=== bcd_lap_timer ===
Fig. 1: bcd_lap_timer, congestion heat map
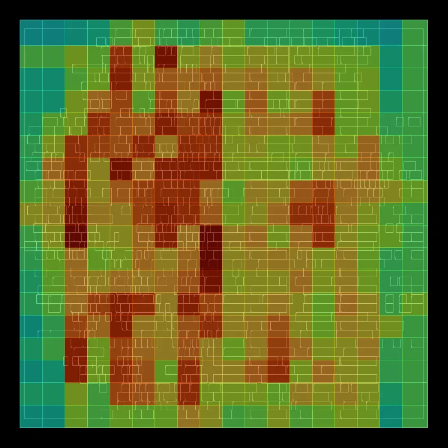
Fig. 2: bcd_lap_timer, a small window of the routed layout
Window x 84 to 104, y 21 to 41 um. Cells in grey, sequential cells in the stronger grey; small squares are vias.
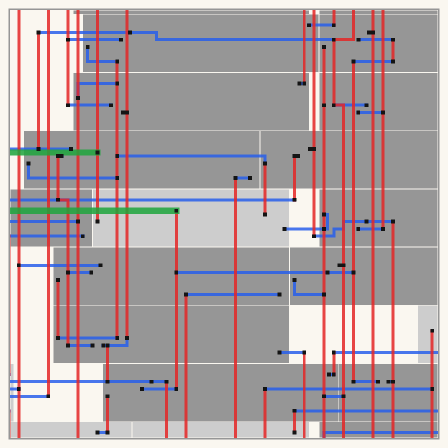
Fig. 3: bcd_lap_timer, signal wires by layer
Drawn at 3 px/um.
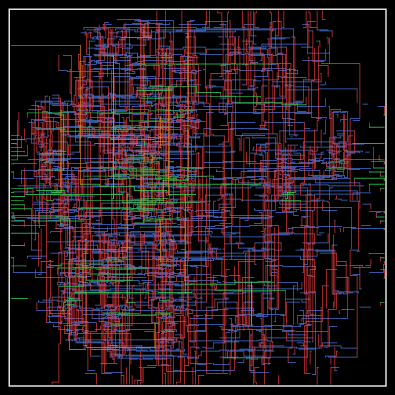
$ cat config.mk
export PLATFORM = sky130hd
export DESIGN_NAME = bcd_lap_timer
export DESIGN_NICKNAME = d
export VERILOG_FILES = /design/src/rtl/bcd_lap_timer.sv
export SDC_FILE = /design/constraint.sdc
export NUM_CORES = 1
export LEC_CHECK = 0
export CAP_MARGIN = 20
export CORE_UTILIZATION = 49
export CTS_CLUSTER_SIZE = 24
export DETAILED_ROUTE_END_ITERATION = 12
export PLACE_DENSITY = 0.76
export RECOVER_POWER = 100
export SETUP_SLACK_MARGIN = 0.02
export SLEW_MARGIN = 10
export SYNTH_ARGS = -nofsm -noshare
export SYNTH_HDL_FRONTEND = slang
export SYNTH_SLANG_ARGS = --single-unit
$ cat constraint.sdc
create_clock -name clk -period 4.2 [get_ports clk]
set_clock_uncertainty 0.05 [all_clocks]
set_input_delay 0.63 -clock clk [delete_from_list [all_inputs] [get_ports clk]]
set_output_delay 0.63 -clock clk [all_outputs]
set_load 0.005 [all_outputs]
$ cat src/rtl/bcd_lap_timer.sv
// HH:MM:SS BCD up/down timer with tick prescaler and a show-ahead lap FIFO.
// state | meaning: IDLE cleared/loadable, RUN counting, STOP paused, DONE down-count hit zero
module bcd_lap_timer #(
  parameter int TICK_DIV  = 1,
  parameter int LAP_DEPTH = 4,
  parameter int HR_WRAP   = 24,
  parameter int CW        = $clog2(LAP_DEPTH + 1)
) (
  input  logic          clk,
  input  logic          rst_n,
  input  logic          start,
  input  logic          stop,
  input  logic          lap,
  input  logic          clr,
  input  logic          dir,
  input  logic          load,
  input  logic [23:0]   load_val,
  input  logic          lap_pop,
  output logic [23:0]   cnt_out,
  output logic [1:0]    state,
  output logic [23:0]   lap_data,
  output logic [CW-1:0] lap_count,
  output logic          lap_empty,
  output logic          lap_full,
  output logic          done,
  output logic          load_err
);

  typedef enum logic [1:0] {
    S_IDLE = 2'b00,
    S_RUN  = 2'b01,
    S_STOP = 2'b10,
    S_DONE = 2'b11
  } state_t;

  localparam int PSW = (TICK_DIV > 1) ? $clog2(TICK_DIV) : 1;
  localparam int PW  = (LAP_DEPTH > 1) ? $clog2(LAP_DEPTH) : 1;
  localparam int SW  = CW + 1;
  localparam logic [PSW-1:0] PS_LAST  = PSW'(TICK_DIV - 1);
  localparam logic [PW-1:0]  PTR_LAST = PW'(LAP_DEPTH - 1);
  localparam logic [CW-1:0]  DEPTH_C  = CW'(LAP_DEPTH);
  localparam logic [7:0]     HR_LAST  = 8'(HR_WRAP - 1);
  localparam logic [7:0]     HR_LIM   = 8'(HR_WRAP);

  state_t          st;
  logic [23:0]     cnt_q;
  logic [PSW-1:0]  presc;
  logic            dir_q;
  logic [23:0]     fifo_mem [LAP_DEPTH];
  logic [PW-1:0]   rd_ptr;
  logic [CW-1:0]   count_q;

  logic [3:0] h1, h0, m1, m0, s1, s0;
  logic [7:0] hr_bin;
  logic [23:0] cnt_up, cnt_dn;
  logic [3:0] lh1, lh0, lm1, lm0, ls1, ls0;
  logic [7:0] ld_hr_bin;
  logic       load_ok, tick, start_ok;

  assign {h1, h0, m1, m0, s1, s0} = cnt_q;
  assign hr_bin = ({4'd0, h1} * 8'd10) + {4'd0, h0};
  assign tick   = (st == S_RUN) && (presc == PS_LAST);

  always_comb begin
    logic [3:0] u_h1, u_h0, u_m1, u_m0, u_s1, u_s0;
    u_h1 = h1; u_h0 = h0; u_m1 = m1; u_m0 = m0; u_s1 = s1; u_s0 = s0;
    if (s0 != 4'd9) u_s0 = s0 + 4'd1;
    else begin
      u_s0 = 4'd0;
      if (s1 != 4'd5) u_s1 = s1 + 4'd1;
      else begin
        u_s1 = 4'd0;
        if (m0 != 4'd9) u_m0 = m0 + 4'd1;
        else begin
          u_m0 = 4'd0;
          if (m1 != 4'd5) u_m1 = m1 + 4'd1;
          else begin
            u_m1 = 4'd0;
            // hours roll as a two-digit BCD value up to HR_WRAP-1
            if (hr_bin >= HR_LAST) begin
              u_h1 = 4'd0;
              u_h0 = 4'd0;
            end else if (h0 != 4'd9) u_h0 = h0 + 4'd1;
            else begin
              u_h0 = 4'd0;
              u_h1 = h1 + 4'd1;
            end
          end
        end
      end
    end
    cnt_up = {u_h1, u_h0, u_m1, u_m0, u_s1, u_s0};
  end

  always_comb begin
    logic [3:0] d_h1, d_h0, d_m1, d_m0, d_s1, d_s0;
    d_h1 = h1; d_h0 = h0; d_m1 = m1; d_m0 = m0; d_s1 = s1; d_s0 = s0;
    if (s0 != 4'd0) d_s0 = s0 - 4'd1;
    else begin
      d_s0 = 4'd9;
      if (s1 != 4'd0) d_s1 = s1 - 4'd1;
      else begin
        d_s1 = 4'd5;
        if (m0 != 4'd0) d_m0 = m0 - 4'd1;
        else begin
          d_m0 = 4'd9;
          if (m1 != 4'd0) d_m1 = m1 - 4'd1;
          else begin
            d_m1 = 4'd5;
            if (h0 != 4'd0) d_h0 = h0 - 4'd1;
            else begin
              d_h0 = 4'd9;
              d_h1 = h1 - 4'd1;
            end
          end
        end
      end
    end
    cnt_dn = (cnt_q == 24'h0) ? 24'h0 : {d_h1, d_h0, d_m1, d_m0, d_s1, d_s0};
  end

  assign {lh1, lh0, lm1, lm0, ls1, ls0} = load_val;
  assign ld_hr_bin = ({4'd0, lh1} * 8'd10) + {4'd0, lh0};
  assign load_ok = (ls1 <= 4'd5) && (lm1 <= 4'd5) && (ls0 <= 4'd9) && (lm0 <= 4'd9) &&
                   (lh0 <= 4'd9) && (ld_hr_bin < HR_LIM);

  // DONE can only restart after a load gave it something to count
  assign start_ok = (st == S_DONE) ? (cnt_q != 24'h0) : !(dir && (cnt_q == 24'h0));

  always_ff @(posedge clk or negedge rst_n) begin
    if (!rst_n) begin
      st       <= S_IDLE;
      cnt_q    <= 24'h0;
      presc    <= '0;
      dir_q    <= 1'b0;
      done     <= 1'b0;
      load_err <= 1'b0;
    end else begin
      done     <= 1'b0;
      load_err <= 1'b0;
      if (clr) begin
        st    <= S_IDLE;
        cnt_q <= 24'h0;
        presc <= '0;
      end else if (st == S_RUN) begin
        presc <= tick ? '0 : presc + PSW'(1);
        if (tick) cnt_q <= dir_q ? cnt_dn : cnt_up;
        if (tick && dir_q && (cnt_dn == 24'h0)) begin
          st   <= S_DONE;
          done <= 1'b1;
        end else if (stop) begin
          st <= S_STOP;
        end
      end else begin
        if (load) begin
          if (load_ok) begin
            cnt_q <= load_val;
            presc <= '0;
          end else begin
            load_err <= 1'b1;
          end
        end
        if (!stop && start && start_ok) begin
          st    <= S_RUN;
          dir_q <= dir;
        end
      end
    end
  end

  logic            fifo_flush, do_push, do_pop;
  logic [SW-1:0]   wr_sum;
  logic [PW-1:0]   wr_idx, rd_next;

  assign fifo_flush = clr && (st == S_IDLE);
  assign do_push    = lap && (st == S_RUN) && !fifo_flush;
  assign do_pop     = lap_pop && (count_q != '0) && !fifo_flush;
  assign wr_sum     = SW'(rd_ptr) + SW'(count_q);
  assign wr_idx     = (wr_sum >= SW'(LAP_DEPTH)) ? PW'(wr_sum - SW'(LAP_DEPTH)) : PW'(wr_sum);
  assign rd_next    = (rd_ptr == PTR_LAST) ? '0 : rd_ptr + PW'(1);

  always_ff @(posedge clk) begin
    if (do_push) fifo_mem[wr_idx] <= cnt_q;
  end

  // a push into a full FIFO overwrites the head slot, so the head just advances
  always_ff @(posedge clk or negedge rst_n) begin
    if (!rst_n) begin
      rd_ptr  <= '0;
      count_q <= '0;
    end else if (fifo_flush) begin
      rd_ptr  <= '0;
      count_q <= '0;
    end else if (do_push && (do_pop || lap_full)) begin
      rd_ptr <= rd_next;
    end else if (do_pop) begin
      rd_ptr  <= rd_next;
      count_q <= count_q - CW'(1);
    end else if (do_push) begin
      count_q <= count_q + CW'(1);
    end
  end

  assign cnt_out   = cnt_q;
  assign state     = st;
  assign lap_count = count_q;
  assign lap_empty = (count_q == '0);
  assign lap_full  = (count_q == DEPTH_C);
  assign lap_data  = (count_q == '0) ? 24'h0 : fifo_mem[rd_ptr];

endmodule

==> impl_metrics.csv <==
group,metric,value,unit
job,drv_cap,4,
placement,routabilityCongestion,0.9082,
job,warnings,33,
grt,grt_pass1_wl,31220,um
floorplanning,die_h,125.1,um
yosys,ys_cells,654,
power_and_ir_drop,fin_total_pwr,0.004543,W
yosys,logic_family,"simple AND/OR/NAND/NOR gates",
yosys,synth_cell_types,71,
routing,dr_wl_met3,1436,um
final_layout,signal_buffers,114,
setup_path,required,4450,ps
sta,drv_slew,86,
yosys,ys_warn_count,0,
final_layout,nNonClkInverters,21,
hold_path,hold_end,"presc",
final_layout,instances_no_fill,944,
outcome,violations,"capacitance limit, slew limit",
outcome,status,"finished with violations",
floorplanning,core_util_floorplan,50.69,%
setup_path,cpMostUsedCell,"ha_1",
Notes on Fig. 1 above:
met2 global-route usage: 42.56%
total track usage: 25.78%

Notes on Fig. 2 above:
[blue] metal 1
[red] metal 2
[green] metal 3
most frequent: edfxtp_1 (11), clkbuf_16 (1)
cells with their middle in the window: 12
netlist names of flops here include: fifo_mem (11)
sequential cells in the window: 11

Notes on Fig. 3 above:
[green] metal 3 | wire length: 1440 um
[blue] metal 1 | wire length: 7970 um
[orange] metal 4 | wire length: 518 um
[red] metal 2 | wire length: 9650 um
WL final: 19570 um
Via Count: 5965

==> synthesized netlist by cell type, drive strengths merged, types with 9 or more instances <==
cell type  instances  area share, %
a21oi             30            2.0
mux4              24            7.3
nor2b             31            2.6
clkbuf            33            1.7
inv               21            1.1
dfrtp             35             12
nor2              54            2.7
nand2             48            2.4
nand3             15            1.1
ha                25            4.2
edfxtp            96             39
nor3              23            1.6
a221oi             9            1.1
o21ai             51            3.5
==> cells in the final DEF (no fill, tap or decap), types with 25 or more instances in the layout <==
cell	instances
edfxtp_1	96
dlygate4sd3_1	57
nor2_1	52
nand2_1	48
o21ai_0	46
dfrtp_1	35
nor2b_1	31
clkdlybuf4s50_1	31
a21oi_1	30
ha_1	25
==> power by group <==
part / leakage (nW) / switching (W) / total, W / internal, W
Sequential: 1.34 / 0.000199 / 0.00173 / 0.00153
Combinational: 1.72 / 0.000706 / 0.00143 / 0.000721
Clock: 0.269 / 0.000609 / 0.00139 / 0.000780
==> stage by stage <==
| stage | worst slack, ps | util [%] |
|---|---|---|
| floorplan | 770.8 | - |
| global placement | 418.4 | 58.66 |
| detailed placement | 222.9 | 58.66 |
| CTS | 650.0 | 62.47 |
| global route | 321.6 | 62.11 |
| finish | 478.2 | 62.11 |

=== sd_sector_responder_flat ===
Fig. 4: sd_sector_responder_flat, signal wires by layer
Drawn at 2 px/um.
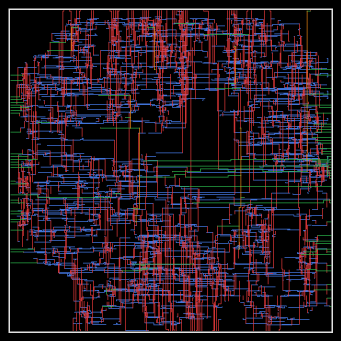
Fig. 5: sd_sector_responder_flat, a small window of the routed layout
Window x 111 to 131, y 30 to 50 um. Cells in grey, sequential cells in the stronger grey; small squares are vias.
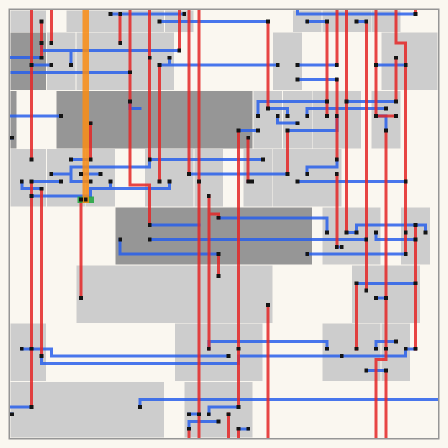
===== src/rtl/sd_sector_responder_if.sv =====
// Per-drive SD sector-read bus between a sector reader (master) and the
// responder that answers its requests (slave).
interface sd_sector_responder_if;
    logic        sd_rd;
    logic [31:0] sd_lba;
    logic        sd_ack;
    logic [7:0]  sd_buff_addr;
    logic [15:0] sd_buff_dout;
    logic        sd_buff_wr;

    modport master (
        output sd_rd,
        output sd_lba,
        input  sd_ack,
        input  sd_buff_addr,
        input  sd_buff_dout,
        input  sd_buff_wr
    );

    modport slave (
        input  sd_rd,
        input  sd_lba,
        output sd_ack,
        output sd_buff_addr,
        output sd_buff_dout,
        output sd_buff_wr
    );
endinterface


===== src/rtl/sd_sector_responder.sv =====
// Host stand-in for the SD sector-read handshake: acks each request and streams a
// deterministic, img_size-bounded sector. Optional stall input via SD_RESP_STALL_EN.
module sd_sector_responder #(
    parameter int ACK_LATENCY  = 4,
    parameter int WORD_GAP     = 1,
    parameter int SECTOR_WORDS = 256
) (
    input  logic                        clk,
    input  logic                        reset,
    input  logic [63:0]                 img_size,
`ifdef SD_RESP_STALL_EN
    input  logic                        stall,
`endif
    sd_sector_responder_if.slave        bus,
    output logic                        busy,
    output logic                        err_oob,
    output logic [15:0]                 sector_count
);

    typedef enum logic [2:0] {
        ST_IDLE,
        ST_LAT,
        ST_XFER,
        ST_GAP,
        ST_DONE
    } state_t;

    localparam logic [7:0] LAT_LOAD  = 8'(ACK_LATENCY - 1);
    localparam logic [3:0] GAP_LOAD  = 4'((WORD_GAP > 0) ? (WORD_GAP - 1) : 0);
    localparam logic [7:0] LAST_WORD = 8'(SECTOR_WORDS - 1);
    localparam bit         NO_GAP    = (WORD_GAP == 0);

    state_t      state_q, state_d;
    logic [31:0] lba_q, lba_d;
    logic [63:0] img_q, img_d;
    logic [7:0]  lat_q, lat_d;
    logic [3:0]  gap_q, gap_d;
    logic [7:0]  word_q, word_d;
    logic        ack_q, ack_d;
    logic        wr_q, wr_d;
    logic [7:0]  addr_q, addr_d;
    logic [15:0] dout_q, dout_d;
    logic        err_q, err_d;
    logic [15:0] count_q, count_d;

    logic        stall_w;
    logic [63:0] req_byte;
    logic [63:0] byte_addr;
    logic [15:0] pattern;
    logic [15:0] word_data;

`ifdef SD_RESP_STALL_EN
    assign stall_w = stall;
`else
    assign stall_w = 1'b0;
`endif

    // Bounds are checked on the full 64-bit byte address so huge LBAs never alias.
    assign req_byte  = {23'd0, bus.sd_lba, 9'd0};
    assign byte_addr = {23'd0, lba_q, 9'd0} + {55'd0, word_q, 1'b0};
    assign pattern   = {lba_q[7:0], word_q};

    genvar gi;
    generate
        for (gi = 0; gi < 2; gi++) begin : g_byte
            logic in_bounds;
            assign in_bounds = (byte_addr + 64'(gi)) < img_q;
            assign word_data[gi*8 +: 8] = in_bounds ? pattern[gi*8 +: 8] : 8'h00;
        end
    endgenerate

    always_comb begin
        state_d = state_q;
        lba_d   = lba_q;
        img_d   = img_q;
        lat_d   = lat_q;
        gap_d   = gap_q;
        word_d  = word_q;
        ack_d   = ack_q;
        wr_d    = 1'b0;
        addr_d  = addr_q;
        dout_d  = dout_q;
        err_d   = 1'b0;
        count_d = count_q;

        case (state_q)
            ST_IDLE: begin
                if (bus.sd_rd) begin
                    lba_d   = bus.sd_lba;
                    img_d   = img_size;
                    lat_d   = LAT_LOAD;
                    word_d  = 8'd0;
                    err_d   = (req_byte >= img_size);
                    state_d = ST_LAT;
                end
            end
            ST_LAT: begin
                if (lat_q == 8'd0) begin
                    ack_d   = 1'b1;
                    state_d = ST_XFER;
                end else begin
                    lat_d = lat_q - 8'd1;
                end
            end
            ST_XFER: begin
                if (!stall_w) begin
                    wr_d   = 1'b1;
                    addr_d = word_q;
                    dout_d = word_data;
                    if (word_q == LAST_WORD) begin
                        state_d = ST_DONE;
                    end else begin
                        word_d = word_q + 8'd1;
                        if (!NO_GAP) begin
                            gap_d   = GAP_LOAD;
                            state_d = ST_GAP;
                        end
                    end
                end
            end
            ST_GAP: begin
                if (!stall_w) begin
                    if (gap_q == 4'd0) begin
                        state_d = ST_XFER;
                    end else begin
                        gap_d = gap_q - 4'd1;
                    end
                end
            end
            ST_DONE: begin
                ack_d   = 1'b0;
                count_d = count_q + 16'd1;
                state_d = ST_IDLE;
            end
            default: begin
                ack_d   = 1'b0;
                state_d = ST_IDLE;
            end
        endcase
    end

    always_ff @(posedge clk or negedge reset) begin
        if (!reset) begin
            state_q <= ST_IDLE;
            lba_q   <= 32'd0;
            img_q   <= 64'd0;
            lat_q   <= 8'd0;
            gap_q   <= 4'd0;
            word_q  <= 8'd0;
            ack_q   <= 1'b0;
            wr_q    <= 1'b0;
            addr_q  <= 8'd0;
            dout_q  <= 16'd0;
            err_q   <= 1'b0;
            count_q <= 16'd0;
        end else begin
            state_q <= state_d;
            lba_q   <= lba_d;
            img_q   <= img_d;
            lat_q   <= lat_d;
            gap_q   <= gap_d;
            word_q  <= word_d;
            ack_q   <= ack_d;
            wr_q    <= wr_d;
            addr_q  <= addr_d;
            dout_q  <= dout_d;
            err_q   <= err_d;
            count_q <= count_d;
        end
    end

    assign bus.sd_ack       = ack_q;
    assign bus.sd_buff_wr   = wr_q;
    assign bus.sd_buff_addr = addr_q;
    assign bus.sd_buff_dout = dout_q;
    assign busy             = (state_q != ST_IDLE);
    assign err_oob          = err_q;
    assign sector_count     = count_q;

endmodule


===== src/flat_wrapper.sv =====
// flat-port wrapper written by rule: the top's interface ports become plain ports
module sd_sector_responder_flat 
#(
    parameter int ACK_LATENCY  = 4,
    parameter int WORD_GAP     = 1,
    parameter int SECTOR_WORDS = 256
)
  (clk, reset, img_size, busy, err_oob, sector_count, bus_sd_rd, bus_sd_lba, bus_sd_ack, bus_sd_buff_addr, bus_sd_buff_dout, bus_sd_buff_wr);
  sd_sector_responder_if bus_i ();
  input  logic clk;
  input  logic reset;
  input  logic [63:0] img_size;
  output logic busy;
  output logic err_oob;
  output logic [15:0] sector_count;
  input wire logic [$bits(bus_i.sd_rd)-1:0] bus_sd_rd;
  input wire logic [$bits(bus_i.sd_lba)-1:0] bus_sd_lba;
  output wire logic [$bits(bus_i.sd_ack)-1:0] bus_sd_ack;
  output wire logic [$bits(bus_i.sd_buff_addr)-1:0] bus_sd_buff_addr;
  output wire logic [$bits(bus_i.sd_buff_dout)-1:0] bus_sd_buff_dout;
  output wire logic [$bits(bus_i.sd_buff_wr)-1:0] bus_sd_buff_wr;
  assign bus_i.sd_rd = bus_sd_rd;
  assign bus_i.sd_lba = bus_sd_lba;
  assign bus_sd_ack = bus_i.sd_ack;
  assign bus_sd_buff_addr = bus_i.sd_buff_addr;
  assign bus_sd_buff_dout = bus_i.sd_buff_dout;
  assign bus_sd_buff_wr = bus_i.sd_buff_wr;
  sd_sector_responder #(.ACK_LATENCY(ACK_LATENCY), .WORD_GAP(WORD_GAP), .SECTOR_WORDS(SECTOR_WORDS)) u_core (.clk(clk), .reset(reset), .img_size(img_size), .bus(bus_i), .busy(busy), .err_oob(err_oob), .sector_count(sector_count));
endmodule

===== config.mk =====
export PLATFORM = sky130hd
export DESIGN_NAME = sd_sector_responder_flat
export DESIGN_NICKNAME = d
export VERILOG_FILES = /design/src/rtl/sd_sector_responder_if.sv /design/src/rtl/sd_sector_responder.sv /design/src/flat_wrapper.sv
export SDC_FILE = /design/constraint.sdc
export NUM_CORES = 1
export LEC_CHECK = 0
export ABC_AREA = 1
export CORE_MARGIN = 2
export CORE_UTILIZATION = 35
export DETAILED_ROUTE_END_ITERATION = 12
export DONT_BUFFER_PORTS = 1
export HOLD_SLACK_MARGIN = 0.02
export PLACE_DENSITY = 0.5
export SYNTH_ARGS = -nofsm -noshare
export SYNTH_HDL_FRONTEND = slang
export SYNTH_SLANG_ARGS = --single-unit

===== constraint.sdc =====
create_clock -name clk -period 2.4 [get_ports clk]
set_input_delay 0.24 -clock clk [delete_from_list [all_inputs] [get_ports clk]]
set_output_delay 0.24 -clock clk [all_outputs]
set_load 0.02 [all_outputs]

==> impl_metrics.csv <==
group,metric,value,unit
sta,setup_violations,0,
clock_network,cts_max_level,4,
clock_network,clk_latency,420,ps
floorplanning,die_area,0.02583,mm^2
grt,met2_usage,27.02,%
final_layout,layout-drive-gt1-share,5.737,%
final_layout,fill_cells,2431,
outcome,violations,"hold timing",
setup_path,required,2710,ps
setup_path,crit_type,"reg -> reg",
sta,setup_ws,364.7,ps
grt,grt_max_degree,163,
hold_path,hp-class,"in -> async",
sta,fmax,491.3,MHz
floorplanning,row_count,57,
grt,grt_pass1_wl,34430,um
outcome,status,"finished with violations",
placement,routabilityCongestion,0.7552,
sta,timing.setup.tns,0,ps
yosys,ys_warn_count,0,
final_layout,stdcell_area,0.01051,mm^2
grt,grt_use_met3,4.365,%
setup_path,worstReg2RegStart,"u_core.lba_q[22]",
clock_network,cts_sinks,162,
yosys,async_flop_share,100.0,%
routing,via_per_inst,4.617,
floorplanning,fp.dieW,160.7,um
grt,gr-total-overflow,0,
sta,whs,-490.2,ps
placement,place_area,0.008947,mm^2
final_layout,fin_util,43.32,%
clock_network,cts_setup_buffers,0,
power_and_ir_drop,max-vdd-ir-drop,397.4,uV
placement,pre_cts_ws,297.0,ps
final_layout,largest_reg_flops,64,
power_and_ir_drop,p_sw_share,39.02,%
setup_path,cp_max_fo,8,
yosys,netlist_top_cells_count,"nand2_1, dfrtp_1, inv_1",
sta,rsz0062_at_grt,"no",
sta,hold_viol,162,
About Fig. 4:
[orange] metal 4 | wire length: 256 um
[green] metal 3 | wire length: 1150 um
[blue] metal 1 | wire length: 9750 um
[red] metal 2 | wire length: 9710 um

About Fig. 5:
[blue] metal 1
[green] metal 3
[orange] metal 4
[red] metal 2
netlist names of flops here include: u_core.lat_q (2)
sequential cells in the window: 2
most frequent: nand2_1 (5), nor2_1 (3)
cells with their middle in the window: 26

power by group through the flow:
stage | clock, W | combinational [W] | sequential [W]
finish | 0.00279 | 0.00389 | 0.00446
global route | 0.00300 | 0.00460 | 0.00459
CTS | 0.00289 | 0.00397 | 0.00447
detailed placement | 0 | 0.00380 | 0.00452
global placement | 0 | 0.00377 | 0.00449
floorplan | 0 | 0.00298 | 0.00433
kinds of logic (layout without fill, tap and decap cells):
group | count (synthesis) | in the layout | share of synthesized area (%)
and+or+nand+nor | 445 | 445 | 22.05
buffers and inverters | 167 | 273 | 7.495
DFF | 162 | 162 | 47.15
AOI/OAI and AO/OA | 148 | 148 | 9.155
adders and majority gates | 79 | 79 | 11.50
xor gates and xnor gates | 26 | 26 | 2.649
area by class of cell:
cell class	count	share of cell area (%)
Tap cell	324	3.859
Clock buffer	17	4.050
Clock inverter	15	1.632
Sequential cell	162	38.59
Multi-Input combinational cell	698	37.11
Timing Repair Buffer	101	9.743
Inverter	140	5.014

=== bcd_xs3_seq_converter_flat ===
Fig. 6: bcd_xs3_seq_converter_flat, signal wires by layer
Drawn at 4 px/um.
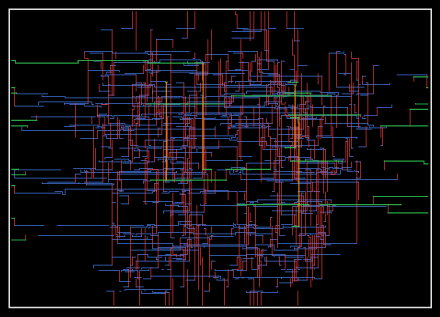
## config.mk

```make
export PLATFORM = sky130hd
export DESIGN_NAME = bcd_xs3_seq_converter_flat
export DESIGN_NICKNAME = d
export VERILOG_FILES = /design/src/rtl/bcd_xs3_seq_converter_if.sv /design/src/rtl/bcd_xs3_seq_converter.sv /design/src/flat_wrapper.sv
export SDC_FILE = /design/constraint.sdc
export NUM_CORES = 1
export LEC_CHECK = 0
export ABC_AREA = 1
export CORE_ASPECT_RATIO = 0.7
export CORE_UTILIZATION = 26
export DETAILED_ROUTE_END_ITERATION = 6
export MAX_ROUTING_LAYER = met4
export PLACE_DENSITY = 0.54
export SLEW_MARGIN = 5
export SYNTH_ARGS = -nofsm -noshare
export SYNTH_HDL_FRONTEND = slang
export SYNTH_SLANG_ARGS = --single-unit
```

## constraint.sdc

```tcl
create_clock -name clk -period 1.3 [get_ports clk]
set_input_delay 0.195 -clock clk [delete_from_list [all_inputs] [get_ports clk]]
set_output_delay 0.195 -clock clk [all_outputs]
set_load 0.05 [all_outputs]
```

## src/rtl/bcd_xs3_seq_converter_if.sv

```systemverilog
// Start/done handshake and data bus of the BCD <-> excess-3 sequential converter.
// The master requests conversions and the converter implements the slave side.
interface bcd_xs3_seq_converter_if #(
  parameter int DIGITS = 4
);
  logic                  start;
  logic                  mode;
  logic [4*DIGITS-1:0]   din;
  logic                  busy;
  logic                  done;
  logic [4*DIGITS-1:0]   dout;
  logic                  err;
  logic [DIGITS-1:0]     err_mask;

  modport master (
    output start, mode, din,
    input  busy, done, dout, err, err_mask
  );

  modport slave (
    input  start, mode, din,
    output busy, done, dout, err, err_mask
  );
endinterface

```

## src/rtl/bcd_xs3_seq_converter.sv

```systemverilog
// Multi-digit BCD <-> excess-3 converter, one digit per clock, least significant digit first.
// Invalid input codes produce 4'hF and set the matching err_mask bit.
module bcd_xs3_seq_converter #(
  parameter int DIGITS = 4
) (
  input  logic                  clk,
  input  logic                  rst,
  bcd_xs3_seq_converter_if.slave bus
);
  localparam int IDX_W = (DIGITS > 1) ? $clog2(DIGITS) : 1;
  localparam logic [IDX_W-1:0] LAST_IDX = IDX_W'(DIGITS - 1);

  typedef enum logic [1:0] {
    IDLE = 2'd0,
    CONV = 2'd1,
    DONE = 2'd2
  } state_t;

  state_t                state_q;
  logic [IDX_W-1:0]      idx_q;
  logic [4*DIGITS-1:0]   shift_q;
  logic                  mode_q;
  logic [4*DIGITS-1:0]   dout_q;
  logic [DIGITS-1:0]     err_mask_q;
  logic                  busy_q;
  logic                  done_q;

  logic [3:0]            cur_digit;
  logic [3:0]            conv_digit_d;
  logic                  conv_err_d;

  // The digit under conversion is always the bottom nibble of the shift register.
  assign cur_digit = shift_q[3:0];

  // Invalid codes are forced to 4'hF rather than computed, so nothing ever wraps.
  always_comb begin
    conv_digit_d = 4'hF;
    conv_err_d   = 1'b0;
    if (!mode_q) begin
      if (cur_digit <= 4'd9) conv_digit_d = cur_digit + 4'd3;
      else                   conv_err_d   = 1'b1;
    end else begin
      if (cur_digit >= 4'd3 && cur_digit <= 4'd12) conv_digit_d = cur_digit - 4'd3;
      else                                         conv_err_d   = 1'b1;
    end
  end

  always_ff @(posedge clk) begin
    if (rst) begin
      state_q    <= IDLE;
      idx_q      <= '0;
      shift_q    <= '0;
      mode_q     <= 1'b0;
      dout_q     <= '0;
      err_mask_q <= '0;
      busy_q     <= 1'b0;
      done_q     <= 1'b0;
    end else begin
      case (state_q)
        IDLE: begin
          done_q <= 1'b0;
          if (bus.start) begin
            shift_q    <= bus.din;
            mode_q     <= bus.mode;
            dout_q     <= '0;
            err_mask_q <= '0;
            idx_q      <= '0;
            busy_q     <= 1'b1;
            state_q    <= CONV;
          end
        end
        CONV: begin
          dout_q[4*idx_q +: 4] <= conv_digit_d;
          err_mask_q[idx_q]    <= conv_err_d;
          shift_q              <= shift_q >> 4;
          if (idx_q == LAST_IDX) begin
            busy_q  <= 1'b0;
            done_q  <= 1'b1;
            state_q <= DONE;
          end else begin
            idx_q <= idx_q + IDX_W'(1);
          end
        end
        DONE: begin
          done_q  <= 1'b0;
          state_q <= IDLE;
        end
        default: begin
          busy_q  <= 1'b0;
          done_q  <= 1'b0;
          state_q <= IDLE;
        end
      endcase
    end
  end

  assign bus.busy     = busy_q;
  assign bus.done     = done_q;
  assign bus.dout     = dout_q;
  assign bus.err_mask = err_mask_q;
  assign bus.err      = |err_mask_q;
endmodule

```

## src/flat_wrapper.sv

```systemverilog
// flat-port wrapper written by rule: the top's interface ports become plain ports
module bcd_xs3_seq_converter_flat 
#(
  parameter int DIGITS = 4
)
  (clk, rst, bus_start, bus_mode, bus_din, bus_busy, bus_done, bus_dout, bus_err, bus_err_mask);
  bcd_xs3_seq_converter_if #(.DIGITS(DIGITS)) bus_i ();
  input  logic clk;
  input  logic rst;
  input wire logic [$bits(bus_i.start)-1:0] bus_start;
  input wire logic [$bits(bus_i.mode)-1:0] bus_mode;
  input wire logic [$bits(bus_i.din)-1:0] bus_din;
  output wire logic [$bits(bus_i.busy)-1:0] bus_busy;
  output wire logic [$bits(bus_i.done)-1:0] bus_done;
  output wire logic [$bits(bus_i.dout)-1:0] bus_dout;
  output wire logic [$bits(bus_i.err)-1:0] bus_err;
  output wire logic [$bits(bus_i.err_mask)-1:0] bus_err_mask;
  assign bus_i.start = bus_start;
  assign bus_i.mode = bus_mode;
  assign bus_i.din = bus_din;
  assign bus_busy = bus_i.busy;
  assign bus_done = bus_i.done;
  assign bus_dout = bus_i.dout;
  assign bus_err = bus_i.err;
  assign bus_err_mask = bus_i.err_mask;
  bcd_xs3_seq_converter #(.DIGITS(DIGITS)) u_core (.clk(clk), .rst(rst), .bus(bus_i));
endmodule
```

==> impl_metrics.csv <==
group,metric,value,unit
outcome,status,"finished with violations",
outcome,violations,"setup timing",
setup_path,cpLargestDelayFamily,"simple AND/OR/NAND/NOR gates",
routing,wl_met2,2402,um
floorplanning,row_count,25,
routing,ant_nets,0,
sta,fmax,666.9,MHz
final_layout,diodes,0,
placement,pre_cts_ws,-215.0,ps
yosys,synth_cell_types,23,
final_layout,comb_area,0.001227,mm^2
sta,setup_ws,-199.6,ps
final_layout,fill_cells,638,
power_and_ir_drop,p_sw_share,32.20,%
setup_path,worstReg2RegStart,"u_core.shift_q[0]",
final_layout,numSequentialCells,43,
yosys,async_flop_share,0,%
sta,setup_violations,20,
power_and_ir_drop,fin_total_pwr,0.003181,W
sta,timing.setup.tns,-1576,ps
grt,grt_max_degree,20,
placement,place_area,0.002875,mm^2
sta,whs,452.9,ps
setup_path,max_stage_delay,540,ps
hold_path,worstHoldStart,"bus_din[12]",
clock_network,clkTransAtPathRegs,80,ps
yosys,topCellsByArea,"dfxtp_1, nand2_1, a21oi_1, ha_1, nand3_1",
final_layout,sh_comb_area,36.43,%
final_layout,final_common_cell,"nand2_1",
yosys,ys_cells,260,
grt,grt.busiest_layer,"met2",
sta,rsz0062_at_grt,"yes",
job,warnings,34,
floorplanning,fp.dieW,105.1,um
power_and_ir_drop,p_seq_share,45.3,%
job,drv_cap,0,
Notes on Fig. 6 above:
[red] metal 2 | wire length: 2400 um
[blue] metal 1 | wire length: 2770 um
[orange] metal 4 | wire length: 93.8 um
[green] metal 3 | wire length: 290 um
Via Count: 1988
total track usage: 15.03%
routed len/inst: 12.89 um
WL final: 5557 um

==> cells by family (layout without fill, tap and decap cells) <==
| kind of cell | count (synthesis) | after routing | share of synthesized area [%] |
|---|---|---|---|
| AND-OR/OR-AND | 49 | 49 | 13.78 |
| flip-flops | 43 | 43 | 44.50 |
| XOR/XNOR | 2 | 2 | 0.9057 |
| AND/OR/NAND/NOR | 127 | 127 | 28.98 |
| adder cells (fa/ha/maj) | 7 | 7 | 4.528 |
| buffers and inverters | 32 | 109 | 7.309 |
==> power by group through the flow <==
| stage | combinational (W) | clock, W | sequential, W |
|---|---|---|---|
| 5_1_grt | 0.000981 | 0.000918 | 0.00145 |
| 3_3_place_gp | 0.000683 | 0 | 0.00146 |
| 3_5_place_dp | 0.000690 | 0 | 0.00146 |
| 6_report | 0.000910 | 0.000832 | 0.00144 |
| 2_1_floorplan | 0.000363 | 0 | 0.00149 |
| 4_1_cts | 0.000805 | 0.000855 | 0.00144 |
==> final timing paths <==
path                                            end  cells past startpoint
worst min register to register   u_core.shift_q[12]                      2
worst max-delay path                        bus_err                      2
worst min-delay path             u_core.shift_q[12]                      3
worst max register to register  u_core.bus.dout[15]                     11

=== processor ===
<file path="config.mk">
export PLATFORM = sky130hd
export DESIGN_NAME = processor
export DESIGN_NICKNAME = d
export VERILOG_FILES = /design/src/rtl/processor_pkg.sv /design/src/rtl/processor_regfile.sv /design/src/rtl/processor.sv
export SDC_FILE = /design/constraint.sdc
export NUM_CORES = 2
export LEC_CHECK = 0
export CAP_MARGIN = 10
export CORE_ASPECT_RATIO = 1.75
export CORE_MARGIN = 8
export CORE_UTILIZATION = 40
export DETAILED_ROUTE_END_ITERATION = 16
export GPL_TIMING_DRIVEN = 0
export PLACE_DENSITY = 0.67
export SYNTH_ARGS = -nofsm -noshare
export SYNTH_HDL_FRONTEND = slang
export SYNTH_SLANG_ARGS = --single-unit
</file>
<file path="constraint.sdc">
create_clock -name clk -period 8.1 [get_ports clk]
set_input_delay 1.215 -clock clk [delete_from_list [all_inputs] [get_ports clk]]
set_output_delay 1.215 -clock clk [all_outputs]
set_load 0.02 [all_outputs]
</file>
<file path="src/rtl/processor_pkg.sv">
// processor_pkg: opcode and funct constants, ALU op enum and funct decoder shared by the processor
package processor_pkg;
  localparam logic [5:0] OP_SW = 6'b000010;
  localparam logic [5:0] OP_LW = 6'b000100;
  localparam logic [5:0] FN_ADD = 6'b100000;
  localparam logic [5:0] FN_SUB = 6'b100010;
  localparam logic [5:0] FN_AND = 6'b100100;
  localparam logic [5:0] FN_OR = 6'b100101;
  localparam logic [5:0] FN_SLT = 6'b101010;
  typedef enum logic [2:0] {ALU_NOP, ALU_ADD, ALU_SUB, ALU_AND, ALU_OR, ALU_SLT} alu_op_e;
  function automatic alu_op_e alu_decode(input logic [5:0] funct);
    return funct == FN_ADD ? ALU_ADD :
           funct == FN_SUB ? ALU_SUB :
           funct == FN_AND ? ALU_AND :
           funct == FN_OR  ? ALU_OR  :
           funct == FN_SLT ? ALU_SLT : ALU_NOP;
  endfunction
endpackage

</file>
<file path="src/rtl/processor_regfile.sv">
// regfile: 32x32 register file, two async reads, one sync write, reg[i]=i on async active-low reset, reg[0] hardwired 0
module regfile (
  input  logic        clk,
  input  logic        rst_n,
  input  logic [4:0]  ra,
  input  logic [4:0]  rb,
  input  logic        we,
  input  logic [4:0]  wa,
  input  logic [31:0] wd,
  output logic [31:0] da,
  output logic [31:0] db
);
  logic [31:0] r [32];
  always_ff @(posedge clk or negedge rst_n)
    if (!rst_n) for (int i = 0; i < 32; i++) r[i] <= 32'(i);
    else if (we && wa != 5'd0) r[wa] <= wd;
  assign da = r[ra];
  assign db = r[rb];
endmodule

</file>
<file path="src/rtl/processor.sv">
// processor: single-cycle core executing externally supplied Inst (R-type ALU, sw, lw); ports clk, rst_n, Inst in, RD combinational result out
module processor import processor_pkg::*; #(
  parameter int DMEM_WORDS = 32
) (
  input  logic        clk,
  input  logic        rst_n,
  input  logic [31:0] Inst,
  output logic [31:0] RD
);
  localparam int K = $clog2(DMEM_WORDS);
  logic [5:0] op;
  logic [4:0] rs, rt, rd;
  logic [15:0] imm;
  logic [31:0] a, b, alu, addr, mem_rd;
  logic is_r, is_sw, is_lw, we;
  logic [K-1:0] widx;
  alu_op_e alu_op;
  logic [31:0] dmem [DMEM_WORDS];
  assign op = Inst[31:26];
  assign rs = Inst[25:21];
  assign rt = Inst[20:16];
  assign rd = Inst[15:11];
  assign imm = Inst[15:0];
  assign is_r = op[0];
  assign is_sw = op == OP_SW;
  assign is_lw = op == OP_LW;
  assign alu_op = alu_decode(Inst[5:0]);
  regfile u_rf (
    .clk(clk), .rst_n(rst_n), .ra(rs), .rb(rt),
    .we(we), .wa(is_r ? rd : rt), .wd(is_r ? alu : mem_rd),
    .da(a), .db(b)
  );
  always_comb begin
    alu = alu_op == ALU_ADD ? a + b :
          alu_op == ALU_SUB ? a - b :
          alu_op == ALU_AND ? a & b :
          alu_op == ALU_OR  ? a | b :
          alu_op == ALU_SLT ? {31'b0, $signed(a) < $signed(b)} : 32'b0;
  end
  // word index keeps only address bits [K+1:2], so accesses wrap modulo memory size
  assign addr = a + {{16{imm[15]}}, imm};
  assign widx = K'(addr >> 2);
  assign mem_rd = dmem[widx];
  assign we = (is_r && alu_op != ALU_NOP) || is_lw;
  assign RD = is_r ? alu : is_sw ? b : is_lw ? mem_rd : 32'b0;
  always_ff @(posedge clk or negedge rst_n)
    if (!rst_n) for (int i = 0; i < DMEM_WORDS; i++) dmem[i] <= 32'b0;
    else if (is_sw) dmem[widx] <= b;
endmodule

</file>
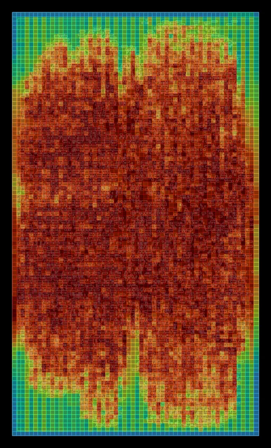
Fig. 7. Congestion heat map (processor).
total track usage: 46.58%
met2 global-route usage: 70.53%
GR peak layer: met2
M3 GR Usage: 18.80%
routed len/inst: 45.43 um

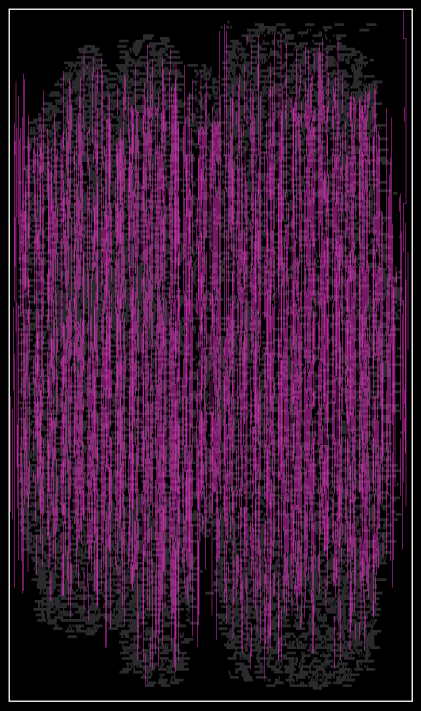
Fig. 8. Met4 routing (processor).
Drawn at 1 px/um. Cells faint in the background.
main direction: vertical
nets with wire on the layer: 1039
wire length on this layer: 114 mm
longest straight run: 375 um
share of all routed wire: 17%

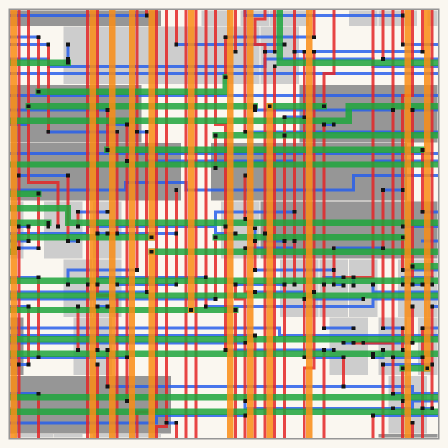
Fig. 9. A small window of the routed layout (processor).
Window x 291 to 311, y 163 to 183 um. Cells in grey, sequential cells in the stronger grey; small squares are vias.
[green] metal 3
[orange] metal 4
[blue] metal 1
[red] metal 2
most frequent: nand2_1 (7), dfrtp_1 (6), o21ai_0 (5)
netlist names of flops here include: dmem (6)
sequential cells in the window: 6
cells with their middle in the window: 22

==> impl_metrics.csv <==
group,metric,value,unit
job,drv_cap,2,
clock_network,cts_max_level,4,
outcome,violations,"capacitance limit, slew limit, setup timing",
sta,setup_ws,-434.1,ps
yosys,synth_cells,10330,
outcome,status,"finished with violations",
yosys,avgSynthCellArea,10.07,um^2
clock_network,hold_buffers,0,
sta,whs,192.1,ps
sta,rsz0062_at_grt,"yes",
sta,setup_violations,28,
clock_network,cts_sinks,2048,
floorplanning,core-area,0.2587,mm^2
floorplanning,fp.dieW,401.5,um
sta,drv_slew,10,
## metrics by stage
stage	cells	util [%]
5_1_grt	14530	48.85
2_1_floorplan	10330	-
3_5_place_dp	13860	42.91
4_1_cts	14420	48.09
6_report	14570	48.90
3_3_place_gp	13740	42.04
## registers in the layout (all words and copies together), names as in the netlist
signal / count
dmem: 1024
u_rf.r: 1024
## critical path, stage by stage
cell and delay (ps):
clkbuf_1 660, clkbuf_1 730, buf_2 490, clkbuf_1 620, buf_8 270, clkdlybuf4s15_2 730, clkbuf_1 740, clkbuf_1 660
buf_8 280, nand3_1 100, o211ai_1 470, buf_4 280
## layout make-up
type / count / area (um^2)
Antenna cell: 57 / 142.6
Buffer: 1010 / 7716
Clock buffer: 303 / 6073
Clock inverter: 72 / 999.7
Fill cell: 23550 / 132200
Inverter: 110 / 435.4
Multi-Input combinational cell: 7130 / 50150
Sequential cell: 2048 / 51350
Tap cell: 3361 / 4205
Timing Repair Buffer: 481 / 5416
## kinds of logic after synthesis
group / after synthesis
simple gates: 3340
fa+ha+maj: 103
flops: 2048
buf+inv: 1150
mux: 797
compound gates: 2878
xor+xnor: 12

=== ps2_mouse_packet_rx ===
Fig. 10: ps2_mouse_packet_rx, signal wires by layer
Drawn at 4 px/um.
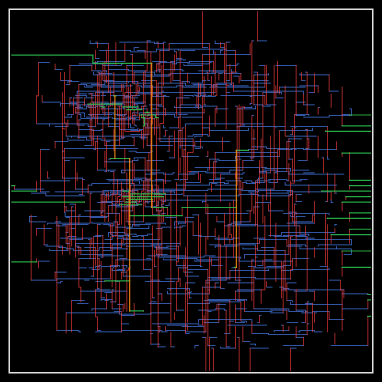
Fig. 11: ps2_mouse_packet_rx, where the registers sit
Drawn at 4 px/um. Other sequential cells in the stronger grey, the rest of the logic in the fainter grey.
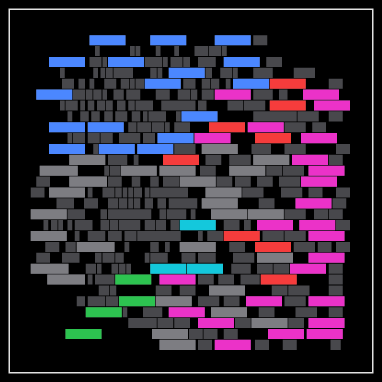
Fig. 12: ps2_mouse_packet_rx, a small window of the routed layout
Window x 58 to 78, y 13 to 33 um. Cells in grey, sequential cells in the stronger grey; small squares are vias.
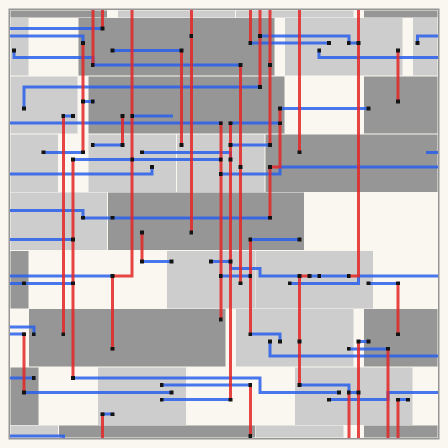
## src/rtl/ps2_mouse_packet_rx.sv

```systemverilog
// PS/2 mouse receiver: sync+filter PS2_CLK, frame 11-bit bytes, assemble 3-byte packets (parity check: PS2_RX_PARITY_CHECK_EN).
// Latency: oTrig/oErr one cycle after the deciding sampling event (~FILTER_DEPTH+3 cycles after the PS2_CLK fall).
// Backpressure: none; the device cannot be stalled, so each packet is presented once as a single-cycle trigger.
module ps2_mouse_packet_rx #(
  parameter int FILTER_DEPTH   = 8,
  parameter int TIMEOUT_CYCLES = 100000
) (
  input  logic        CLOCK,
  input  logic        RESET,
  input  logic        PS2_CLK,
  input  logic        PS2_DAT,
  input  logic        iEn,
  output logic        oTrig,
  output logic [23:0] oData,
  output logic        oErr
);

  localparam int FW = $clog2(FILTER_DEPTH + 1);
  localparam int TW = $clog2(TIMEOUT_CYCLES + 1);

  typedef enum logic [1:0] {IDLE, DATA, PARITY, STOP} state_t;

  state_t        state, state_nxt;
  logic          clk_s1, clk_s2, dat_s1, dat_s2;
  logic          filt_lvl;
  logic [FW-1:0] filt_cnt;
  logic          evt, run, busy, tmo_hit;
  logic          shift_en, stop_evt, parity_ok, frame_ok, frame_bad;
  logic [7:0]    shreg, byte0, byte1;
  logic [2:0]    bit_cnt;
  logic [1:0]    byte_idx;
  logic [TW-1:0] tmo_cnt;

  // Sampling event is the cycle the filtered clock commits to a falling level.
  assign evt     = filt_lvl && !clk_s2 && (filt_cnt == FW'(FILTER_DEPTH - 1));
  assign busy    = (state != IDLE) || (byte_idx != 2'd0);
  assign tmo_hit = busy && (tmo_cnt == TW'(TIMEOUT_CYCLES));

  always_ff @(posedge CLOCK or negedge RESET) begin
    if (!RESET) begin
      clk_s1   <= 1'b1;
      clk_s2   <= 1'b1;
      dat_s1   <= 1'b1;
      dat_s2   <= 1'b1;
      filt_lvl <= 1'b1;
      filt_cnt <= '0;
    end else begin
      clk_s1 <= PS2_CLK;
      clk_s2 <= clk_s1;
      dat_s1 <= PS2_DAT;
      dat_s2 <= dat_s1;
      if (clk_s2 == filt_lvl) begin
        filt_cnt <= '0;
      end else if (filt_cnt == FW'(FILTER_DEPTH - 1)) begin
        filt_lvl <= clk_s2;
        filt_cnt <= '0;
      end else begin
        filt_cnt <= filt_cnt + 1'b1;
      end
    end
  end

  always_ff @(posedge CLOCK or negedge RESET) begin
    if (!RESET) state <= IDLE;
    else        state <= state_nxt;
  end

  always_comb begin
    state_nxt = state;
    if (!iEn || tmo_hit) begin
      state_nxt = IDLE;
    end else if (evt) begin
      case (state)
        IDLE:    if (!dat_s2) state_nxt = DATA;
        DATA:    if (bit_cnt == 3'd7) state_nxt = PARITY;
        PARITY:  state_nxt = STOP;
        default: state_nxt = IDLE;
      endcase
    end
  end

  always_comb begin
    run       = iEn && !tmo_hit && evt;
    shift_en  = run && (state == DATA);
    stop_evt  = run && (state == STOP);
    frame_ok  = stop_evt && dat_s2 && parity_ok;
    frame_bad = stop_evt && !(dat_s2 && parity_ok);
  end

`ifdef PS2_RX_PARITY_CHECK_EN
  logic par_bit;

  always_ff @(posedge CLOCK or negedge RESET) begin
    if (!RESET)                            par_bit <= 1'b0;
    else if (run && (state == PARITY))     par_bit <= dat_s2;
  end

  assign parity_ok = ^{shreg, par_bit};
`else
  assign parity_ok = 1'b1;
`endif

  always_ff @(posedge CLOCK or negedge RESET) begin
    if (!RESET) begin
      shreg    <= '0;
      bit_cnt  <= '0;
      byte_idx <= '0;
      byte0    <= '0;
      byte1    <= '0;
      tmo_cnt  <= '0;
      oData    <= '0;
      oTrig    <= 1'b0;
      oErr     <= 1'b0;
    end else begin
      oTrig <= 1'b0;
      oErr  <= 1'b0;
      if (shift_en) begin
        shreg   <= {dat_s2, shreg[7:1]};
        bit_cnt <= bit_cnt + 1'b1;
      end else if (state == IDLE) begin
        bit_cnt <= '0;
      end
      if (!iEn || tmo_hit || evt || !busy) tmo_cnt <= '0;
      else                                 tmo_cnt <= tmo_cnt + 1'b1;
      // Disable aborts silently; timeout and frame errors drop the partial packet.
      if (!iEn) begin
        byte_idx <= '0;
      end else if (tmo_hit || frame_bad) begin
        byte_idx <= '0;
        oErr     <= 1'b1;
      end else if (frame_ok) begin
        case (byte_idx)
          2'd0: begin
            if (!shreg[3]) begin
              oErr <= 1'b1;
            end else begin
              byte0    <= shreg;
              byte_idx <= 2'd1;
            end
          end
          2'd1: begin
            byte1    <= shreg;
            byte_idx <= 2'd2;
          end
          default: begin
            oData    <= {shreg, byte1, byte0};
            oTrig    <= 1'b1;
            byte_idx <= '0;
          end
        endcase
      end
    end
  end

endmodule

```

## config.mk

```make
export PLATFORM = sky130hd
export DESIGN_NAME = ps2_mouse_packet_rx
export DESIGN_NICKNAME = d
export VERILOG_FILES = /design/src/rtl/ps2_mouse_packet_rx.sv
export SDC_FILE = /design/constraint.sdc
export NUM_CORES = 1
export LEC_CHECK = 0
export CAP_MARGIN = 20
export CORE_MARGIN = 5
export CORE_UTILIZATION = 57
export CTS_CLUSTER_SIZE = 14
export DETAILED_ROUTE_END_ITERATION = 7
export GPL_TIMING_DRIVEN = 1
export HOLD_SLACK_MARGIN = 0.06
export PLACE_DENSITY = 0.79
export SYNTH_ARGS = -nofsm -noshare
export SYNTH_HDL_FRONTEND = slang
export SYNTH_SLANG_ARGS = --single-unit
```

## constraint.sdc

```tcl
create_clock -name CLOCK -period 2.9 [get_ports CLOCK]
set_clock_uncertainty 0.1 [all_clocks]
set_input_delay 0.58 -clock CLOCK [delete_from_list [all_inputs] [get_ports CLOCK]]
set_output_delay 0.58 -clock CLOCK [all_outputs]
set_load 0.01 [all_outputs]
```

==> impl_metrics.csv <==
group,metric,value,unit
clock_network,clock_path_buffers,2,
final_layout,largest_reg_flops,24,
yosys,synth_cell_types,46,
floorplanning,core_util_floorplan,58.52,%
setup_path,path_depth,4,
yosys,synth-edff-count,0,
sta,rsz0062_at_grt,"no",
grt,grt_max_degree,55,
floorplanning,ios,31,
yosys,ys_warn_count,0,
setup_path,endpoint,"shreg[7]",
sta,fmax,391.5,MHz
yosys,synth_top_area_share,52.83,%
clock_network,cts_tree,"done",
clock_network,hold_buffers,0,
final_layout,biggestRegsByFlops,"oData (24), tmo_cnt (17)",
grt,grt_pass1_vias,2288,
sta,worstMarginPinSlew,901.7,ps
yosys,avgSynthCellArea,13.34,um^2
sta,period_used_share,88.08,%
routing,drt-initial-drc-count,105,
final_layout,instances_no_fill,395,
final_layout,largest_class,"flip-flops and latches",
yosys,async_flop_share,100.0,%
final_layout,stdcell_area,0.004325,mm^2
setup_path,crit_type,"reg -> reg",
final_layout,regMostFlops,"oData",
setup_path,critPathLaunchType,"flip-flop",
routing,ant_nets,0,
sta,timing.setup.tns,0,ps
floorplanning,die_h,90.51,um
sta,hold_viol,0,
yosys,ys_seq_share,56.38,%
yosys,ys_cells,277,
final_layout,num-multi-input-gates,173,
setup_path,worstPathArrival,2690,ps
floorplanning,die_area,0.008192,mm^2
final_layout,diodes,0,
final_layout,synthToLayoutAreaGrowth,17.07,%
setup_path,timing.reg2reg.setup_slack,350,ps
clock_network,clkTransAtPathRegs,90,ps
setup_path,path_buffers,0,
grt,grt.busiest_layer,"met2",
yosys,synth_cells,277,
power_and_ir_drop,p_leak,1.968,nW
setup_path,crit_start,"tmo_cnt[2]",
clock_network,cts_sinks,83,
yosys,largest_area_cell,"dfrtp_1",
sta,period_needed,2554,ps
placement,dp_cells,379,
routing,drtPass1Iterations,4,
final_layout,fin_util,68.51,%
yosys,netlist_top_cells_count,"dfrtp_1, nor2_1, mux2_1",
final_layout,regArea,0.002083,mm^2
job,warnings,30,
final_layout,sh_seq_area,48.16,%
yosys,top_cell,"dfrtp_1",
floorplanning,row_count,29,
hold_path,hp-class,"in -> async",
yosys,floorplan.nets,292,
clock_network,cts_setup_buffers,0,
placement,routabilityCongestion,0.8408,
setup_path,reg2reg_depth,4,
routing,drt-total-wl,6179,um
outcome,status,"completed",
setup_path,cp-end-kind,"flip-flop",
setup_path,slowest_stage,"o21ai_1",
grt,grt_use_met3,3.250,%
sta,setup_violations,0,
## Picture notes: Fig. 10
[orange] metal 4 | wire length: 119 um
[blue] metal 1 | wire length: 2960 um
[green] metal 3 | wire length: 291 um
[red] metal 2 | wire length: 2810 um
routed len/inst: 15.64 um
Via Count: 2223

## Picture notes: Fig. 11
[magenta] oData | flops: 24
[green] filt_cnt | flops: 4
[red] byte0 | flops: 8
[blue] tmo_cnt | flops: 17
[cyan] bit_cnt | flops: 3
not coloured: 27

## Picture notes: Fig. 12
[red] metal 2
[blue] metal 1
cells with their middle in the window: 15
netlist names of flops here include: byte0 (2), oData (2)
most frequent: mux2_4 (5), dfrtp_1 (5), mux2_1 (3)
sequential cells in the window: 5

[metal layers]
metal,share of wire [%],vias up
met5,0,-
met4,1.9,0
met3,4.7,11
met2,45,59
met1,48,1102
li1,-,1051
[power breakdown]
group	internal, W	total, W	switching, W
clock network	0.000597	0.00101	0.000412
logic	0.0000284	0.0000746	0.0000461
registers	0.00118	0.00119	0.0000147
total	0.00180	0.00228	0.000473
[logic make-up (layout without fill, tap and decap cells)]
logic type / count (synthesis) / after routing / synth area share [%]
muxes: 50 / 50 / 17.17
adders and majority gates: 10 / 10 / 3.386
DFF: 83 / 83 / 56.38
and+or+nand+nor: 81 / 81 / 13.00
xor gates and xnor gates: 16 / 16 / 3.793
buffers and inverters: 21 / 62 / 2.946
AOI/OAI and AO/OA: 16 / 16 / 3.319
[worst min path at each step]
stage / endpoint / cells after the start / startpoint / slack, ps
finish: oData[0] / 1 / RESET / 170
global route: oData[0] / 1 / RESET / 220
CTS: oData[0] / 1 / RESET / 180
detailed placement: dat_s2 / 0 / dat_s1 / 250
global placement: dat_s2 / 0 / dat_s1 / 250
floorplan: bit_cnt[0] / 0 / RESET / 180

=== alu_core ===
==> config.mk <==
export PLATFORM = sky130hd
export DESIGN_NAME = alu_core
export DESIGN_NICKNAME = d
export VERILOG_FILES = /design/src/rtl/alu_pkg.sv /design/src/rtl/alu_shifter.sv /design/src/rtl/alu_core.sv
export SDC_FILE = /design/constraint.sdc
export NUM_CORES = 1
export LEC_CHECK = 0
export ABC_CLOCK_PERIOD_IN_PS = 2800
export CAP_MARGIN = 30
export CORE_MARGIN = 2
export CORE_UTILIZATION = 35
export CTS_CLUSTER_DIAMETER = 120
export DETAILED_ROUTE_END_ITERATION = 10
export GPL_TIMING_DRIVEN = 0
export PLACE_DENSITY = 0.72
export SLEW_MARGIN = 30
export SYNTH_ARGS = -nofsm -noshare
export SYNTH_HDL_FRONTEND = slang
export SYNTH_SLANG_ARGS = --single-unit
export TNS_END_PERCENT = 30
==> constraint.sdc <==
create_clock -name clk -period 2.8 [get_ports clk]
set_clock_uncertainty 0.2 [all_clocks]
set_input_delay 0.28 -clock clk [delete_from_list [all_inputs] [get_ports clk]]
set_output_delay 0.28 -clock clk [all_outputs]
set_load 0.01 [all_outputs]
==> src/rtl/alu_pkg.sv <==
// rtl/alu_pkg.sv - shared width constant and operation/shift encodings for alu_core
package alu_pkg;

    localparam int ALU_W = 8;

    typedef enum logic [1:0] {
        ALU_ADD = 2'b00,
        ALU_SUB = 2'b01,
        ALU_AND = 2'b10,
        ALU_OR  = 2'b11
    } alu_op_e;

    typedef enum logic [1:0] {
        SH_NONE = 2'b00,
        SH_SHL  = 2'b01,
        SH_SHR  = 2'b10,
        SH_SAR  = 2'b11
    } shift_e;

    // Zero detect on the final, post-shift value; carry never participates.
    function automatic logic is_zero(input logic [ALU_W-1:0] value);
        return (value == '0);
    endfunction

endpackage

==> src/rtl/alu_shifter.sv <==
// rtl/alu_shifter.sv - combinational post-op shifter; the shifted-out bit replaces the op carry
module alu_shifter
    import alu_pkg::*;
(
    input  logic [ALU_W-1:0] op,
    input  logic             c_op,
    input  logic [1:0]       shift,
    output logic [ALU_W-1:0] result,
    output logic             cout
);

    always_comb begin
        result = op;
        cout   = c_op;
        unique case (shift_e'(shift))
            SH_NONE: begin
                result = op;
                cout   = c_op;
            end
            SH_SHL: begin
                result = {op[ALU_W-2:0], 1'b0};
                cout   = op[ALU_W-1];
            end
            SH_SHR: begin
                result = {1'b0, op[ALU_W-1:1]};
                cout   = op[0];
            end
            SH_SAR: begin
                result = {op[ALU_W-1], op[ALU_W-1:1]};
                cout   = op[0];
            end
            default: begin
                result = op;
                cout   = c_op;
            end
        endcase
    end

endmodule

==> src/rtl/alu_core.sv <==
// rtl/alu_core.sv - 8-bit registered ALU (ADD/SUB/AND/OR) with optional post-op shifter under ALU_SHIFT_EN
module alu_core
    import alu_pkg::*;
(
    input  logic             clk,
    input  logic             reset,
    input  logic [ALU_W-1:0] a,
    input  logic [ALU_W-1:0] b,
    input  logic [1:0]       ALU_sel,
    input  logic [1:0]       load_shift,
    output logic [ALU_W-1:0] result,
    output logic             cout,
    output logic             zout
);

    logic [ALU_W:0]   sum_ext;
    logic [ALU_W:0]   diff_ext;
    logic [ALU_W-1:0] op;
    logic             c_op;
    logic [ALU_W-1:0] final_val;
    logic             final_c;

    // One extra bit captures carry on add and borrow (a < b) on subtract.
    assign sum_ext  = {1'b0, a} + {1'b0, b};
    assign diff_ext = {1'b0, a} - {1'b0, b};

    always_comb begin
        op   = '0;
        c_op = 1'b0;
        unique case (alu_op_e'(ALU_sel))
            ALU_ADD: begin
                op   = sum_ext[ALU_W-1:0];
                c_op = sum_ext[ALU_W];
            end
            ALU_SUB: begin
                op   = diff_ext[ALU_W-1:0];
                c_op = diff_ext[ALU_W];
            end
            ALU_AND: begin
                op   = a & b;
                c_op = 1'b0;
            end
            ALU_OR: begin
                op   = a | b;
                c_op = 1'b0;
            end
            default: begin
                op   = '0;
                c_op = 1'b0;
            end
        endcase
    end

`ifdef ALU_SHIFT_EN
    alu_shifter u_shifter (
        .op     (op),
        .c_op   (c_op),
        .shift  (load_shift),
        .result (final_val),
        .cout   (final_c)
    );
`else
    // Shift select is accepted on the port but has no effect in this build.
    logic unused_load_shift;
    assign unused_load_shift = ^load_shift;
    assign final_val         = op;
    assign final_c           = c_op;
`endif

    always_ff @(posedge clk) begin
        if (reset) begin
            result <= '0;
            cout   <= 1'b0;
            zout   <= 1'b0;
        end else begin
            result <= final_val;
            cout   <= final_c;
            zout   <= is_zero(final_val);
        end
    end

endmodule

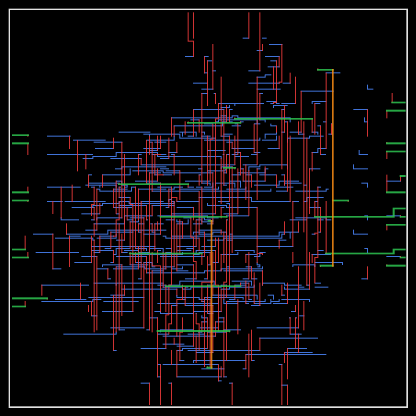
Fig. 13. Signal wires by layer (alu_core).
Drawn at 6 px/um.
[green] metal 3 | wire length: 165 um
[blue] metal 1 | wire length: 1310 um
[red] metal 2 | wire length: 1350 um
[orange] metal 4 | wire length: 57.1 um
routed len/inst: 11.27 um
WL final: 2875 um
total track usage: 12.81%
Via Count: 1291

==> impl_metrics.csv <==
group,metric,value,unit
grt,grt_pass1_wl,4478,um
final_layout,buf_share,18.99,%
yosys,ys_ff,10,
final_layout,nNonClkInverters,26,
setup_path,cp_cell_sequence,"clkdlybuf4s50_1, inv_1, ha_4, inv_1, xnor2_1, mux4_2, or4_4, nor4_4",
yosys,ys_cells,170,
final_layout,diodes,0,
outcome,status,"completed",
job,drv_cap,0,
floorplanning,ios,32,
placement,io_buffers,28,
yosys,ys_seq_share,14.84,%
grt,gr-total-overflow,0,
placement,dp_cells,246,
setup_path,path_depth,8,
sta,whs,241.6,ps
yosys,avgSynthCellArea,7.934,um^2
routing,route.detailed.drc,0,
setup_path,worstPathArrival,2620,ps
final_layout,layout-drive-gt1-share,16.91,%
sta,fmax,373.8,MHz
power_and_ir_drop,max-vdd-ir-drop,92.72,uV
clock_network,cts_tree,"done",
final_layout,regArea,200.2,um^2
clock_network,cts_root_buf,"clkbuf_8",
setup_path,path_buffers,3,
power_and_ir_drop,p_leak,0.8577,nW
setup_path,crit_type,"in -> reg",
floorplanning,nWellTaps,48,
floorplanning,die_h,66.08,um
yosys,ys_warn_count,0,
sta,worstMarginPinSlew,489.6,ps
sta,period_needed,2675,ps
floorplanning,core-area,0.003689,mm^2
yosys,top_cell,"inv_1",
setup_path,max_stage_delay,540,ps
sta,setup_violations,0,
yosys,async_flop_share,0,%
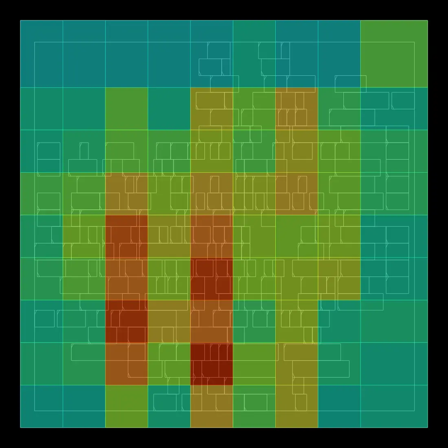
Fig. 14. Congestion heat map (alu_core).
post-layout util: 50.54%
met1 Track Usage GR: 17.05%
met2 global-route usage: 21.38%

-- cells by family (layout without fill, tap and decap cells) --
group	Yosys count	in the layout	synth area share [%]
flops	10	10	14.84
xor+xnor	3	3	1.948
simple gates	50	50	20.13
fa+ha+maj	26	26	25.23
mux	6	6	6.308
buf+inv	32	69	9.554
compound gates	43	43	21.99
-- worst min path at each step --
stage	from	end	slack, ps	cells past startpoint
after floorplan	cout	cout	380	0
after global placement	reset	result[0]	450	2
after detailed placement	reset	result[2]	450	2
after CTS	reset	result[2]	240	2
after global routing	reset	result[0]	280	2
final	reset	result[1]	240	2
-- report_power, final --
group	internal, W	total (W)	switching (W)
clock	0.0000931	0.000139	0.0000456
sequential	0.000156	0.000159	0.00000256
combinational	0.000150	0.000298	0.000148
-- per-layer routing --
metal,vias to the layer above,global-route usage (%),part of all wire [%]
met5,-,0,0
met4,0,4.592,2.0
met3,5,1.193,5.7
met2,42,21.38,47
met1,581,17.05,45
li1,663,-,-
-- registers in the layout (all words and copies together), names as in the netlist --
| signal | count |
|---|---|
| result | 8 |
| cout | 1 |
| zout | 1 |

=== fifo_uart_tx_drain_flat ===
### config.mk
export PLATFORM = sky130hd
export DESIGN_NAME = fifo_uart_tx_drain_flat
export DESIGN_NICKNAME = d
export VERILOG_FILES = /design/src/rtl/fifo_uart_tx_drain_if.sv /design/src/rtl/fifo_uart_tx_drain.sv /design/src/flat_wrapper.sv
export SDC_FILE = /design/constraint.sdc
export NUM_CORES = 1
export LEC_CHECK = 0
export CORE_ASPECT_RATIO = 0.75
export CORE_MARGIN = 2
export CORE_UTILIZATION = 34
export CTS_CLUSTER_SIZE = 24
export DETAILED_ROUTE_END_ITERATION = 16
export GPL_ROUTABILITY_DRIVEN = 0
export MAX_ROUTING_LAYER = met4
export SLEW_MARGIN = 20
export SYNTH_ARGS = -nofsm -noshare
export SYNTH_HDL_FRONTEND = slang
export SYNTH_SLANG_ARGS = --single-unit
### constraint.sdc
create_clock -name clk -period 3.1 [get_ports clk]
set_clock_uncertainty 0.05 [all_clocks]
set_input_delay 0.62 -clock clk [delete_from_list [all_inputs] [get_ports clk]]
set_output_delay 0.62 -clock clk [all_outputs]
set_load 0.01 [all_outputs]
### src/rtl/fifo_uart_tx_drain_if.sv
// rtl/fifo_uart_tx_drain_if.sv - FIFO read port and serial line bundle for fifo_uart_tx_drain
//
// Purpose: carries everything between the drain block and its neighbours
// except clk/reset.
// Ports (as seen by the master / drain side):
//   enable      in   allow new frames to start
//   fifo_empty  in   FIFO empty flag
//   fifo_data   in   FIFO data_out, valid the cycle after fifo_rd_en
//   fifo_cs     out  FIFO chip select, same timing as fifo_rd_en
//   fifo_rd_en  out  one-cycle pop strobe
//   tx          out  serial line, idles high
//   busy        out  high whenever a frame is in progress
//   frame_done  out  pulse on the last clk of each stop bit
//   frame_count out  completed frame counter, wraps
interface fifo_uart_tx_drain_if #(
  parameter int DATA_WIDTH  = 8,
  parameter int COUNT_WIDTH = 16
);
  logic                   enable;
  logic                   fifo_empty;
  logic [DATA_WIDTH-1:0]  fifo_data;
  logic                   fifo_cs;
  logic                   fifo_rd_en;
  logic                   tx;
  logic                   busy;
  logic                   frame_done;
  logic [COUNT_WIDTH-1:0] frame_count;

  modport master (
    input  enable, fifo_empty, fifo_data,
    output fifo_cs, fifo_rd_en, tx, busy, frame_done, frame_count
  );

  modport slave (
    output enable, fifo_empty, fifo_data,
    input  fifo_cs, fifo_rd_en, tx, busy, frame_done, frame_count
  );
endinterface

### src/rtl/fifo_uart_tx_drain.sv
// rtl/fifo_uart_tx_drain.sv - pops FIFO words and serialises them as start/data/stop frames
//
// Purpose: whenever enabled and the FIFO is non-empty, pop one word and send
// it LSB first between a 0 start bit and a 1 stop bit, CLKS_PER_BIT clocks
// per bit.
// Ports:
//   clk    in  rising-edge system clock
//   reset  in  asynchronous active-high reset
//   bus    master modport of fifo_uart_tx_drain_if (FIFO read port, serial
//          line and status)
module fifo_uart_tx_drain #(
  parameter int DATA_WIDTH   = 8,
  parameter int CLKS_PER_BIT = 16,
  parameter int COUNT_WIDTH  = 16
) (
  input  logic                  clk,
  input  logic                  reset,
  fifo_uart_tx_drain_if.master  bus
);

  localparam int DIV_W = $clog2(CLKS_PER_BIT);
  localparam int BIT_W = (DATA_WIDTH > 1) ? $clog2(DATA_WIDTH) : 1;
  localparam logic [DIV_W-1:0] DIV_LAST = DIV_W'(CLKS_PER_BIT - 1);
  localparam logic [BIT_W-1:0] BIT_LAST = BIT_W'(DATA_WIDTH - 1);

  typedef enum logic [2:0] {
    S_IDLE, S_POP, S_LATCH, S_START, S_DATA, S_STOP
  } state_t;

  state_t                 r_state, w_state_nxt;
  logic [DIV_W-1:0]       r_div, w_div_nxt;
  logic [BIT_W-1:0]       r_bit, w_bit_nxt;
  logic [DATA_WIDTH-1:0]  r_shift, w_shift_nxt;
  logic                   w_div_last;
  logic                   w_count_inc;
  logic                   w_tx_nxt;

  logic                   r_tx;
  logic                   r_rd_en;
  logic                   r_busy;
  logic                   r_frame_done;
  logic [COUNT_WIDTH-1:0] r_frame_count;

  assign w_div_last = (r_div == DIV_LAST);

  always_comb begin
    w_state_nxt = r_state;
    w_div_nxt   = r_div;
    w_bit_nxt   = r_bit;
    w_shift_nxt = r_shift;
    w_count_inc = 1'b0;
    case (r_state)
      // empty is only looked at here, so a pop can never hit an empty FIFO
      S_IDLE: if (bus.enable && !bus.fifo_empty) w_state_nxt = S_POP;
      S_POP:  w_state_nxt = S_LATCH;
      // fifo_data reflects the pop one cycle after the strobe
      S_LATCH: begin
        w_shift_nxt = bus.fifo_data;
        w_div_nxt   = '0;
        w_bit_nxt   = '0;
        w_state_nxt = S_START;
      end
      S_START: begin
        if (w_div_last) begin
          w_div_nxt   = '0;
          w_state_nxt = S_DATA;
        end else begin
          w_div_nxt = r_div + DIV_W'(1);
        end
      end
      S_DATA: begin
        if (w_div_last) begin
          w_div_nxt   = '0;
          w_shift_nxt = r_shift >> 1;
          if (r_bit == BIT_LAST) begin
            w_bit_nxt   = '0;
            w_state_nxt = S_STOP;
          end else begin
            w_bit_nxt = r_bit + BIT_W'(1);
          end
        end else begin
          w_div_nxt = r_div + DIV_W'(1);
        end
      end
      S_STOP: begin
        if (w_div_last) begin
          w_div_nxt   = '0;
          w_count_inc = 1'b1;
          w_state_nxt = S_IDLE;
        end else begin
          w_div_nxt = r_div + DIV_W'(1);
        end
      end
      default: w_state_nxt = S_IDLE;
    endcase
  end

  // Outputs are registered from the next-state values so they line up with
  // the state they belong to rather than lagging it by a cycle.
  always_comb begin
    w_tx_nxt = 1'b1;
    case (w_state_nxt)
      S_START: w_tx_nxt = 1'b0;
      S_DATA:  w_tx_nxt = w_shift_nxt[0];
      default: w_tx_nxt = 1'b1;
    endcase
  end

  always_ff @(posedge clk or posedge reset) begin
    if (reset) begin
      r_state       <= S_IDLE;
      r_div         <= '0;
      r_bit         <= '0;
      r_shift       <= '0;
      r_tx          <= 1'b1;
      r_rd_en       <= 1'b0;
      r_busy        <= 1'b0;
      r_frame_done  <= 1'b0;
      r_frame_count <= '0;
    end else begin
      r_state      <= w_state_nxt;
      r_div        <= w_div_nxt;
      r_bit        <= w_bit_nxt;
      r_shift      <= w_shift_nxt;
      r_tx         <= w_tx_nxt;
      r_rd_en      <= (w_state_nxt == S_POP);
      r_busy       <= (w_state_nxt != S_IDLE);
      r_frame_done <= (w_state_nxt == S_STOP) && (w_div_nxt == DIV_LAST);
      if (w_count_inc) r_frame_count <= r_frame_count + COUNT_WIDTH'(1);
    end
  end

  assign bus.fifo_cs     = r_rd_en;
  assign bus.fifo_rd_en  = r_rd_en;
  assign bus.tx          = r_tx;
  assign bus.busy        = r_busy;
  assign bus.frame_done  = r_frame_done;
  assign bus.frame_count = r_frame_count;

endmodule

### src/flat_wrapper.sv
// flat-port wrapper written by rule: the top's interface ports become plain ports
module fifo_uart_tx_drain_flat 
#(
  parameter int DATA_WIDTH   = 8,
  parameter int CLKS_PER_BIT = 16,
  parameter int COUNT_WIDTH  = 16
)
  (clk, reset, bus_enable, bus_fifo_empty, bus_fifo_data, bus_fifo_cs, bus_fifo_rd_en, bus_tx, bus_busy, bus_frame_done, bus_frame_count);
  fifo_uart_tx_drain_if #(.DATA_WIDTH(DATA_WIDTH), .COUNT_WIDTH(COUNT_WIDTH)) bus_i ();
  input  logic clk;
  input  logic reset;
  input wire logic [$bits(bus_i.enable)-1:0] bus_enable;
  input wire logic [$bits(bus_i.fifo_empty)-1:0] bus_fifo_empty;
  input wire logic [$bits(bus_i.fifo_data)-1:0] bus_fifo_data;
  output wire logic [$bits(bus_i.fifo_cs)-1:0] bus_fifo_cs;
  output wire logic [$bits(bus_i.fifo_rd_en)-1:0] bus_fifo_rd_en;
  output wire logic [$bits(bus_i.tx)-1:0] bus_tx;
  output wire logic [$bits(bus_i.busy)-1:0] bus_busy;
  output wire logic [$bits(bus_i.frame_done)-1:0] bus_frame_done;
  output wire logic [$bits(bus_i.frame_count)-1:0] bus_frame_count;
  assign bus_i.enable = bus_enable;
  assign bus_i.fifo_empty = bus_fifo_empty;
  assign bus_i.fifo_data = bus_fifo_data;
  assign bus_fifo_cs = bus_i.fifo_cs;
  assign bus_fifo_rd_en = bus_i.fifo_rd_en;
  assign bus_tx = bus_i.tx;
  assign bus_busy = bus_i.busy;
  assign bus_frame_done = bus_i.frame_done;
  assign bus_frame_count = bus_i.frame_count;
  fifo_uart_tx_drain #(.DATA_WIDTH(DATA_WIDTH), .CLKS_PER_BIT(CLKS_PER_BIT), .COUNT_WIDTH(COUNT_WIDTH)) u_core (.clk(clk), .reset(reset), .bus(bus_i));
endmodule
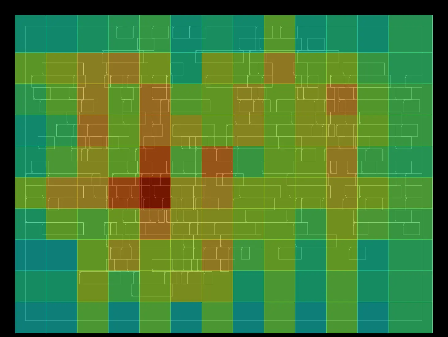
Fig. 15. Congestion heat map (fifo_uart_tx_drain_flat).
post-layout util: 42.69%
GR peak layer: met1
met1 Track Usage GR: 19.66%
M3 GR Usage: 4.531%

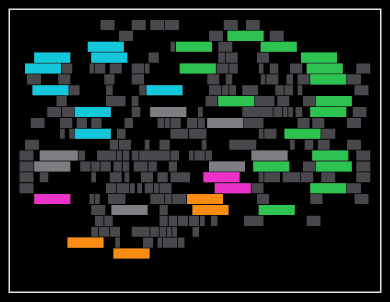
Fig. 16. Where the registers sit (fifo_uart_tx_drain_flat).
Drawn at 4 px/um. Other sequential cells in the stronger grey, the rest of the logic in the fainter grey.
[green] u_core.bus.frame_count | flops: 16
[cyan] u_core.r_shift | flops: 8 | where: north-west
[orange] u_core.r_div | flops: 4 | where: south
[magenta] u_core.r_state | flops: 3
not coloured: 7

## worst max path at each step
stage | from | endpoint | cells after the start
3_3_place_gp | u_core.r_div[0] | u_core.r_shift[1] | 5
3_5_place_dp | u_core.r_div[0] | u_core.r_shift[2] | 5
6_report | u_core.r_div[0] | u_core.r_shift[6] | 5
5_1_grt | u_core.r_div[0] | u_core.bus.tx | 5
4_1_cts | u_core.r_div[0] | u_core.r_shift[2] | 5
2_1_floorplan | u_core.r_div[0] | u_core.bus.frame_done | 6
## registers in the layout, summed over array words and instances, names as in the netlist
signal and count:
u_core.bus.busy 1, u_core.bus.fifo_cs 1, u_core.bus.frame_count 16, u_core.bus.frame_done 1, u_core.bus.tx 1, u_core.r_bit 3, u_core.r_div 4, u_core.r_shift 8
u_core.r_state 3
## stage by stage
step	instance area [um^2]	std cells	utilization [%]
4_1_cts	2449	297	42.69
6_report	2449	297	42.69
2_1_floorplan	1998	187	-
3_5_place_dp	2354	289	41.03
3_3_place_gp	2354	289	41.03
5_1_grt	2449	297	42.69
## metal layers
layer | vias to the layer above | part of all wire [%]
met5 | - | 0
met4 | 0 | 0.61
met3 | 2 | 5.7
met2 | 40 | 41
met1 | 713 | 53
li1 | 745 | -
==> impl_metrics.csv <==
group,metric,value,unit
placement,io_buffers,32,
outcome,status,"completed",
setup_path,reg2reg_depth,5,
yosys,floorplan.nets,203,
yosys,adder_share,2.505,%
clock_network,cts_buffers,5,
yosys,synth_cell_types,46,
yosys,synth-main-ff-cell,"dfrtp_1",
sta,max-slew-margin-rel,50.49,%
yosys,yosys_area,0.001998,mm^2
yosys,ys_sh_aoi,17.16,%
clock_network,clk_latency,290,ps
clock_network,cts_sinks,38,
power_and_ir_drop,p_sw_share,35.85,%
placement,dpl.hpwl,2790,um
final_layout,diodes,0,
final_layout,comb_area,957.2,um^2
clock_network,cts_max_level,2,
power_and_ir_drop,clkPwrFrac,22.7,%
yosys,xor_share,6.575,%
setup_path,path_buffers,0,
job,warnings,26,
floorplanning,core_util_floorplan,34.84,%
routing,ant_nets,0,
sta,setup_violations,0,
sta,whs,424.5,ps
final_layout,layout-drive-gt1-share,8.676,%
setup_path,cpLargestDelayFamily,"simple AND/OR/NAND/NOR gates",
final_layout,final_common_cell,"dfrtp_1",

=== pl_mem_stage ===
Fig. 17: pl_mem_stage, met4 routing
Drawn at 3 px/um. Cells faint in the background.
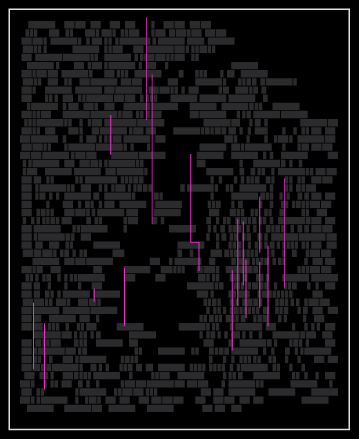
$ cat config.mk
export PLATFORM = sky130hd
export DESIGN_NAME = pl_mem_stage
export DESIGN_NICKNAME = d
export VERILOG_FILES = /design/src/rtl/pl_mem_pkg.sv /design/src/rtl/pl_mem_stage_fmt.sv /design/src/rtl/pl_mem_stage.sv
export SDC_FILE = /design/constraint.sdc
export NUM_CORES = 1
export LEC_CHECK = 0
export ABC_AREA = 1
export CAP_MARGIN = 20
export CORE_ASPECT_RATIO = 1.25
export CORE_MARGIN = 3
export CORE_UTILIZATION = 40
export CTS_CLUSTER_SIZE = 14
export DETAILED_ROUTE_END_ITERATION = 7
export PLACE_DENSITY = 0.78
export REMOVE_ABC_BUFFERS = 1
export SLEW_MARGIN = 10
export SYNTH_ARGS = -nofsm -noshare
export SYNTH_HDL_FRONTEND = slang
export SYNTH_SLANG_ARGS = --single-unit
$ cat constraint.sdc
create_clock -name clk -period 5.05 [get_ports clk]
set_input_delay 1.01 -clock clk [delete_from_list [all_inputs] [get_ports clk]]
set_output_delay 1.01 -clock clk [all_outputs]
set_load 0.03 [all_outputs]
$ cat src/rtl/pl_mem_pkg.sv
// Shared types and constants for the memory-access pipeline stage.
package pl_mem_pkg;

    typedef enum logic [1:0] {
        IDLE = 2'd0,
        BUSY = 2'd1,
        DONE = 2'd2
    } state_t;

    localparam logic [2:0] F3_B  = 3'b000;
    localparam logic [2:0] F3_H  = 3'b001;
    localparam logic [2:0] F3_W  = 3'b010;
    localparam logic [2:0] F3_BU = 3'b100;
    localparam logic [2:0] F3_HU = 3'b101;

    localparam logic [1:0] RESULT_SRC_MEM = 2'b01;

endpackage

$ cat src/rtl/pl_mem_stage_fmt.sv
// pl_mem_fmt: combinational store lane steering / byte enables, load extraction / extension,
// and misalignment detection for the memory stage.
module pl_mem_fmt
    import pl_mem_pkg::*;
(
    input  logic        req_store,
    input  logic [2:0]  req_funct3,
    input  logic [1:0]  req_offset,
    input  logic [31:0] st_data,
    output logic [3:0]  st_be,
    output logic [31:0] st_wdata,
    output logic        misaligned,
    input  logic [2:0]  ld_funct3,
    input  logic [1:0]  ld_offset,
    input  logic [31:0] ld_rdata,
    output logic [31:0] ld_data
);

    logic [1:0]  req_size;
    logic [7:0]  ld_byte;
    logic [15:0] ld_half;

    always_comb begin
        st_be    = 4'hF;
        st_wdata = st_data;
        case (req_funct3)
            F3_B: begin
                st_be    = 4'b0001 << req_offset;
                st_wdata = {4{st_data[7:0]}};
            end
            F3_H: begin
                st_be    = 4'b0011 << {req_offset[1], 1'b0};
                st_wdata = {2{st_data[15:0]}};
            end
            default: ;
        endcase
    end

    // Stores only know SB/SH as narrow sizes; loads treat the unsigned variants as narrow too.
    always_comb begin
        if (req_store)
            req_size = (req_funct3 == F3_B) ? 2'd0 : (req_funct3 == F3_H) ? 2'd1 : 2'd2;
        else
            req_size = req_funct3[1] ? 2'd2 : {1'b0, req_funct3[0]};
        misaligned = ((req_size == 2'd1) && req_offset[0]) ||
                     ((req_size == 2'd2) && (req_offset != 2'b00));
    end

    always_comb begin
        ld_byte = ld_rdata[{ld_offset, 3'b000} +: 8];
        ld_half = ld_offset[1] ? ld_rdata[31:16] : ld_rdata[15:0];
        case (ld_funct3)
            F3_B:    ld_data = {{24{ld_byte[7]}}, ld_byte};
            F3_BU:   ld_data = {24'd0, ld_byte};
            F3_H:    ld_data = {{16{ld_half[15]}}, ld_half};
            F3_HU:   ld_data = {16'd0, ld_half};
            default: ld_data = ld_rdata;
        endcase
    end

endmodule

$ cat src/rtl/pl_mem_stage.sv
// Memory-access pipeline stage: req/ack handshake with variable-latency memory and watchdog.
// Optional misaligned-access trap enabled by defining PL_MEM_MISALIGN_TRAP_EN.
module pl_mem_stage
    import pl_mem_pkg::*;
#(
    parameter int XLEN           = 32,
    parameter int TIMEOUT_CYCLES = 16,
    parameter int CNT_W          = 5
) (
    input  logic            clk,
    input  logic            reset,
    input  logic [XLEN-1:0] ALUResultM,
    input  logic [XLEN-1:0] WriteDataM,
    input  logic [2:0]      funct3M,
    input  logic            MemWriteM,
    input  logic [1:0]      ResultSrcM,
    output logic [XLEN-1:0] ReadDataM,
    output logic            StallM,
    output logic            mem_req,
    output logic            mem_we,
    output logic [XLEN-1:0] mem_addr,
    output logic [XLEN-1:0] mem_wdata,
    output logic [3:0]      mem_be,
    input  logic [XLEN-1:0] mem_rdata,
    input  logic            mem_ack,
    output logic            bus_err,
    output logic            misalign
);

`ifdef PL_MEM_MISALIGN_TRAP_EN
    localparam logic TRAP_EN = 1'b1;
`else
    localparam logic TRAP_EN = 1'b0;
`endif

    localparam logic [CNT_W-1:0] CNT_LAST = CNT_W'(TIMEOUT_CYCLES - 1);

    state_t          state, state_next;
    logic [CNT_W-1:0] cnt;
    logic [2:0]      lat_funct3;
    logic [1:0]      lat_offset;
    logic            access, trap, timeout;
    logic [3:0]      st_be;
    logic [31:0]     st_wdata, ld_data;
    logic            misaligned;

    assign access  = MemWriteM | (ResultSrcM == RESULT_SRC_MEM);
    assign StallM  = access & (state != DONE);
    assign trap    = TRAP_EN & misaligned;
    assign timeout = (TIMEOUT_CYCLES != 0) && (state == BUSY) && (cnt == CNT_LAST) && !mem_ack;

    pl_mem_fmt u_fmt (
        .req_store  (MemWriteM),
        .req_funct3 (funct3M),
        .req_offset (ALUResultM[1:0]),
        .st_data    (WriteDataM),
        .st_be      (st_be),
        .st_wdata   (st_wdata),
        .misaligned (misaligned),
        .ld_funct3  (lat_funct3),
        .ld_offset  (lat_offset),
        .ld_rdata   (mem_rdata),
        .ld_data    (ld_data)
    );

    always_ff @(posedge clk or posedge reset) begin
        if (reset) state <= IDLE;
        else       state <= state_next;
    end

    always_comb begin
        state_next = state;
        case (state)
            IDLE:    if (access) state_next = trap ? DONE : BUSY;
            BUSY:    if (mem_ack || timeout) state_next = DONE;
            DONE:    state_next = IDLE;
            default: state_next = IDLE;
        endcase
    end

    always_ff @(posedge clk or posedge reset) begin
        if (reset) begin
            ReadDataM  <= '0;
            mem_req    <= 1'b0;
            mem_we     <= 1'b0;
            mem_addr   <= '0;
            mem_wdata  <= '0;
            mem_be     <= '0;
            bus_err    <= 1'b0;
            misalign   <= 1'b0;
            cnt        <= '0;
            lat_funct3 <= '0;
            lat_offset <= '0;
        end else begin
            misalign <= 1'b0;
            case (state)
                IDLE: begin
                    if (access && trap) begin
                        ReadDataM <= '0;
                        misalign  <= 1'b1;
                    end else if (access) begin
                        mem_req    <= 1'b1;
                        mem_we     <= MemWriteM;
                        mem_addr   <= {ALUResultM[XLEN-1:2], 2'b00};
                        mem_wdata  <= st_wdata;
                        mem_be     <= MemWriteM ? st_be : 4'hF;
                        cnt        <= '0;
                        lat_funct3 <= funct3M;
                        lat_offset <= ALUResultM[1:0];
                    end
                end
                BUSY: begin
                    cnt <= cnt + 1'b1;
                    // An ack arriving on the final watchdog cycle still completes normally.
                    if (mem_ack) begin
                        mem_req <= 1'b0;
                        if (!mem_we) ReadDataM <= ld_data;
                    end else if (timeout) begin
                        mem_req   <= 1'b0;
                        bus_err   <= 1'b1;
                        ReadDataM <= '0;
                    end
                end
                default: ;
            endcase
        end
    end

endmodule

==> impl_metrics.csv <==
group,metric,value,unit
final_layout,final_common_cell,"nand2_1",
yosys,synthesis.area,0.005709,mm^2
sta,drv_slew,0,
placement,dp_cells,1131,
floorplanning,ios,210,
setup_path,path_buffers,3,
final_layout,comb_area,0.002504,mm^2
setup_path,cpMostUsedCell,"nor2_1",
sta,setup_ws,1454,ps
routing,post_drt_wl_per_cell,14.95,um
hold_path,hp-class,"reg -> reg",
power_and_ir_drop,clkPwrFrac,22.3,%
final_layout,instances_no_fill,1163,
final_layout,fin_util,60.52,%
sta,finClkSkew,6.785,ps
grt,grt_pass1_vias,5716,
yosys,synth_top_area_share,49.53,%
yosys,topCellsByArea,"dfrtp_1, nand2_1, nor2_1, o21ai_0, nand3_1",
power_and_ir_drop,p_sw_share,44.53,%
yosys,synth-main-ff-cell,"dfrtp_1",
floorplanning,core_util_floorplan,41.15,%
floorplanning,core-area,0.01387,mm^2
setup_path,cp_max_fo,2,
sta,period_used_share,71.21,%
setup_path,path_depth,6,
floorplanning,fp.dieW,112.9,um
hold_path,worstHoldStart,"mem_wdata[19]",
clock_network,cts_sinks,113,
power_and_ir_drop,powerDensity,652.4,mW/mm^2
yosys,mux_area_share,0,%
placement,place_area,0.007797,mm^2
placement,io_buffers,206,
power_and_ir_drop,switching_power,0.002439,W
clock_network,cts_tree,"done",
outcome,status,"completed",
final_layout,nets,1082,
Notes on Fig. 17 above:
wire length on this layer: 396 um
longest straight run: 49.6 um
nets with wire on the layer: 13
main direction: vertical
WL final: 17390 um
Via Count: 5721

## area by class of cell
type,count,area share [%]
clock inverters,15,2.071
flip-flops and latches,113,33.68
multi-input cells,594,29.82
repair buffers,211,25.00
well taps,175,2.608
clock buffers,17,5.066
inverters,38,1.758
## layer usage
metal | global-route usage (%) | wire (um) | vias to the layer above
met5 | 0 | 13 | -
met4 | 8.544 | 395 | 2
met1 | 26.44 | 6855 | 2627
met3 | 8.743 | 1802 | 35
met2 | 37.11 | 8323 | 252
li1 | - | - | 2805
## power groups by stage
stage | combinational, W | clock [W] | sequential, W
2_1_floorplan | 0.000909 | 0 | 0.00222
3_3_place_gp | 0.00267 | 0 | 0.00158
3_5_place_dp | 0.00270 | 0 | 0.00157
4_1_cts | 0.00271 | 0.00125 | 0.00157
5_1_grt | 0.00293 | 0.00129 | 0.00163
6_report | 0.00268 | 0.00122 | 0.00157
## synth_stat cells, types with 4 or more instances
cell type  count
nand2_1      403
inv_1         31
o21ai_1        6
a21oi_1        9
buf_4         11
buf_2         17
nor2_1        59
clkbuf_1       7
dfrtp_1      113
o211ai_1       8
nand3_1       36
or2_2          8
or2_0          4
buf_6          4
o21ai_0       40
inv_2          5

=== adc_spi_responder ===
`config.mk`:
```
export PLATFORM = sky130hd
export DESIGN_NAME = adc_spi_responder
export DESIGN_NICKNAME = d
export VERILOG_FILES = /design/src/rtl/adc_spi_responder.sv
export SDC_FILE = /design/constraint.sdc
export NUM_CORES = 1
export LEC_CHECK = 0
export ABC_AREA = 0
export ABC_CLOCK_PERIOD_IN_PS = 3200
export CAP_MARGIN = 25
export CORE_UTILIZATION = 59
export DETAILED_ROUTE_END_ITERATION = 10
export GPL_TIMING_DRIVEN = 0
export PLACE_DENSITY = 0.84
export SYNTH_ARGS = -nofsm -noshare
export SYNTH_HDL_FRONTEND = slang
export SYNTH_SLANG_ARGS = --single-unit
```
`constraint.sdc`:
```
create_clock -name clk -period 3.2 [get_ports clk]
set_input_delay 0.64 -clock clk [delete_from_list [all_inputs] [get_ports clk]]
set_output_delay 0.64 -clock clk [all_outputs]
set_load 0.01 [all_outputs]
```
`src/rtl/adc_spi_responder.sv`:
```
// ---------------------------------------------------------------------------
// adc_spi_responder
//
// SPI slave transmitter that stands in for an ADCS7476-style ADC. A locally
// supplied sample is framed as LEAD_ZEROS zero bits followed by DATA_WIDTH
// data bits, MSB first, and driven onto the master's din line. The master
// samples on sck rising edges; this block changes dout on sck falling edges.
//
// Ports:
//   clk          system clock
//   n_rst        asynchronous active-low reset
//   sck          SPI clock from the master (async to clk, idles high)
//   cs           active-low chip select from the master (async to clk)
//   sample_data  next sample value
//   sample_valid one-cycle strobe that captures sample_data
//   dout         serial data to the master
//   dout_oe      high while a frame is being driven
//   frame_done   one-cycle pulse when a full frame completes
//   frame_abort  one-cycle pulse when cs rises mid-frame
//   stale        the last frame re-sent a sample that had already been sent
//
// FRAME_BITS must equal DATA_WIDTH + LEAD_ZEROS, and SYNC_STAGES must be at
// least 2.
// ---------------------------------------------------------------------------
module adc_spi_responder #(
  parameter int DATA_WIDTH  = 12,
  parameter int LEAD_ZEROS  = 4,
  parameter int FRAME_BITS  = 16,
  parameter int SYNC_STAGES = 2
) (
  input  logic                  clk,
  input  logic                  n_rst,
  input  logic                  sck,
  input  logic                  cs,
  input  logic [DATA_WIDTH-1:0] sample_data,
  input  logic                  sample_valid,
  output logic                  dout,
  output logic                  dout_oe,
  output logic                  frame_done,
  output logic                  frame_abort,
  output logic                  stale
);

  localparam int CNT_W = $clog2(FRAME_BITS);
  localparam logic [CNT_W-1:0] LAST_BIT = CNT_W'(FRAME_BITS - 1);

  typedef enum logic [1:0] {
    IDLE,
    SHIFT,
    WAIT_CS
  } state_t;

  // Synchroniser chains and edge-detector history. Everything resets to the
  // idle-high level so no spurious edge appears at reset release.
  logic [SYNC_STAGES-1:0] sck_sync;
  logic [SYNC_STAGES-1:0] cs_sync;
  logic                   sck_prev;
  logic                   cs_prev;

  // prime fills with ones once the synchroniser has flushed its reset value;
  // only then does cs_sync reflect the real pad level.
  logic [SYNC_STAGES-1:0] prime;
  logic                   cs_armed;

  logic sck_s;
  logic cs_s;
  logic sck_fall;
  logic cs_fall;
  logic cs_rise;

  state_t                  state_q, state_d;
  logic [FRAME_BITS-1:0]   shift_q, shift_d;
  logic [CNT_W-1:0]        bit_cnt_q, bit_cnt_d;
  logic [DATA_WIDTH-1:0]   sample_q;
  logic                    fresh_q;
  logic                    dout_q, dout_d;
  logic                    oe_q, oe_d;
  logic                    done_q, done_d;
  logic                    abort_q, abort_d;
  logic                    stale_q, stale_d;
  logic                    load_frame;
  logic [DATA_WIDTH-1:0]   load_sample;
  logic [FRAME_BITS-1:0]   frame_word;

  assign sck_s    = sck_sync[SYNC_STAGES-1];
  assign cs_s     = cs_sync[SYNC_STAGES-1];
  assign sck_fall = sck_prev & ~sck_s;
  assign cs_fall  = cs_prev & ~cs_s;
  assign cs_rise  = ~cs_prev & cs_s;

  // A sample strobe in the same cycle as the frame load is bypassed straight
  // into the frame so the newest value goes out.
  assign load_sample = sample_valid ? sample_data : sample_q;
  assign frame_word  = {{LEAD_ZEROS{1'b0}}, load_sample};

  // Input synchronisers, edge history and the cs arming logic. A cs that is
  // already low when reset releases must not start a frame, so cs has to be
  // seen high (after the chain has flushed) before any falling edge counts.
  always_ff @(posedge clk or negedge n_rst) begin
    if (!n_rst) begin
      sck_sync <= '1;
      cs_sync  <= '1;
      sck_prev <= 1'b1;
      cs_prev  <= 1'b1;
      prime    <= '0;
      cs_armed <= 1'b0;
    end else begin
      sck_sync <= {sck_sync[SYNC_STAGES-2:0], sck};
      cs_sync  <= {cs_sync[SYNC_STAGES-2:0], cs};
      sck_prev <= sck_s;
      cs_prev  <= cs_s;
      prime    <= {prime[SYNC_STAGES-2:0], 1'b1};
      if (prime[SYNC_STAGES-1] && cs_s) begin
        cs_armed <= 1'b1;
      end
    end
  end

  // Sample register and the fresh flag. Loading a frame consumes the sample,
  // which takes priority over a coincident strobe (that strobe was bypassed).
  always_ff @(posedge clk or negedge n_rst) begin
    if (!n_rst) begin
      sample_q <= '0;
      fresh_q  <= 1'b0;
    end else begin
      if (sample_valid) begin
        sample_q <= sample_data;
      end
      if (load_frame) begin
        fresh_q <= 1'b0;
      end else if (sample_valid) begin
        fresh_q <= 1'b1;
      end
    end
  end

  // State and output registers; all outputs come straight from flops.
  always_ff @(posedge clk or negedge n_rst) begin
    if (!n_rst) begin
      state_q   <= IDLE;
      shift_q   <= '0;
      bit_cnt_q <= '0;
      dout_q    <= 1'b0;
      oe_q      <= 1'b0;
      done_q    <= 1'b0;
      abort_q   <= 1'b0;
      stale_q   <= 1'b0;
    end else begin
      state_q   <= state_d;
      shift_q   <= shift_d;
      bit_cnt_q <= bit_cnt_d;
      dout_q    <= dout_d;
      oe_q      <= oe_d;
      done_q    <= done_d;
      abort_q   <= abort_d;
      stale_q   <= stale_d;
    end
  end

  // Next-state and next-output logic. In SHIFT a cs rise is checked before a
  // sck fall so a simultaneous pair aborts without shifting.
  always_comb begin
    state_d    = state_q;
    shift_d    = shift_q;
    bit_cnt_d  = bit_cnt_q;
    dout_d     = dout_q;
    oe_d       = oe_q;
    done_d     = 1'b0;
    abort_d    = 1'b0;
    stale_d    = stale_q;
    load_frame = 1'b0;

    case (state_q)
      IDLE: begin
        dout_d = 1'b0;
        oe_d   = 1'b0;
        if (cs_fall && cs_armed) begin
          load_frame = 1'b1;
          state_d    = SHIFT;
          shift_d    = frame_word;
          dout_d     = frame_word[FRAME_BITS-1];
          oe_d       = 1'b1;
          bit_cnt_d  = '0;
          stale_d    = sample_valid ? 1'b0 : ~fresh_q;
        end
      end

      SHIFT: begin
        if (cs_rise) begin
          state_d = IDLE;
          dout_d  = 1'b0;
          oe_d    = 1'b0;
          abort_d = 1'b1;
        end else if (sck_fall) begin
          if (bit_cnt_q == LAST_BIT) begin
            state_d = WAIT_CS;
            dout_d  = 1'b0;
            oe_d    = 1'b0;
            done_d  = 1'b1;
          end else begin
            shift_d   = {shift_q[FRAME_BITS-2:0], 1'b0};
            dout_d    = shift_q[FRAME_BITS-2];
            bit_cnt_d = bit_cnt_q + CNT_W'(1);
          end
        end
      end

      WAIT_CS: begin
        dout_d = 1'b0;
        oe_d   = 1'b0;
        if (cs_rise) begin
          state_d = IDLE;
        end
      end

      default: begin
        state_d = IDLE;
        dout_d  = 1'b0;
        oe_d    = 1'b0;
      end
    endcase
  end

  assign dout        = dout_q;
  assign dout_oe     = oe_q;
  assign frame_done  = done_q;
  assign frame_abort = abort_q;
  assign stale       = stale_q;

endmodule

```
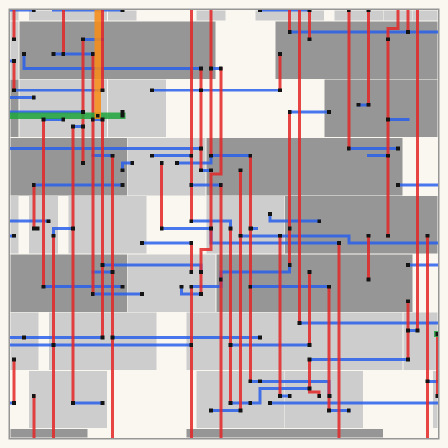
Fig. 18. A small window of the routed layout (adc_spi_responder).
Window x 35 to 55, y 5 to 25 um. Cells in grey, sequential cells in the stronger grey; small squares are vias.
[blue] metal 1
[orange] metal 4
[green] metal 3
[red] metal 2
most frequent: dfrtp_1 (8), mux2_2 (3), a22o_2 (3)
netlist names of flops here include: bit_cnt_q (3), shift_q (3), sample_q (2)
cells with their middle in the window: 20
sequential cells in the window: 8

==> impl_metrics.csv <==
group,metric,value,unit
power_and_ir_drop,p_comb_share,22.5,%
clock_network,cts_buffers,5,
setup_path,timing.reg2reg.setup_slack,1410,ps
yosys,ys_ff,48,
final_layout,comb_area,708.2,um^2
sta,max-slew-margin-rel,61.83,%
final_layout,largest_class,"flip-flops and latches",
setup_path,max_stage_delay,530,ps
power_and_ir_drop,power.group.top,"sequential cells",
final_layout,instances_no_fill,223,
clock_network,cts_sinks,48,
placement,routabilityCongestion,0.7148,
outcome,status,"completed",
sta,finClkSkew,10.72,ps
yosys,mux_area_share,19.33,%
power_and_ir_drop,clkPwrFrac,20.8,%
yosys,topCellsByArea,"dfrtp_1, mux2i_1, dfstp_2, mux2_2, inv_1",
power_and_ir_drop,powerComb,0.000311,W
routing,highest_layer,"met4",
job,warnings,26,
setup_path,reg2reg_depth,5,
power_and_ir_drop,p_seq_share,56.7,%
clock_network,cts_setup_buffers,0,
yosys,adder_share,0.6234,%
final_layout,fill_cells,231,
hold_path,hp-class,"in -> async",
clock_network,cts_resized,0,
yosys,logic_family,"multiplexers",
setup_path,path_depth,1,
routing,route.detailed.drc,0,
routing,wl_met2,1825,um
power_and_ir_drop,p_clk,0.000288,W
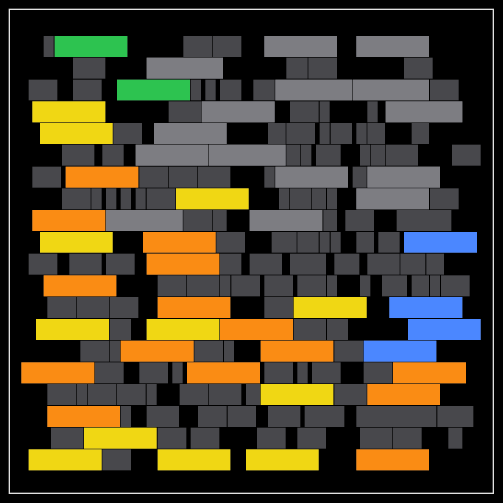
Fig. 19. Where the registers sit (adc_spi_responder).
Drawn at 8 px/um. Other sequential cells in the stronger grey, the rest of the logic in the fainter grey.
[yellow] sample_q | flops: 12
[green] prime | flops: 2
[orange] shift_q | flops: 15
[blue] bit_cnt_q | flops: 4
not coloured: 15
Register Area: 0.001209 mm^2
flop share of the area: 51.36%
sequential logic power: 0.000784 W

-- worst min path at each step --
| stage | to | depth (start not counted) | startpoint |
|---|---|---|---|
| 6_report | shift_q[12] | 1 | n_rst |
| 5_1_grt | shift_q[12] | 1 | n_rst |
| 4_1_cts | bit_cnt_q[2] | 1 | n_rst |
| 3_5_place_dp | prime[1] | 0 | prime[0] |
| 3_3_place_gp | prime[1] | 0 | prime[0] |
| 2_1_floorplan | prime[1] | 0 | prime[0] |
-- Yosys cell counts --
library cell / n
inv_1: 12
or4b_1: 1
a32o_1: 1
buf_4: 1
nor2_1: 8
nand3b_1: 1
conb_1: 1
nor3_1: 3
buf_2: 3
a41o_1: 1
and2b_2: 1
a211oi_2: 1
mux2_2: 14
o21a_1: 1
dfrtp_1: 42
o221a_2: 1
o22a_1: 1
buf_6: 2
a211o_1: 2
nand2b_1: 2
a31oi_1: 1
nor3b_4: 1
a21boi_1: 1
or2_2: 1
a21boi_0: 1
nand2_2: 1
mux2i_1: 23
ha_1: 1
a22o_2: 4
nand3_1: 1
nand4_1: 1
dfstp_2: 6
nand2_1: 6
nor4b_1: 1
a21o_1: 1

=== alu_ctrl_seq ===
Fig. 20: alu_ctrl_seq, a small window of the routed layout
Window x 32 to 52, y 4 to 24 um. Cells in grey, sequential cells in the stronger grey; small squares are vias.
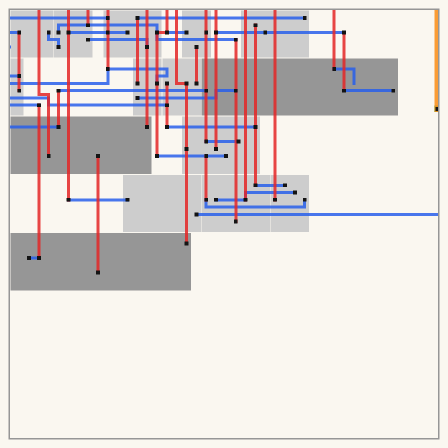
==> src/rtl/alu_ctrl_seq.sv <==
`default_nettype none
// ============================================================================
// Module  : alu_ctrl_seq
// Brief   : Handshaked ALU-control decoder with programmable MUL/DIV hold time.
// Revision: 1.0
// ============================================================================
module alu_ctrl_seq #(
  parameter int INSTR_W = 32,
  parameter int MUL_LAT = 3,
  parameter int DIV_LAT = 8,
  parameter int CNT_W   = 4
) (
  input  logic               clk,
  input  logic               rst_n,
  input  logic [INSTR_W-1:0] instr_in,
  input  logic [1:0]         alu_op_in,
  input  logic               in_valid,
  output logic               in_ready,
  output logic [3:0]         alu_out,
  output logic               out_valid,
  input  logic               out_ready,
  output logic               busy,
  output logic               illegal
);

  localparam logic [1:0] C_ST_IDLE  = 2'd0;
  localparam logic [1:0] C_ST_MULTI = 2'd1;
  localparam logic [1:0] C_ST_DONE  = 2'd2;

  localparam logic [3:0] C_SEL_ADD = 4'b0000;
  localparam logic [3:0] C_SEL_SUB = 4'b0001;
  localparam logic [3:0] C_SEL_MUL = 4'b0010;
  localparam logic [3:0] C_SEL_DIV = 4'b0011;
  localparam logic [3:0] C_SEL_AND = 4'b0100;
  localparam logic [3:0] C_SEL_OR  = 4'b0101;
  localparam logic [3:0] C_SEL_NOR = 4'b0110;
  localparam logic [3:0] C_SEL_NOP = 4'b0111;
  localparam logic [3:0] C_SEL_SRL = 4'b1000;
  localparam logic [3:0] C_SEL_SLT = 4'b1001;
  localparam logic [3:0] C_SEL_XOR = 4'b1010;
  localparam logic [3:0] C_SEL_SLTI = 4'b1011;

  // Counter preload is LAT-1 so the MULTI state lasts exactly LAT cycles.
  localparam logic [CNT_W-1:0] C_MUL_CNT = CNT_W'(MUL_LAT - 1);
  localparam logic [CNT_W-1:0] C_DIV_CNT = CNT_W'(DIV_LAT - 1);

  logic [1:0]       state_q, state_d;
  logic [3:0]       alu_q, alu_d;
  logic             ill_q, ill_d;
  logic [CNT_W-1:0] cnt_q, cnt_d;

  logic [5:0] w_funct;
  logic [5:0] w_opcode;
  logic [3:0] w_dec_sel;
  logic       w_dec_ill;
  logic       w_dec_mul;
  logic       w_dec_div;
  logic       w_accept;
  logic       w_unused;

  assign w_funct  = instr_in[5:0];
  assign w_opcode = instr_in[INSTR_W-1 -: 6];
  assign w_unused = ^instr_in[INSTR_W-7:6];

  always_comb begin
    w_dec_sel = C_SEL_ADD;
    w_dec_ill = 1'b0;
    w_dec_mul = 1'b0;
    w_dec_div = 1'b0;
    case (alu_op_in)
      2'b00: w_dec_sel = C_SEL_ADD;
      2'b01: w_dec_sel = C_SEL_SUB;
      2'b10: begin
        case (w_funct)
          6'b100000: w_dec_sel = C_SEL_ADD;
          6'b100010: w_dec_sel = C_SEL_SUB;
          6'b000010: begin
            w_dec_sel = C_SEL_MUL;
            w_dec_mul = 1'b1;
          end
          6'b011010: begin
            w_dec_sel = C_SEL_DIV;
            w_dec_div = 1'b1;
          end
          6'b100100: w_dec_sel = C_SEL_AND;
          6'b100101: w_dec_sel = C_SEL_OR;
          6'b100111: w_dec_sel = C_SEL_NOR;
          6'b000000: w_dec_sel = C_SEL_NOP;
          6'b000011: w_dec_sel = C_SEL_SRL;
          6'b101010: w_dec_sel = C_SEL_SLT;
          6'b100110: w_dec_sel = C_SEL_XOR;
          default:   w_dec_ill = 1'b1;
        endcase
      end
      default: begin
        case (w_opcode)
          6'b001010: w_dec_sel = C_SEL_SLTI;
          6'b001100: w_dec_sel = C_SEL_AND;
          6'b001101: w_dec_sel = C_SEL_OR;
          6'b001110: w_dec_sel = C_SEL_XOR;
          6'b001000: w_dec_sel = C_SEL_ADD;
          default:   w_dec_ill = 1'b1;
        endcase
      end
    endcase
  end

  // A DONE result may hand over to a new request in the same cycle it is consumed.
  assign in_ready = rst_n & ((state_q == C_ST_IDLE) |
                             ((state_q == C_ST_DONE) & out_ready));
  assign w_accept = in_valid & in_ready;

  always_comb begin
    state_d = state_q;
    alu_d   = alu_q;
    ill_d   = ill_q;
    cnt_d   = cnt_q;
    case (state_q)
      C_ST_MULTI: begin
        if (cnt_q == '0) begin
          state_d = C_ST_DONE;
        end else begin
          cnt_d = cnt_q - CNT_W'(1);
        end
      end
      C_ST_DONE: begin
        if (out_ready) begin
          state_d = C_ST_IDLE;
        end
      end
      default: state_d = C_ST_IDLE;
    endcase
    if (w_accept) begin
      alu_d = w_dec_sel;
      ill_d = w_dec_ill;
      if (w_dec_mul) begin
        state_d = C_ST_MULTI;
        cnt_d   = C_MUL_CNT;
      end else if (w_dec_div) begin
        state_d = C_ST_MULTI;
        cnt_d   = C_DIV_CNT;
      end else begin
        state_d = C_ST_DONE;
        cnt_d   = '0;
      end
    end
  end

  always_ff @(posedge clk or negedge rst_n) begin
    if (!rst_n) begin
      state_q <= C_ST_IDLE;
      alu_q   <= C_SEL_NOP;
      ill_q   <= 1'b0;
      cnt_q   <= '0;
    end else begin
      state_q <= state_d;
      alu_q   <= alu_d;
      ill_q   <= ill_d;
      cnt_q   <= cnt_d;
    end
  end

  assign alu_out   = alu_q;
  assign illegal   = ill_q;
  assign out_valid = (state_q == C_ST_DONE);
  assign busy      = (state_q == C_ST_MULTI);

endmodule
`default_nettype wire

==> config.mk <==
export PLATFORM = sky130hd
export DESIGN_NAME = alu_ctrl_seq
export DESIGN_NICKNAME = d
export VERILOG_FILES = /design/src/rtl/alu_ctrl_seq.sv
export SDC_FILE = /design/constraint.sdc
export NUM_CORES = 1
export LEC_CHECK = 0
export CORE_MARGIN = 5
export CORE_UTILIZATION = 44
export CTS_BUF_LIST = sky130_fd_sc_hd__clkbuf_4
export CTS_CLUSTER_DIAMETER = 80
export DETAILED_ROUTE_END_ITERATION = 8
export PLACE_DENSITY = 0.86
export SYNTH_ARGS = -nofsm -noshare
export SYNTH_HDL_FRONTEND = slang
export SYNTH_SLANG_ARGS = --single-unit
==> constraint.sdc <==
create_clock -name clk -period 4.7 [get_ports clk]
set_clock_uncertainty 0.15 [all_clocks]
set_input_delay 1.175 -clock clk [delete_from_list [all_inputs] [get_ports clk]]
set_output_delay 1.175 -clock clk [all_outputs]
set_load 0.03 [all_outputs]
==> impl_metrics.csv <==
group,metric,value,unit
grt,grt_pass1_wl,3698,um
final_layout,sh_comb_area,46.73,%
routing,wl_met1,898,um
placement,routabilityCongestion,0.8703,
final_layout,instances_no_fill,159,
routing,highest_layer,"met4",
placement,dpl.hpwl,1750,um
floorplanning,die_area,0.003084,mm^2
setup_path,cp-end-kind,"primary output",
outcome,status,"completed",
sta,period_needed,3921,ps
sta,whs,347.1,ps
setup_path,cp_cell_sequence,"clkdlybuf4s50_1, nor2b_4, nor3b_1, clkdlybuf4s50_1",
grt,grt.busiest_layer,"met2",
final_layout,buf_share,22.01,%
power_and_ir_drop,powerDensity,228.5,mW/mm^2
sta,fmax,255.0,MHz
sta,rsz0062_at_grt,"no",
floorplanning,ios,46,
clock_network,cts_buffers,3,
grt,grt_max_degree,20,
yosys,ys_seq_share,30.59,%
setup_path,slowest_stage,"clkdlybuf4s50_1",
yosys,logic_family,"simple AND/OR/NAND/NOR gates",
yosys,topCellsByArea,"dfrtp_1, dfstp_2, nor2b_1, inv_1, nor2_1",
sta,hold_viol,0,
final_layout,diodes,0,
final_layout,sh_seq_area,23.16,%
clock_network,clk_latency,270,ps
routing,via_per_inst,5.597,
placement,place_area,0.001175,mm^2
setup_path,crit_type,"in -> out",
final_layout,clock_buffers,4,
routing,drtPass1Iterations,4,
clock_network,cts_setup_buffers,0,
setup_path,cpMostUsedCell,"clkdlybuf4s50_1",
sta,timing.setup.tns,0,ps
setup_path,max_stage_delay,700,ps
hold_path,hold_end,"alu_out[2]",
final_layout,fin_util,61.42,%
final_layout,layout-drive-gt1-share,14.39,%
sta,max-slew-margin-rel,71.58,%
yosys,yosys_area,912.1,um^2
grt,grt_pass1_vias,853,
routing,drt-initial-drc-count,16,
job,drv_cap,0,
yosys,async_flop_share,100.0,%
final_layout,num-multi-input-gates,81,
grt,antenna_found_initial,0,
setup_path,crit_start,"out_ready",
yosys,synth_top_area_share,21.95,%
routing,wl_met2,1071,um
final_layout,nets,172,
sta,period_used_share,83.42,%
final_layout,stdcell_area,0.001205,mm^2
hold_path,worstHoldStart,"alu_out[2]",
grt,met2_usage,25.00,%
clock_network,hold_buffers,0,
clock_network,clock_path_buffers,2,
final_layout,nNonClkInverters,9,
setup_path,critPathLaunchType,"input port",
setup_path,worstPathArrival,2600,ps
clock_network,cts_sinks,11,
yosys,synth-edff-count,0,
yosys,ys_ff,11,
clock_network,cts_resized,0,
setup_path,path_buffers,2,
final_layout,regArea,279.0,um^2
floorplanning,core-area,0.001962,mm^2
final_layout,synthToLayoutAreaGrowth,32.10,%
About Fig. 20:
[orange] metal 4
[red] metal 2
[green] metal 3
[blue] metal 1
cells with their middle in the window: 14
most frequent: dfrtp_1 (3)
netlist names of flops here include: cnt_q (3)
sequential cells in the window: 3

==> power breakdown <==
group	leakage [nW]	switching (W)	internal [W]
Sequential	0.136	0.00000619	0.000105
Combinational	0.342	0.0000482	0.0000471
Clock	0.0184	0.0000301	0.0000386
Total	0.496	0.0000845	0.000191
==> placed cells by master, fill, tap and decap left out, types with 2 or more instances in the layout <==
master           Yosys  layout
nand2_1              3       3
a21o_1               3       3
nor3b_1              3       3
buf_4                1       2
dfstp_2              3       3
and2_1               2       2
o22ai_1              3       3
inv_1                9       9
nand4_1              2       2
nand2b_1             5       5
nor2_1               9       9
nor2b_1              6       6
clkbuf_4             0       4
a21oi_1              3       3
xnor2_1              2       2
o21ai_0              3       3
nor3_1               5       5
clkdlybuf4s50_1      0      25
dfrtp_1              8       8
nand3_1              2       2
a21oi_2              2       2
==> synthesized netlist by cell type, drive strengths merged, types with 2 or more instances <==
library cell	number
buf	6
dfstp	3
nor3b	3
nor2b	7
a21oi	5
o22ai	3
nand2b	5
nand4	3
nand2	3
nand3	2
xnor2	2
a21o	3
dfrtp	8
o21ai	3
nor3	5
inv	9
and2	4
nor2	9

=== rx_frame_receiver ===
Fig. 21: rx_frame_receiver, congestion heat map
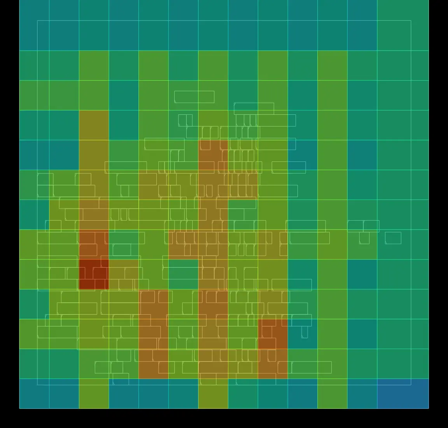
Fig. 22: rx_frame_receiver, routed clock nets over the placement
Drawn at 3 px/um.
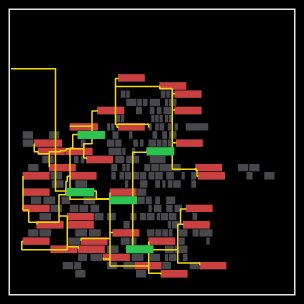
==> src/rtl/rx_frame_receiver.sv <==
// rx_frame_receiver: serial frame receiver with a valid/ready output hold stage.
// Frame: start(0), 7 data bits LSB first, even parity, stop(1).
// Each bit lasts CLKS_PER_BIT clocks.
// A completed frame is dropped with an overrun pulse when the previous one is still unaccepted.
module rx_frame_receiver #(
  parameter int CLKS_PER_BIT = 4
) (
  input  logic       clk,
  input  logic       rstn,
  input  logic       serial_in,
  input  logic       data_ready,
  output logic [6:0] data_out,
  output logic       data_valid,
  output logic       parity_err,
  output logic       frame_err,
  output logic       overrun,
  output logic       busy
);

  // Mid-bit offset for the start sample, and the full-period terminal count after it.
  localparam logic [7:0] HALF_CNT = 8'(CLKS_PER_BIT / 2);
  localparam logic [7:0] LAST_CNT = 8'(CLKS_PER_BIT - 1);

  typedef enum logic [2:0] {
    IDLE,
    START,
    DATA,
    PARITY,
    STOP,
    WAIT_HIGH
  } state_t;

  state_t     state;
  logic       sync_1;
  logic       rx_s;
  logic [7:0] cnt;
  logic [2:0] bit_idx;
  logic [6:0] shift;
  logic       par_s;

  // Two-flop synchronizer; resets to the idle (high) line level.
  always_ff @(posedge clk or negedge rstn) begin
    if (!rstn) begin
      sync_1 <= 1'b1;
      rx_s   <= 1'b1;
    end else begin
      sync_1 <= serial_in;
      rx_s   <= sync_1;
    end
  end

  // Receive FSM plus the output hold register.
  // A frame is delivered on the stop-sample edge.
  // It is dropped instead when the held frame is still pending.
  always_ff @(posedge clk or negedge rstn) begin
    if (!rstn) begin
      state      <= IDLE;
      cnt        <= 8'd0;
      bit_idx    <= 3'd0;
      shift      <= 7'h00;
      par_s      <= 1'b0;
      data_out   <= 7'h00;
      data_valid <= 1'b0;
      parity_err <= 1'b0;
      frame_err  <= 1'b0;
      overrun    <= 1'b0;
    end else begin
      overrun <= 1'b0;
      // Consumer handshake; a frame completing this cycle overrides the clear below.
      if (data_valid && data_ready) begin
        data_valid <= 1'b0;
      end
      case (state)
        IDLE: begin
          if (!rx_s) begin
            state <= START;
            cnt   <= 8'd0;
          end
        end
        START: begin
          if (cnt == HALF_CNT) begin
            cnt     <= 8'd0;
            bit_idx <= 3'd0;
            // A line already back high by mid-start is a glitch; drop it silently.
            state   <= rx_s ? IDLE : DATA;
          end else begin
            cnt <= cnt + 8'd1;
          end
        end
        DATA: begin
          if (cnt == LAST_CNT) begin
            cnt   <= 8'd0;
            // Shift right so the first received bit ends up in bit 0.
            shift <= {rx_s, shift[6:1]};
            if (bit_idx == 3'd6) begin
              state <= PARITY;
            end else begin
              bit_idx <= bit_idx + 3'd1;
            end
          end else begin
            cnt <= cnt + 8'd1;
          end
        end
        PARITY: begin
          if (cnt == LAST_CNT) begin
            cnt   <= 8'd0;
            par_s <= (^shift) ^ rx_s;
            state <= STOP;
          end else begin
            cnt <= cnt + 8'd1;
          end
        end
        STOP: begin
          if (cnt == LAST_CNT) begin
            cnt   <= 8'd0;
            // A low stop bit means a break or a framing fault; wait for the line to recover.
            state <= rx_s ? IDLE : WAIT_HIGH;
            if (!data_valid || data_ready) begin
              data_out   <= shift;
              parity_err <= par_s;
              frame_err  <= ~rx_s;
              data_valid <= 1'b1;
            end else begin
              overrun <= 1'b1;
            end
          end else begin
            cnt <= cnt + 8'd1;
          end
        end
        WAIT_HIGH: begin
          if (rx_s) begin
            state <= IDLE;
          end
        end
        default: state <= IDLE;
      endcase
    end
  end

  assign busy = (state != IDLE);

endmodule

==> config.mk <==
export PLATFORM = sky130hd
export DESIGN_NAME = rx_frame_receiver
export DESIGN_NICKNAME = d
export VERILOG_FILES = /design/src/rtl/rx_frame_receiver.sv
export SDC_FILE = /design/constraint.sdc
export NUM_CORES = 1
export LEC_CHECK = 0
export CAP_MARGIN = 20
export CORE_MARGIN = 4
export CORE_UTILIZATION = 24
export CTS_BUF_LIST = sky130_fd_sc_hd__clkbuf_16
export CTS_CLUSTER_SIZE = 30
export DETAILED_ROUTE_END_ITERATION = 10
export SYNTH_ARGS = -nofsm -noshare
export SYNTH_HDL_FRONTEND = slang
export SYNTH_SLANG_ARGS = --single-unit
==> constraint.sdc <==
create_clock -name clk -period 2.3 [get_ports clk]
set_input_delay 0.345 -clock clk [delete_from_list [all_inputs] [get_ports clk]]
set_output_delay 0.345 -clock clk [all_outputs]
set_load 0.05 [all_outputs]
==> impl_metrics.csv <==
group,metric,value,unit
power_and_ir_drop,p_seq_share,35.9,%
power_and_ir_drop,powerComb,0.000903,W
final_layout,layout-drive-gt1-share,19.27,%
grt,grt_pass1_wl,6182,um
sta,whs,358.0,ps
clock_network,cts_max_level,2,
yosys,avgSynthCellArea,10.55,um^2
power_and_ir_drop,fin_total_pwr,0.002375,W
setup_path,endpoint,"busy",
setup_path,reg2reg_depth,4,
power_and_ir_drop,p_sw_share,37.76,%
routing,route.detailed.drc,0,
power_and_ir_drop,power.group.top,"combinational cells",
setup_path,critPathLaunchType,"flip-flop",
grt,met2_usage,13.09,%
setup_path,path_buffers,2,
setup_path,cp-end-kind,"primary output",
placement,routabilityCongestion,0.7691,
final_layout,sh_seq_area,39.48,%
final_layout,diodes,0,
yosys,ys_seq_share,48.68,%
yosys,ys_warn_count,0,
setup_path,cp_max_fo,7,
hold_path,hp-class,"reg -> reg",
final_layout,fill_cells,787,
clock_network,clock_path_buffers,2,
job,drv_cap,0,
clock_network,clkTransAtPathRegs,50,ps
grt,grt_pass1_vias,1284,
final_layout,sh_comb_area,39.65,%
placement,dp_cells,284,
final_layout,regArea,878.3,um^2
routing,drt-initial-drc-count,144,
floorplanning,die_h,94.71,um
routing,ant_nets,0,
setup_path,rr_endpoint,"cnt[4]",
setup_path,slowest_stage,"clkdlybuf4s50_1",
sta,period_needed,2221,ps
yosys,floorplan.nets,179,
routing,vias,1307,
clock_network,cts_setup_buffers,0,
floorplanning,core-area,0.007292,mm^2
floorplanning,nWellTaps,99,
sta,hold_viol,0,
floorplanning,die_area,0.008969,mm^2
final_layout,final_common_cell,"dfrtp_1",
yosys,yosys_area,0.001804,mm^2
sta,setup_ws,78.96,ps
yosys,ys_cells,171,
outcome,status,"completed",
setup_path,path_depth,3,
About Fig. 21:
routed len/inst: 12.04 um
total track usage: 8.877%
M3 GR Usage: 2.709%
GR peak layer: met2

About Fig. 22:
[red] flip-flops | count: 35
[yellow] clock wires | length: 505 um
[green] clock drivers | count: 5
routed clock nets: 6
clock share of power: 26.1%
Power Clock: 0.000621 W
clk ins delay skew pair: 270 ps
Setup Skew: 5.162 ps

## logic make-up after synthesis
| kind of cell | share of synthesized area (%) |
|---|---|
| buffers and inverters | 2.427 |
| flip-flops | 48.68 |
| XOR/XNOR | 3.398 |
| multiplexers | 10.47 |
| adder cells (fa/ha/maj) | 2.774 |
| AND/OR/NAND/NOR | 19.56 |
| AND-OR/OR-AND | 12.69 |
## Yosys cell counts (all sizes together) (2+ instances only)
library cell  count  area share [%]
nand4             2             1.0
o21ai            13             3.6
nor2b             3             1.0
dfrtp            33              46
nand2b            4             1.4
inv               3            0.62
a211o             2            0.97
clkbuf            5             1.1
nand3             3            0.83
xnor2             7             3.4
a31oi             3             1.0
nor3              6             1.7
nor3b             2            0.83
o211ai            3             1.2
nor2             10             2.1
o31ai             3             1.2
or2               2            0.69
nand2            20             4.3
and2              2            0.76
mux2             15             9.4
dfstp             2             2.9
ha                4             2.8
mux2i             2             1.1
nor4              2             1.5
buf               2            0.69
## worst min path at each step
stage	start	end	cells past startpoint
after CTS	sync_1	rx_s	0
final	sync_1	rx_s	0
after global placement	sync_1	rx_s	0
after detailed placement	sync_1	rx_s	0
after floorplan	rstn	bit_idx[0]	0
after global routing	sync_1	rx_s	0

=== cardinal_local_port_flat ===
===== src/rtl/cardinal_local_port_if.sv =====
// Link and router-core signal bundle for the cardinal local port.
// The slave modport is the port itself; the master is the NIC/core side.
interface cardinal_local_port_if #(
  parameter int unsigned CNT_WIDTH = 16
);
  logic                 net_so;
  logic [63:0]          net_do;
  logic                 net_ro;
  logic                 net_polarity;
  logic                 net_si;
  logic [63:0]          net_dl;
  logic                 net_ri;
  logic                 inj_valid;
  logic [63:0]          inj_data;
  logic                 inj_ready;
  logic                 ej_valid;
  logic [63:0]          ej_data;
  logic                 ej_ready;
  logic [CNT_WIDTH-1:0] inj_cnt;
  logic [CNT_WIDTH-1:0] ej_cnt;

  modport slave (
    input  net_so, net_do, net_ri, inj_ready, ej_valid, ej_data,
    output net_ro, net_polarity, net_si, net_dl, inj_valid, inj_data,
           ej_ready, inj_cnt, ej_cnt
  );

  modport master (
    output net_so, net_do, net_ri, inj_ready, ej_valid, ej_data,
    input  net_ro, net_polarity, net_si, net_dl, inj_valid, inj_data,
           ej_ready, inj_cnt, ej_cnt
  );
endinterface


===== src/rtl/cardinal_local_port.sv =====
// Router-side NIC endpoint: per-VC injection buffers, 2-entry ejection FIFO,
// toggling link polarity and wrap-around packet counters.
module cardinal_local_port #(
  parameter int unsigned CNT_WIDTH = 16
) (
  input  logic                  clk,
  input  logic                  reset,
  cardinal_local_port_if.slave  link
);
  localparam int unsigned DW = 64;

  logic                 pol_q, pol_d;
  logic                 ro_q, ro_d;
  logic [1:0]           full_q, full_d;
  logic [DW-1:0]        buf_q [2];
  logic [DW-1:0]        buf_d [2];
  logic [DW-1:0]        fifo_q [2];
  logic [DW-1:0]        fifo_d [2];
  logic                 head_q, head_d;
  logic                 tail_q, tail_d;
  logic [1:0]           count_q, count_d;
  logic [CNT_WIDTH-1:0] inj_cnt_q, inj_cnt_d;
  logic [CNT_WIDTH-1:0] ej_cnt_q, ej_cnt_d;

  logic inj_valid_c, net_si_c, ej_ready_c;
  logic fill_c, drain_c, push_c, pop_c;

  // Fill always targets VC pol_q and drain VC ~pol_q, so they never collide.
  assign inj_valid_c = full_q[~pol_q];
  assign net_si_c    = (count_q != 2'd0);
  assign ej_ready_c  = (count_q != 2'd2);
  assign fill_c      = link.net_so && ro_q && (link.net_do[63] == pol_q);
  assign drain_c     = inj_valid_c && link.inj_ready;
  assign push_c      = link.ej_valid && ej_ready_c;
  assign pop_c       = net_si_c && link.net_ri;

  always_comb begin
    pol_d     = ~pol_q;
    full_d    = full_q;
    buf_d     = buf_q;
    fifo_d    = fifo_q;
    head_d    = head_q;
    tail_d    = tail_q;
    count_d   = count_q;
    inj_cnt_d = inj_cnt_q;
    ej_cnt_d  = ej_cnt_q;

    if (fill_c) begin
      full_d[pol_q] = 1'b1;
      buf_d[pol_q]  = link.net_do;
      inj_cnt_d     = inj_cnt_q + CNT_WIDTH'(1);
    end
    if (drain_c) begin
      full_d[~pol_q] = 1'b0;
    end
    // Ready reflects the buffer that the next polarity will offer to the NIC.
    ro_d = ~full_d[~pol_q];

    if (push_c) begin
      fifo_d[tail_q] = link.ej_data;
      tail_d         = ~tail_q;
    end
    if (pop_c) begin
      head_d   = ~head_q;
      ej_cnt_d = ej_cnt_q + CNT_WIDTH'(1);
    end
    case ({push_c, pop_c})
      2'b10:   count_d = count_q + 2'd1;
      2'b01:   count_d = count_q - 2'd1;
      default: count_d = count_q;
    endcase
  end

  always_ff @(posedge clk or posedge reset) begin
    if (reset) begin
      pol_q     <= 1'b0;
      ro_q      <= 1'b1;
      full_q    <= 2'b00;
      buf_q[0]  <= '0;
      buf_q[1]  <= '0;
      fifo_q[0] <= '0;
      fifo_q[1] <= '0;
      head_q    <= 1'b0;
      tail_q    <= 1'b0;
      count_q   <= 2'd0;
      inj_cnt_q <= '0;
      ej_cnt_q  <= '0;
    end else begin
      pol_q     <= pol_d;
      ro_q      <= ro_d;
      full_q    <= full_d;
      buf_q     <= buf_d;
      fifo_q    <= fifo_d;
      head_q    <= head_d;
      tail_q    <= tail_d;
      count_q   <= count_d;
      inj_cnt_q <= inj_cnt_d;
      ej_cnt_q  <= ej_cnt_d;
    end
  end

  assign link.net_ro       = ro_q;
  assign link.net_polarity = pol_q;
  assign link.inj_valid    = inj_valid_c;
  assign link.inj_data     = inj_valid_c ? buf_q[~pol_q] : '0;
  assign link.net_si       = net_si_c;
  assign link.net_dl       = net_si_c ? fifo_q[head_q] : '0;
  assign link.ej_ready     = ej_ready_c;
  assign link.inj_cnt      = inj_cnt_q;
  assign link.ej_cnt       = ej_cnt_q;
endmodule


===== src/flat_wrapper.sv =====
// flat-port wrapper written by rule: the top's interface ports become plain ports
module cardinal_local_port_flat 
#(
  parameter int unsigned CNT_WIDTH = 16
)
  (clk, reset, link_net_so, link_net_do, link_net_ri, link_inj_ready, link_ej_valid, link_ej_data, link_net_ro, link_net_polarity, link_net_si, link_net_dl, link_inj_valid, link_inj_data, link_ej_ready, link_inj_cnt, link_ej_cnt);
  cardinal_local_port_if #(.CNT_WIDTH(CNT_WIDTH)) link_i ();
  input  logic clk;
  input  logic reset;
  input wire logic [$bits(link_i.net_so)-1:0] link_net_so;
  input wire logic [$bits(link_i.net_do)-1:0] link_net_do;
  input wire logic [$bits(link_i.net_ri)-1:0] link_net_ri;
  input wire logic [$bits(link_i.inj_ready)-1:0] link_inj_ready;
  input wire logic [$bits(link_i.ej_valid)-1:0] link_ej_valid;
  input wire logic [$bits(link_i.ej_data)-1:0] link_ej_data;
  output wire logic [$bits(link_i.net_ro)-1:0] link_net_ro;
  output wire logic [$bits(link_i.net_polarity)-1:0] link_net_polarity;
  output wire logic [$bits(link_i.net_si)-1:0] link_net_si;
  output wire logic [$bits(link_i.net_dl)-1:0] link_net_dl;
  output wire logic [$bits(link_i.inj_valid)-1:0] link_inj_valid;
  output wire logic [$bits(link_i.inj_data)-1:0] link_inj_data;
  output wire logic [$bits(link_i.ej_ready)-1:0] link_ej_ready;
  output wire logic [$bits(link_i.inj_cnt)-1:0] link_inj_cnt;
  output wire logic [$bits(link_i.ej_cnt)-1:0] link_ej_cnt;
  assign link_i.net_so = link_net_so;
  assign link_i.net_do = link_net_do;
  assign link_i.net_ri = link_net_ri;
  assign link_i.inj_ready = link_inj_ready;
  assign link_i.ej_valid = link_ej_valid;
  assign link_i.ej_data = link_ej_data;
  assign link_net_ro = link_i.net_ro;
  assign link_net_polarity = link_i.net_polarity;
  assign link_net_si = link_i.net_si;
  assign link_net_dl = link_i.net_dl;
  assign link_inj_valid = link_i.inj_valid;
  assign link_inj_data = link_i.inj_data;
  assign link_ej_ready = link_i.ej_ready;
  assign link_inj_cnt = link_i.inj_cnt;
  assign link_ej_cnt = link_i.ej_cnt;
  cardinal_local_port #(.CNT_WIDTH(CNT_WIDTH)) u_core (.clk(clk), .reset(reset), .link(link_i));
endmodule

===== config.mk =====
export PLATFORM = sky130hd
export DESIGN_NAME = cardinal_local_port_flat
export DESIGN_NICKNAME = d
export VERILOG_FILES = /design/src/rtl/cardinal_local_port_if.sv /design/src/rtl/cardinal_local_port.sv /design/src/flat_wrapper.sv
export SDC_FILE = /design/constraint.sdc
export NUM_CORES = 1
export LEC_CHECK = 0
export ABC_AREA = 1
export CAP_MARGIN = 30
export CORE_UTILIZATION = 52
export DETAILED_ROUTE_END_ITERATION = 10
export PLACE_DENSITY = 0.82
export SYNTH_ARGS = -nofsm -noshare
export SYNTH_HDL_FRONTEND = slang
export SYNTH_SLANG_ARGS = --single-unit

===== constraint.sdc =====
create_clock -name clk -period 22.8 [get_ports clk]
set_input_delay 6.84 -clock clk [delete_from_list [all_inputs] [get_ports clk]]
set_output_delay 6.84 -clock clk [all_outputs]
set_load 0.02 [all_outputs]

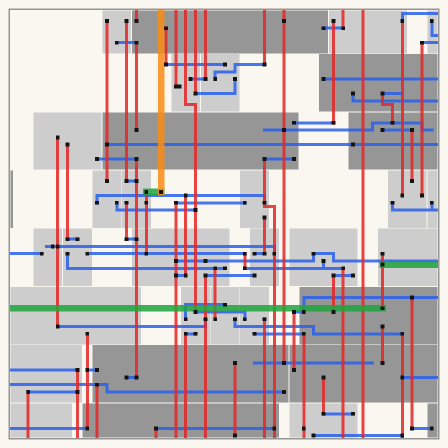
Fig. 23. A small window of the routed layout (cardinal_local_port_flat).
Window x 113 to 133, y 31 to 51 um. Cells in grey, sequential cells in the stronger grey; small squares are vias.
[blue] metal 1
[green] metal 3
[red] metal 2
[orange] metal 4
netlist names of flops here include: u_core.link.ej_cnt (5), u_core.fifo_q (2)
most frequent: dfrtp_1 (7), nand2_1 (6)
cells with their middle in the window: 28
sequential cells in the window: 7

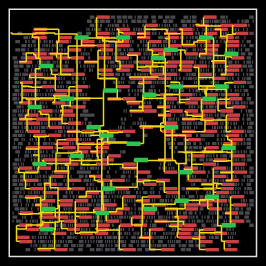
Fig. 24. Routed clock nets over the placement (cardinal_local_port_flat).
Drawn at 1.5 px/um.
[green] clock drivers | count: 31
[yellow] clock wires | length: 3480 um
[red] flip-flops | count: 296
flops lie: spread over the die

==> impl_metrics.csv <==
group,metric,value,unit
final_layout,fin_util,69.91,%
sta,hold_viol,0,
sta,fmax,100.8,MHz
sta,timing.setup.tns,0,ps
outcome,status,"completed",
routing,ant_nets,0,
floorplanning,core_util_floorplan,53.51,%
placement,pre_cts_ws,13140,ps
routing,drt-total-wl,36540,um
sta,setup_ws,12880,ps
placement,dp_cells,2285,
yosys,synth-edff-count,0,
yosys,topCellsByArea,"dfrtp_1, nand2_1, o21ai_0, inv_1, nand3_1",
final_layout,synthToLayoutAreaGrowth,30.65,%
setup_path,crit_type,"reg -> out",
final_layout,numSequentialCells,296,
final_layout,stdcell_area,0.01781,mm^2
placement,dpl.hpwl,22940,um
yosys,ys_sh_aoi,11.97,%
-- metal layers --
layer | up-vias | global-route usage, %
met5 | - | 0
met1 | 5804 | 35.53
met3 | 70 | 5.429
met2 | 413 | 44.95
met4 | 0 | 9.386
li1 | 5873 | -
-- layout by cell type (no fill, tap or decap), types with 11 or more instances in the layout --
master	count
nand2_1	647
nand3_1	77
buf_4	13
nor2_1	21
clkbuf_1	11
o21ai_0	220
clkdlybuf4s50_1	298
a21oi_1	65
dfrtp_1	293
xor2_1	16
o21ai_1	38
inv_1	223
clkbuf_16	31
-- where the power goes --
group / leakage, nW / switching [W] / total (W) / internal, W
registers: 3.66 / 0.0000879 / 0.000772 / 0.000684
clock network: 0.493 / 0.000199 / 0.000497 / 0.000298
logic: 4.83 / 0.000468 / 0.000790 / 0.000322
total: 8.99 / 0.000755 / 0.00206 / 0.00130
-- flip-flops by register name, indices dropped and copies added (netlist names) --
name	count
u_core.buf_q	128
u_core.fifo_q	128
u_core.link.ej_cnt	16
u_core.link.inj_cnt	16
u_core.count_q	2
u_core.full_q	2
u_core.head_q	1
u_core.link.net_polarity	1
u_core.link.net_ro	1
u_core.tail_q	1

=== instr_encoder ===
<file path="src/rtl/instr_encoder.sv">
// instr_encoder: packs 2-bit SIC-4 instruction fields into 8-bit words and
// streams them into instruction memory, one word per accepted tuple.
//
// A load session opens on start_i (from idle or done), writes at
// auto-incrementing addresses from 0, and closes on a handshake with
// in_last_i set or after address DEPTH-1 has been written (full_o).
//
// Optional feature: define INSTR_ENC_CHECKSUM_EN to add checksum_o, the XOR
// of every word written in the current session.
//
// Ports:
//   clk_i, rst_i         clock, synchronous active-high reset
//   start_i              opens a session (honoured in idle or done only)
//   in_valid_i/in_ready_o  tuple handshake
//   in_op_i, in_rtd_i, in_rs_i, in_fun_imm_i  2-bit fields
//   in_last_i            accepted tuple is the last of the session
//   imem_we_o/imem_addr_o/imem_wdata_o  memory write port (registered)
//   busy_o, done_o, full_o, count_o      session status
//   checksum_o           session XOR (INSTR_ENC_CHECKSUM_EN only)

module instr_encoder #(
  parameter int unsigned ADDR_W = 8
) (
  input  logic              clk_i,
  input  logic              rst_i,
  input  logic              start_i,
  input  logic              in_valid_i,
  output logic              in_ready_o,
  input  logic [1:0]        in_op_i,
  input  logic [1:0]        in_rtd_i,
  input  logic [1:0]        in_rs_i,
  input  logic [1:0]        in_fun_imm_i,
  input  logic              in_last_i,
  output logic              imem_we_o,
  output logic [ADDR_W-1:0] imem_addr_o,
  output logic [7:0]        imem_wdata_o,
  output logic              busy_o,
  output logic              done_o,
  output logic              full_o,
  output logic [ADDR_W:0]   count_o
`ifdef INSTR_ENC_CHECKSUM_EN
  ,
  output logic [7:0]        checksum_o
`endif
);

  typedef enum logic [1:0] {StIdle, StLoad, StDone} state_e;

  localparam logic [ADDR_W-1:0] LastAddr = '1;

  state_e              state_q;
  logic [ADDR_W-1:0]   ptr_q;
  logic                in_ready_q;
  logic                imem_we_q;
  logic [ADDR_W-1:0]   imem_addr_q;
  logic [7:0]          imem_wdata_q;
  logic                busy_q;
  logic                done_q;
  logic                full_q;
  logic [ADDR_W:0]     count_q;
`ifdef INSTR_ENC_CHECKSUM_EN
  logic [7:0]          checksum_q;
`endif

  logic [7:0] word;
  logic       handshake;
  logic       at_last_addr;

  assign word         = {in_op_i, in_rtd_i, in_rs_i, in_fun_imm_i};
  assign handshake    = in_valid_i && in_ready_q;
  assign at_last_addr = (ptr_q == LastAddr);

  always_ff @(posedge clk_i) begin
    if (rst_i) begin
      state_q      <= StIdle;
      ptr_q        <= '0;
      in_ready_q   <= 1'b0;
      imem_we_q    <= 1'b0;
      imem_addr_q  <= '0;
      imem_wdata_q <= '0;
      busy_q       <= 1'b0;
      done_q       <= 1'b0;
      full_q       <= 1'b0;
      count_q      <= '0;
`ifdef INSTR_ENC_CHECKSUM_EN
      checksum_q   <= '0;
`endif
    end else begin
      // Write strobe is a single-cycle pulse per accepted tuple.
      imem_we_q <= 1'b0;
      unique case (state_q)
        StIdle, StDone: begin
          // in_valid_i is ignored here since in_ready_q is low.
          if (start_i) begin
            state_q    <= StLoad;
            ptr_q      <= '0;
            count_q    <= '0;
            full_q     <= 1'b0;
            in_ready_q <= 1'b1;
            busy_q     <= 1'b1;
            done_q     <= 1'b0;
`ifdef INSTR_ENC_CHECKSUM_EN
            checksum_q <= '0;
`endif
          end
        end
        StLoad: begin
          if (handshake) begin
            imem_we_q    <= 1'b1;
            imem_addr_q  <= ptr_q;
            imem_wdata_q <= word;
            ptr_q        <= ptr_q + 1'b1;  // wraps after DEPTH-1, unused thereafter
            count_q      <= count_q + 1'b1;
`ifdef INSTR_ENC_CHECKSUM_EN
            checksum_q   <= checksum_q ^ word;
`endif
            if (in_last_i || at_last_addr) begin
              state_q    <= StDone;
              in_ready_q <= 1'b0;
              busy_q     <= 1'b0;
              done_q     <= 1'b1;
              full_q     <= at_last_addr;
            end
          end
        end
        default: state_q <= StIdle;
      endcase
    end
  end

  assign in_ready_o   = in_ready_q;
  assign imem_we_o    = imem_we_q;
  assign imem_addr_o  = imem_addr_q;
  assign imem_wdata_o = imem_wdata_q;
  assign busy_o       = busy_q;
  assign done_o       = done_q;
  assign full_o       = full_q;
  assign count_o      = count_q;
`ifdef INSTR_ENC_CHECKSUM_EN
  assign checksum_o   = checksum_q;
`endif

endmodule

</file>
<file path="config.mk">
export PLATFORM = sky130hd
export DESIGN_NAME = instr_encoder
export DESIGN_NICKNAME = d
export VERILOG_FILES = /design/src/rtl/instr_encoder.sv
export SDC_FILE = /design/constraint.sdc
export NUM_CORES = 1
export LEC_CHECK = 0
export CAP_MARGIN = 40
export CORE_MARGIN = 5
export CORE_UTILIZATION = 23
export DETAILED_ROUTE_END_ITERATION = 10
export PLACE_DENSITY = 0.41
export SYNTH_ARGS = -nofsm -noshare
export SYNTH_HDL_FRONTEND = slang
export SYNTH_SLANG_ARGS = --single-unit
</file>
<file path="constraint.sdc">
create_clock -name clk_i -period 2.2 [get_ports clk_i]
set_input_delay 0.66 -clock clk_i [delete_from_list [all_inputs] [get_ports clk_i]]
set_output_delay 0.66 -clock clk_i [all_outputs]
set_load 0.05 [all_outputs]
</file>
==> impl_metrics.csv <==
group,metric,value,unit
routing,via_per_inst,4.456,
setup_path,cp_max_fo,3,
routing,dr_wl_met3,296,um
yosys,ys_ff,39,
setup_path,required,1540,ps
setup_path,worstReg2RegStart,"busy_o",
final_layout,regArea,780.7,um^2
power_and_ir_drop,powerDensity,662.3,mW/mm^2
yosys,ys_cells,187,
grt,grtUsageMet1,13.59,%
floorplanning,fp.dieW,92.60,um
setup_path,endpoint,"count_o[8]",
setup_path,max_stage_delay,810,ps
yosys,ys_seq_share,49.76,%
final_layout,layout-drive-gt1-share,16.39,%
setup_path,worstPathArrival,1440,ps
clock_network,cts_sinks,39,
yosys,floorplan.nets,202,
power_and_ir_drop,max-vdd-ir-drop,242.5,uV
sta,rsz0062_at_grt,"no",
placement,io_buffers,42,
routing,post_drt_wl_per_cell,12.81,um
yosys,ys_warn_count,0,
outcome,status,"completed",
sta,period_needed,2101,ps
routing,drt-total-wl,4075,um
yosys,avgSynthCellArea,8.390,um^2
setup_path,slowest_stage,"clkdlybuf4s50_1",
yosys,ys_sh_aoi,18.34,%
clock_network,clock_path_buffers,2,
final_layout,synthToLayoutAreaGrowth,41.39,%
floorplanning,row_count,30,
through the flow:
stage	area (um^2)	util (%)	std cells	total power, W	hold slack (ps)
2_1_floorplan	1569	-	187	0.0008062	453.4
3_3_place_gp	2101	31.27	310	0.0008723	442.6
3_5_place_dp	2101	31.27	310	0.0008710	448.8
4_1_cts	2218	33.02	318	0.001500	457.3
5_1_grt	2218	33.02	318	0.001544	484.1
6_report	2218	33.02	318	0.001469	456.1
final cells by class:
| class | count | area share, % |
|---|---|---|
| multi-input cells | 134 | 32.66 |
| flip-flops and latches | 39 | 35.19 |
| repair buffers | 55 | 22.00 |
| clock inverters | 2 | 1.579 |
| clock buffers | 6 | 3.723 |
| inverters | 2 | 0.3384 |
| well taps | 80 | 4.512 |
power breakdown:
part / total, W / internal [W] / switching [W]
Combinational: 0.000132 / 0.0000556 / 0.0000768
Clock: 0.000617 / 0.000367 / 0.000250
Sequential: 0.000720 / 0.000713 / 0.00000722
registers in the layout, summed over array words and instances (netlist names), 2 cells and up:
| name | cells |
|---|---|
| imem_addr_o | 8 |
| state_q | 2 |
| ptr_q | 8 |
| count_o | 9 |
| imem_wdata_o | 8 |
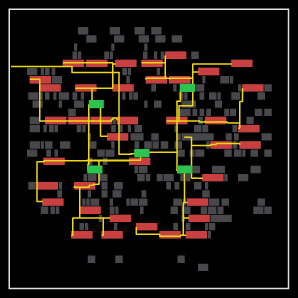
Fig. 25. Routed clock nets over the placement (instr_encoder).
Drawn at 3 px/um.
[red] flip-flops | count: 39
[yellow] clock wires | length: 552 um
[green] clock drivers | count: 5
routed clock nets: 6
Power Clock: 0.000617 W
clk ins delay skew pair: 290 ps
Setup Skew: 4.822 ps


=== unsigned_sqrt_iterative ===
Fig. 26: unsigned_sqrt_iterative, where the registers sit
Drawn at 4 px/um. Other sequential cells in the stronger grey, the rest of the logic in the fainter grey.
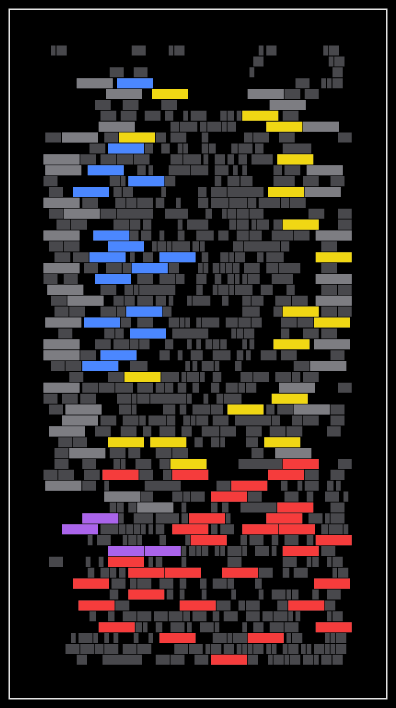
Fig. 27: unsigned_sqrt_iterative, routed clock nets over the placement
Drawn at 2 px/um.
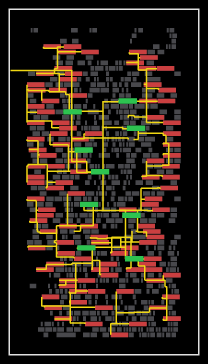
`config.mk`:
```
export PLATFORM = sky130hd
export DESIGN_NAME = unsigned_sqrt_iterative
export DESIGN_NICKNAME = d
export VERILOG_FILES = /design/src/rtl/unsigned_sqrt_iterative_pkg.sv /design/src/rtl/unsigned_sqrt_step.sv /design/src/rtl/unsigned_sqrt_iterative.sv
export SDC_FILE = /design/constraint.sdc
export NUM_CORES = 1
export LEC_CHECK = 0
export ABC_CLOCK_PERIOD_IN_PS = 7100
export CAP_MARGIN = 20
export CORE_ASPECT_RATIO = 2
export CORE_MARGIN = 8
export CORE_UTILIZATION = 50
export CTS_CLUSTER_SIZE = 14
export DETAILED_ROUTE_END_ITERATION = 6
export GPL_TIMING_DRIVEN = 0
export MAX_ROUTING_LAYER = met4
export PLACE_DENSITY = 0.76
export SETUP_SLACK_MARGIN = 0.4
export SYNTH_ARGS = -nofsm -noshare
export SYNTH_HDL_FRONTEND = slang
export SYNTH_HIERARCHICAL = 1
export SYNTH_SLANG_ARGS = --single-unit
export TNS_END_PERCENT = 100
```
`constraint.sdc`:
```
create_clock -name clk -period 7.1 [get_ports clk]
set_input_delay 1.42 -clock clk [delete_from_list [all_inputs] [get_ports clk]]
set_output_delay 1.42 -clock clk [all_outputs]
set_load 0.02 [all_outputs]
```
`src/rtl/unsigned_sqrt_iterative_pkg.sv`:
```
// Shared types for the unsigned square-root interface.
// The FP sqrt requester reuses SQRT_ITERATIONS to size its wait.
package unsigned_sqrt_iterative_pkg;

  localparam int SQRT_DATA_WIDTH = 32;
  localparam int SQRT_ITERATIONS = SQRT_DATA_WIDTH / 2;

  typedef struct packed {
    logic                       start;
    logic [SQRT_DATA_WIDTH-1:0] radicand;
  } sqrt_input_t;

  typedef struct packed {
    logic                       done;
    logic [SQRT_DATA_WIDTH-1:0] result;
    logic [SQRT_DATA_WIDTH-1:0] remainder;
  } sqrt_output_t;

  typedef enum logic {
    SQRT_IDLE = 1'b0,
    SQRT_RUN  = 1'b1
  } sqrt_state_t;

endpackage

```
`src/rtl/unsigned_sqrt_step.sv`:
```
// One restoring digit-by-digit square-root step: consumes two radicand bits,
// produces one root bit and the updated partial remainder.
module unsigned_sqrt_step #(
  parameter int ITERATIONS = 16
) (
  input  logic [ITERATIONS+1:0] rem_in,
  input  logic [ITERATIONS-1:0] root_in,
  input  logic [1:0]            x_top,
  output logic [ITERATIONS+1:0] rem_out,
  output logic [ITERATIONS-1:0] root_out
);

  localparam int REM_W  = ITERATIONS + 2;
  localparam int WIDE_W = ITERATIONS + 4;

  // The partial remainder never exceeds 2*root, so its top bits are always
  // zero; working at the untruncated width is numerically identical.
  logic [WIDE_W-1:0] rem_wide;
  logic [WIDE_W-1:0] trial_wide;
  logic              take;

  assign rem_wide   = {rem_in, x_top};
  assign trial_wide = {2'b00, root_in, 2'b01};
  assign take       = (rem_wide >= trial_wide);

  assign rem_out  = take ? REM_W'(rem_wide - trial_wide) : REM_W'(rem_wide);
  assign root_out = {root_in[ITERATIONS-2:0], take};

endmodule

```
`src/rtl/unsigned_sqrt_iterative.sv`:
```
// Iterative unsigned square root: floor(sqrt(radicand)) and remainder,
// two radicand bits per cycle, restartable by a new start at any time.
module unsigned_sqrt_iterative
  import unsigned_sqrt_iterative_pkg::*;
#(
  parameter int DATA_WIDTH = 32
) (
  input  logic                  clk,
  input  logic                  rst,
  input  logic                  start,
  input  logic [DATA_WIDTH-1:0] radicand,
  output logic                  done,
  output logic [DATA_WIDTH-1:0] result,
  output logic [DATA_WIDTH-1:0] remainder
);

  localparam int ITERATIONS = DATA_WIDTH / 2;
  localparam int CNT_W      = $clog2(ITERATIONS);
  localparam int REM_W      = ITERATIONS + 2;

  sqrt_state_t           state_reg;
  logic [DATA_WIDTH-1:0] x_reg;
  logic [REM_W-1:0]      rem_reg;
  logic [ITERATIONS-1:0] root_reg;
  logic [CNT_W-1:0]      cnt_reg;

  logic [DATA_WIDTH-1:0] x_src;
  logic [REM_W-1:0]      rem_src;
  logic [ITERATIONS-1:0] root_src;
  logic [REM_W-1:0]      rem_next;
  logic [ITERATIONS-1:0] root_next;
  logic                  last_step;

  // A start (idle or mid-run) seeds the step from the fresh radicand.
  always_comb begin
    x_src    = x_reg;
    rem_src  = rem_reg;
    root_src = root_reg;
    if (start) begin
      x_src    = radicand;
      rem_src  = '0;
      root_src = '0;
    end
  end

  unsigned_sqrt_step #(
    .ITERATIONS(ITERATIONS)
  ) u_step (
    .rem_in  (rem_src),
    .root_in (root_src),
    .x_top   (x_src[DATA_WIDTH-1:DATA_WIDTH-2]),
    .rem_out (rem_next),
    .root_out(root_next)
  );

  assign last_step = (state_reg == SQRT_RUN) && !start &&
                     (cnt_reg == CNT_W'(ITERATIONS - 1));

  always_ff @(posedge clk or posedge rst) begin
    if (rst) begin
      state_reg <= SQRT_IDLE;
      x_reg     <= '0;
      rem_reg   <= '0;
      root_reg  <= '0;
      cnt_reg   <= '0;
      done      <= 1'b0;
      result    <= '0;
      remainder <= '0;
    end else begin
      done <= 1'b0;
      if (start || state_reg == SQRT_RUN) begin
        x_reg    <= x_src << 2;
        rem_reg  <= rem_next;
        root_reg <= root_next;
      end
      if (start) begin
        state_reg <= SQRT_RUN;
        cnt_reg   <= CNT_W'(1);
      end else if (last_step) begin
        state_reg <= SQRT_IDLE;
        cnt_reg   <= '0;
        done      <= 1'b1;
        result    <= DATA_WIDTH'(root_next);
        remainder <= DATA_WIDTH'(rem_next);
      end else if (state_reg == SQRT_RUN) begin
        cnt_reg <= cnt_reg + CNT_W'(1);
      end
    end
  end

endmodule
```
==> impl_metrics.csv <==
group,metric,value,unit
outcome,status,"completed",
yosys,yosys_area,0.006082,mm^2
sta,setup_ws,1828,ps
placement,dp_cells,812,
yosys,ys_sh_simple,10.37,%
hold_path,whs_path_depth,1,
grt,grt.busiest_layer,"met2",
sta,fmax,189.7,MHz
sta,hold_viol,0,
sta,period_needed,5272,ps
placement,io_buffers,69,
yosys,ys_sh_aoi,8.311,%
floorplanning,row_count,57,
setup_path,worstReg2RegStart,"root_reg[3]",
yosys,ys_seq_share,42.79,%
power_and_ir_drop,max-vdd-ir-drop,168.5,uV
routing,wl_met1,5857,um
clock_network,clkTransAtPathRegs,70,ps
yosys,netlist_top_cells_count,"dfrtp_1, mux2_2, buf_4",
clock_network,cts_buffers,9,
routing,vias,4194,
grt,grt_usage,17.42,%
grt,grt_pass1_wl,21760,um
final_layout,numSequentialCells,104,
clock_network,cts_max_level,3,
yosys,synth_top_area_share,42.79,%
yosys,synth-main-ff-cell,"dfrtp_1",
final_layout,clock_buffers,10,
routing,post_drt_wl_per_cell,15.91,um
yosys,ys_warn_count,6,
grt,met2_usage,28.97,%
clock_network,cts_resized,0,
hold_path,hp-class,"reg -> reg",
routing,highest_layer,"met4",
floorplanning,fp.dieW,93.99,um
sta,period_used_share,74.26,%
Notes on Fig. 26 above:
[yellow] rem_reg | flops: 18
[red] x_reg | flops: 30
[blue] root_reg | flops: 16
[purple] cnt_reg | flops: 4 | where: south-west

Notes on Fig. 27 above:
[red] flip-flops | count: 104
[green] clock drivers | count: 9
[yellow] clock wires | length: 1290 um
routed clock nets: 10
clk ins delay skew pair: 350 ps
Setup Skew: 9.170 ps
clock share of power: 22.9%
Power Clock: 0.000521 W

-- logic make-up after synthesis --
group                    after synthesis
AND-OR/OR-AND                         82
XOR/XNOR                              15
adder cells (fa/ha/maj)               19
buffers and inverters                102
flip-flops                           104
multiplexers                         120
other                                  1
AND/OR/NAND/NOR                      123
-- where the power goes --
| group | switching [W] | internal (W) | total [W] |
|---|---|---|---|
| sequential | 0.0000412 | 0.000684 | 0.000725 |
| clock | 0.000233 | 0.000289 | 0.000521 |
| combinational | 0.000498 | 0.000529 | 0.00103 |
-- critical path, cell delays in order --
cell	delay, ps
clkdlybuf4s50_1	590
buf_2	280
clkbuf_1	450
nor2b_1	120
inv_1	110
ha_1	240
buf_6	140
a21oi_2	190
o21ai_1	90
a21oi_2	250
a211oi_2	140
nor3_4	640
buf_12	240
mux2_4	320
mux2_2	270
-- worst max-delay path by stage --
stage,start,endpoint,depth (start not counted)
after floorplan,start,remainder[10],12
after global placement,rst,rem_reg[15],2
after detailed placement,start,remainder[16],15
after CTS,start,remainder[14],15
after global routing,start,remainder[14],13
final,start,remainder[16],15

=== seq_alu_flat ===
**config.mk**
```make
export PLATFORM = sky130hd
export DESIGN_NAME = seq_alu_flat
export DESIGN_NICKNAME = d
export VERILOG_FILES = /design/src/rtl/seq_alu_if.sv /design/src/rtl/seq_alu.sv /design/src/flat_wrapper.sv
export SDC_FILE = /design/constraint.sdc
export NUM_CORES = 1
export LEC_CHECK = 0
export CAP_MARGIN = 0
export CORE_ASPECT_RATIO = 0.7
export CORE_MARGIN = 3
export CORE_UTILIZATION = 40
export DETAILED_ROUTE_END_ITERATION = 7
export DONT_BUFFER_PORTS = 1
export PLACE_DENSITY_LB_ADDON = 0.05
export SYNTH_ARGS = -nofsm -noshare
export SYNTH_HDL_FRONTEND = slang
export SYNTH_SLANG_ARGS = --single-unit
```
**constraint.sdc**
```tcl
create_clock -name Clk -period 0.8 [get_ports Clk]
set_input_delay 0.08 -clock Clk [delete_from_list [all_inputs] [get_ports Clk]]
set_output_delay 0.08 -clock Clk [all_outputs]
set_load 0.05 [all_outputs]
```
**src/rtl/seq_alu_if.sv**
```systemverilog
// Start/Busy/Done handshake bundle between the control unit and seq_alu.
interface seq_alu_if #(
  parameter int WIDTH = 32
);
  logic             Start;
  logic [2:0]       AluCtrl;
  logic [WIDTH-1:0] DataIn1;
  logic [WIDTH-1:0] DataIn2;
  logic             Busy;
  logic             Done;
  logic [WIDTH-1:0] AluResult;
  logic             Zero;
  logic             Overflow;

  modport master (
    output Start, AluCtrl, DataIn1, DataIn2,
    input  Busy, Done, AluResult, Zero, Overflow
  );
  modport slave (
    input  Start, AluCtrl, DataIn1, DataIn2,
    output Busy, Done, AluResult, Zero, Overflow
  );
endinterface

```
**src/rtl/seq_alu.sv**
```systemverilog
// Multi-cycle ALU with registered result/flags and a Start/Busy/Done handshake.
// Define SEQ_ALU_MUL_EN to build the iterative shift-add multiplier for op 101.
module seq_alu #(
  parameter  int WIDTH = 32,
  localparam int SHW   = $clog2(WIDTH)
) (
  input logic      Clk,
  input logic      Rst_n,
  seq_alu_if.slave bus
);
  localparam logic [2:0]       OP_ADD = 3'b000;
  localparam logic [2:0]       OP_SUB = 3'b001;
  localparam logic [2:0]       OP_OR  = 3'b010;
  localparam logic [2:0]       OP_AND = 3'b011;
  localparam logic [2:0]       OP_SLT = 3'b100;
  localparam logic [2:0]       OP_MUL = 3'b101;
  localparam logic [2:0]       OP_SLL = 3'b110;
  localparam logic [2:0]       OP_SRL = 3'b111;
  localparam logic [WIDTH-1:0] ZERO_W = {WIDTH{1'b0}};

  logic [WIDTH-1:0] sum_s;
  logic [WIDTH-1:0] diff_s;
  logic [WIDTH-1:0] result_s;
  logic             overflow_s;
  logic             slt_s;

  logic [WIDTH-1:0] aluResult_r;
  logic             zero_r;
  logic             overflow_r;
  logic             done_r;

  // Single-cycle datapath evaluated on the live operands.
  always_comb begin
    sum_s      = bus.DataIn1 + bus.DataIn2;
    diff_s     = bus.DataIn1 - bus.DataIn2;
    slt_s      = ($signed(bus.DataIn1) < $signed(bus.DataIn2));
    result_s   = ZERO_W;
    overflow_s = 1'b0;
    case (bus.AluCtrl)
      OP_ADD: begin
        result_s   = sum_s;
        overflow_s = (bus.DataIn1[WIDTH-1] == bus.DataIn2[WIDTH-1]) &&
                     (sum_s[WIDTH-1] != bus.DataIn1[WIDTH-1]);
      end
      OP_SUB: begin
        result_s   = diff_s;
        overflow_s = (bus.DataIn1[WIDTH-1] != bus.DataIn2[WIDTH-1]) &&
                     (diff_s[WIDTH-1] != bus.DataIn1[WIDTH-1]);
      end
      OP_OR:  result_s = bus.DataIn1 | bus.DataIn2;
      OP_AND: result_s = bus.DataIn1 & bus.DataIn2;
      OP_SLT: result_s = {{(WIDTH-1){1'b0}}, slt_s};
      // Without the multiplier, op 101 is flagged illegal through Overflow.
      OP_MUL: begin
        result_s   = ZERO_W;
        overflow_s = 1'b1;
      end
      OP_SLL: result_s = bus.DataIn1 << bus.DataIn2[SHW-1:0];
      OP_SRL: result_s = bus.DataIn1 >> bus.DataIn2[SHW-1:0];
      default: begin
        result_s   = ZERO_W;
        overflow_s = 1'b0;
      end
    endcase
  end

`ifdef SEQ_ALU_MUL_EN
  localparam int CW = SHW + 1;
  localparam logic [CW-1:0] ONE_C = {{(CW-1){1'b0}}, 1'b1};

  typedef enum logic [0:0] {
    ST_IDLE = 1'b0,
    ST_MUL  = 1'b1
  } state_t;

  state_t             state_r;
  logic               busy_r;
  logic [2*WIDTH-1:0] multiplicand_r;
  logic [2*WIDTH-1:0] acc_r;
  logic [2*WIDTH-1:0] accNext_s;
  logic [WIDTH-1:0]   multiplier_r;
  logic [CW-1:0]      count_r;

  // Accumulator value after conditionally adding the multiplicand this cycle.
  always_comb begin
    if (multiplier_r[0]) begin
      accNext_s = acc_r + multiplicand_r;
    end else begin
      accNext_s = acc_r;
    end
  end

  // Control FSM, shift-add datapath and registered outputs.
  always_ff @(posedge Clk or negedge Rst_n) begin
    if (!Rst_n) begin
      state_r        <= ST_IDLE;
      busy_r         <= 1'b0;
      multiplicand_r <= {(2*WIDTH){1'b0}};
      acc_r          <= {(2*WIDTH){1'b0}};
      multiplier_r   <= ZERO_W;
      count_r        <= {CW{1'b0}};
      aluResult_r    <= ZERO_W;
      zero_r         <= 1'b0;
      overflow_r     <= 1'b0;
      done_r         <= 1'b0;
    end else begin
      done_r <= 1'b0;
      case (state_r)
        ST_IDLE: begin
          if (bus.Start && (bus.AluCtrl == OP_MUL)) begin
            multiplicand_r <= {ZERO_W, bus.DataIn1};
            multiplier_r   <= bus.DataIn2;
            acc_r          <= {(2*WIDTH){1'b0}};
            count_r        <= CW'(WIDTH);
            state_r        <= ST_MUL;
            busy_r         <= 1'b1;
          end else if (bus.Start) begin
            aluResult_r <= result_s;
            zero_r      <= (result_s == ZERO_W);
            overflow_r  <= overflow_s;
            done_r      <= 1'b1;
          end
        end
        ST_MUL: begin
          acc_r          <= accNext_s;
          multiplicand_r <= multiplicand_r << 1'b1;
          multiplier_r   <= multiplier_r >> 1'b1;
          count_r        <= count_r - ONE_C;
          // Last iteration: the product is complete in accNext_s this cycle.
          if (count_r == ONE_C) begin
            state_r     <= ST_IDLE;
            busy_r      <= 1'b0;
            aluResult_r <= accNext_s[WIDTH-1:0];
            zero_r      <= (accNext_s[WIDTH-1:0] == ZERO_W);
            overflow_r  <= |accNext_s[2*WIDTH-1:WIDTH];
            done_r      <= 1'b1;
          end
        end
        default: begin
          state_r <= ST_IDLE;
          busy_r  <= 1'b0;
        end
      endcase
    end
  end

  assign bus.Busy = busy_r;
`else
  // Registered outputs; every operation completes in one cycle.
  always_ff @(posedge Clk or negedge Rst_n) begin
    if (!Rst_n) begin
      aluResult_r <= ZERO_W;
      zero_r      <= 1'b0;
      overflow_r  <= 1'b0;
      done_r      <= 1'b0;
    end else begin
      done_r <= bus.Start;
      if (bus.Start) begin
        aluResult_r <= result_s;
        zero_r      <= (result_s == ZERO_W);
        overflow_r  <= overflow_s;
      end
    end
  end

  assign bus.Busy = 1'b0;
`endif

  assign bus.Done      = done_r;
  assign bus.AluResult = aluResult_r;
  assign bus.Zero      = zero_r;
  assign bus.Overflow  = overflow_r;
endmodule
```
**src/flat_wrapper.sv**
```systemverilog
// flat-port wrapper written by rule: the top's interface ports become plain ports
module seq_alu_flat 
#(
  parameter  int WIDTH = 32,
  localparam int SHW   = $clog2(WIDTH)
)
  (Clk, Rst_n, bus_Start, bus_AluCtrl, bus_DataIn1, bus_DataIn2, bus_Busy, bus_Done, bus_AluResult, bus_Zero, bus_Overflow);
  seq_alu_if #(.WIDTH(WIDTH)) bus_i ();
  input logic Clk;
  input logic Rst_n;
  input wire logic [$bits(bus_i.Start)-1:0] bus_Start;
  input wire logic [$bits(bus_i.AluCtrl)-1:0] bus_AluCtrl;
  input wire logic [$bits(bus_i.DataIn1)-1:0] bus_DataIn1;
  input wire logic [$bits(bus_i.DataIn2)-1:0] bus_DataIn2;
  output wire logic [$bits(bus_i.Busy)-1:0] bus_Busy;
  output wire logic [$bits(bus_i.Done)-1:0] bus_Done;
  output wire logic [$bits(bus_i.AluResult)-1:0] bus_AluResult;
  output wire logic [$bits(bus_i.Zero)-1:0] bus_Zero;
  output wire logic [$bits(bus_i.Overflow)-1:0] bus_Overflow;
  assign bus_i.Start = bus_Start;
  assign bus_i.AluCtrl = bus_AluCtrl;
  assign bus_i.DataIn1 = bus_DataIn1;
  assign bus_i.DataIn2 = bus_DataIn2;
  assign bus_Busy = bus_i.Busy;
  assign bus_Done = bus_i.Done;
  assign bus_AluResult = bus_i.AluResult;
  assign bus_Zero = bus_i.Zero;
  assign bus_Overflow = bus_i.Overflow;
  seq_alu #(.WIDTH(WIDTH)) u_core (.Clk(Clk), .Rst_n(Rst_n), .bus(bus_i));
endmodule
```
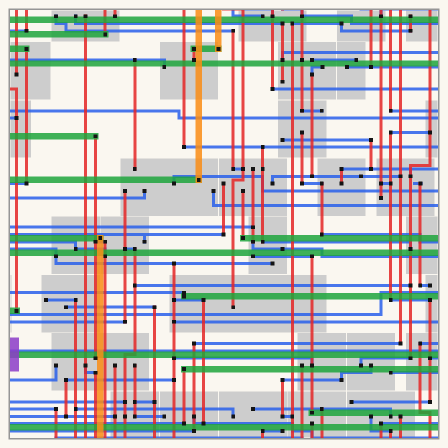
Fig. 28. A small window of the routed layout (seq_alu_flat).
Window x 137 to 157, y 25 to 45 um. Cells in grey, sequential cells in the stronger grey; small squares are vias.
[orange] metal 4
[purple] metal 5
[green] metal 3
[red] metal 2
[blue] metal 1
cells with their middle in the window: 27
sequential cells in the window: 0
most frequent: buf_4 (7), nor2b_1 (4), a22oi_1 (2)

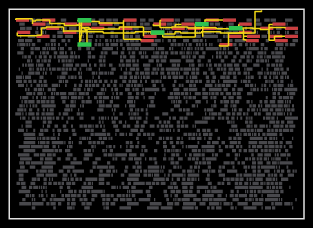
Fig. 29. Routed clock nets over the placement (seq_alu_flat).
Drawn at 1.5 px/um.
[yellow] clock wires | length: 638 um
[green] clock drivers | count: 5
[red] flip-flops | count: 35
flops lie: a band across the top
routed clock nets: 6

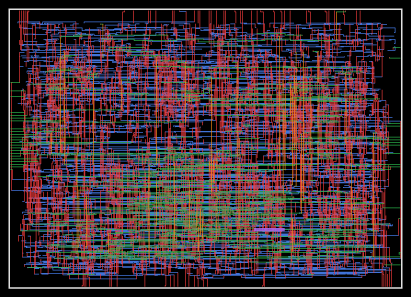
Fig. 30. Signal wires by layer (seq_alu_flat).
Drawn at 2 px/um.
[green] metal 3 | wire length: 6910 um
[orange] metal 4 | wire length: 1520 um
[red] metal 2 | wire length: 20.5 mm
[blue] metal 1 | wire length: 22.4 mm
[purple] metal 5 | wire length: 13.8 um

==> impl_metrics.csv <==
group,metric,value,unit
outcome,status,"finished with violations",
outcome,violations,"hold timing, setup timing",
sta,hold_viol,67,
clock_network,clkTransAtPathRegs,60,ps
yosys,yosys_area,0.01006,mm^2
power_and_ir_drop,intPower,0.009307,W
sta,whs,-517.2,ps
sta,rsz0062_at_grt,"yes",
final_layout,signal_buffers,481,
sta,setup_violations,69,
power_and_ir_drop,p_leak,6.831,nW
clock_network,cts_setup_buffers,20,
sta,setup_ws,-2539,ps
setup_path,cp-end-kind,"flip-flop",
power_and_ir_drop,p_comb_share,72.6,%
## cells in the mapped netlist (all sizes together), types with 13 or more instances
| master | count |
|---|---|
| a21o | 19 |
| dfrtp | 35 |
| mux2i | 44 |
| o221ai | 13 |
| o21ai | 51 |
| clkbuf | 71 |
| o211ai | 17 |
| a31oi | 22 |
| ha | 97 |
| nor2 | 155 |
| a21oi | 115 |
| nand2 | 111 |
| mux2 | 43 |
| nor3 | 30 |
| nand2b | 13 |
| nand4 | 15 |
| a211oi | 28 |
| buf | 28 |
| nor2b | 22 |
| o22ai | 23 |
| inv | 93 |
| nand3 | 24 |
| mux4 | 45 |
## critical path, delay by kind of cell
kind                       cells  cell delay (ps)
adders and majority gates      1              260
and+or+nand+nor                6             1680
AOI/OAI and AO/OA              5             1230
buffers and inverters          2              270
## layer usage
layer | vias to the layer above | share of wire (%)
li1 | 5860 | -
met1 | 6192 | 44
met2 | 756 | 40
met3 | 100 | 13
met4 | 2 | 3.0
met5 | - | 0.025
## cells by family (layout without fill, tap and decap cells)
group           count (synthesis)  count (layout)
mux                           132             132
compound gates                440             440
flops                          35              35
buf+inv                       194             584
other cells                     1               1
simple gates                  441             441
fa+ha+maj                      99              99
xor+xnor                        8               8

=== line_stepper ===
Fig. 31: line_stepper, routed clock nets over the placement
Drawn at 2 px/um.
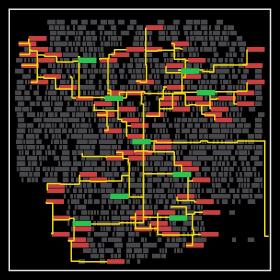
[config.mk]
export PLATFORM = sky130hd
export DESIGN_NAME = line_stepper
export DESIGN_NICKNAME = d
export VERILOG_FILES = /design/src/rtl/render_pkg.sv /design/src/rtl/line_setup.sv /design/src/rtl/line_stepper.sv
export SDC_FILE = /design/constraint.sdc
export NUM_CORES = 1
export LEC_CHECK = 0
export CORE_MARGIN = 2
export CORE_UTILIZATION = 55
export DETAILED_ROUTE_END_ITERATION = 8
export GPL_TIMING_DRIVEN = 0
export PLACE_DENSITY = 0.81
export SLEW_MARGIN = 20
export SYNTH_ARGS = -nofsm -noshare
export SYNTH_HDL_FRONTEND = slang
export SYNTH_HIERARCHICAL = 1
export SYNTH_SLANG_ARGS = --single-unit
[constraint.sdc]
create_clock -name clk -period 5.7 [get_ports clk]
set_input_delay 1.14 -clock clk [delete_from_list [all_inputs] [get_ports clk]]
set_output_delay 1.14 -clock clk [all_outputs]
set_load 0.005 [all_outputs]
[src/rtl/render_pkg.sv]
`default_nettype none
// ============================================================================
// render_pkg : shared types and constants for the render line-draw path.
// Revision 1.0
// ============================================================================
package render_pkg;

  localparam int C_COORD_W = 10;
  // Room for -|dy| plus a sign bit and the worst-case excursion of err.
  localparam int C_ERR_W   = C_COORD_W + 2;

  typedef enum logic [1:0] {
    ST_IDLE = 2'd0,
    ST_RUN  = 2'd1,
    ST_FIN  = 2'd2
  } stepper_state_e;

endpackage
`default_nettype wire

[src/rtl/line_setup.sv]
`default_nettype none
// ============================================================================
// line_setup : combinational Bresenham setup (deltas, directions, initial err).
// Revision 1.0
// ============================================================================
module line_setup
  import render_pkg::*;
#(
  parameter int COORD_W = C_COORD_W,
  parameter int ERR_W   = C_ERR_W
) (
  input  logic [COORD_W-1:0]      x0_i,
  input  logic [COORD_W-1:0]      y0_i,
  input  logic [COORD_W-1:0]      x1_i,
  input  logic [COORD_W-1:0]      y1_i,
  output logic [COORD_W-1:0]      dx_o,
  output logic signed [ERR_W-1:0] dy_o,
  output logic                    sx_neg_o,
  output logic                    sy_neg_o,
  output logic signed [ERR_W-1:0] err_o
);

  logic [COORD_W-1:0]      w_ady;
  logic signed [ERR_W-1:0] w_dx_ext;
  logic signed [ERR_W-1:0] w_ady_ext;

  assign sx_neg_o = (x1_i < x0_i);
  assign sy_neg_o = (y1_i < y0_i);

  assign dx_o  = sx_neg_o ? (x0_i - x1_i) : (x1_i - x0_i);
  assign w_ady = sy_neg_o ? (y0_i - y1_i) : (y1_i - y0_i);

  assign w_dx_ext  = {{(ERR_W-COORD_W){1'b0}}, dx_o};
  assign w_ady_ext = {{(ERR_W-COORD_W){1'b0}}, w_ady};

  // dy is kept negative so every step is a plain signed add of dx or dy.
  assign dy_o  = -w_ady_ext;
  assign err_o = w_dx_ext + dy_o;

endmodule
`default_nettype wire

[src/rtl/line_stepper.sv]
`default_nettype none
// ============================================================================
// line_stepper : emits one Bresenham pixel per draw_enable strobe.
// Revision 1.0
// ============================================================================
module line_stepper
  import render_pkg::*;
#(
  parameter int COORD_W = C_COORD_W
) (
  input  logic               clk,
  input  logic               rst,
  input  logic               draw_enable,
  input  logic               set_new,
  input  logic [COORD_W-1:0] x0,
  input  logic [COORD_W-1:0] y0,
  input  logic [COORD_W-1:0] x1,
  input  logic [COORD_W-1:0] y1,
  output logic [COORD_W-1:0] x_out,
  output logic [COORD_W-1:0] y_out,
  output logic               done,
  output logic               busy
);

  localparam int ERR_W = COORD_W + (C_ERR_W - C_COORD_W);

  stepper_state_e state_q, state_d;

  logic [COORD_W-1:0]      cur_x_q, cur_x_d;
  logic [COORD_W-1:0]      cur_y_q, cur_y_d;
  logic [COORD_W-1:0]      end_x_q, end_x_d;
  logic [COORD_W-1:0]      end_y_q, end_y_d;
  logic [COORD_W-1:0]      dx_q, dx_d;
  logic signed [ERR_W-1:0] dy_q, dy_d;
  logic                    sx_neg_q, sx_neg_d;
  logic                    sy_neg_q, sy_neg_d;
  logic signed [ERR_W-1:0] err_q, err_d;

  logic [COORD_W-1:0]      w_set_dx;
  logic signed [ERR_W-1:0] w_set_dy;
  logic signed [ERR_W-1:0] w_set_err;
  logic                    w_set_sx_neg;
  logic                    w_set_sy_neg;

  logic                    w_load;
  logic                    w_step;
  logic                    w_zero_len;
  logic signed [ERR_W:0]   w_e2;
  logic signed [ERR_W:0]   w_dy_wide;
  logic signed [ERR_W:0]   w_dx_wide;
  logic signed [ERR_W-1:0] w_dx_err;
  logic                    w_step_x;
  logic                    w_step_y;
  logic [COORD_W-1:0]      w_nx;
  logic [COORD_W-1:0]      w_ny;
  logic signed [ERR_W-1:0] w_err_next;

  line_setup #(
    .COORD_W (COORD_W),
    .ERR_W   (ERR_W)
  ) u_setup (
    .x0_i     (x0),
    .y0_i     (y0),
    .x1_i     (x1),
    .y1_i     (y1),
    .dx_o     (w_set_dx),
    .dy_o     (w_set_dy),
    .sx_neg_o (w_set_sx_neg),
    .sy_neg_o (w_set_sy_neg),
    .err_o    (w_set_err)
  );

  assign w_load     = draw_enable & set_new;
  assign w_step     = draw_enable & ~set_new & (state_q == ST_RUN);
  assign w_zero_len = (x0 == x1) && (y0 == y1);

  // Both axis decisions look at the same pre-step error.
  assign w_e2      = {err_q, 1'b0};
  assign w_dy_wide = {dy_q[ERR_W-1], dy_q};
  assign w_dx_wide = {{(ERR_W+1-COORD_W){1'b0}}, dx_q};
  assign w_dx_err  = {{(ERR_W-COORD_W){1'b0}}, dx_q};
  assign w_step_x  = (w_e2 >= w_dy_wide);
  assign w_step_y  = (w_e2 <= w_dx_wide);

  assign w_nx = !w_step_x ? cur_x_q :
                (sx_neg_q ? cur_x_q - COORD_W'(1) : cur_x_q + COORD_W'(1));
  assign w_ny = !w_step_y ? cur_y_q :
                (sy_neg_q ? cur_y_q - COORD_W'(1) : cur_y_q + COORD_W'(1));

  assign w_err_next = err_q + (w_step_x ? dy_q : '0) + (w_step_y ? w_dx_err : '0);

  always_ff @(posedge clk or posedge rst) begin
    if (rst) begin
      state_q <= ST_IDLE;
    end else begin
      state_q <= state_d;
    end
  end

  always_comb begin
    state_d = state_q;
    if (w_load) begin
      state_d = w_zero_len ? ST_FIN : ST_RUN;
    end else if (w_step && (w_nx == end_x_q) && (w_ny == end_y_q)) begin
      state_d = ST_FIN;
    end
  end

  always_comb begin
    done  = (state_q == ST_FIN);
    busy  = (state_q == ST_RUN);
    x_out = cur_x_q;
    y_out = cur_y_q;
  end

  always_comb begin
    cur_x_d  = cur_x_q;
    cur_y_d  = cur_y_q;
    end_x_d  = end_x_q;
    end_y_d  = end_y_q;
    dx_d     = dx_q;
    dy_d     = dy_q;
    sx_neg_d = sx_neg_q;
    sy_neg_d = sy_neg_q;
    err_d    = err_q;
    if (w_load) begin
      cur_x_d  = x0;
      cur_y_d  = y0;
      end_x_d  = x1;
      end_y_d  = y1;
      dx_d     = w_set_dx;
      dy_d     = w_set_dy;
      sx_neg_d = w_set_sx_neg;
      sy_neg_d = w_set_sy_neg;
      err_d    = w_set_err;
    end else if (w_step) begin
      cur_x_d = w_nx;
      cur_y_d = w_ny;
      err_d   = w_err_next;
    end
  end

  always_ff @(posedge clk or posedge rst) begin
    if (rst) begin
      cur_x_q  <= '0;
      cur_y_q  <= '0;
      end_x_q  <= '0;
      end_y_q  <= '0;
      dx_q     <= '0;
      dy_q     <= '0;
      sx_neg_q <= 1'b0;
      sy_neg_q <= 1'b0;
      err_q    <= '0;
    end else begin
      cur_x_q  <= cur_x_d;
      cur_y_q  <= cur_y_d;
      end_x_q  <= end_x_d;
      end_y_q  <= end_y_d;
      dx_q     <= dx_d;
      dy_q     <= dy_d;
      sx_neg_q <= sx_neg_d;
      sy_neg_q <= sy_neg_d;
      err_q    <= err_d;
    end
  end

endmodule
`default_nettype wire

==> impl_metrics.csv <==
group,metric,value,unit
sta,fmax,182.2,MHz
final_layout,stdcell_area,0.01023,mm^2
placement,dpl.hpwl,19990,um
yosys,synth_cells,1087,
routing,vias,8610,
routing,route.detailed.drc,0,
sta,period_needed,5487,ps
final_layout,clock_area_share,3.007,%
power_and_ir_drop,powerDensity,507.1,mW/mm^2
clock_network,cts_tree,"done",
final_layout,regArea,0.001952,mm^2
placement,dp_cells,1364,
routing,post_drt_wl_per_cell,18.76,um
yosys,synth-edff-count,0,
setup_path,endpoint,"err_q[11]",
setup_path,path_depth,22,
final_layout,num-multi-input-gates,878,
sta,period_used_share,96.27,%
sta,max-slew-margin-rel,38.68,%
sta,setup_violations,0,
sta,worstMarginPinSlew,913.7,ps
final_layout,buf_share,8.826,%
yosys,async_flop_share,100.0,%
setup_path,cpLargestDelayFamily,"AND-OR/OR-AND gates",
setup_path,rr_endpoint,"err_q[11]",
setup_path,crit_type,"in -> reg",
final_layout,fin_util,66.83,%
power_and_ir_drop,max-vdd-ir-drop,289.8,uV
routing,via_per_inst,6.217,
yosys,mux_area_share,2.759,%
final_layout,instances_no_fill,1385,
clock_network,cts_root_buf,"clkbuf_16",
placement,place_area,0.009652,mm^2
final_layout,comb_area,0.006445,mm^2
outcome,status,"completed",
routing,drtPass1Iterations,9,
yosys,synth_top_area_share,22.42,%
yosys,ys_cells,1087,
hold_path,hp-class,"reg -> reg",
job,warnings,44,
final_layout,nets,1328,
job,drv_cap,0,
final_layout,sh_comb_area,62.97,%
final_layout,nNonClkInverters,96,
final_layout,final_common_cell,"nand2_1",
clock_network,clkTransAtPathRegs,70,ps
floorplanning,ios,66,
grt,antenna_found_initial,0,
floorplanning,die_area,0.01685,mm^2
yosys,yosys_area,0.008707,mm^2
setup_path,cp_cell_sequence,"clkdlybuf4s50_1, inv_1, ha_4, a21oi_4, o221ai_4, a31oi_4, buf_4, buf_4, mux2i_2, xnor2_2, and4bb_4, nand2_1, xor2_2, ha_4, a21oi_1, o21ai_2, and4_1, a2111oi_2, a31oi_1, xnor2_1, a22oi_1, o21ai_0",
final_layout,numSequentialCells,78,
power_and_ir_drop,p_sw_share,48.50,%
yosys,synth-main-ff-cell,"dfrtp_1",
setup_path,reg2reg_depth,19,
placement,routabilityCongestion,0.9637,
routing,drt-initial-drc-count,719,
About Fig. 31:
[red] flip-flops | count: 78
[green] clock drivers | count: 9
[yellow] clock wires | length: 1220 um
routed clock nets: 10
Power Clock: 0.000617 W
clock share of power: 11.9%
Setup Skew: 10.70 ps
clk ins delay skew pair: 360 ps

-- cell families after synthesis --
| logic type | count (synthesis) |
|---|---|
| AND/OR/NAND/NOR | 341 |
| AND-OR/OR-AND | 308 |
| buffers and inverters | 131 |
| adder cells (fa/ha/maj) | 115 |
| XOR/XNOR | 91 |
| flip-flops | 78 |
| multiplexers | 23 |
-- repair_timing --
action | 4_1_cts | 5_1_grt
buffers inserted | 2 | 4
endpoints found under the setup margin | 2 | 4
resized | 16 | 40
pin swaps | 2 | 6
endpoints found under the hold margin | 0 | 0
-- registers in the layout, indices dropped and copies added (netlist names) --
| register | count |
|---|---|
| end_y_q | 10 |
| state_q | 2 |
| y_out | 10 |
| dx_q | 10 |
| x_out | 10 |
| sx_neg_q | 1 |
| end_x_q | 10 |
| err_q | 12 |
| sy_neg_q | 1 |
| dy_q | 12 |
-- power groups by stage --
| stage | clock network (W) | registers (W) | logic, W |
|---|---|---|---|
| after floorplan | 0 | 0.000901 | 0.00258 |
| after global placement | 0 | 0.000959 | 0.00332 |
| after detailed placement | 0 | 0.000964 | 0.00341 |
| after CTS | 0.000613 | 0.000956 | 0.00347 |
| after global routing | 0.000641 | 0.000984 | 0.00397 |
| final | 0.000617 | 0.000964 | 0.00361 |

=== pipeline_regfile ===
Fig. 32: pipeline_regfile, congestion heat map
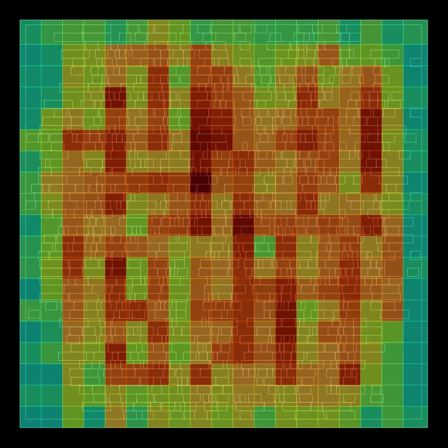
Fig. 33: pipeline_regfile, a small window of the routed layout
Window x 89 to 109, y 23 to 43 um. Cells in grey, sequential cells in the stronger grey; small squares are vias.
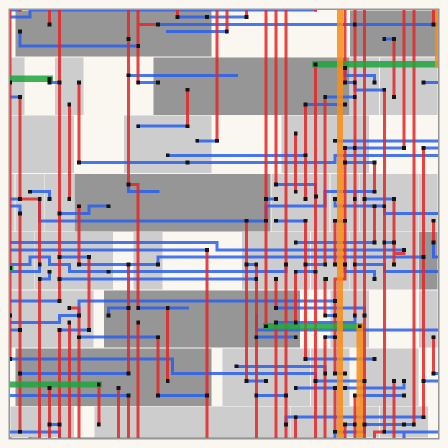
[src/rtl/pipeline_regfile.sv]
// pipeline_regfile
//   Register file plus pending-write scoreboard for the pipelined core.
//   Reads are combinational. The single writeback port is bypassed to the read
//   ports in the same cycle. Each register has a busy bit that is set when an
//   instruction issues with that register as its destination, and cleared at
//   writeback. The decode stage stalls on Hazard, which covers both RAW hazards
//   (a used operand is busy) and WAW hazards (the issuing destination is busy).
//
// Ports
//   Clock       in   rising-edge clock
//   Reset       in   asynchronous active-low reset
//   Enable      in   0 freezes all state (pipeline stall)
//   RdAddr      in   NUM_READ packed read addresses, port i at [i*ADDR_W +: ADDR_W]
//   RdUse       in   per-port flag: operand needed this cycle
//   RdData      out  NUM_READ packed read data, port i at [i*WORD_SIZE +: WORD_SIZE]
//   RdBusy      out  per-port flag: register has an outstanding write
//   IssueValid  in   instruction issuing with destination IssueDst
//   IssueDst    in   destination register to mark pending
//   IssueReady  out  destination has no pending write (or is written back now)
//   WbValid     in   writeback this cycle
//   WbAddr      in   writeback register
//   WbData      in   writeback data
//   Hazard      out  stall request to decode

module pipeline_regfile #(
  parameter int WORD_SIZE = 16,
  parameter int NUM_REGS  = 8,
  parameter int NUM_READ  = 2,
  parameter int REG0_ZERO = 0,
  localparam int ADDR_W   = (NUM_REGS > 1) ? $clog2(NUM_REGS) : 1
) (
  input  logic                          Clock,
  input  logic                          Reset,
  input  logic                          Enable,
  input  logic [NUM_READ*ADDR_W-1:0]    RdAddr,
  input  logic [NUM_READ-1:0]           RdUse,
  output logic [NUM_READ*WORD_SIZE-1:0] RdData,
  output logic [NUM_READ-1:0]           RdBusy,
  input  logic                          IssueValid,
  input  logic [ADDR_W-1:0]             IssueDst,
  output logic                          IssueReady,
  input  logic                          WbValid,
  input  logic [ADDR_W-1:0]             WbAddr,
  input  logic [WORD_SIZE-1:0]          WbData,
  output logic                          Hazard
);

  logic [WORD_SIZE-1:0] regs_q [NUM_REGS];
  logic [WORD_SIZE-1:0] regs_d [NUM_REGS];
  logic [NUM_REGS-1:0]  busy_q;
  logic [NUM_REGS-1:0]  busy_d;

  logic [NUM_REGS-1:0]  wb_hot;
  logic [NUM_REGS-1:0]  iss_hot;
  logic [NUM_REGS-1:0]  iss_fire_hot;

  // One-hot decode of a register address. Out-of-range addresses and the
  // hard-wired zero register decode to all zeros, so every lookup through this
  // decode reads 0, reports not busy, and is never written or marked busy.
  function automatic logic [NUM_REGS-1:0] decode(input logic [ADDR_W-1:0] a);
    logic [NUM_REGS-1:0] dec;
    dec = '0;
    for (int j = 0; j < NUM_REGS; j++) begin
      if ((a == ADDR_W'(j)) && !((REG0_ZERO != 0) && (j == 0))) begin
        dec[j] = 1'b1;
      end
    end
    return dec;
  endfunction

  // Writeback hit vector. It is gated by Reset so the bypass cannot leak
  // WbData onto RdData while reset is held.
  always_comb begin
    wb_hot = '0;
    if (Reset && Enable && WbValid) begin
      wb_hot = decode(WbAddr);
    end
  end

  assign iss_hot    = decode(IssueDst);
  assign IssueReady = ~(|(iss_hot & busy_q)) | (|(iss_hot & wb_hot));

  always_comb begin
    iss_fire_hot = '0;
    if (Enable && IssueValid && IssueReady) begin
      iss_fire_hot = iss_hot;
    end
  end

  // When an issue and a writeback target the same register, the set wins.
  // That register then stays busy for the newly issued instruction.
  assign busy_d = (busy_q & ~wb_hot) | iss_fire_hot;

  always_comb begin
    for (int j = 0; j < NUM_REGS; j++) begin
      regs_d[j] = wb_hot[j] ? WbData : regs_q[j];
    end
  end

  always_ff @(posedge Clock or negedge Reset) begin
    if (!Reset) begin
      for (int j = 0; j < NUM_REGS; j++) begin
        regs_q[j] <= '0;
      end
      busy_q <= '0;
    end else begin
      for (int j = 0; j < NUM_REGS; j++) begin
        regs_q[j] <= regs_d[j];
      end
      busy_q <= busy_d;
    end
  end

  // Read ports: mux the stored value, then override it with WbData on a
  // bypass hit. A bypass hit also hides the busy bit the writeback is clearing.
  always_comb begin
    logic [NUM_REGS-1:0]  sel;
    logic [WORD_SIZE-1:0] word;
    RdData = '0;
    RdBusy = '0;
    sel    = '0;
    word   = '0;
    for (int i = 0; i < NUM_READ; i++) begin
      sel  = decode(RdAddr[i*ADDR_W +: ADDR_W]);
      word = '0;
      for (int j = 0; j < NUM_REGS; j++) begin
        if (sel[j]) begin
          word = regs_q[j];
        end
      end
      if (|(sel & wb_hot)) begin
        word = WbData;
      end
      RdData[i*WORD_SIZE +: WORD_SIZE] = word;
      RdBusy[i] = |(sel & busy_q & ~wb_hot);
    end
  end

  assign Hazard = (|(RdBusy & RdUse)) | (IssueValid & ~IssueReady);

endmodule

[config.mk]
export PLATFORM = sky130hd
export DESIGN_NAME = pipeline_regfile
export DESIGN_NICKNAME = d
export VERILOG_FILES = /design/src/rtl/pipeline_regfile.sv
export SDC_FILE = /design/constraint.sdc
export NUM_CORES = 1
export LEC_CHECK = 0
export CAP_MARGIN = 0
export CORE_MARGIN = 1.5
export CORE_UTILIZATION = 50
export DETAILED_ROUTE_END_ITERATION = 8
export PLACE_DENSITY = 0.7
export SYNTH_ARGS = -nofsm -noshare
export SYNTH_HDL_FRONTEND = slang
export SYNTH_SLANG_ARGS = --single-unit
export TNS_END_PERCENT = 5
[constraint.sdc]
create_clock -name Clock -period 2.98 [get_ports Clock]
set_input_delay 0.298 -clock Clock [delete_from_list [all_inputs] [get_ports Clock]]
set_output_delay 0.298 -clock Clock [all_outputs]
set_load 0.01 [all_outputs]
==> impl_metrics.csv <==
group,metric,value,unit
final_layout,clock_buffers,24,
final_layout,fill_cells,1313,
routing,via_per_inst,6.300,
yosys,avgSynthCellArea,10.06,um^2
setup_path,slowest_stage,"clkdlybuf4s50_1",
final_layout,buf_share,13.21,%
setup_path,cp_cell_sequence,"clkdlybuf4s50_1, buf_4, inv_1, nand2_1, buf_4, o22ai_1, a22o_1, o21ai_0, clkdlybuf4s50_1",
placement,io_buffers,70,
clock_network,clkTransAtPathRegs,60,ps
placement,routabilityCongestion,0.8918,
routing,highest_layer,"met4",
placement,dpl.hpwl,16980,um
grt,antenna_found_initial,0,
routing,drt-total-wl,25910,um
routing,drt-initial-drc-count,780,
sta,timing.setup.tns,0,ps
placement,dp_cells,1122,
final_layout,instances_no_fill,1154,
yosys,top_cell,"mux2_2",
outcome,status,"completed",
sta,setup_violations,0,
yosys,synth-main-ff-cell,"dfrtp_1",
final_layout,num-multi-input-gates,605,
setup_path,critPathLaunchType,"input port",
final_layout,sh_comb_area,44.65,%
grt,grtUsageMet1,39.49,%
yosys,ys_ff,136,
grt,gr-total-overflow,0,
sta,setup_ws,4.649,ps
final_layout,sh_seq_area,33.30,%
routing,wl_met1,11080,um
routing,ant_nets,0,
floorplanning,fp.dieW,132.1,um
clock_network,cts_setup_buffers,0,
clock_network,cts_resized,27,
yosys,topCellsByArea,"dfrtp_1, mux2_2, o21ai_0, nand2_1, mux2i_1",
final_layout,nNonClkInverters,8,
setup_path,worstPathArrival,2680,ps
clock_network,clk_latency,420,ps
sta,max-slew-margin-rel,30.57,%
sta,whs,93.92,ps
job,warnings,28,
final_layout,diodes,0,
yosys,yosys_area,0.008333,mm^2
yosys,largest_area_cell,"dfrtp_1",
setup_path,crit_type,"in -> out",
sta,period_used_share,99.84,%
clock_network,hold_buffers,0,
clock_network,cts_buffers,17,
final_layout,clock_area_share,5.852,%
setup_path,path_buffers,5,
clock_network,cts_root_buf,"clkbuf_16",
clock_network,clock_path_buffers,2,
setup_path,max_stage_delay,590,ps
yosys,ys_cells,828,
final_layout,numSequentialCells,136,
setup_path,cp-end-kind,"primary output",
final_layout,largest_class,"multi-input combinational cells",
routing,route.detailed.drc,0,
## Picture notes: Fig. 32
total track usage: 30.37%
met2 global-route usage: 49.62%
M3 GR Usage: 5.959%
routed len/inst: 22.45 um
GR peak layer: met2

## Picture notes: Fig. 33
[green] metal 3
[red] metal 2
[orange] metal 4
[blue] metal 1
cells with their middle in the window: 29
most frequent: mux2_2 (7), dfrtp_1 (5), nand2_1 (4)
netlist names of flops here include: regs_q (5)
sequential cells in the window: 5

-- sequential cells by signal, indices dropped and copies added, names as in the netlist --
name / count
regs_q: 128
busy_q: 8
-- worst paths after layout --
kind | startpoint | endpoint | slack [ps] | cells after the start
worst min register to register | regs_q[85] | regs_q[85] | 500 | 2
worst min-delay path | Reset | regs_q[8] | 90 | 2
worst max register to register | busy_q[1] | busy_q[3] | 1280 | 6
min in group Clock | Reset | busy_q[5] | 430 | 5
worst max-delay path | RdAddr[0] | RdData[11] | 5 | 9
max in group asynchronous | Reset | regs_q[108] | 1340 | 3
-- worst register-to-register path, cell delays in order, from the launching register on --
cell	delay (ps)
dfrtp_1	440
mux2_2	280
o22ai_1	160
a211oi_1	70
o21a_1	120
buf_4	170
o41ai_1	340
-- power by group --
group	switching, W	internal, W	total, W
logic	0.000719	0.000875	0.00159
clock network	0.000801	0.00138	0.00218
registers	0.000309	0.00222	0.00253
-- cell families (layout without fill, tap and decap cells) --
group | Yosys count | in the layout | synth area share (%)
flops | 136 | 136 | 40.84
xor+xnor | 7 | 7 | 0.7358
simple gates | 182 | 182 | 10.48
mux | 177 | 177 | 23.98
buf+inv | 87 | 193 | 4.790
compound gates | 239 | 239 | 19.17

=== vga_grid_decoder_flat ===
Fig. 34: vga_grid_decoder_flat, signal wires by layer
Drawn at 2 px/um.
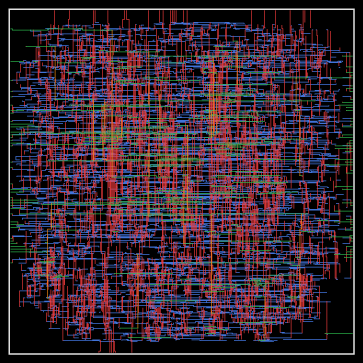
==> config.mk <==
export PLATFORM = sky130hd
export DESIGN_NAME = vga_grid_decoder_flat
export DESIGN_NICKNAME = d
export VERILOG_FILES = /design/src/rtl/vga_grid_decoder_if.sv /design/src/rtl/vga_grid_decoder.sv /design/src/flat_wrapper.sv
export SDC_FILE = /design/constraint.sdc
export NUM_CORES = 1
export LEC_CHECK = 0
export ABC_AREA = 1
export CORE_MARGIN = 3
export CORE_UTILIZATION = 53
export CTS_CLUSTER_SIZE = 12
export DETAILED_ROUTE_END_ITERATION = 10
export PLACE_DENSITY_LB_ADDON = 0.12
export SYNTH_ARGS = -nofsm -noshare
export SYNTH_HDL_FRONTEND = slang
export SYNTH_SLANG_ARGS = --single-unit
==> constraint.sdc <==
create_clock -name clk -period 4.2 [get_ports clk]
set_input_delay 0.63 -clock clk [delete_from_list [all_inputs] [get_ports clk]]
set_output_delay 0.63 -clock clk [all_outputs]
set_load 0.01 [all_outputs]
==> src/rtl/vga_grid_decoder_if.sv <==
// VGA pixel stream into the grid decoder and the recovered grid/status back out.
interface vga_grid_decoder_if;
  logic        display_clk;
  logic        Hsync;
  logic        Vsync;
  logic [2:0]  vgaRed;
  logic [2:0]  vgaGreen;
  logic [1:0]  vgaBlue;
  logic [97:0] grid;
  logic        grid_valid;
  logic        locked;
  logic        sync_err;
  logic        cell_err;

  modport master (
    output display_clk, Hsync, Vsync, vgaRed, vgaGreen, vgaBlue,
    input  grid, grid_valid, locked, sync_err, cell_err
  );

  modport slave (
    input  display_clk, Hsync, Vsync, vgaRed, vgaGreen, vgaBlue,
    output grid, grid_valid, locked, sync_err, cell_err
  );
endinterface

==> src/rtl/vga_grid_decoder.sv <==
// Loopback monitor for the VGA stream: recovers pixel position from sync edges, samples every
// board cell centre and republishes the 98-bit grid once per frame with clean timing.
module vga_grid_decoder #(
  parameter int unsigned H_TOTAL = 800,
  parameter int unsigned V_TOTAL = 521,
  parameter int unsigned X0      = 266,
  parameter int unsigned PITCH   = 66,
  parameter int unsigned Y_SEL   = 66,
  parameter int unsigned Y0      = 141
) (
  input logic               clk,
  input logic               rst_n,
  vga_grid_decoder_if.slave vga
);
  localparam logic [9:0] HLast   = 10'(H_TOTAL - 1);
  localparam logic [9:0] VLast   = 10'(V_TOTAL - 1);
  localparam logic [9:0] XStart  = 10'(X0);
  localparam logic [9:0] PitchM1 = 10'(PITCH - 1);
  localparam logic [9:0] YStart  = 10'(Y_SEL);
  localparam logic [9:0] YGapM1  = 10'(Y0 - Y_SEL - 1);
  localparam logic [2:0] IdxDone = 3'd7;
  localparam logic [6:0] TopBit  = 7'd97;

  logic        hs_d, vs_d;
  logic [9:0]  col_q, row_q;
  logic [9:0]  col_wait_q, row_wait_q;
  logic [2:0]  col_idx_q, row_idx_q;
  logic [6:0]  row_base_q;
  logic        seen_hs_q, seen_vs_q, frame_bad_q, cell_bad_q;
  logic [97:0] shadow_q;
  logic [97:0] grid_q;
  logic        grid_valid_q, locked_q, sync_err_q, cell_err_q;

  logic        hs_fall, vs_fall;
  logic [9:0]  col_d, row_d;
  logic [9:0]  col_wait_cur, col_wait_d, row_wait_d;
  logic [2:0]  col_idx_cur, col_idx_d, row_idx_d;
  logic [6:0]  row_base_d, bit_ptr;
  logic        col_hit, row_hit;
  logic [7:0]  rgb;
  logic [1:0]  code;
  logic        code_bad;
  logic [97:0] shadow_d;
  logic        cell_bad_d, line_err, frame_err, frame_bad_now, frame_bad_d, publish;

  always_comb begin
    hs_fall = hs_d & ~vga.Hsync;
    vs_fall = vs_d & ~vga.Vsync;

    // Position of the pixel presented on this tick.
    col_d = hs_fall ? 10'd0 : ((col_q == 10'h3ff) ? col_q : col_q + 10'd1);
    row_d = row_q;
    if (hs_fall) begin
      row_d = vs_fall ? 10'd0 : ((row_q == 10'h3ff) ? row_q : row_q + 10'd1);
    end

    col_wait_cur = hs_fall ? XStart : col_wait_q;
    col_idx_cur  = hs_fall ? 3'd0 : col_idx_q;
    col_hit      = (col_wait_cur == 10'd0) && (col_idx_cur != IdxDone);
    if (col_hit) begin
      col_wait_d = PitchM1;
      col_idx_d  = col_idx_cur + 3'd1;
    end else begin
      col_wait_d = (col_wait_cur != 10'd0) ? col_wait_cur - 10'd1 : 10'd0;
      col_idx_d  = col_idx_cur;
    end

    // Row tracker advances once per line; index 0 is the selection row, 1..6 the board rows.
    row_wait_d = row_wait_q;
    row_idx_d  = row_idx_q;
    row_base_d = row_base_q;
    if (hs_fall) begin
      if (vs_fall) begin
        row_wait_d = YStart;
        row_idx_d  = 3'd0;
        row_base_d = TopBit;
      end else if ((row_wait_q == 10'd0) && (row_idx_q != IdxDone)) begin
        row_wait_d = (row_idx_q == 3'd0) ? YGapM1 : PitchM1;
        row_idx_d  = row_idx_q + 3'd1;
        row_base_d = row_base_q - 7'd14;
      end else if (row_wait_q != 10'd0) begin
        row_wait_d = row_wait_q - 10'd1;
      end
    end
    row_hit = (row_wait_d == 10'd0) && (row_idx_d != IdxDone);
    bit_ptr = row_base_d - {3'b000, col_idx_cur, 1'b0};

    rgb      = {vga.vgaRed, vga.vgaGreen, vga.vgaBlue};
    code_bad = 1'b0;
    case (rgb)
      8'b000_111_00: code = 2'b01;
      8'b111_000_00: code = 2'b10;
      8'b000_000_00: code = 2'b00;
      default: begin
        code     = 2'b00;
        code_bad = 1'b1;
      end
    endcase

    shadow_d   = shadow_q;
    cell_bad_d = cell_bad_q;
    if (vs_fall) begin
      shadow_d   = '0;
      cell_bad_d = 1'b0;
    end
    if (row_hit && col_hit) begin
      shadow_d[bit_ptr -: 2] = code;
      cell_bad_d             = cell_bad_d | code_bad;
    end

    line_err      = hs_fall && seen_hs_q && (col_q != HLast);
    frame_err     = vs_fall && seen_vs_q && (row_q != VLast);
    frame_bad_now = frame_bad_q | line_err | frame_err;
    // A frame whose start was not seen since reset is never published.
    publish       = vs_fall && seen_vs_q && !frame_bad_now;
    frame_bad_d   = vs_fall ? 1'b0 : frame_bad_now;
  end

  always_ff @(posedge clk or negedge rst_n) begin
    if (!rst_n) begin
      hs_d         <= 1'b1;
      vs_d         <= 1'b1;
      col_q        <= '0;
      row_q        <= '0;
      col_wait_q   <= '0;
      col_idx_q    <= '0;
      row_wait_q   <= '0;
      row_idx_q    <= '0;
      row_base_q   <= TopBit;
      seen_hs_q    <= 1'b0;
      seen_vs_q    <= 1'b0;
      frame_bad_q  <= 1'b0;
      cell_bad_q   <= 1'b0;
      shadow_q     <= '0;
      grid_q       <= '0;
      grid_valid_q <= 1'b0;
      locked_q     <= 1'b0;
      sync_err_q   <= 1'b0;
      cell_err_q   <= 1'b0;
    end else begin
      grid_valid_q <= 1'b0;
      sync_err_q   <= 1'b0;
      if (vga.display_clk) begin
        hs_d        <= vga.Hsync;
        vs_d        <= vga.Vsync;
        col_q       <= col_d;
        row_q       <= row_d;
        col_wait_q  <= col_wait_d;
        col_idx_q   <= col_idx_d;
        row_wait_q  <= row_wait_d;
        row_idx_q   <= row_idx_d;
        row_base_q  <= row_base_d;
        seen_hs_q   <= seen_hs_q | hs_fall;
        seen_vs_q   <= seen_vs_q | vs_fall;
        frame_bad_q <= frame_bad_d;
        cell_bad_q  <= cell_bad_d;
        shadow_q    <= shadow_d;
        sync_err_q  <= line_err | frame_err;
        if (vs_fall) begin
          locked_q <= publish;
          if (publish) begin
            grid_q       <= shadow_q;
            grid_valid_q <= 1'b1;
            cell_err_q   <= cell_bad_q;
          end
        end
      end
    end
  end

  assign vga.grid       = grid_q;
  assign vga.grid_valid = grid_valid_q;
  assign vga.locked     = locked_q;
  assign vga.sync_err   = sync_err_q;
  assign vga.cell_err   = cell_err_q;
endmodule
==> src/flat_wrapper.sv <==
// flat-port wrapper written by rule: the top's interface ports become plain ports
module vga_grid_decoder_flat 
#(
  parameter int unsigned H_TOTAL = 800,
  parameter int unsigned V_TOTAL = 521,
  parameter int unsigned X0      = 266,
  parameter int unsigned PITCH   = 66,
  parameter int unsigned Y_SEL   = 66,
  parameter int unsigned Y0      = 141
)
  (clk, rst_n, vga_display_clk, vga_Hsync, vga_Vsync, vga_vgaRed, vga_vgaGreen, vga_vgaBlue, vga_grid, vga_grid_valid, vga_locked, vga_sync_err, vga_cell_err);
  vga_grid_decoder_if vga_i ();
  input logic clk;
  input logic rst_n;
  input wire logic [$bits(vga_i.display_clk)-1:0] vga_display_clk;
  input wire logic [$bits(vga_i.Hsync)-1:0] vga_Hsync;
  input wire logic [$bits(vga_i.Vsync)-1:0] vga_Vsync;
  input wire logic [$bits(vga_i.vgaRed)-1:0] vga_vgaRed;
  input wire logic [$bits(vga_i.vgaGreen)-1:0] vga_vgaGreen;
  input wire logic [$bits(vga_i.vgaBlue)-1:0] vga_vgaBlue;
  output wire logic [$bits(vga_i.grid)-1:0] vga_grid;
  output wire logic [$bits(vga_i.grid_valid)-1:0] vga_grid_valid;
  output wire logic [$bits(vga_i.locked)-1:0] vga_locked;
  output wire logic [$bits(vga_i.sync_err)-1:0] vga_sync_err;
  output wire logic [$bits(vga_i.cell_err)-1:0] vga_cell_err;
  assign vga_i.display_clk = vga_display_clk;
  assign vga_i.Hsync = vga_Hsync;
  assign vga_i.Vsync = vga_Vsync;
  assign vga_i.vgaRed = vga_vgaRed;
  assign vga_i.vgaGreen = vga_vgaGreen;
  assign vga_i.vgaBlue = vga_vgaBlue;
  assign vga_grid = vga_i.grid;
  assign vga_grid_valid = vga_i.grid_valid;
  assign vga_locked = vga_i.locked;
  assign vga_sync_err = vga_i.sync_err;
  assign vga_cell_err = vga_i.cell_err;
  vga_grid_decoder #(.H_TOTAL(H_TOTAL), .V_TOTAL(V_TOTAL), .X0(X0), .PITCH(PITCH), .Y_SEL(Y_SEL), .Y0(Y0)) u_core (.clk(clk), .rst_n(rst_n), .vga(vga_i));
endmodule
==> impl_metrics.csv <==
group,metric,value,unit
placement,place_area,0.01672,mm^2
sta,setup_violations,0,
routing,wl_met2,17260,um
final_layout,fin_util,67.19,%
yosys,synth_cell_types,53,
yosys,yosys_area,0.01454,mm^2
setup_path,slowest_stage,"fa_1",
routing,highest_layer,"met4",
yosys,ys_ff,259,
sta,whs,49.28,ps
clock_network,clkTransAtPathRegs,60,ps
final_layout,synthToLayoutAreaGrowth,22.49,%
floorplanning,ios,115,
routing,drt-initial-drc-count,1468,
yosys,mux_area_share,0,%
setup_path,max_stage_delay,420,ps
placement,io_buffers,114,
outcome,status,"completed",
grt,met2_usage,40.30,%
yosys,ys_sh_simple,32.36,%
job,drv_cap,0,
setup_path,rr_endpoint,"u_core.shadow_q[16]",
sta,worstMarginPinSlew,1112,ps
routing,ant_nets,0,
power_and_ir_drop,p_comb_share,53.3,%
sta,setup_ws,292.3,ps
yosys,logic_family,"simple AND/OR/NAND/NOR gates",
routing,post_drt_wl_per_cell,16.13,um
yosys,adder_share,1.515,%
clock_network,cts_root_buf,"clkbuf_16",
grt,grt_use_met3,4.367,%
placement,pre_cts_ws,-234.6,ps
setup_path,endpoint,"u_core.shadow_q[16]",
sta,fmax,255.9,MHz
clock_network,cts_setup_buffers,0,
yosys,ys_cells,2003,
final_layout,nets,2207,
final_layout,fill_cells,2255,
job,warnings,32,
yosys,synthesis.area,0.01454,mm^2
power_and_ir_drop,p_leak,8.612,nW
grt,grt_max_degree,109,
power_and_ir_drop,intPower,0.007508,W
grt,grt.busiest_layer,"met1",
power_and_ir_drop,p_seq_share,28.3,%
yosys,xor_share,0.9640,%
yosys,largest_area_cell,"dfrtp_1",
yosys,synth_top_area_share,43.73,%
power_and_ir_drop,max-vdd-ir-drop,435.7,uV
Notes on Fig. 34 above:
[green] metal 3 | wire length: 3330 um
[blue] metal 1 | wire length: 19500 um
[orange] metal 4 | wire length: 764 um
[red] metal 2 | wire length: 17300 um

area by class of cell:
cell class	count	area (um^2)	area share [%]
multi-input combinational	1385	6803	38.21
clock buffer	41	819.5	4.603
timing repair buffer	236	2188	12.29
inverter	267	1015	5.699
sequential	259	6487	36.43
clock inverter	7	73.82	0.4146
tap	335	419.2	2.354
registers in the layout, indices dropped and copies added, names as in the netlist, 3 cells and up:
name and flops:
u_core.row_q 10, u_core.col_wait_q 10, u_core.row_wait_q 10, u_core.vga.grid 98, u_core.row_idx_q 3, u_core.col_q 10
u_core.col_idx_q 3, u_core.row_base_q 7, u_core.shadow_q 98
cell families after synthesis:
kind of cell / Yosys count
AND-OR/OR-AND: 290
XOR/XNOR: 16
adder cells (fa/ha/maj): 17
buffers and inverters: 359
flip-flops: 259
AND/OR/NAND/NOR: 1062
cell usage after synthesis, types with 12 or more instances:
cell type,instances
a31oi_1,12
xor2_1,12
buf_2,15
nor2_1,279
clkbuf_1,56
o21ai_1,22
inv_2,13
nor3_1,20
ha_1,16
nand3_1,164
nand4_1,39
nand2_1,492
o21ai_0,157
dfrtp_1,254
a21oi_1,65
inv_1,250

=== fmul_pipe ===
File: src/rtl/fmul_pipe.sv
// Purpose : parametrised IEEE-754-style multiplier (flush-to-zero, round-to-nearest-even).
// Latency : 3 cycles, one operation per cycle. S3 is the output register.
// Backpressure: a stage loads only when its downstream is empty or moving; in_ready is combinational from out_ready.
//
// Optional feature macro: FMUL_FLAGS_EN adds the flags port {invalid, overflow, underflow, inexact}.
//
// Ports:
//   clk, rst              clock, asynchronous active-high reset
//   in_valid/in_ready     operand handshake for x1, x2 (W = 1+EXP_W+MAN_W bits each)
//   out_valid/out_ready   result handshake for y (W bits)
//   flags                 exception flags, valid with out_valid (FMUL_FLAGS_EN only)

module fmul_pipe #(
    parameter int EXP_W = 8,
    parameter int MAN_W = 23
) (
    input  logic                   clk,
    input  logic                   rst,
    input  logic                   in_valid,
    output logic                   in_ready,
    input  logic [EXP_W+MAN_W:0]   x1,
    input  logic [EXP_W+MAN_W:0]   x2,
    output logic                   out_valid,
    input  logic                   out_ready,
    output logic [EXP_W+MAN_W:0]   y
`ifdef FMUL_FLAGS_EN
    ,
    output logic [3:0]             flags
`endif
);

    localparam int W  = 1 + EXP_W + MAN_W;
    localparam int PW = 2 * (MAN_W + 1);
    // Exponent arithmetic carries two extra bits: one for the sum of two
    // biased exponents, one for the sign after the bias is removed.
    localparam int XW = EXP_W + 2;

    localparam logic signed [XW-1:0] BIAS_X = XW'((1 << (EXP_W - 1)) - 1);
    localparam logic signed [XW-1:0] EMAX_X = XW'((1 << EXP_W) - 1);
    localparam logic [W-1:0]         QNAN   = {1'b0, {EXP_W{1'b1}}, 1'b1, {(MAN_W-1){1'b0}}};

    // ------------------------------------------------------------------
    // Stall chain
    // ------------------------------------------------------------------
    logic r1_vld, r2_vld, r3_vld;
    logic w_s1_en, w_s2_en, w_s3_en;

    assign w_s3_en  = !r3_vld || out_ready;
    assign w_s2_en  = !r2_vld || w_s3_en;
    assign w_s1_en  = !r1_vld || w_s2_en;
    assign in_ready = w_s1_en;

    // ------------------------------------------------------------------
    // S1: unpack, classify, exponent sum, significand product
    // ------------------------------------------------------------------
    logic               w_sa, w_sb, w_sign;
    logic [EXP_W-1:0]   w_ea, w_eb;
    logic [MAN_W-1:0]   w_fa, w_fb;
    logic               w_a_zero, w_b_zero, w_a_emax, w_b_emax;
    logic               w_a_nan, w_b_nan, w_a_inf, w_b_inf;
    logic               w_spec;
    logic [W-1:0]       w_spec_val;
    logic [PW-1:0]      w_prod;
    logic signed [XW-1:0] w_exp_sum;

    assign w_sa = x1[W-1];
    assign w_sb = x2[W-1];
    assign w_ea = x1[W-2 -: EXP_W];
    assign w_eb = x2[W-2 -: EXP_W];
    assign w_fa = x1[MAN_W-1:0];
    assign w_fb = x2[MAN_W-1:0];

    // A zero exponent covers both true zeros and subnormals (flushed to zero).
    assign w_a_zero = (w_ea == '0);
    assign w_b_zero = (w_eb == '0);
    assign w_a_emax = &w_ea;
    assign w_b_emax = &w_eb;
    assign w_a_nan  = w_a_emax && (|w_fa);
    assign w_b_nan  = w_b_emax && (|w_fb);
    assign w_a_inf  = w_a_emax && !(|w_fa);
    assign w_b_inf  = w_b_emax && !(|w_fb);
    assign w_sign   = w_sa ^ w_sb;

    assign w_prod    = PW'({1'b1, w_fa}) * PW'({1'b1, w_fb});
    assign w_exp_sum = $signed({2'b00, w_ea}) + $signed({2'b00, w_eb}) - BIAS_X;

    // Special operands decide the result here; the arithmetic path is
    // still computed but ignored downstream when w_spec is set.
    always_comb begin
        w_spec     = 1'b1;
        w_spec_val = QNAN;
        if (w_a_nan || w_b_nan) begin
            w_spec_val = QNAN;
        end else if ((w_a_inf && w_b_zero) || (w_a_zero && w_b_inf)) begin
            w_spec_val = QNAN;
        end else if (w_a_inf || w_b_inf) begin
            w_spec_val = {w_sign, {EXP_W{1'b1}}, {MAN_W{1'b0}}};
        end else if (w_a_zero || w_b_zero) begin
            w_spec_val = {w_sign, {(W-1){1'b0}}};
        end else begin
            w_spec = 1'b0;
        end
    end

`ifdef FMUL_FLAGS_EN
    logic w_inv;
    // Signalling NaN: fraction nonzero with the quiet bit clear.
    assign w_inv = (w_a_nan && !w_fa[MAN_W-1]) || (w_b_nan && !w_fb[MAN_W-1]) ||
                   (w_a_inf && w_b_zero) || (w_a_zero && w_b_inf);
`endif

    logic                 r1_sign, r1_spec;
    logic signed [XW-1:0] r1_exp;
    logic [PW-1:0]        r1_prod;
    logic [W-1:0]         r1_spec_val;
`ifdef FMUL_FLAGS_EN
    logic                 r1_inv;
`endif

    always_ff @(posedge clk or posedge rst) begin
        if (rst) begin
            r1_vld      <= 1'b0;
            r1_sign     <= 1'b0;
            r1_spec     <= 1'b0;
            r1_exp      <= '0;
            r1_prod     <= '0;
            r1_spec_val <= '0;
`ifdef FMUL_FLAGS_EN
            r1_inv      <= 1'b0;
`endif
        end else begin
            if (w_s1_en) begin
                r1_vld <= in_valid;
            end
            if (w_s1_en && in_valid) begin
                r1_sign     <= w_sign;
                r1_spec     <= w_spec;
                r1_exp      <= w_exp_sum;
                r1_prod     <= w_prod;
                r1_spec_val <= w_spec_val;
`ifdef FMUL_FLAGS_EN
                r1_inv      <= w_inv;
`endif
            end
        end
    end

    // ------------------------------------------------------------------
    // S2: normalise by at most one bit, form guard/round/sticky
    // ------------------------------------------------------------------
    // The product of two [1,2) significands lies in [1,4); the leading one
    // sits at PW-1 or PW-2. w_norm drops that leading one.
    logic [PW-2:0]        w_norm;
    logic signed [XW-1:0] w_exp_n;

    assign w_norm  = r1_prod[PW-1] ? r1_prod[PW-2:0] : {r1_prod[PW-3:0], 1'b0};
    assign w_exp_n = r1_exp + {{(XW-1){1'b0}}, r1_prod[PW-1]};

    logic                 r2_sign, r2_spec, r2_g, r2_r, r2_s;
    logic signed [XW-1:0] r2_exp;
    logic [MAN_W-1:0]     r2_frac;
    logic [W-1:0]         r2_spec_val;
`ifdef FMUL_FLAGS_EN
    logic                 r2_inv;
`endif

    always_ff @(posedge clk or posedge rst) begin
        if (rst) begin
            r2_vld      <= 1'b0;
            r2_sign     <= 1'b0;
            r2_spec     <= 1'b0;
            r2_g        <= 1'b0;
            r2_r        <= 1'b0;
            r2_s        <= 1'b0;
            r2_exp      <= '0;
            r2_frac     <= '0;
            r2_spec_val <= '0;
`ifdef FMUL_FLAGS_EN
            r2_inv      <= 1'b0;
`endif
        end else begin
            if (w_s2_en) begin
                r2_vld <= r1_vld;
            end
            if (w_s2_en && r1_vld) begin
                r2_sign     <= r1_sign;
                r2_spec     <= r1_spec;
                r2_exp      <= w_exp_n;
                r2_frac     <= w_norm[PW-2 -: MAN_W];
                r2_g        <= w_norm[MAN_W];
                r2_r        <= w_norm[MAN_W-1];
                r2_s        <= |w_norm[MAN_W-2:0];
                r2_spec_val <= r1_spec_val;
`ifdef FMUL_FLAGS_EN
                r2_inv      <= r1_inv;
`endif
            end
        end
    end

    // ------------------------------------------------------------------
    // S3: round to nearest even, range check, pack
    // ------------------------------------------------------------------
    logic                 w_rnd_up, w_ovf, w_unf;
    logic [MAN_W:0]       w_frac_r;
    logic signed [XW-1:0] w_exp_r;
    logic [W-1:0]         w_y3;

    assign w_rnd_up = r2_g && (r2_r || r2_s || r2_frac[0]);
    // The hidden bit is always one here, so a carry out of the fraction is
    // the same as a carry out of the full significand: the fraction wraps
    // to zero and the exponent steps up by one.
    assign w_frac_r = {1'b0, r2_frac} + {{MAN_W{1'b0}}, w_rnd_up};
    assign w_exp_r  = r2_exp + {{(XW-1){1'b0}}, w_frac_r[MAN_W]};
    assign w_ovf    = !w_exp_r[XW-1] && (w_exp_r >= EMAX_X);
    assign w_unf    = w_exp_r[XW-1] || (w_exp_r == '0);

`ifdef FMUL_FLAGS_EN
    logic       w_inexact;
    logic [3:0] w_f3;
    assign w_inexact = r2_g || r2_r || r2_s;
`endif

    always_comb begin
        w_y3 = {r2_sign, w_exp_r[EXP_W-1:0], w_frac_r[MAN_W-1:0]};
`ifdef FMUL_FLAGS_EN
        w_f3 = {3'b000, w_inexact};
`endif
        if (r2_spec) begin
            w_y3 = r2_spec_val;
`ifdef FMUL_FLAGS_EN
            w_f3 = {r2_inv, 3'b000};
`endif
        end else if (w_unf) begin
            w_y3 = {r2_sign, {(W-1){1'b0}}};
`ifdef FMUL_FLAGS_EN
            w_f3 = 4'b0011;
`endif
        end else if (w_ovf) begin
            w_y3 = {r2_sign, {EXP_W{1'b1}}, {MAN_W{1'b0}}};
`ifdef FMUL_FLAGS_EN
            w_f3 = 4'b0101;
`endif
        end
    end

    logic [W-1:0] r3_y;
`ifdef FMUL_FLAGS_EN
    logic [3:0]   r3_flags;
`endif

    // Loading only on a valid upstream keeps y frozen while stalled and
    // quiet when the pipe drains.
    always_ff @(posedge clk or posedge rst) begin
        if (rst) begin
            r3_vld   <= 1'b0;
            r3_y     <= '0;
`ifdef FMUL_FLAGS_EN
            r3_flags <= 4'b0000;
`endif
        end else begin
            if (w_s3_en) begin
                r3_vld <= r2_vld;
            end
            if (w_s3_en && r2_vld) begin
                r3_y     <= w_y3;
`ifdef FMUL_FLAGS_EN
                r3_flags <= w_f3;
`endif
            end
        end
    end

    assign out_valid = r3_vld;
    assign y         = r3_y;
`ifdef FMUL_FLAGS_EN
    assign flags     = r3_flags;
`endif

endmodule

File: config.mk
export PLATFORM = sky130hd
export DESIGN_NAME = fmul_pipe
export DESIGN_NICKNAME = d
export VERILOG_FILES = /design/src/rtl/fmul_pipe.sv
export SDC_FILE = /design/constraint.sdc
export NUM_CORES = 2
export LEC_CHECK = 0
export ABC_AREA = 1
export CAP_MARGIN = 5
export CORE_MARGIN = 10
export CORE_UTILIZATION = 50
export DETAILED_ROUTE_END_ITERATION = 8
export HOLD_SLACK_MARGIN = 0.15
export PLACE_DENSITY = 0.71
export SYNTH_ARGS = -nofsm -noshare
export SYNTH_HDL_FRONTEND = slang
export SYNTH_SLANG_ARGS = --single-unit
File: constraint.sdc
create_clock -name clk -period 10.75 [get_ports clk]
set_clock_uncertainty 0.2 [all_clocks]
set_input_delay 3.225 -clock clk [delete_from_list [all_inputs] [get_ports clk]]
set_output_delay 3.225 -clock clk [all_outputs]
set_load 0.03 [all_outputs]
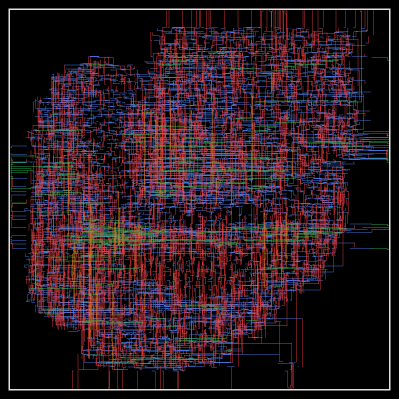
Fig. 35. Signal wires by layer (fmul_pipe).
Drawn at 1.5 px/um.
[blue] metal 1 | wire length: 29.4 mm
[red] metal 2 | wire length: 33.7 mm
[orange] metal 4 | wire length: 1870 um
[green] metal 3 | wire length: 4390 um
routed len/inst: 15.88 um
total track usage: 22.61%

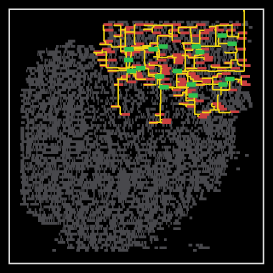
Fig. 36. Routed clock nets over the placement (fmul_pipe).
Drawn at 1 px/um.
[green] clock drivers | count: 17
[yellow] clock wires | length: 1910 um
[red] flip-flops | count: 139
routed clock nets: 18

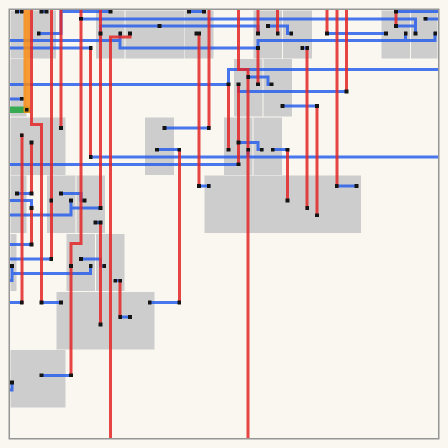
Fig. 37. A small window of the routed layout (fmul_pipe).
Window x 180 to 200, y 53 to 73 um. Cells in grey, sequential cells in the stronger grey; small squares are vias.
[red] metal 2
[orange] metal 4
[green] metal 3
[blue] metal 1
most frequent: inv_1 (10), nand2_1 (8), buf_4 (2)
sequential cells in the window: 0
cells with their middle in the window: 22

==> impl_metrics.csv <==
group,metric,value,unit
outcome,status,"completed",
yosys,topCellsByArea,"fa_1, inv_1, nand2_1, dfrtp_1, ha_1",
floorplanning,die_h,252.7,um
yosys,ys_sh_simple,19.25,%
routing,dr_wl_met3,4393,um
final_layout,nets,4404,
sta,setup_violations,0,
final_layout,signal_buffers,196,
yosys,ys_sh_aoi,5.974,%
yosys,yosys_area,0.02708,mm^2
sta,fmax,99.21,MHz
sta,period_needed,10080,ps
grt,grt_pass1_wl,116100,um
final_layout,num-multi-input-gates,2293,
final_layout,numSequentialCells,139,
yosys,synth-main-ff-cell,"dfrtp_1",
placement,io_buffers,101,
yosys,ys_cells,3574,
setup_path,max_stage_delay,930,ps
floorplanning,ios,102,
sta,timing.setup.tns,0,ps
hold_path,hp-class,"reg -> reg",
setup_path,rr_endpoint,"y[2]",
floorplanning,core-area,0.05371,mm^2
sta,hold_viol,0,
setup_path,path_buffers,7,
final_layout,largest_reg_flops,48,
clock_network,cts_resized,0,
setup_path,cpMostUsedCell,"fa_1",
yosys,ys_ff,139,
grt,grt_pass1_vias,23000,
yosys,largest_area_cell,"fa_1",
yosys,synthesis.area,0.02708,mm^2
grt,grtUsageMet1,28.92,%
setup_path,cpLargestDelayFamily,"adder cells",
yosys,ys_warn_count,0,
clock_network,clk_latency,430,ps
yosys,xor_share,1.326,%
grt,gr-total-overflow,0,
final_layout,fill_cells,5006,
==> worst max-delay path by stage <==
stage / startpoint / end / slack (ps) / depth (start not counted)
2_1_floorplan: x2[2] / r1_prod[28] / 1640 / 26
3_3_place_gp: x1[10] / r1_prod[26] / 400 / 25
3_5_place_dp: x1[10] / r1_prod[26] / 340 / 25
4_1_cts: x1[10] / r1_prod[26] / 750 / 25
5_1_grt: x1[10] / r1_prod[26] / 380 / 25
6_report: x1[10] / r1_prod[26] / 670 / 25
==> per-stage QoR <==
step	std cells	cell area, um^2	worst slack, ps	hold slack (ps)	util, %
floorplan	3574	27080	1641	242.2	-
global placement	4337	29200	399.2	262.2	54.36
detailed placement	4337	29200	341.4	268.4	54.36
CTS	4369	29820	753.0	280.9	55.52
global route	4369	29820	381.5	303.4	55.52
finish	4369	29820	670.8	279.4	55.52

=== angular_filter_accum ===
File: src/rtl/angular_pkg.sv
// ---------------------------------------------------------------------------
// angular_pkg
// Shared constants and types for the intra angular sample path.
//   BIT_DEPTH_DEF : default prediction sample width
//   PROD_W        : width of one signed tap product from the MCM stage
//   SUM_W         : width of the four-tap sum (two bits of headroom)
//   FILT_SHIFT    : normalisation shift (filter taps sum to 64)
//   ROUND_OFS     : rounding offset added before the shift
// clip_pel clamps an already normalised value into the default pixel range.
// ---------------------------------------------------------------------------
package angular_pkg;

    localparam int BIT_DEPTH_DEF = 8;
    localparam int PROD_W        = 16;
    localparam int SUM_W         = 18;
    localparam int FILT_SHIFT    = 6;
    localparam int ROUND_OFS     = 32;

    typedef logic signed [PROD_W-1:0]     prod_t;
    typedef logic signed [SUM_W-1:0]      sum_t;
    typedef logic [BIT_DEPTH_DEF-1:0]     pel_t;

    // Clamp a normalised signed value into 0..2^BIT_DEPTH_DEF-1.
    function automatic pel_t clip_pel(input sum_t r);
        localparam sum_t PEL_MAX = sum_t'((2 ** BIT_DEPTH_DEF) - 1);
        pel_t res;
        if (r < 0) begin
            res = '0;
        end else if (r > PEL_MAX) begin
            res = '1;
        end else begin
            res = r[BIT_DEPTH_DEF-1:0];
        end
        return res;
    endfunction

endpackage

File: src/rtl/round_shift_clip.sv
// ---------------------------------------------------------------------------
// round_shift_clip
// Combinational round-half-up, arithmetic right shift and clip of a signed
// filter sum to an unsigned prediction sample. Shared by the angular,
// bilinear and DC stages.
//   sum_in  : signed filter sum (IN_W bits)
//   pel_out : unsigned clipped sample (OUT_W bits)
// ---------------------------------------------------------------------------
module round_shift_clip
    import angular_pkg::*;
#(
    parameter int IN_W      = SUM_W,
    parameter int OUT_W     = BIT_DEPTH_DEF,
    parameter int SHIFT_AMT = FILT_SHIFT
) (
    input  logic signed [IN_W-1:0] sum_in,
    output logic [OUT_W-1:0]       pel_out
);

    localparam logic signed [IN_W:0] RND   = (IN_W+1)'(2 ** (SHIFT_AMT - 1));
    localparam logic signed [IN_W:0] P_MAX = (IN_W+1)'((2 ** OUT_W) - 1);

    logic signed [IN_W:0] biased;
    logic signed [IN_W:0] shifted;

    // The rounding offset is added one bit wider than the sum: a sum close
    // to the positive limit plus the offset would otherwise wrap negative
    // and clip to 0 instead of to the maximum.
    always_comb begin
        biased  = $signed({sum_in[IN_W-1], sum_in}) + RND;
        shifted = biased >>> SHIFT_AMT;
        if (shifted < 0) begin
            pel_out = '0;
        end else if (shifted > P_MAX) begin
            pel_out = '1;
        end else begin
            pel_out = shifted[OUT_W-1:0];
        end
    end

endmodule

File: src/rtl/angular_filter_accum.sv
// ---------------------------------------------------------------------------
// angular_filter_accum
// Sums the four tap products of one angular predicted sample, rounds,
// shifts and clips to a BIT_DEPTH sample. 2-stage pipeline with valid/ready
// on both sides and a per-row sample counter.
//   clk, rst_n          : clock, async active-low reset
//   flush               : synchronous clear of pipeline and row counter
//   in_valid/in_ready   : input handshake
//   in_p0..in_p3        : signed tap products
//   out_valid/out_ready : output handshake
//   out_sample          : clipped prediction sample
//   out_last            : sample is the last of its row
//   out_idx             : sample position within the row
// ---------------------------------------------------------------------------
module angular_filter_accum
    import angular_pkg::*;
#(
    parameter int BIT_DEPTH = angular_pkg::BIT_DEPTH_DEF,
    parameter int PROD_W    = angular_pkg::PROD_W,
    parameter int SHIFT     = angular_pkg::FILT_SHIFT,
    parameter int N_SAMPLES = 32
) (
    input  logic                         clk,
    input  logic                         rst_n,
    input  logic                         flush,
    input  logic                         in_valid,
    output logic                         in_ready,
    input  logic signed [PROD_W-1:0]     in_p0,
    input  logic signed [PROD_W-1:0]     in_p1,
    input  logic signed [PROD_W-1:0]     in_p2,
    input  logic signed [PROD_W-1:0]     in_p3,
    output logic                         out_valid,
    input  logic                         out_ready,
    output logic [BIT_DEPTH-1:0]         out_sample,
    output logic                         out_last,
    output logic [$clog2(N_SAMPLES)-1:0] out_idx
);

    localparam int PAIR_W = PROD_W + 1;
    localparam int ACC_W  = PROD_W + 2;
    localparam int IDX_W  = $clog2(N_SAMPLES);
    localparam logic [IDX_W-1:0] IDX_LAST = IDX_W'(N_SAMPLES - 1);

    logic                     en;
    logic                     accept;
    logic                     consume;
    logic                     s1_valid;
    logic signed [PAIR_W-1:0] s1_a;
    logic signed [PAIR_W-1:0] s1_b;
    logic signed [ACC_W-1:0]  s2_sum;
    logic [BIT_DEPTH-1:0]     s2_pel;
    logic [IDX_W-1:0]         counter;

    // The whole pipeline moves together: it advances whenever the output
    // register is empty or being drained, so an empty S1 slot is simply
    // overwritten and bubbles never occupy a cycle of throughput.
    always_comb begin
        en       = !out_valid || out_ready;
        in_ready = en && !flush;
        accept   = in_valid && in_ready;
        consume  = out_valid && out_ready;
    end

    // Final add of the two pair sums; with four PROD_W products two extra
    // bits are always enough, so this cannot overflow.
    always_comb begin
        s2_sum = $signed({s1_a[PAIR_W-1], s1_a}) + $signed({s1_b[PAIR_W-1], s1_b});
    end

    round_shift_clip #(
        .IN_W      (ACC_W),
        .OUT_W     (BIT_DEPTH),
        .SHIFT_AMT (SHIFT)
    ) u_rsc (
        .sum_in  (s2_sum),
        .pel_out (s2_pel)
    );

    // Stage S1: pairwise sums of the tap products. Data is only captured on
    // an accepted input so the registers stay quiet on idle cycles.
    always_ff @(posedge clk or negedge rst_n) begin
        if (!rst_n) begin
            s1_valid <= 1'b0;
            s1_a     <= '0;
            s1_b     <= '0;
        end else if (flush) begin
            s1_valid <= 1'b0;
        end else if (en) begin
            s1_valid <= accept;
            if (accept) begin
                s1_a <= $signed({in_p0[PROD_W-1], in_p0}) + $signed({in_p1[PROD_W-1], in_p1});
                s1_b <= $signed({in_p2[PROD_W-1], in_p2}) + $signed({in_p3[PROD_W-1], in_p3});
            end
        end
    end

    // Stage S2: output register holding the rounded, clipped sample. While
    // stalled (en low) it keeps its value so the consumer sees a stable word.
    always_ff @(posedge clk or negedge rst_n) begin
        if (!rst_n) begin
            out_valid  <= 1'b0;
            out_sample <= '0;
        end else if (flush) begin
            out_valid  <= 1'b0;
        end else if (en) begin
            out_valid <= s1_valid;
            if (s1_valid) begin
                out_sample <= s2_pel;
            end
        end
    end

    // Row position counter. It steps on each output handshake and wraps at
    // the row length; a flush returns it to 0 even if a sample is consumed
    // in the same cycle, so the next row always starts at index 0.
    always_ff @(posedge clk or negedge rst_n) begin
        if (!rst_n) begin
            counter <= '0;
        end else if (flush) begin
            counter <= '0;
        end else if (consume) begin
            if (counter == IDX_LAST) begin
                counter <= '0;
            end else begin
                counter <= counter + 1'b1;
            end
        end
    end

    always_comb begin
        out_idx  = counter;
        out_last = out_valid && (counter == IDX_LAST);
    end

endmodule

File: config.mk
export PLATFORM = sky130hd
export DESIGN_NAME = angular_filter_accum
export DESIGN_NICKNAME = d
export VERILOG_FILES = /design/src/rtl/angular_pkg.sv /design/src/rtl/round_shift_clip.sv /design/src/rtl/angular_filter_accum.sv
export SDC_FILE = /design/constraint.sdc
export NUM_CORES = 1
export LEC_CHECK = 0
export ABC_AREA = 1
export CAP_MARGIN = 5
export CORE_UTILIZATION = 41
export DETAILED_ROUTE_END_ITERATION = 10
export PLACE_DENSITY = 0.64
export SLEW_MARGIN = 20
export SYNTH_ARGS = -nofsm -noshare
export SYNTH_HDL_FRONTEND = slang
export SYNTH_SLANG_ARGS = --single-unit
File: constraint.sdc
create_clock -name clk -period 3.7 [get_ports clk]
set_input_delay 0.37 -clock clk [delete_from_list [all_inputs] [get_ports clk]]
set_output_delay 0.37 -clock clk [all_outputs]
set_load 0.1 [all_outputs]
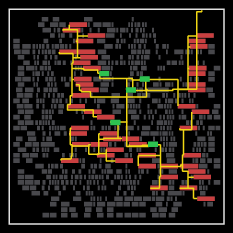
Fig. 38. Routed clock nets over the placement (angular_filter_accum).
Drawn at 2 px/um.
[yellow] clock wires | length: 616 um
[red] flip-flops | count: 49
[green] clock drivers | count: 5
routed clock nets: 6

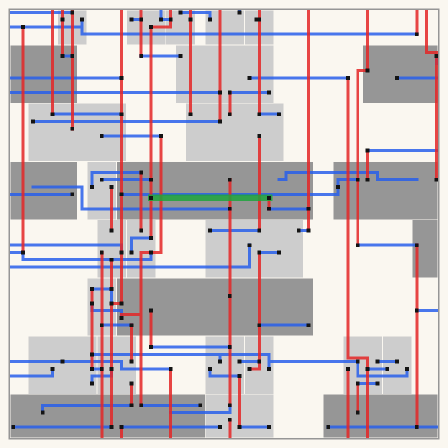
Fig. 39. A small window of the routed layout (angular_filter_accum).
Window x 70 to 90, y 17 to 37 um. Cells in grey, sequential cells in the stronger grey; small squares are vias.
[blue] metal 1
[green] metal 3
[red] metal 2
sequential cells in the window: 5
most frequent: nand2_1 (8), dfrtp_1 (5), ha_1 (4)
cells with their middle in the window: 25
netlist names of flops here include: s1_a (4), out_idx (1)

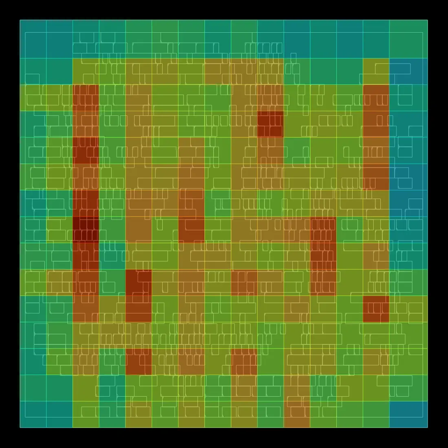
Fig. 40. Congestion heat map (angular_filter_accum).
total track usage: 18.99%
routed len/inst: 11.83 um
met1 Track Usage GR: 24.21%
post-layout util: 53.21%

==> impl_metrics.csv <==
group,metric,value,unit
clock_network,cts_max_level,2,
setup_path,timing.reg2reg.setup_slack,1190,ps
floorplanning,die_area,0.01137,mm^2
sta,fmax,398.6,MHz
floorplanning,fp.dieW,106.6,um
clock_network,clock_path_buffers,2,
final_layout,layout-drive-gt1-share,4.017,%
setup_path,worstReg2RegStart,"s1_a[11]",
setup_path,cp_cell_sequence,"ha_1, ha_1, nand2_1, nor2_2, and3_1, nand2_1, nand3_1, nand2_1, nor2_1, nand3_1, nand2_1, nand2_1, nand2_1, nand2_1",
sta,worstMarginPinSlew,971.3,ps
final_layout,diodes,0,
yosys,synth-edff-count,0,
final_layout,nets,859,
sta,setup_ws,1191,ps
grt,gr-total-overflow,0,
setup_path,critPathLaunchType,"flip-flop",
clock_network,clkTransAtPathRegs,90,ps
yosys,synth_cells,637,
clock_network,cts_buffers,5,
yosys,synth_top_area_share,27.33,%
yosys,yosys_area,0.004487,mm^2
floorplanning,row_count,37,
yosys,ys_ff,49,
setup_path,worstPathArrival,2710,ps
setup_path,rr_endpoint,"out_sample[4]",
grt,grt_use_met3,2.006,%
setup_path,required,3900,ps
sta,period_used_share,67.81,%
floorplanning,core-area,0.01046,mm^2
power_and_ir_drop,max-vdd-ir-drop,448.3,uV
yosys,synth_cell_types,40,
routing,dr_wl_met3,337,um
sta,finClkSkew,6.984,ps
grt,grt_pass1_vias,4197,
clock_network,cts_setup_buffers,0,
placement,io_buffers,84,
outcome,status,"completed",
yosys,avgSynthCellArea,7.044,um^2
sta,drv_slew,0,
placement,routabilityCongestion,0.8655,
job,drv_cap,0,
setup_path,cp_max_fo,8,
grt,grt_pass1_wl,17930,um
power_and_ir_drop,p_leak,2.896,nW
clock_network,hold_buffers,0,
placement,pre_cts_ws,1081,ps
setup_path,max_stage_delay,410,ps
sta,period_needed,2509,ps
placement,place_area,0.005460,mm^2
==> cells in the mapped netlist (2+ instances only) <==
cell and count:
nand2_1 210, inv_1 67, ha_1 66, dfrtp_1 49, a21oi_1 43, nor2_1 39
nand3_1 35, o21ai_0 32, xnor2_1 11, xor2_1 11, o21ai_1 7, o31ai_1 6
clkbuf_1 5, nor3_1 5, o21bai_1 5, a21oi_2 4, nand2_2 4, nand4_1 4
a21o_1 3, a31oi_1 3, inv_2 3, or2_2 3, and3_1 2, fa_1 2
nor4_1 2, o22ai_1 2
==> final cells by class <==
cell class | instances | area [um^2]
clock inverter | 2 | 35.03
clock buffer | 5 | 68.82
fill | 1071 | 4896
inverter | 71 | 266.5
sequential | 49 | 1226
timing repair buffer | 85 | 840.8
tap | 136 | 170.2
multi-input combinational | 510 | 2959
==> critical path, delay by kind of cell (launching register included) <==
kind	cells	cell delay, ps
simple gates	12	1320
fa+ha+maj	2	680
flops	1	410
==> report_power, final <==
group | switching, W | internal [W] | total, W
logic | 0.00101 | 0.000560 | 0.00157
clock network | 0.000174 | 0.000197 | 0.000371
registers | 0.0000751 | 0.000649 | 0.000724
total | 0.00126 | 0.00141 | 0.00267

=== handshake_data_rx_flat ===
Fig. 41: handshake_data_rx_flat, where the registers sit
Drawn at 8 px/um. Other sequential cells in the stronger grey, the rest of the logic in the fainter grey.
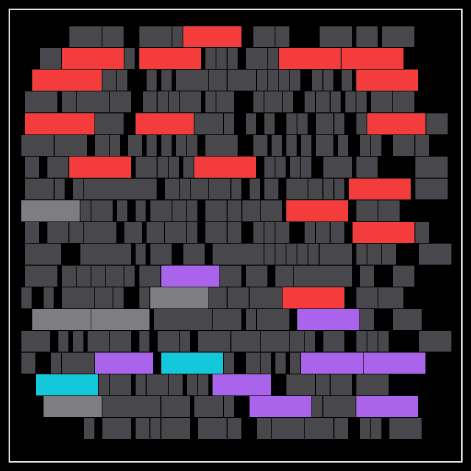
$ cat config.mk
export PLATFORM = sky130hd
export DESIGN_NAME = handshake_data_rx_flat
export DESIGN_NICKNAME = d
export VERILOG_FILES = /design/src/rtl/handshake_data_rx_if.sv /design/src/rtl/handshake_data_rx.sv /design/src/flat_wrapper.sv
export SDC_FILE = /design/constraint.sdc
export NUM_CORES = 1
export LEC_CHECK = 0
export ABC_AREA = 1
export ABC_CLOCK_PERIOD_IN_PS = 1500
export CAP_MARGIN = 0
export CORE_UTILIZATION = 46
export DETAILED_ROUTE_END_ITERATION = 12
export PLACE_DENSITY = 0.8
export SETUP_SLACK_MARGIN = 0.3
export SLEW_MARGIN = 10
export SYNTH_ARGS = -nofsm -noshare
export SYNTH_HDL_FRONTEND = slang
export SYNTH_SLANG_ARGS = --single-unit
export TNS_END_PERCENT = 20
$ cat constraint.sdc
create_clock -name clk_b -period 1.5 [get_ports clk_b]
set_clock_uncertainty 0.05 [all_clocks]
set_input_delay 0.45 -clock clk_b [delete_from_list [all_inputs] [get_ports clk_b]]
set_output_delay 0.45 -clock clk_b [all_outputs]
set_load 0.02 [all_outputs]
$ cat src/rtl/handshake_data_rx_if.sv
// Bundle for the receiver: the req/ack/data crossing from domain a
// plus the valid/ready word output toward the domain-b consumer.
// slave  : receiver side (req_in, data_in, out_ready in; ack_out, out_data, out_valid out)
// master : environment side (drives req_in, data_in, out_ready; observes the rest)
interface handshake_data_rx_if #(
   parameter int WIDTH = 8
);
   logic             req_in;
   logic [WIDTH-1:0] data_in;
   logic             ack_out;
   logic [WIDTH-1:0] out_data;
   logic             out_valid;
   logic             out_ready;

   modport slave (
      input  req_in,
      input  data_in,
      input  out_ready,
      output ack_out,
      output out_data,
      output out_valid
   );

   modport master (
      output req_in,
      output data_in,
      output out_ready,
      input  ack_out,
      input  out_data,
      input  out_valid
   );
endinterface

$ cat src/rtl/handshake_data_rx.sv
// Domain-b receiver for a 4-phase req/ack bundled-data crossing.
// Ports: clk_b, rst_b (sync, active high); bus (slave modport:
//   req_in, data_in, out_ready in / ack_out, out_data, out_valid out);
//   busy, xfer_count, proto_err status outputs.
module handshake_data_rx #(
   parameter int WIDTH       = 8,
   parameter int SYNC_STAGES = 2,
   parameter int CNT_W       = 16
) (
   input  logic                 clk_b,
   input  logic                 rst_b,
   handshake_data_rx_if.slave   bus,
   output logic                 busy,
   output logic [CNT_W-1:0]     xfer_count,
   output logic                 proto_err
);

   localparam logic [1:0] IDLE  = 2'd0;
   localparam logic [1:0] VALID = 2'd1;
   localparam logic [1:0] ACK   = 2'd2;

   logic [SYNC_STAGES-1:0] sync_q;
   logic                   req_s;

   logic [1:0]       state_q, state_d;
   logic             ack_q, ack_d;
   logic             valid_q, valid_d;
   logic [WIDTH-1:0] data_q, data_d;
   logic [CNT_W-1:0] cnt_q, cnt_d;
   logic             err_q, err_d;

   // Only the synchronized request is ever looked at; data_in is
   // trusted stable while req is high and sampled on the capture edge.
   assign req_s = sync_q[SYNC_STAGES-1];

   always_comb begin
      state_d = state_q;
      ack_d   = ack_q;
      valid_d = valid_q;
      data_d  = data_q;
      cnt_d   = cnt_q;
      err_d   = err_q;
      unique case (state_q)
         IDLE: begin
            if (req_s) begin
               state_d = VALID;
               data_d  = bus.data_in;
               valid_d = 1'b1;
            end
         end
         VALID: begin
            // Delivery takes priority over a simultaneous req drop;
            // the drop is then seen in ACK as an ordinary release.
            if (bus.out_ready) begin
               state_d = ACK;
               valid_d = 1'b0;
               ack_d   = 1'b1;
               cnt_d   = cnt_q + CNT_W'(1);
            end else if (!req_s) begin
               state_d = IDLE;
               valid_d = 1'b0;
               err_d   = 1'b1;
            end
         end
         ACK: begin
            if (!req_s) begin
               state_d = IDLE;
               ack_d   = 1'b0;
            end
         end
         default: begin
            state_d = IDLE;
            ack_d   = 1'b0;
            valid_d = 1'b0;
         end
      endcase
   end

   always_ff @(posedge clk_b) begin
      if (rst_b) begin
         sync_q  <= '0;
         state_q <= IDLE;
         ack_q   <= 1'b0;
         valid_q <= 1'b0;
         data_q  <= '0;
         cnt_q   <= '0;
         err_q   <= 1'b0;
      end else begin
         sync_q  <= {sync_q[SYNC_STAGES-2:0], bus.req_in};
         state_q <= state_d;
         ack_q   <= ack_d;
         valid_q <= valid_d;
         data_q  <= data_d;
         cnt_q   <= cnt_d;
         err_q   <= err_d;
      end
   end

   assign bus.ack_out   = ack_q;
   assign bus.out_valid = valid_q;
   assign bus.out_data  = data_q;
   assign busy          = (state_q != IDLE);
   assign xfer_count    = cnt_q;
   assign proto_err     = err_q;

endmodule

$ cat src/flat_wrapper.sv
// flat-port wrapper written by rule: the top's interface ports become plain ports
module handshake_data_rx_flat 
#(
   parameter int WIDTH       = 8,
   parameter int SYNC_STAGES = 2,
   parameter int CNT_W       = 16
)
  (clk_b, rst_b, busy, xfer_count, proto_err, bus_req_in, bus_data_in, bus_out_ready, bus_ack_out, bus_out_data, bus_out_valid);
  handshake_data_rx_if #(.WIDTH(WIDTH)) bus_i ();
  input  logic clk_b;
  input  logic rst_b;
  output logic busy;
  output logic [CNT_W-1:0] xfer_count;
  output logic proto_err;
  input wire logic [$bits(bus_i.req_in)-1:0] bus_req_in;
  input wire logic [$bits(bus_i.data_in)-1:0] bus_data_in;
  input wire logic [$bits(bus_i.out_ready)-1:0] bus_out_ready;
  output wire logic [$bits(bus_i.ack_out)-1:0] bus_ack_out;
  output wire logic [$bits(bus_i.out_data)-1:0] bus_out_data;
  output wire logic [$bits(bus_i.out_valid)-1:0] bus_out_valid;
  assign bus_i.req_in = bus_req_in;
  assign bus_i.data_in = bus_data_in;
  assign bus_i.out_ready = bus_out_ready;
  assign bus_ack_out = bus_i.ack_out;
  assign bus_out_data = bus_i.out_data;
  assign bus_out_valid = bus_i.out_valid;
  handshake_data_rx #(.WIDTH(WIDTH), .SYNC_STAGES(SYNC_STAGES), .CNT_W(CNT_W)) u_core (.clk_b(clk_b), .rst_b(rst_b), .bus(bus_i), .busy(busy), .xfer_count(xfer_count), .proto_err(proto_err));
endmodule
==> impl_metrics.csv <==
group,metric,value,unit
clock_network,cts_max_level,2,
final_layout,clock_buffers,7,
floorplanning,row_count,19,
outcome,status,"completed",
final_layout,regArea,650.6,um^2
clock_network,clkTransAtPathRegs,90,ps
sta,setup_violations,0,
routing,route.detailed.drc,0,
sta,fmax,679.9,MHz
power_and_ir_drop,powerDensity,655.8,mW/mm^2
grt,grt_pass1_vias,1293,
power_and_ir_drop,switching_power,0.0003676,W
setup_path,required,1000,ps
final_layout,clock_area_share,2.007,%
setup_path,worstReg2RegStart,"u_core.xfer_count[0]",
final_layout,diodes,0,
placement,pre_cts_ws,-302.0,ps
grt,grt_pass1_wl,5464,um
final_layout,lay_top_cells,"nor2_1, nand2_1, buf_4",
final_layout,layout-drive-gt1-share,40.88,%
power_and_ir_drop,clkPwrFrac,30.4,%
grt,met2_usage,36.73,%
floorplanning,nWellTaps,31,
final_layout,comb_area,710.7,um^2
hold_path,hp-class,"reg -> reg",
setup_path,path_buffers,1,
yosys,ys_warn_count,0,
grt,grt.busiest_layer,"met2",
power_and_ir_drop,p_sw_share,24.97,%
yosys,async_flop_share,0,%
yosys,largest_area_cell,"dfxtp_1",
routing,highest_layer,"met4",
routing,vias,1519,
sta,worstMarginPinSlew,399.5,ps
setup_path,cp-end-kind,"primary output",
setup_path,crit_start,"u_core.bus.out_valid",
floorplanning,core_util_floorplan,48.90,%
yosys,synth_cell_types,21,
yosys,synthesis.area,0.001360,mm^2
setup_path,path_depth,1,
routing,via_per_inst,4.980,
clock_network,cts_setup_buffers,5,
final_layout,sh_comb_area,31.66,%
clock_network,hold_buffers,0,
setup_path,slowest_stage,"dfxtp_1",
setup_path,endpoint,"bus_out_valid",
yosys,synth_top_area_share,45.63,%
Notes on Fig. 41 above:
[purple] u_core.bus.out_data | flops: 8
[cyan] u_core.state_q | flops: 2
[red] u_core.xfer_count | flops: 16

## through the flow
step	util (%)	hold WS [ps]	instance area, um^2	total power (W)	instances
finish	80.70	372.7	2245	0.001472	305
global route	80.70	391.2	2245	0.001550	305
CTS	75.17	367.5	2091	0.001462	293
detailed placement	71.17	353.9	1979	0.001019	281
global placement	71.17	344.4	1979	0.001016	281
floorplan	-	338.3	1394	0.0009345	191
## power groups by stage
stage          Clock, W  Sequential (W)  Combinational (W)
6_report       0.000448        0.000853           0.000171
5_1_grt        0.000509        0.000856           0.000186
4_1_cts        0.000458        0.000849           0.000155
3_5_place_dp          0        0.000866           0.000153
3_3_place_gp          0        0.000865           0.000151
2_1_floorplan         0        0.000885          0.0000490
## cell families after synthesis
group                      count (synthesis)  share of synthesized area, %
AOI/OAI and AO/OA                         24                         9.016
and+or+nand+nor                          106                         35.14
buffers and inverters                     29                         9.291
DFF                                       31                         45.63
adders and majority gates                  1                        0.9198
## flip-flops by register name, summed over array words and instances, names as in the netlist
name	cells
u_core.bus.ack_out	1
u_core.bus.out_data	8
u_core.bus.out_valid	1
u_core.proto_err	1
u_core.state_q	2
u_core.sync_q	2
u_core.xfer_count	16

=== data_mem_dump ===
Fig. 42: data_mem_dump, met4 routing
Drawn at 4 px/um. Cells faint in the background.
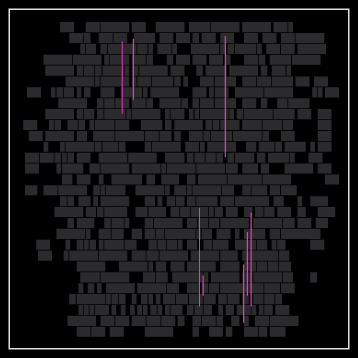
Fig. 43: data_mem_dump, congestion heat map
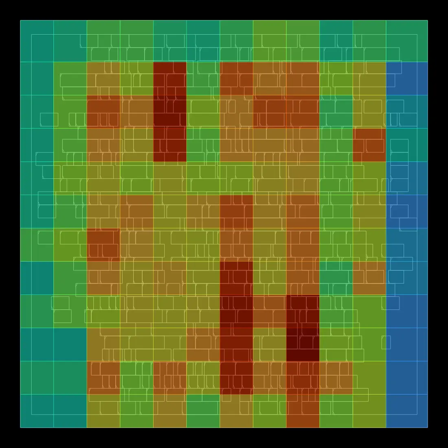
--- src/rtl/data_mem_dump_pkg.sv ---
`default_nettype none
// ============================================================================
//  Module      : data_mem_dump_pkg
//  Description : Shared encodings for the Data_Memory dump master.
//                - Read/write enable encodings (shared with Data_Memory)
//                - Byte/halfword/word widths
//                - Dump FSM state encodings
//  Revision    : 1.0 - initial release
// ============================================================================
package data_mem_dump_pkg;

    // Access widths
    localparam int c_BYTE     = 8;
    localparam int c_HALFWORD = 16;
    localparam int c_WORD     = 32;

    // Data_Memory read-enable encodings
    localparam logic [1:0] c_READ_DISABLE  = 2'b00;
    localparam logic [1:0] c_READ_BYTE     = 2'b01;
    localparam logic [1:0] c_READ_HALFWORD = 2'b10;
    localparam logic [1:0] c_READ_WORD     = 2'b11;

    // Data_Memory write-enable encodings (the dump master never writes)
    localparam logic [1:0] c_WRITE_DISABLE  = 2'b00;
    localparam logic [1:0] c_WRITE_BYTE     = 2'b01;
    localparam logic [1:0] c_WRITE_HALFWORD = 2'b10;
    localparam logic [1:0] c_WRITE_WORD     = 2'b11;

    // Dump FSM states
    localparam int         c_STATE_W  = 3;
    localparam logic [2:0] c_ST_IDLE  = 3'd0;
    localparam logic [2:0] c_ST_REQ   = 3'd1;
    localparam logic [2:0] c_ST_WAIT  = 3'd2;
    localparam logic [2:0] c_ST_SEND  = 3'd3;
    localparam logic [2:0] c_ST_DONE  = 3'd4;
    localparam logic [2:0] c_ST_CHECK = 3'd5;

endpackage : data_mem_dump_pkg
`default_nettype wire

--- src/rtl/data_mem_dump_ser.sv ---
`default_nettype none
// ============================================================================
//  Module      : data_mem_dump_ser
//  Description : 32-bit to 8-bit MSB-first serialiser with valid/ready output.
//                Optional macro DATA_MEM_DUMP_CHECKSUM_EN adds a running XOR
//                of every accepted byte and a single-byte checksum load.
//  Ports       : i_clk, i_rst            clock, synchronous active-high reset
//                i_load, i_load_word     load a word, start sending 4 bytes
//                i_clear_sum, i_load_sum checksum clear / checksum send (opt.)
//                i_tx_ready              downstream ready
//                o_tx_data, o_tx_valid   byte stream
//                o_last_byte_accepted    final byte of current load accepted
//  Revision    : 1.0 - initial release
// ============================================================================
module data_mem_dump_ser
    import data_mem_dump_pkg::*;
(
    input  logic                i_clk,
    input  logic                i_rst,
    input  logic                i_load,
    input  logic [c_WORD-1:0]   i_load_word,
`ifdef DATA_MEM_DUMP_CHECKSUM_EN
    input  logic                i_clear_sum,
    input  logic                i_load_sum,
`endif
    input  logic                i_tx_ready,
    output logic [c_BYTE-1:0]   o_tx_data,
    output logic                o_tx_valid,
    output logic                o_last_byte_accepted
);

    logic [c_WORD-1:0] r_shreg;
    logic [1:0]        r_byte_idx;
    logic              r_valid;
    logic              w_accept;

    assign w_accept             = r_valid & i_tx_ready;
    assign o_last_byte_accepted = w_accept & (r_byte_idx == 2'd3);
    assign o_tx_data            = r_shreg[c_WORD-1 -: c_BYTE];
    assign o_tx_valid           = r_valid;

`ifdef DATA_MEM_DUMP_CHECKSUM_EN
    logic [c_BYTE-1:0] r_sum;
    logic [c_BYTE-1:0] w_sum_next;

    // The checksum load coincides with the last data byte being accepted,
    // so the byte on the bus this cycle is folded in combinationally.
    assign w_sum_next = w_accept ? (r_sum ^ o_tx_data) : r_sum;

    always_ff @(posedge i_clk) begin
        if (i_rst || i_clear_sum) begin
            r_sum <= '0;
        end else begin
            r_sum <= w_sum_next;
        end
    end
`endif

    always_ff @(posedge i_clk) begin
        if (i_rst) begin
            r_shreg    <= '0;
            r_byte_idx <= 2'd0;
            r_valid    <= 1'b0;
        end else if (i_load) begin
            r_shreg    <= i_load_word;
            r_byte_idx <= 2'd0;
            r_valid    <= 1'b1;
`ifdef DATA_MEM_DUMP_CHECKSUM_EN
        end else if (i_load_sum) begin
            // Start at index 3 so exactly one byte goes out.
            r_shreg    <= {w_sum_next, {(c_WORD-c_BYTE){1'b0}}};
            r_byte_idx <= 2'd3;
            r_valid    <= 1'b1;
`endif
        end else if (w_accept) begin
            r_shreg    <= {r_shreg[c_WORD-c_BYTE-1:0], {c_BYTE{1'b0}}};
            r_byte_idx <= r_byte_idx + 2'd1;
            if (r_byte_idx == 2'd3) begin
                r_valid <= 1'b0;
            end
        end
    end

endmodule : data_mem_dump_ser
`default_nettype wire

--- src/rtl/data_mem_dump.sv ---
`default_nettype none
// ============================================================================
//  Module      : data_mem_dump
//  Description : Read-only debug master for Data_Memory. On a start pulse it
//                walks an inclusive (wrapping) word-address range, reads each
//                word and streams it as 4 bytes MSB first on valid/ready.
//                Optional macro DATA_MEM_DUMP_CHECKSUM_EN appends one XOR
//                checksum byte after the last word.
//  Ports       : i_clk, i_rst                  clock, sync active-high reset
//                i_start, i_first_addr, i_last_addr   dump request
//                o_mem_addr, o_mem_read_enable, i_mem_data  memory read port
//                o_tx_data, o_tx_valid, i_tx_ready          byte stream
//                o_busy, o_done                status
//  Revision    : 1.0 - initial release
// ============================================================================
module data_mem_dump
    import data_mem_dump_pkg::*;
#(
    parameter int RAM_WIDTH  = 32,
    parameter int NB_DEPTH   = 10,
    parameter int RD_LATENCY = 1
)
(
    input  logic                 i_clk,
    input  logic                 i_rst,
    input  logic                 i_start,
    input  logic [NB_DEPTH-1:0]  i_first_addr,
    input  logic [NB_DEPTH-1:0]  i_last_addr,
    output logic [NB_DEPTH-1:0]  o_mem_addr,
    output logic [1:0]           o_mem_read_enable,
    input  logic [RAM_WIDTH-1:0] i_mem_data,
    output logic [7:0]           o_tx_data,
    output logic                 o_tx_valid,
    input  logic                 i_tx_ready,
    output logic                 o_busy,
    output logic                 o_done
);

    localparam logic [1:0]          c_LAT_LAST = 2'(RD_LATENCY - 1);
    localparam logic [NB_DEPTH-1:0] c_ADDR_ONE = {{(NB_DEPTH-1){1'b0}}, 1'b1};

    logic [c_STATE_W-1:0] r_state;
    logic [c_STATE_W-1:0] w_state_next;
    logic [NB_DEPTH-1:0]  r_cur_addr;
    logic [NB_DEPTH-1:0]  r_last_addr;
    logic [1:0]           r_lat_cnt;

    logic w_start_accept;
    logic w_advance;
    logic w_load;
    logic w_last_byte_accepted;
`ifdef DATA_MEM_DUMP_CHECKSUM_EN
    logic w_load_sum;
`endif

    // ------------------------------------------------------------------
    // State register and address/latency bookkeeping
    // ------------------------------------------------------------------
    always_ff @(posedge i_clk) begin
        if (i_rst) begin
            r_state     <= c_ST_IDLE;
            r_cur_addr  <= '0;
            r_last_addr <= '0;
            r_lat_cnt   <= 2'd0;
        end else begin
            r_state <= w_state_next;
            if (w_start_accept) begin
                r_cur_addr  <= i_first_addr;
                r_last_addr <= i_last_addr;
            end else if (w_advance) begin
                // Natural modulo-2^NB_DEPTH wrap handles last < first.
                r_cur_addr <= r_cur_addr + c_ADDR_ONE;
            end
            if (r_state == c_ST_WAIT) begin
                r_lat_cnt <= r_lat_cnt + 2'd1;
            end else begin
                r_lat_cnt <= 2'd0;
            end
        end
    end

    // ------------------------------------------------------------------
    // Next-state and output decode
    // ------------------------------------------------------------------
    always_comb begin
        w_state_next      = r_state;
        w_start_accept    = 1'b0;
        w_advance         = 1'b0;
        w_load            = 1'b0;
`ifdef DATA_MEM_DUMP_CHECKSUM_EN
        w_load_sum        = 1'b0;
`endif
        o_mem_addr        = '0;
        o_mem_read_enable = c_READ_DISABLE;
        o_busy            = 1'b1;
        o_done            = 1'b0;

        case (r_state)
            c_ST_IDLE: begin
                o_busy = 1'b0;
                if (i_start) begin
                    w_start_accept = 1'b1;
                    w_state_next   = c_ST_REQ;
                end
            end
            c_ST_REQ: begin
                o_mem_addr        = r_cur_addr;
                o_mem_read_enable = c_READ_WORD;
                w_state_next      = c_ST_WAIT;
            end
            c_ST_WAIT: begin
                // Address and enable held steady until the data is valid.
                o_mem_addr        = r_cur_addr;
                o_mem_read_enable = c_READ_WORD;
                if (r_lat_cnt == c_LAT_LAST) begin
                    w_load       = 1'b1;
                    w_state_next = c_ST_SEND;
                end
            end
            c_ST_SEND: begin
                if (w_last_byte_accepted) begin
                    if (r_cur_addr == r_last_addr) begin
`ifdef DATA_MEM_DUMP_CHECKSUM_EN
                        w_load_sum   = 1'b1;
                        w_state_next = c_ST_CHECK;
`else
                        w_state_next = c_ST_DONE;
`endif
                    end else begin
                        w_advance    = 1'b1;
                        w_state_next = c_ST_REQ;
                    end
                end
            end
`ifdef DATA_MEM_DUMP_CHECKSUM_EN
            c_ST_CHECK: begin
                if (w_last_byte_accepted) begin
                    w_state_next = c_ST_DONE;
                end
            end
`endif
            c_ST_DONE: begin
                o_busy       = 1'b0;
                o_done       = 1'b1;
                w_state_next = c_ST_IDLE;
            end
            default: begin
                o_busy       = 1'b0;
                w_state_next = c_ST_IDLE;
            end
        endcase
    end

    // ------------------------------------------------------------------
    // Byte serialiser
    // ------------------------------------------------------------------
    data_mem_dump_ser u_ser (
        .i_clk                (i_clk),
        .i_rst                (i_rst),
        .i_load               (w_load),
        .i_load_word          (i_mem_data),
`ifdef DATA_MEM_DUMP_CHECKSUM_EN
        .i_clear_sum          (w_start_accept),
        .i_load_sum           (w_load_sum),
`endif
        .i_tx_ready           (i_tx_ready),
        .o_tx_data            (o_tx_data),
        .o_tx_valid           (o_tx_valid),
        .o_last_byte_accepted (w_last_byte_accepted)
    );

endmodule : data_mem_dump
`default_nettype wire
--- config.mk ---
export PLATFORM = sky130hd
export DESIGN_NAME = data_mem_dump
export DESIGN_NICKNAME = d
export VERILOG_FILES = /design/src/rtl/data_mem_dump_pkg.sv /design/src/rtl/data_mem_dump_ser.sv /design/src/rtl/data_mem_dump.sv
export SDC_FILE = /design/constraint.sdc
export NUM_CORES = 1
export LEC_CHECK = 0
export CORE_MARGIN = 2
export CORE_UTILIZATION = 50
export CTS_CLUSTER_DIAMETER = 60
export DETAILED_ROUTE_END_ITERATION = 12
export PLACE_DENSITY = 0.86
export SLEW_MARGIN = 30
export SYNTH_ARGS = -nofsm -noshare
export SYNTH_HDL_FRONTEND = slang
export SYNTH_HIERARCHICAL = 1
export SYNTH_SLANG_ARGS = --single-unit
export TNS_END_PERCENT = 10
--- constraint.sdc ---
create_clock -name i_clk -period 2 [get_ports i_clk]
set_input_delay 0.6 -clock i_clk [delete_from_list [all_inputs] [get_ports i_clk]]
set_output_delay 0.6 -clock i_clk [all_outputs]
set_load 0.005 [all_outputs]
==> impl_metrics.csv <==
group,metric,value,unit
outcome,status,"finished with violations",
outcome,violations,"setup timing",
sta,max-slew-margin-rel,74.59,%
yosys,largest_area_cell,"dfxtp_1",
grt,grt_pass1_vias,2970,
setup_path,timing.reg2reg.setup_slack,90,ps
hold_path,hp-class,"reg -> reg",
clock_network,cts_sinks,60,
sta,rsz0062_at_grt,"yes",
final_layout,fin_util,70.61,%
yosys,synth-main-ff-cell,"dfxtp_1",
power_and_ir_drop,powerComb,0.000858,W
power_and_ir_drop,p_comb_share,25.7,%
sta,hold_viol,0,
hold_path,worstHoldStart,"r_lat_cnt[0]",
sta,setup_violations,6,
yosys,ys_seq_share,37.05,%
power_and_ir_drop,powerDensity,748.8,mW/mm^2
placement,pre_cts_ws,-505.0,ps
yosys,synth_cells,359,
yosys,yosys_area,0.003242,mm^2
grt,antenna_found_initial,0,
setup_path,rr_endpoint,"u_ser/r_shreg[18]",
final_layout,fill_cells,471,
final_layout,layout-drive-gt1-share,26.23,%
routing,via_per_inst,5.598,
yosys,top_cell,"dfxtp_1",
hold_path,hold_end,"r_lat_cnt[0]",
floorplanning,row_count,29,
sta,setup_ws,-52.23,ps
clock_network,clkTransAtPathRegs,70,ps
setup_path,cp_max_fo,5,
power_and_ir_drop,power.group.top,"sequential cells",
setup_path,worstPathArrival,1450,ps
yosys,floorplan.nets,418,
routing,drtPass1Iterations,4,
yosys,synth_top_area_share,37.05,%
Notes on Fig. 42 above:
main direction: vertical
share of all routed wire: 1.8%
wire length on this layer: 145 um
Via Count: 2928
WL final: 8190 um

Notes on Fig. 43 above:
total track usage: 23.48%
M3 GR Usage: 3.245%

[critical path, stage by stage, from the launching register on]
cell      delay [ps]
dfxtp_4          370
xnor2_4          200
nor2_4            50
buf_4            130
buf_6            120
and2_1           150
clkbuf_2         110
[flip-flops by register name, indices dropped and copies added, names as in the netlist]
name,flops
r_last_addr,10
r_cur_addr,10
u_ser/r_shreg,32
r_state,3
u_ser/r_byte_idx,2
u_ser/o_tx_valid,1
r_lat_cnt,2
[cell type report]
class                      count  area, um^2  area share, %
multi-input combinational    233        1763          39.55
sequential                    60        1210          27.14
timing repair buffer         110        1094          24.53
clock buffer                  12       145.1          3.256
inverter                      27       101.3          2.273
tap                           77       96.34          2.161
clock inverter                 4       48.80          1.095
[timing repair]
item | CTS | global route
gates resized | 35 | 24
pin swaps | 3 | 2
setup endpoints to repair | 19 | 19
buffers inserted | 2 | 0
gates cloned | 1 | 0
hold buffers | 0 | 0
[cells by family after synthesis]
kind of cell / synth area share [%]
AND-OR/OR-AND: 18.18
XOR/XNOR: 3.744
adder cells (fa/ha/maj): 1.158
buffers and inverters: 11.04
flip-flops: 37.05
multiplexers: 0.6175
AND/OR/NAND/NOR: 28.21

=== pulse_stretch ===
Fig. 44: pulse_stretch, routed clock nets over the placement
Drawn at 4 px/um.
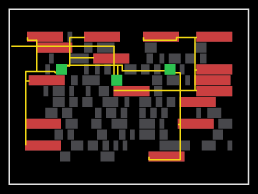
Fig. 45: pulse_stretch, a small window of the routed layout
Window x 35 to 55, y 1 to 21 um. Cells in grey, sequential cells in the stronger grey; small squares are vias.
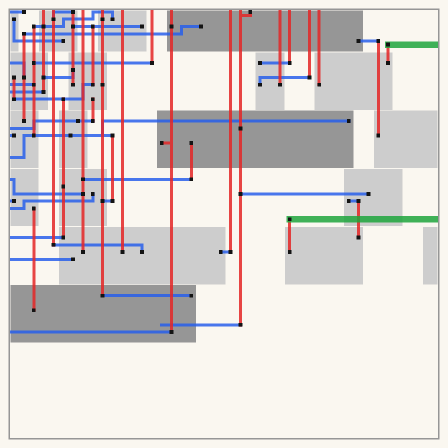
Fig. 46: pulse_stretch, where the registers sit
Drawn at 8 px/um. Other sequential cells in the stronger grey, the rest of the logic in the fainter grey.
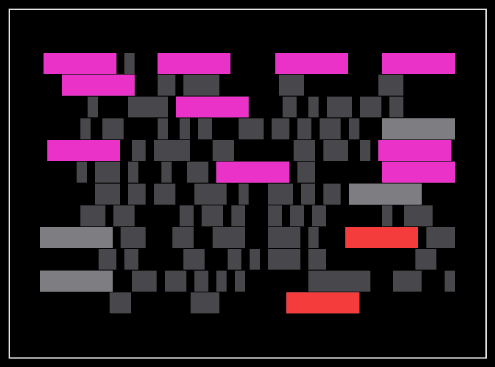
`src/rtl/pulse_stretch.sv`:
```
// Stretches single-cycle events into pulses with a minimum high time and a minimum low gap.
// Events that arrive mid-pulse are queued. Define PULSE_STRETCH_OVF_EN to get the sticky overflow flag.
module pulse_stretch #(
  parameter int HIGH_CYCLES_L2 = 10,
  parameter int GAP_CYCLES_L2  = 10,
  parameter int PEND_W         = 2
) (
  input  logic              i_clk,
  input  logic              i_rst_n,
  input  logic              i_pulse,
  output logic              o_dout,
  output logic              o_busy,
  output logic [PEND_W-1:0] o_pend,
  output logic              o_ovf,
  input  logic              i_ovf_clr
);
  localparam int CNT_W = (HIGH_CYCLES_L2 > GAP_CYCLES_L2) ? HIGH_CYCLES_L2 : GAP_CYCLES_L2;

  typedef enum logic [1:0] {IDLE, HIGH, GAP} state_t;

  state_t            state_q, state_nxt;
  logic [CNT_W-1:0]  cnt_q;
  logic [PEND_W-1:0] pend_q, pend_nxt;
  logic              dout_q, busy_q;
  logic              high_tc, gap_tc, sat;
  logic              take, direct, inc;

  assign high_tc = (state_q == HIGH) && (&cnt_q[HIGH_CYCLES_L2-1:0]);
  assign gap_tc  = (state_q == GAP)  && (&cnt_q[GAP_CYCLES_L2-1:0]);
  assign sat     = &pend_q;

  always_comb begin
    state_nxt = state_q;
    take      = 1'b0;
    direct    = 1'b0;
    case (state_q)
      IDLE: if (i_pulse) state_nxt = HIGH;
      HIGH: if (high_tc) state_nxt = GAP;
      GAP: begin
        if (gap_tc) begin
          if (pend_q != '0) begin
            state_nxt = HIGH;
            take      = 1'b1;
          end else if (i_pulse) begin
            // Event on the final gap cycle with nothing queued starts the next pulse directly.
            state_nxt = HIGH;
            direct    = 1'b1;
          end else begin
            state_nxt = IDLE;
          end
        end
      end
      default: state_nxt = IDLE;
    endcase

    inc      = i_pulse && (state_q != IDLE) && !direct;
    pend_nxt = pend_q;
    if (inc && !take && !sat)
      pend_nxt = pend_q + PEND_W'(1);
    else if (take && !inc)
      pend_nxt = pend_q - PEND_W'(1);
  end

  // Outputs come straight from flops loaded with the next-state decode, so they cannot glitch.
  always_ff @(posedge i_clk or negedge i_rst_n) begin
    if (!i_rst_n) begin
      state_q <= IDLE;
      cnt_q   <= '0;
      pend_q  <= '0;
      dout_q  <= 1'b0;
      busy_q  <= 1'b0;
    end else begin
      state_q <= state_nxt;
      cnt_q   <= (state_nxt != state_q) ? '0 : cnt_q + CNT_W'(1);
      pend_q  <= pend_nxt;
      dout_q  <= (state_nxt == HIGH);
      busy_q  <= (state_nxt != IDLE);
    end
  end

  assign o_dout = dout_q;
  assign o_busy = busy_q;
  assign o_pend = pend_q;

`ifdef PULSE_STRETCH_OVF_EN
  logic ovf_q, drop;

  assign drop = inc && !take && sat;

  always_ff @(posedge i_clk or negedge i_rst_n) begin
    if (!i_rst_n)       ovf_q <= 1'b0;
    else if (i_ovf_clr) ovf_q <= 1'b0;
    else if (drop)      ovf_q <= 1'b1;
  end

  assign o_ovf = ovf_q;
`else
  logic unused_ovf_clr;

  assign unused_ovf_clr = i_ovf_clr;
  assign o_ovf          = 1'b0;
`endif

endmodule

```
`config.mk`:
```
export PLATFORM = sky130hd
export DESIGN_NAME = pulse_stretch
export DESIGN_NICKNAME = d
export VERILOG_FILES = /design/src/rtl/pulse_stretch.sv
export SDC_FILE = /design/constraint.sdc
export NUM_CORES = 1
export LEC_CHECK = 0
export CAP_MARGIN = 20
export CELL_PAD_IN_SITES_DETAIL_PLACEMENT = 1
export CELL_PAD_IN_SITES_GLOBAL_PLACEMENT = 1
export CORE_ASPECT_RATIO = 0.7
export CORE_MARGIN = 3
export CORE_UTILIZATION = 41
export CTS_CLUSTER_SIZE = 16
export DETAILED_ROUTE_END_ITERATION = 12
export GPL_ROUTABILITY_DRIVEN = 1
export PLACE_DENSITY_LB_ADDON = 0.1
export SYNTH_ARGS = -nofsm -noshare
export SYNTH_HDL_FRONTEND = slang
export SYNTH_SLANG_ARGS = --single-unit
```
`constraint.sdc`:
```
create_clock -name i_clk -period 2 [get_ports i_clk]
set_input_delay 0.4 -clock i_clk [delete_from_list [all_inputs] [get_ports i_clk]]
set_output_delay 0.4 -clock i_clk [all_outputs]
set_load 0.05 [all_outputs]
```
==> impl_metrics.csv <==
group,metric,value,unit
setup_path,cp_max_fo,5,
final_layout,signal_buffers,11,
clock_network,cts_max_level,1,
placement,io_buffers,6,
yosys,adder_share,1.527,%
yosys,xor_share,8.550,%
outcome,status,"completed",
sta,period_used_share,95.70,%
power_and_ir_drop,switching_power,0.0003310,W
yosys,avgSynthCellArea,10.12,um^2
sta,setup_ws,85.92,ps
power_and_ir_drop,intPower,0.0006170,W
placement,dp_cells,109,
yosys,synth_cell_types,32,
grt,grt_pass1_vias,640,
final_layout,fill_cells,207,
placement,place_area,918.4,um^2
setup_path,critPathLaunchType,"flip-flop",
final_layout,sh_seq_area,41.94,%
yosys,mux_area_share,0,%
floorplanning,die_area,0.002580,mm^2
power_and_ir_drop,p_comb_share,21.9,%
final_layout,regArea,400.4,um^2
power_and_ir_drop,fin_total_pwr,0.0009481,W
power_and_ir_drop,max-vdd-ir-drop,621.8,uV
power_and_ir_drop,p_leak,0.3714,nW
final_layout,largest_reg_flops,10,
setup_path,path_buffers,1,
setup_path,timing.reg2reg.setup_slack,90,ps
setup_path,crit_start,"cnt_q[0]",
final_layout,numSequentialCells,16,
floorplanning,ios,9,
routing,ant_nets,0,
sta,hold_viol,0,
floorplanning,die_h,43.41,um
setup_path,worstReg2RegStart,"cnt_q[0]",
About Fig. 44:
[green] clock drivers | count: 3
[yellow] clock wires | length: 207 um
[red] flip-flops | count: 16
routed clock nets: 4

About Fig. 45:
[red] metal 2
[green] metal 3
[blue] metal 1
most frequent: clkdlybuf4s50_1 (3), dfrtp_1 (3), o21ai_0 (2)
netlist names of flops here include: state_q (2), o_dout (1)
sequential cells in the window: 3
cells with their middle in the window: 16

About Fig. 46:
[red] state_q | flops: 2
[magenta] cnt_q | flops: 10

## Yosys cell counts (2+ instances only)
| master | instances | area [um^2] |
|---|---|---|
| a21oi_1 | 2 | 10.01 |
| clkbuf_1 | 2 | 7.510 |
| dfrtp_1 | 16 | 400.4 |
| nand2_1 | 3 | 11.26 |
| nand3_1 | 5 | 25.02 |
| nor2_1 | 13 | 48.80 |
| nor2b_1 | 2 | 12.51 |
| nor3_1 | 4 | 20.02 |
| o21ai_0 | 3 | 15.01 |
| o221a_2 | 2 | 22.52 |
| o22a_1 | 2 | 17.52 |
| xnor2_1 | 5 | 43.79 |
| xor2_1 | 3 | 26.28 |
## metal layers
metal	GRT usage, %	share of wire, %
met1	21.52	48
met3	6.548	4.3
met4	2.715	0
met2	25.71	48
met5	0	0
## cells in the final DEF (no fill, tap or decap), types with 2 or more instances in the layout
cell             Yosys  routed
dfrtp_1             16      16
a21oi_1              2       2
xor2_1               3       3
nor3_1               4       4
nor2_1              13      13
o21ai_0              3       3
nand3_1              5       5
nand2_1              3       3
o22a_1               2       2
buf_4                1       7
nor2b_1              2       2
xnor2_1              5       5
o221a_2              2       2
clkdlybuf4s50_1      0       4
clkbuf_4             0       3


==> layout pictures side by side <==
A small window of the routed layout.
(a)
Window x 59 to 79, y 8 to 28 um. Cells in grey, sequential cells in the stronger grey; small squares are vias.
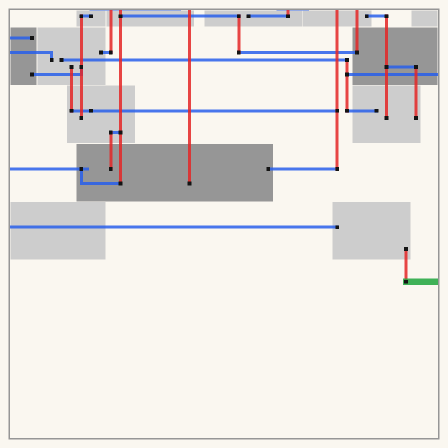
(b)
Window x 60 to 80, y 33 to 53 um. Cells in grey, sequential cells in the stronger grey; small squares are vias.
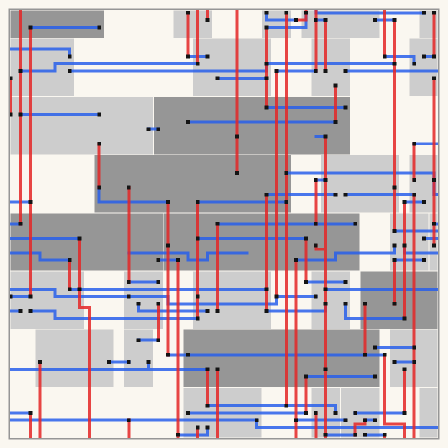
(c)
Window x 32 to 52, y 4 to 24 um. Cells in grey, sequential cells in the stronger grey; small squares are vias.
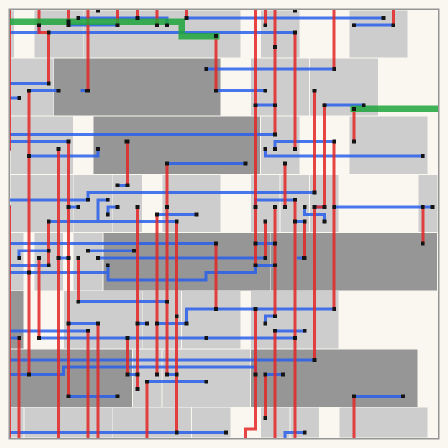
(d)
Window x 59 to 79, y 13 to 33 um. Cells in grey, sequential cells in the stronger grey; small squares are vias.
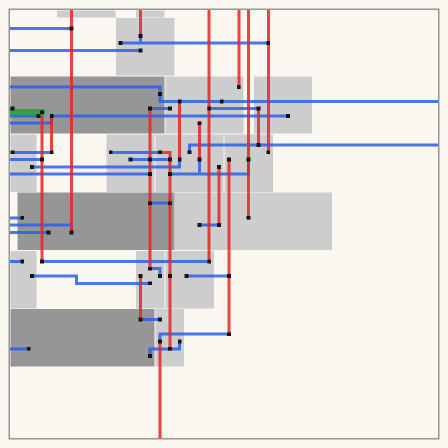
(e)
Window x 53 to 73, y 11 to 31 um. Cells in grey, sequential cells in the stronger grey; small squares are vias.
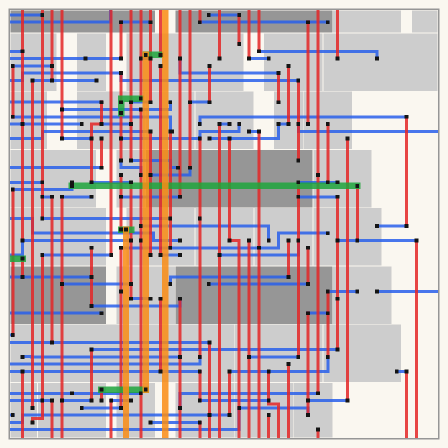
(f)
Window x 69 to 89, y 9 to 29 um. Cells in grey, sequential cells in the stronger grey; small squares are vias.
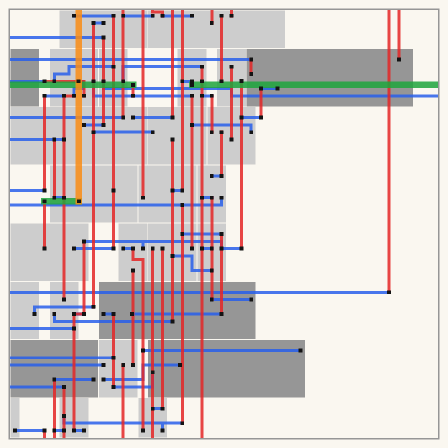
| from | picture |
|---|---|
| data_mem_dump | (e) |
| handshake_data_rx_flat | (c) |
| bcd_xs3_seq_converter_flat | (f) |
| fifo_uart_tx_drain_flat | (a) |
| instr_encoder | (d) |
| unsigned_sqrt_iterative | (b) |


==> notes/layouts.md <==
Pictures saved along the way, in no particular order.

Congestion heat map.
image #1
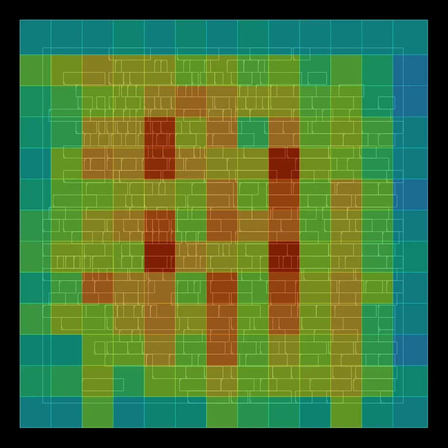
image #2
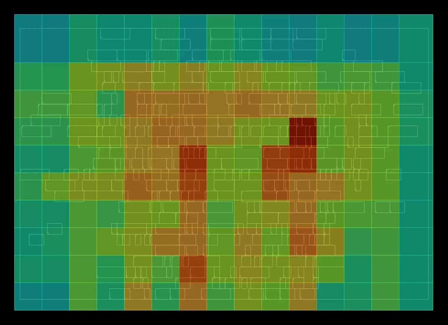
image #3
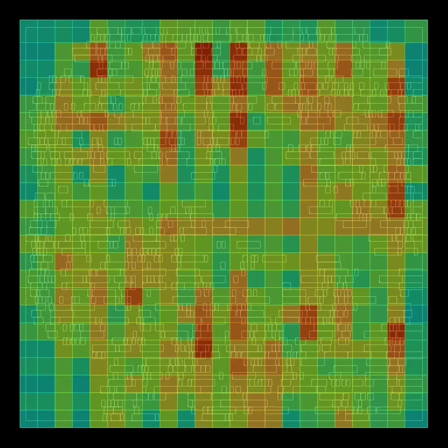
image #4
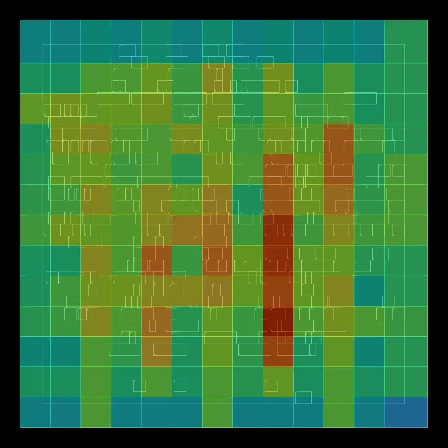
image #5
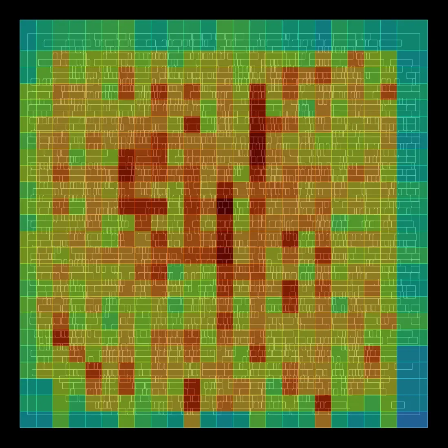
image #6
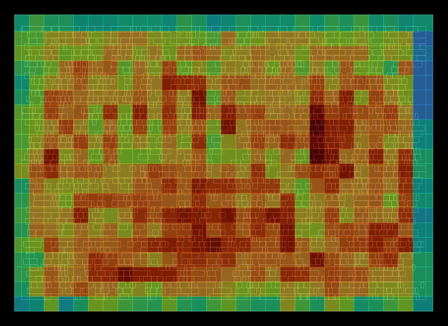
image #3 -> sd_sector_responder_flat
image #2 -> bcd_xs3_seq_converter_flat
image #5 -> vga_grid_decoder_flat
image #1 -> ps2_mouse_packet_rx
image #6 -> seq_alu_flat
image #4 -> instr_encoder
- lowest utilization: image #4
- highest track usage: image #6

No activity file was given, so power comes from the tool's default toggle rates.
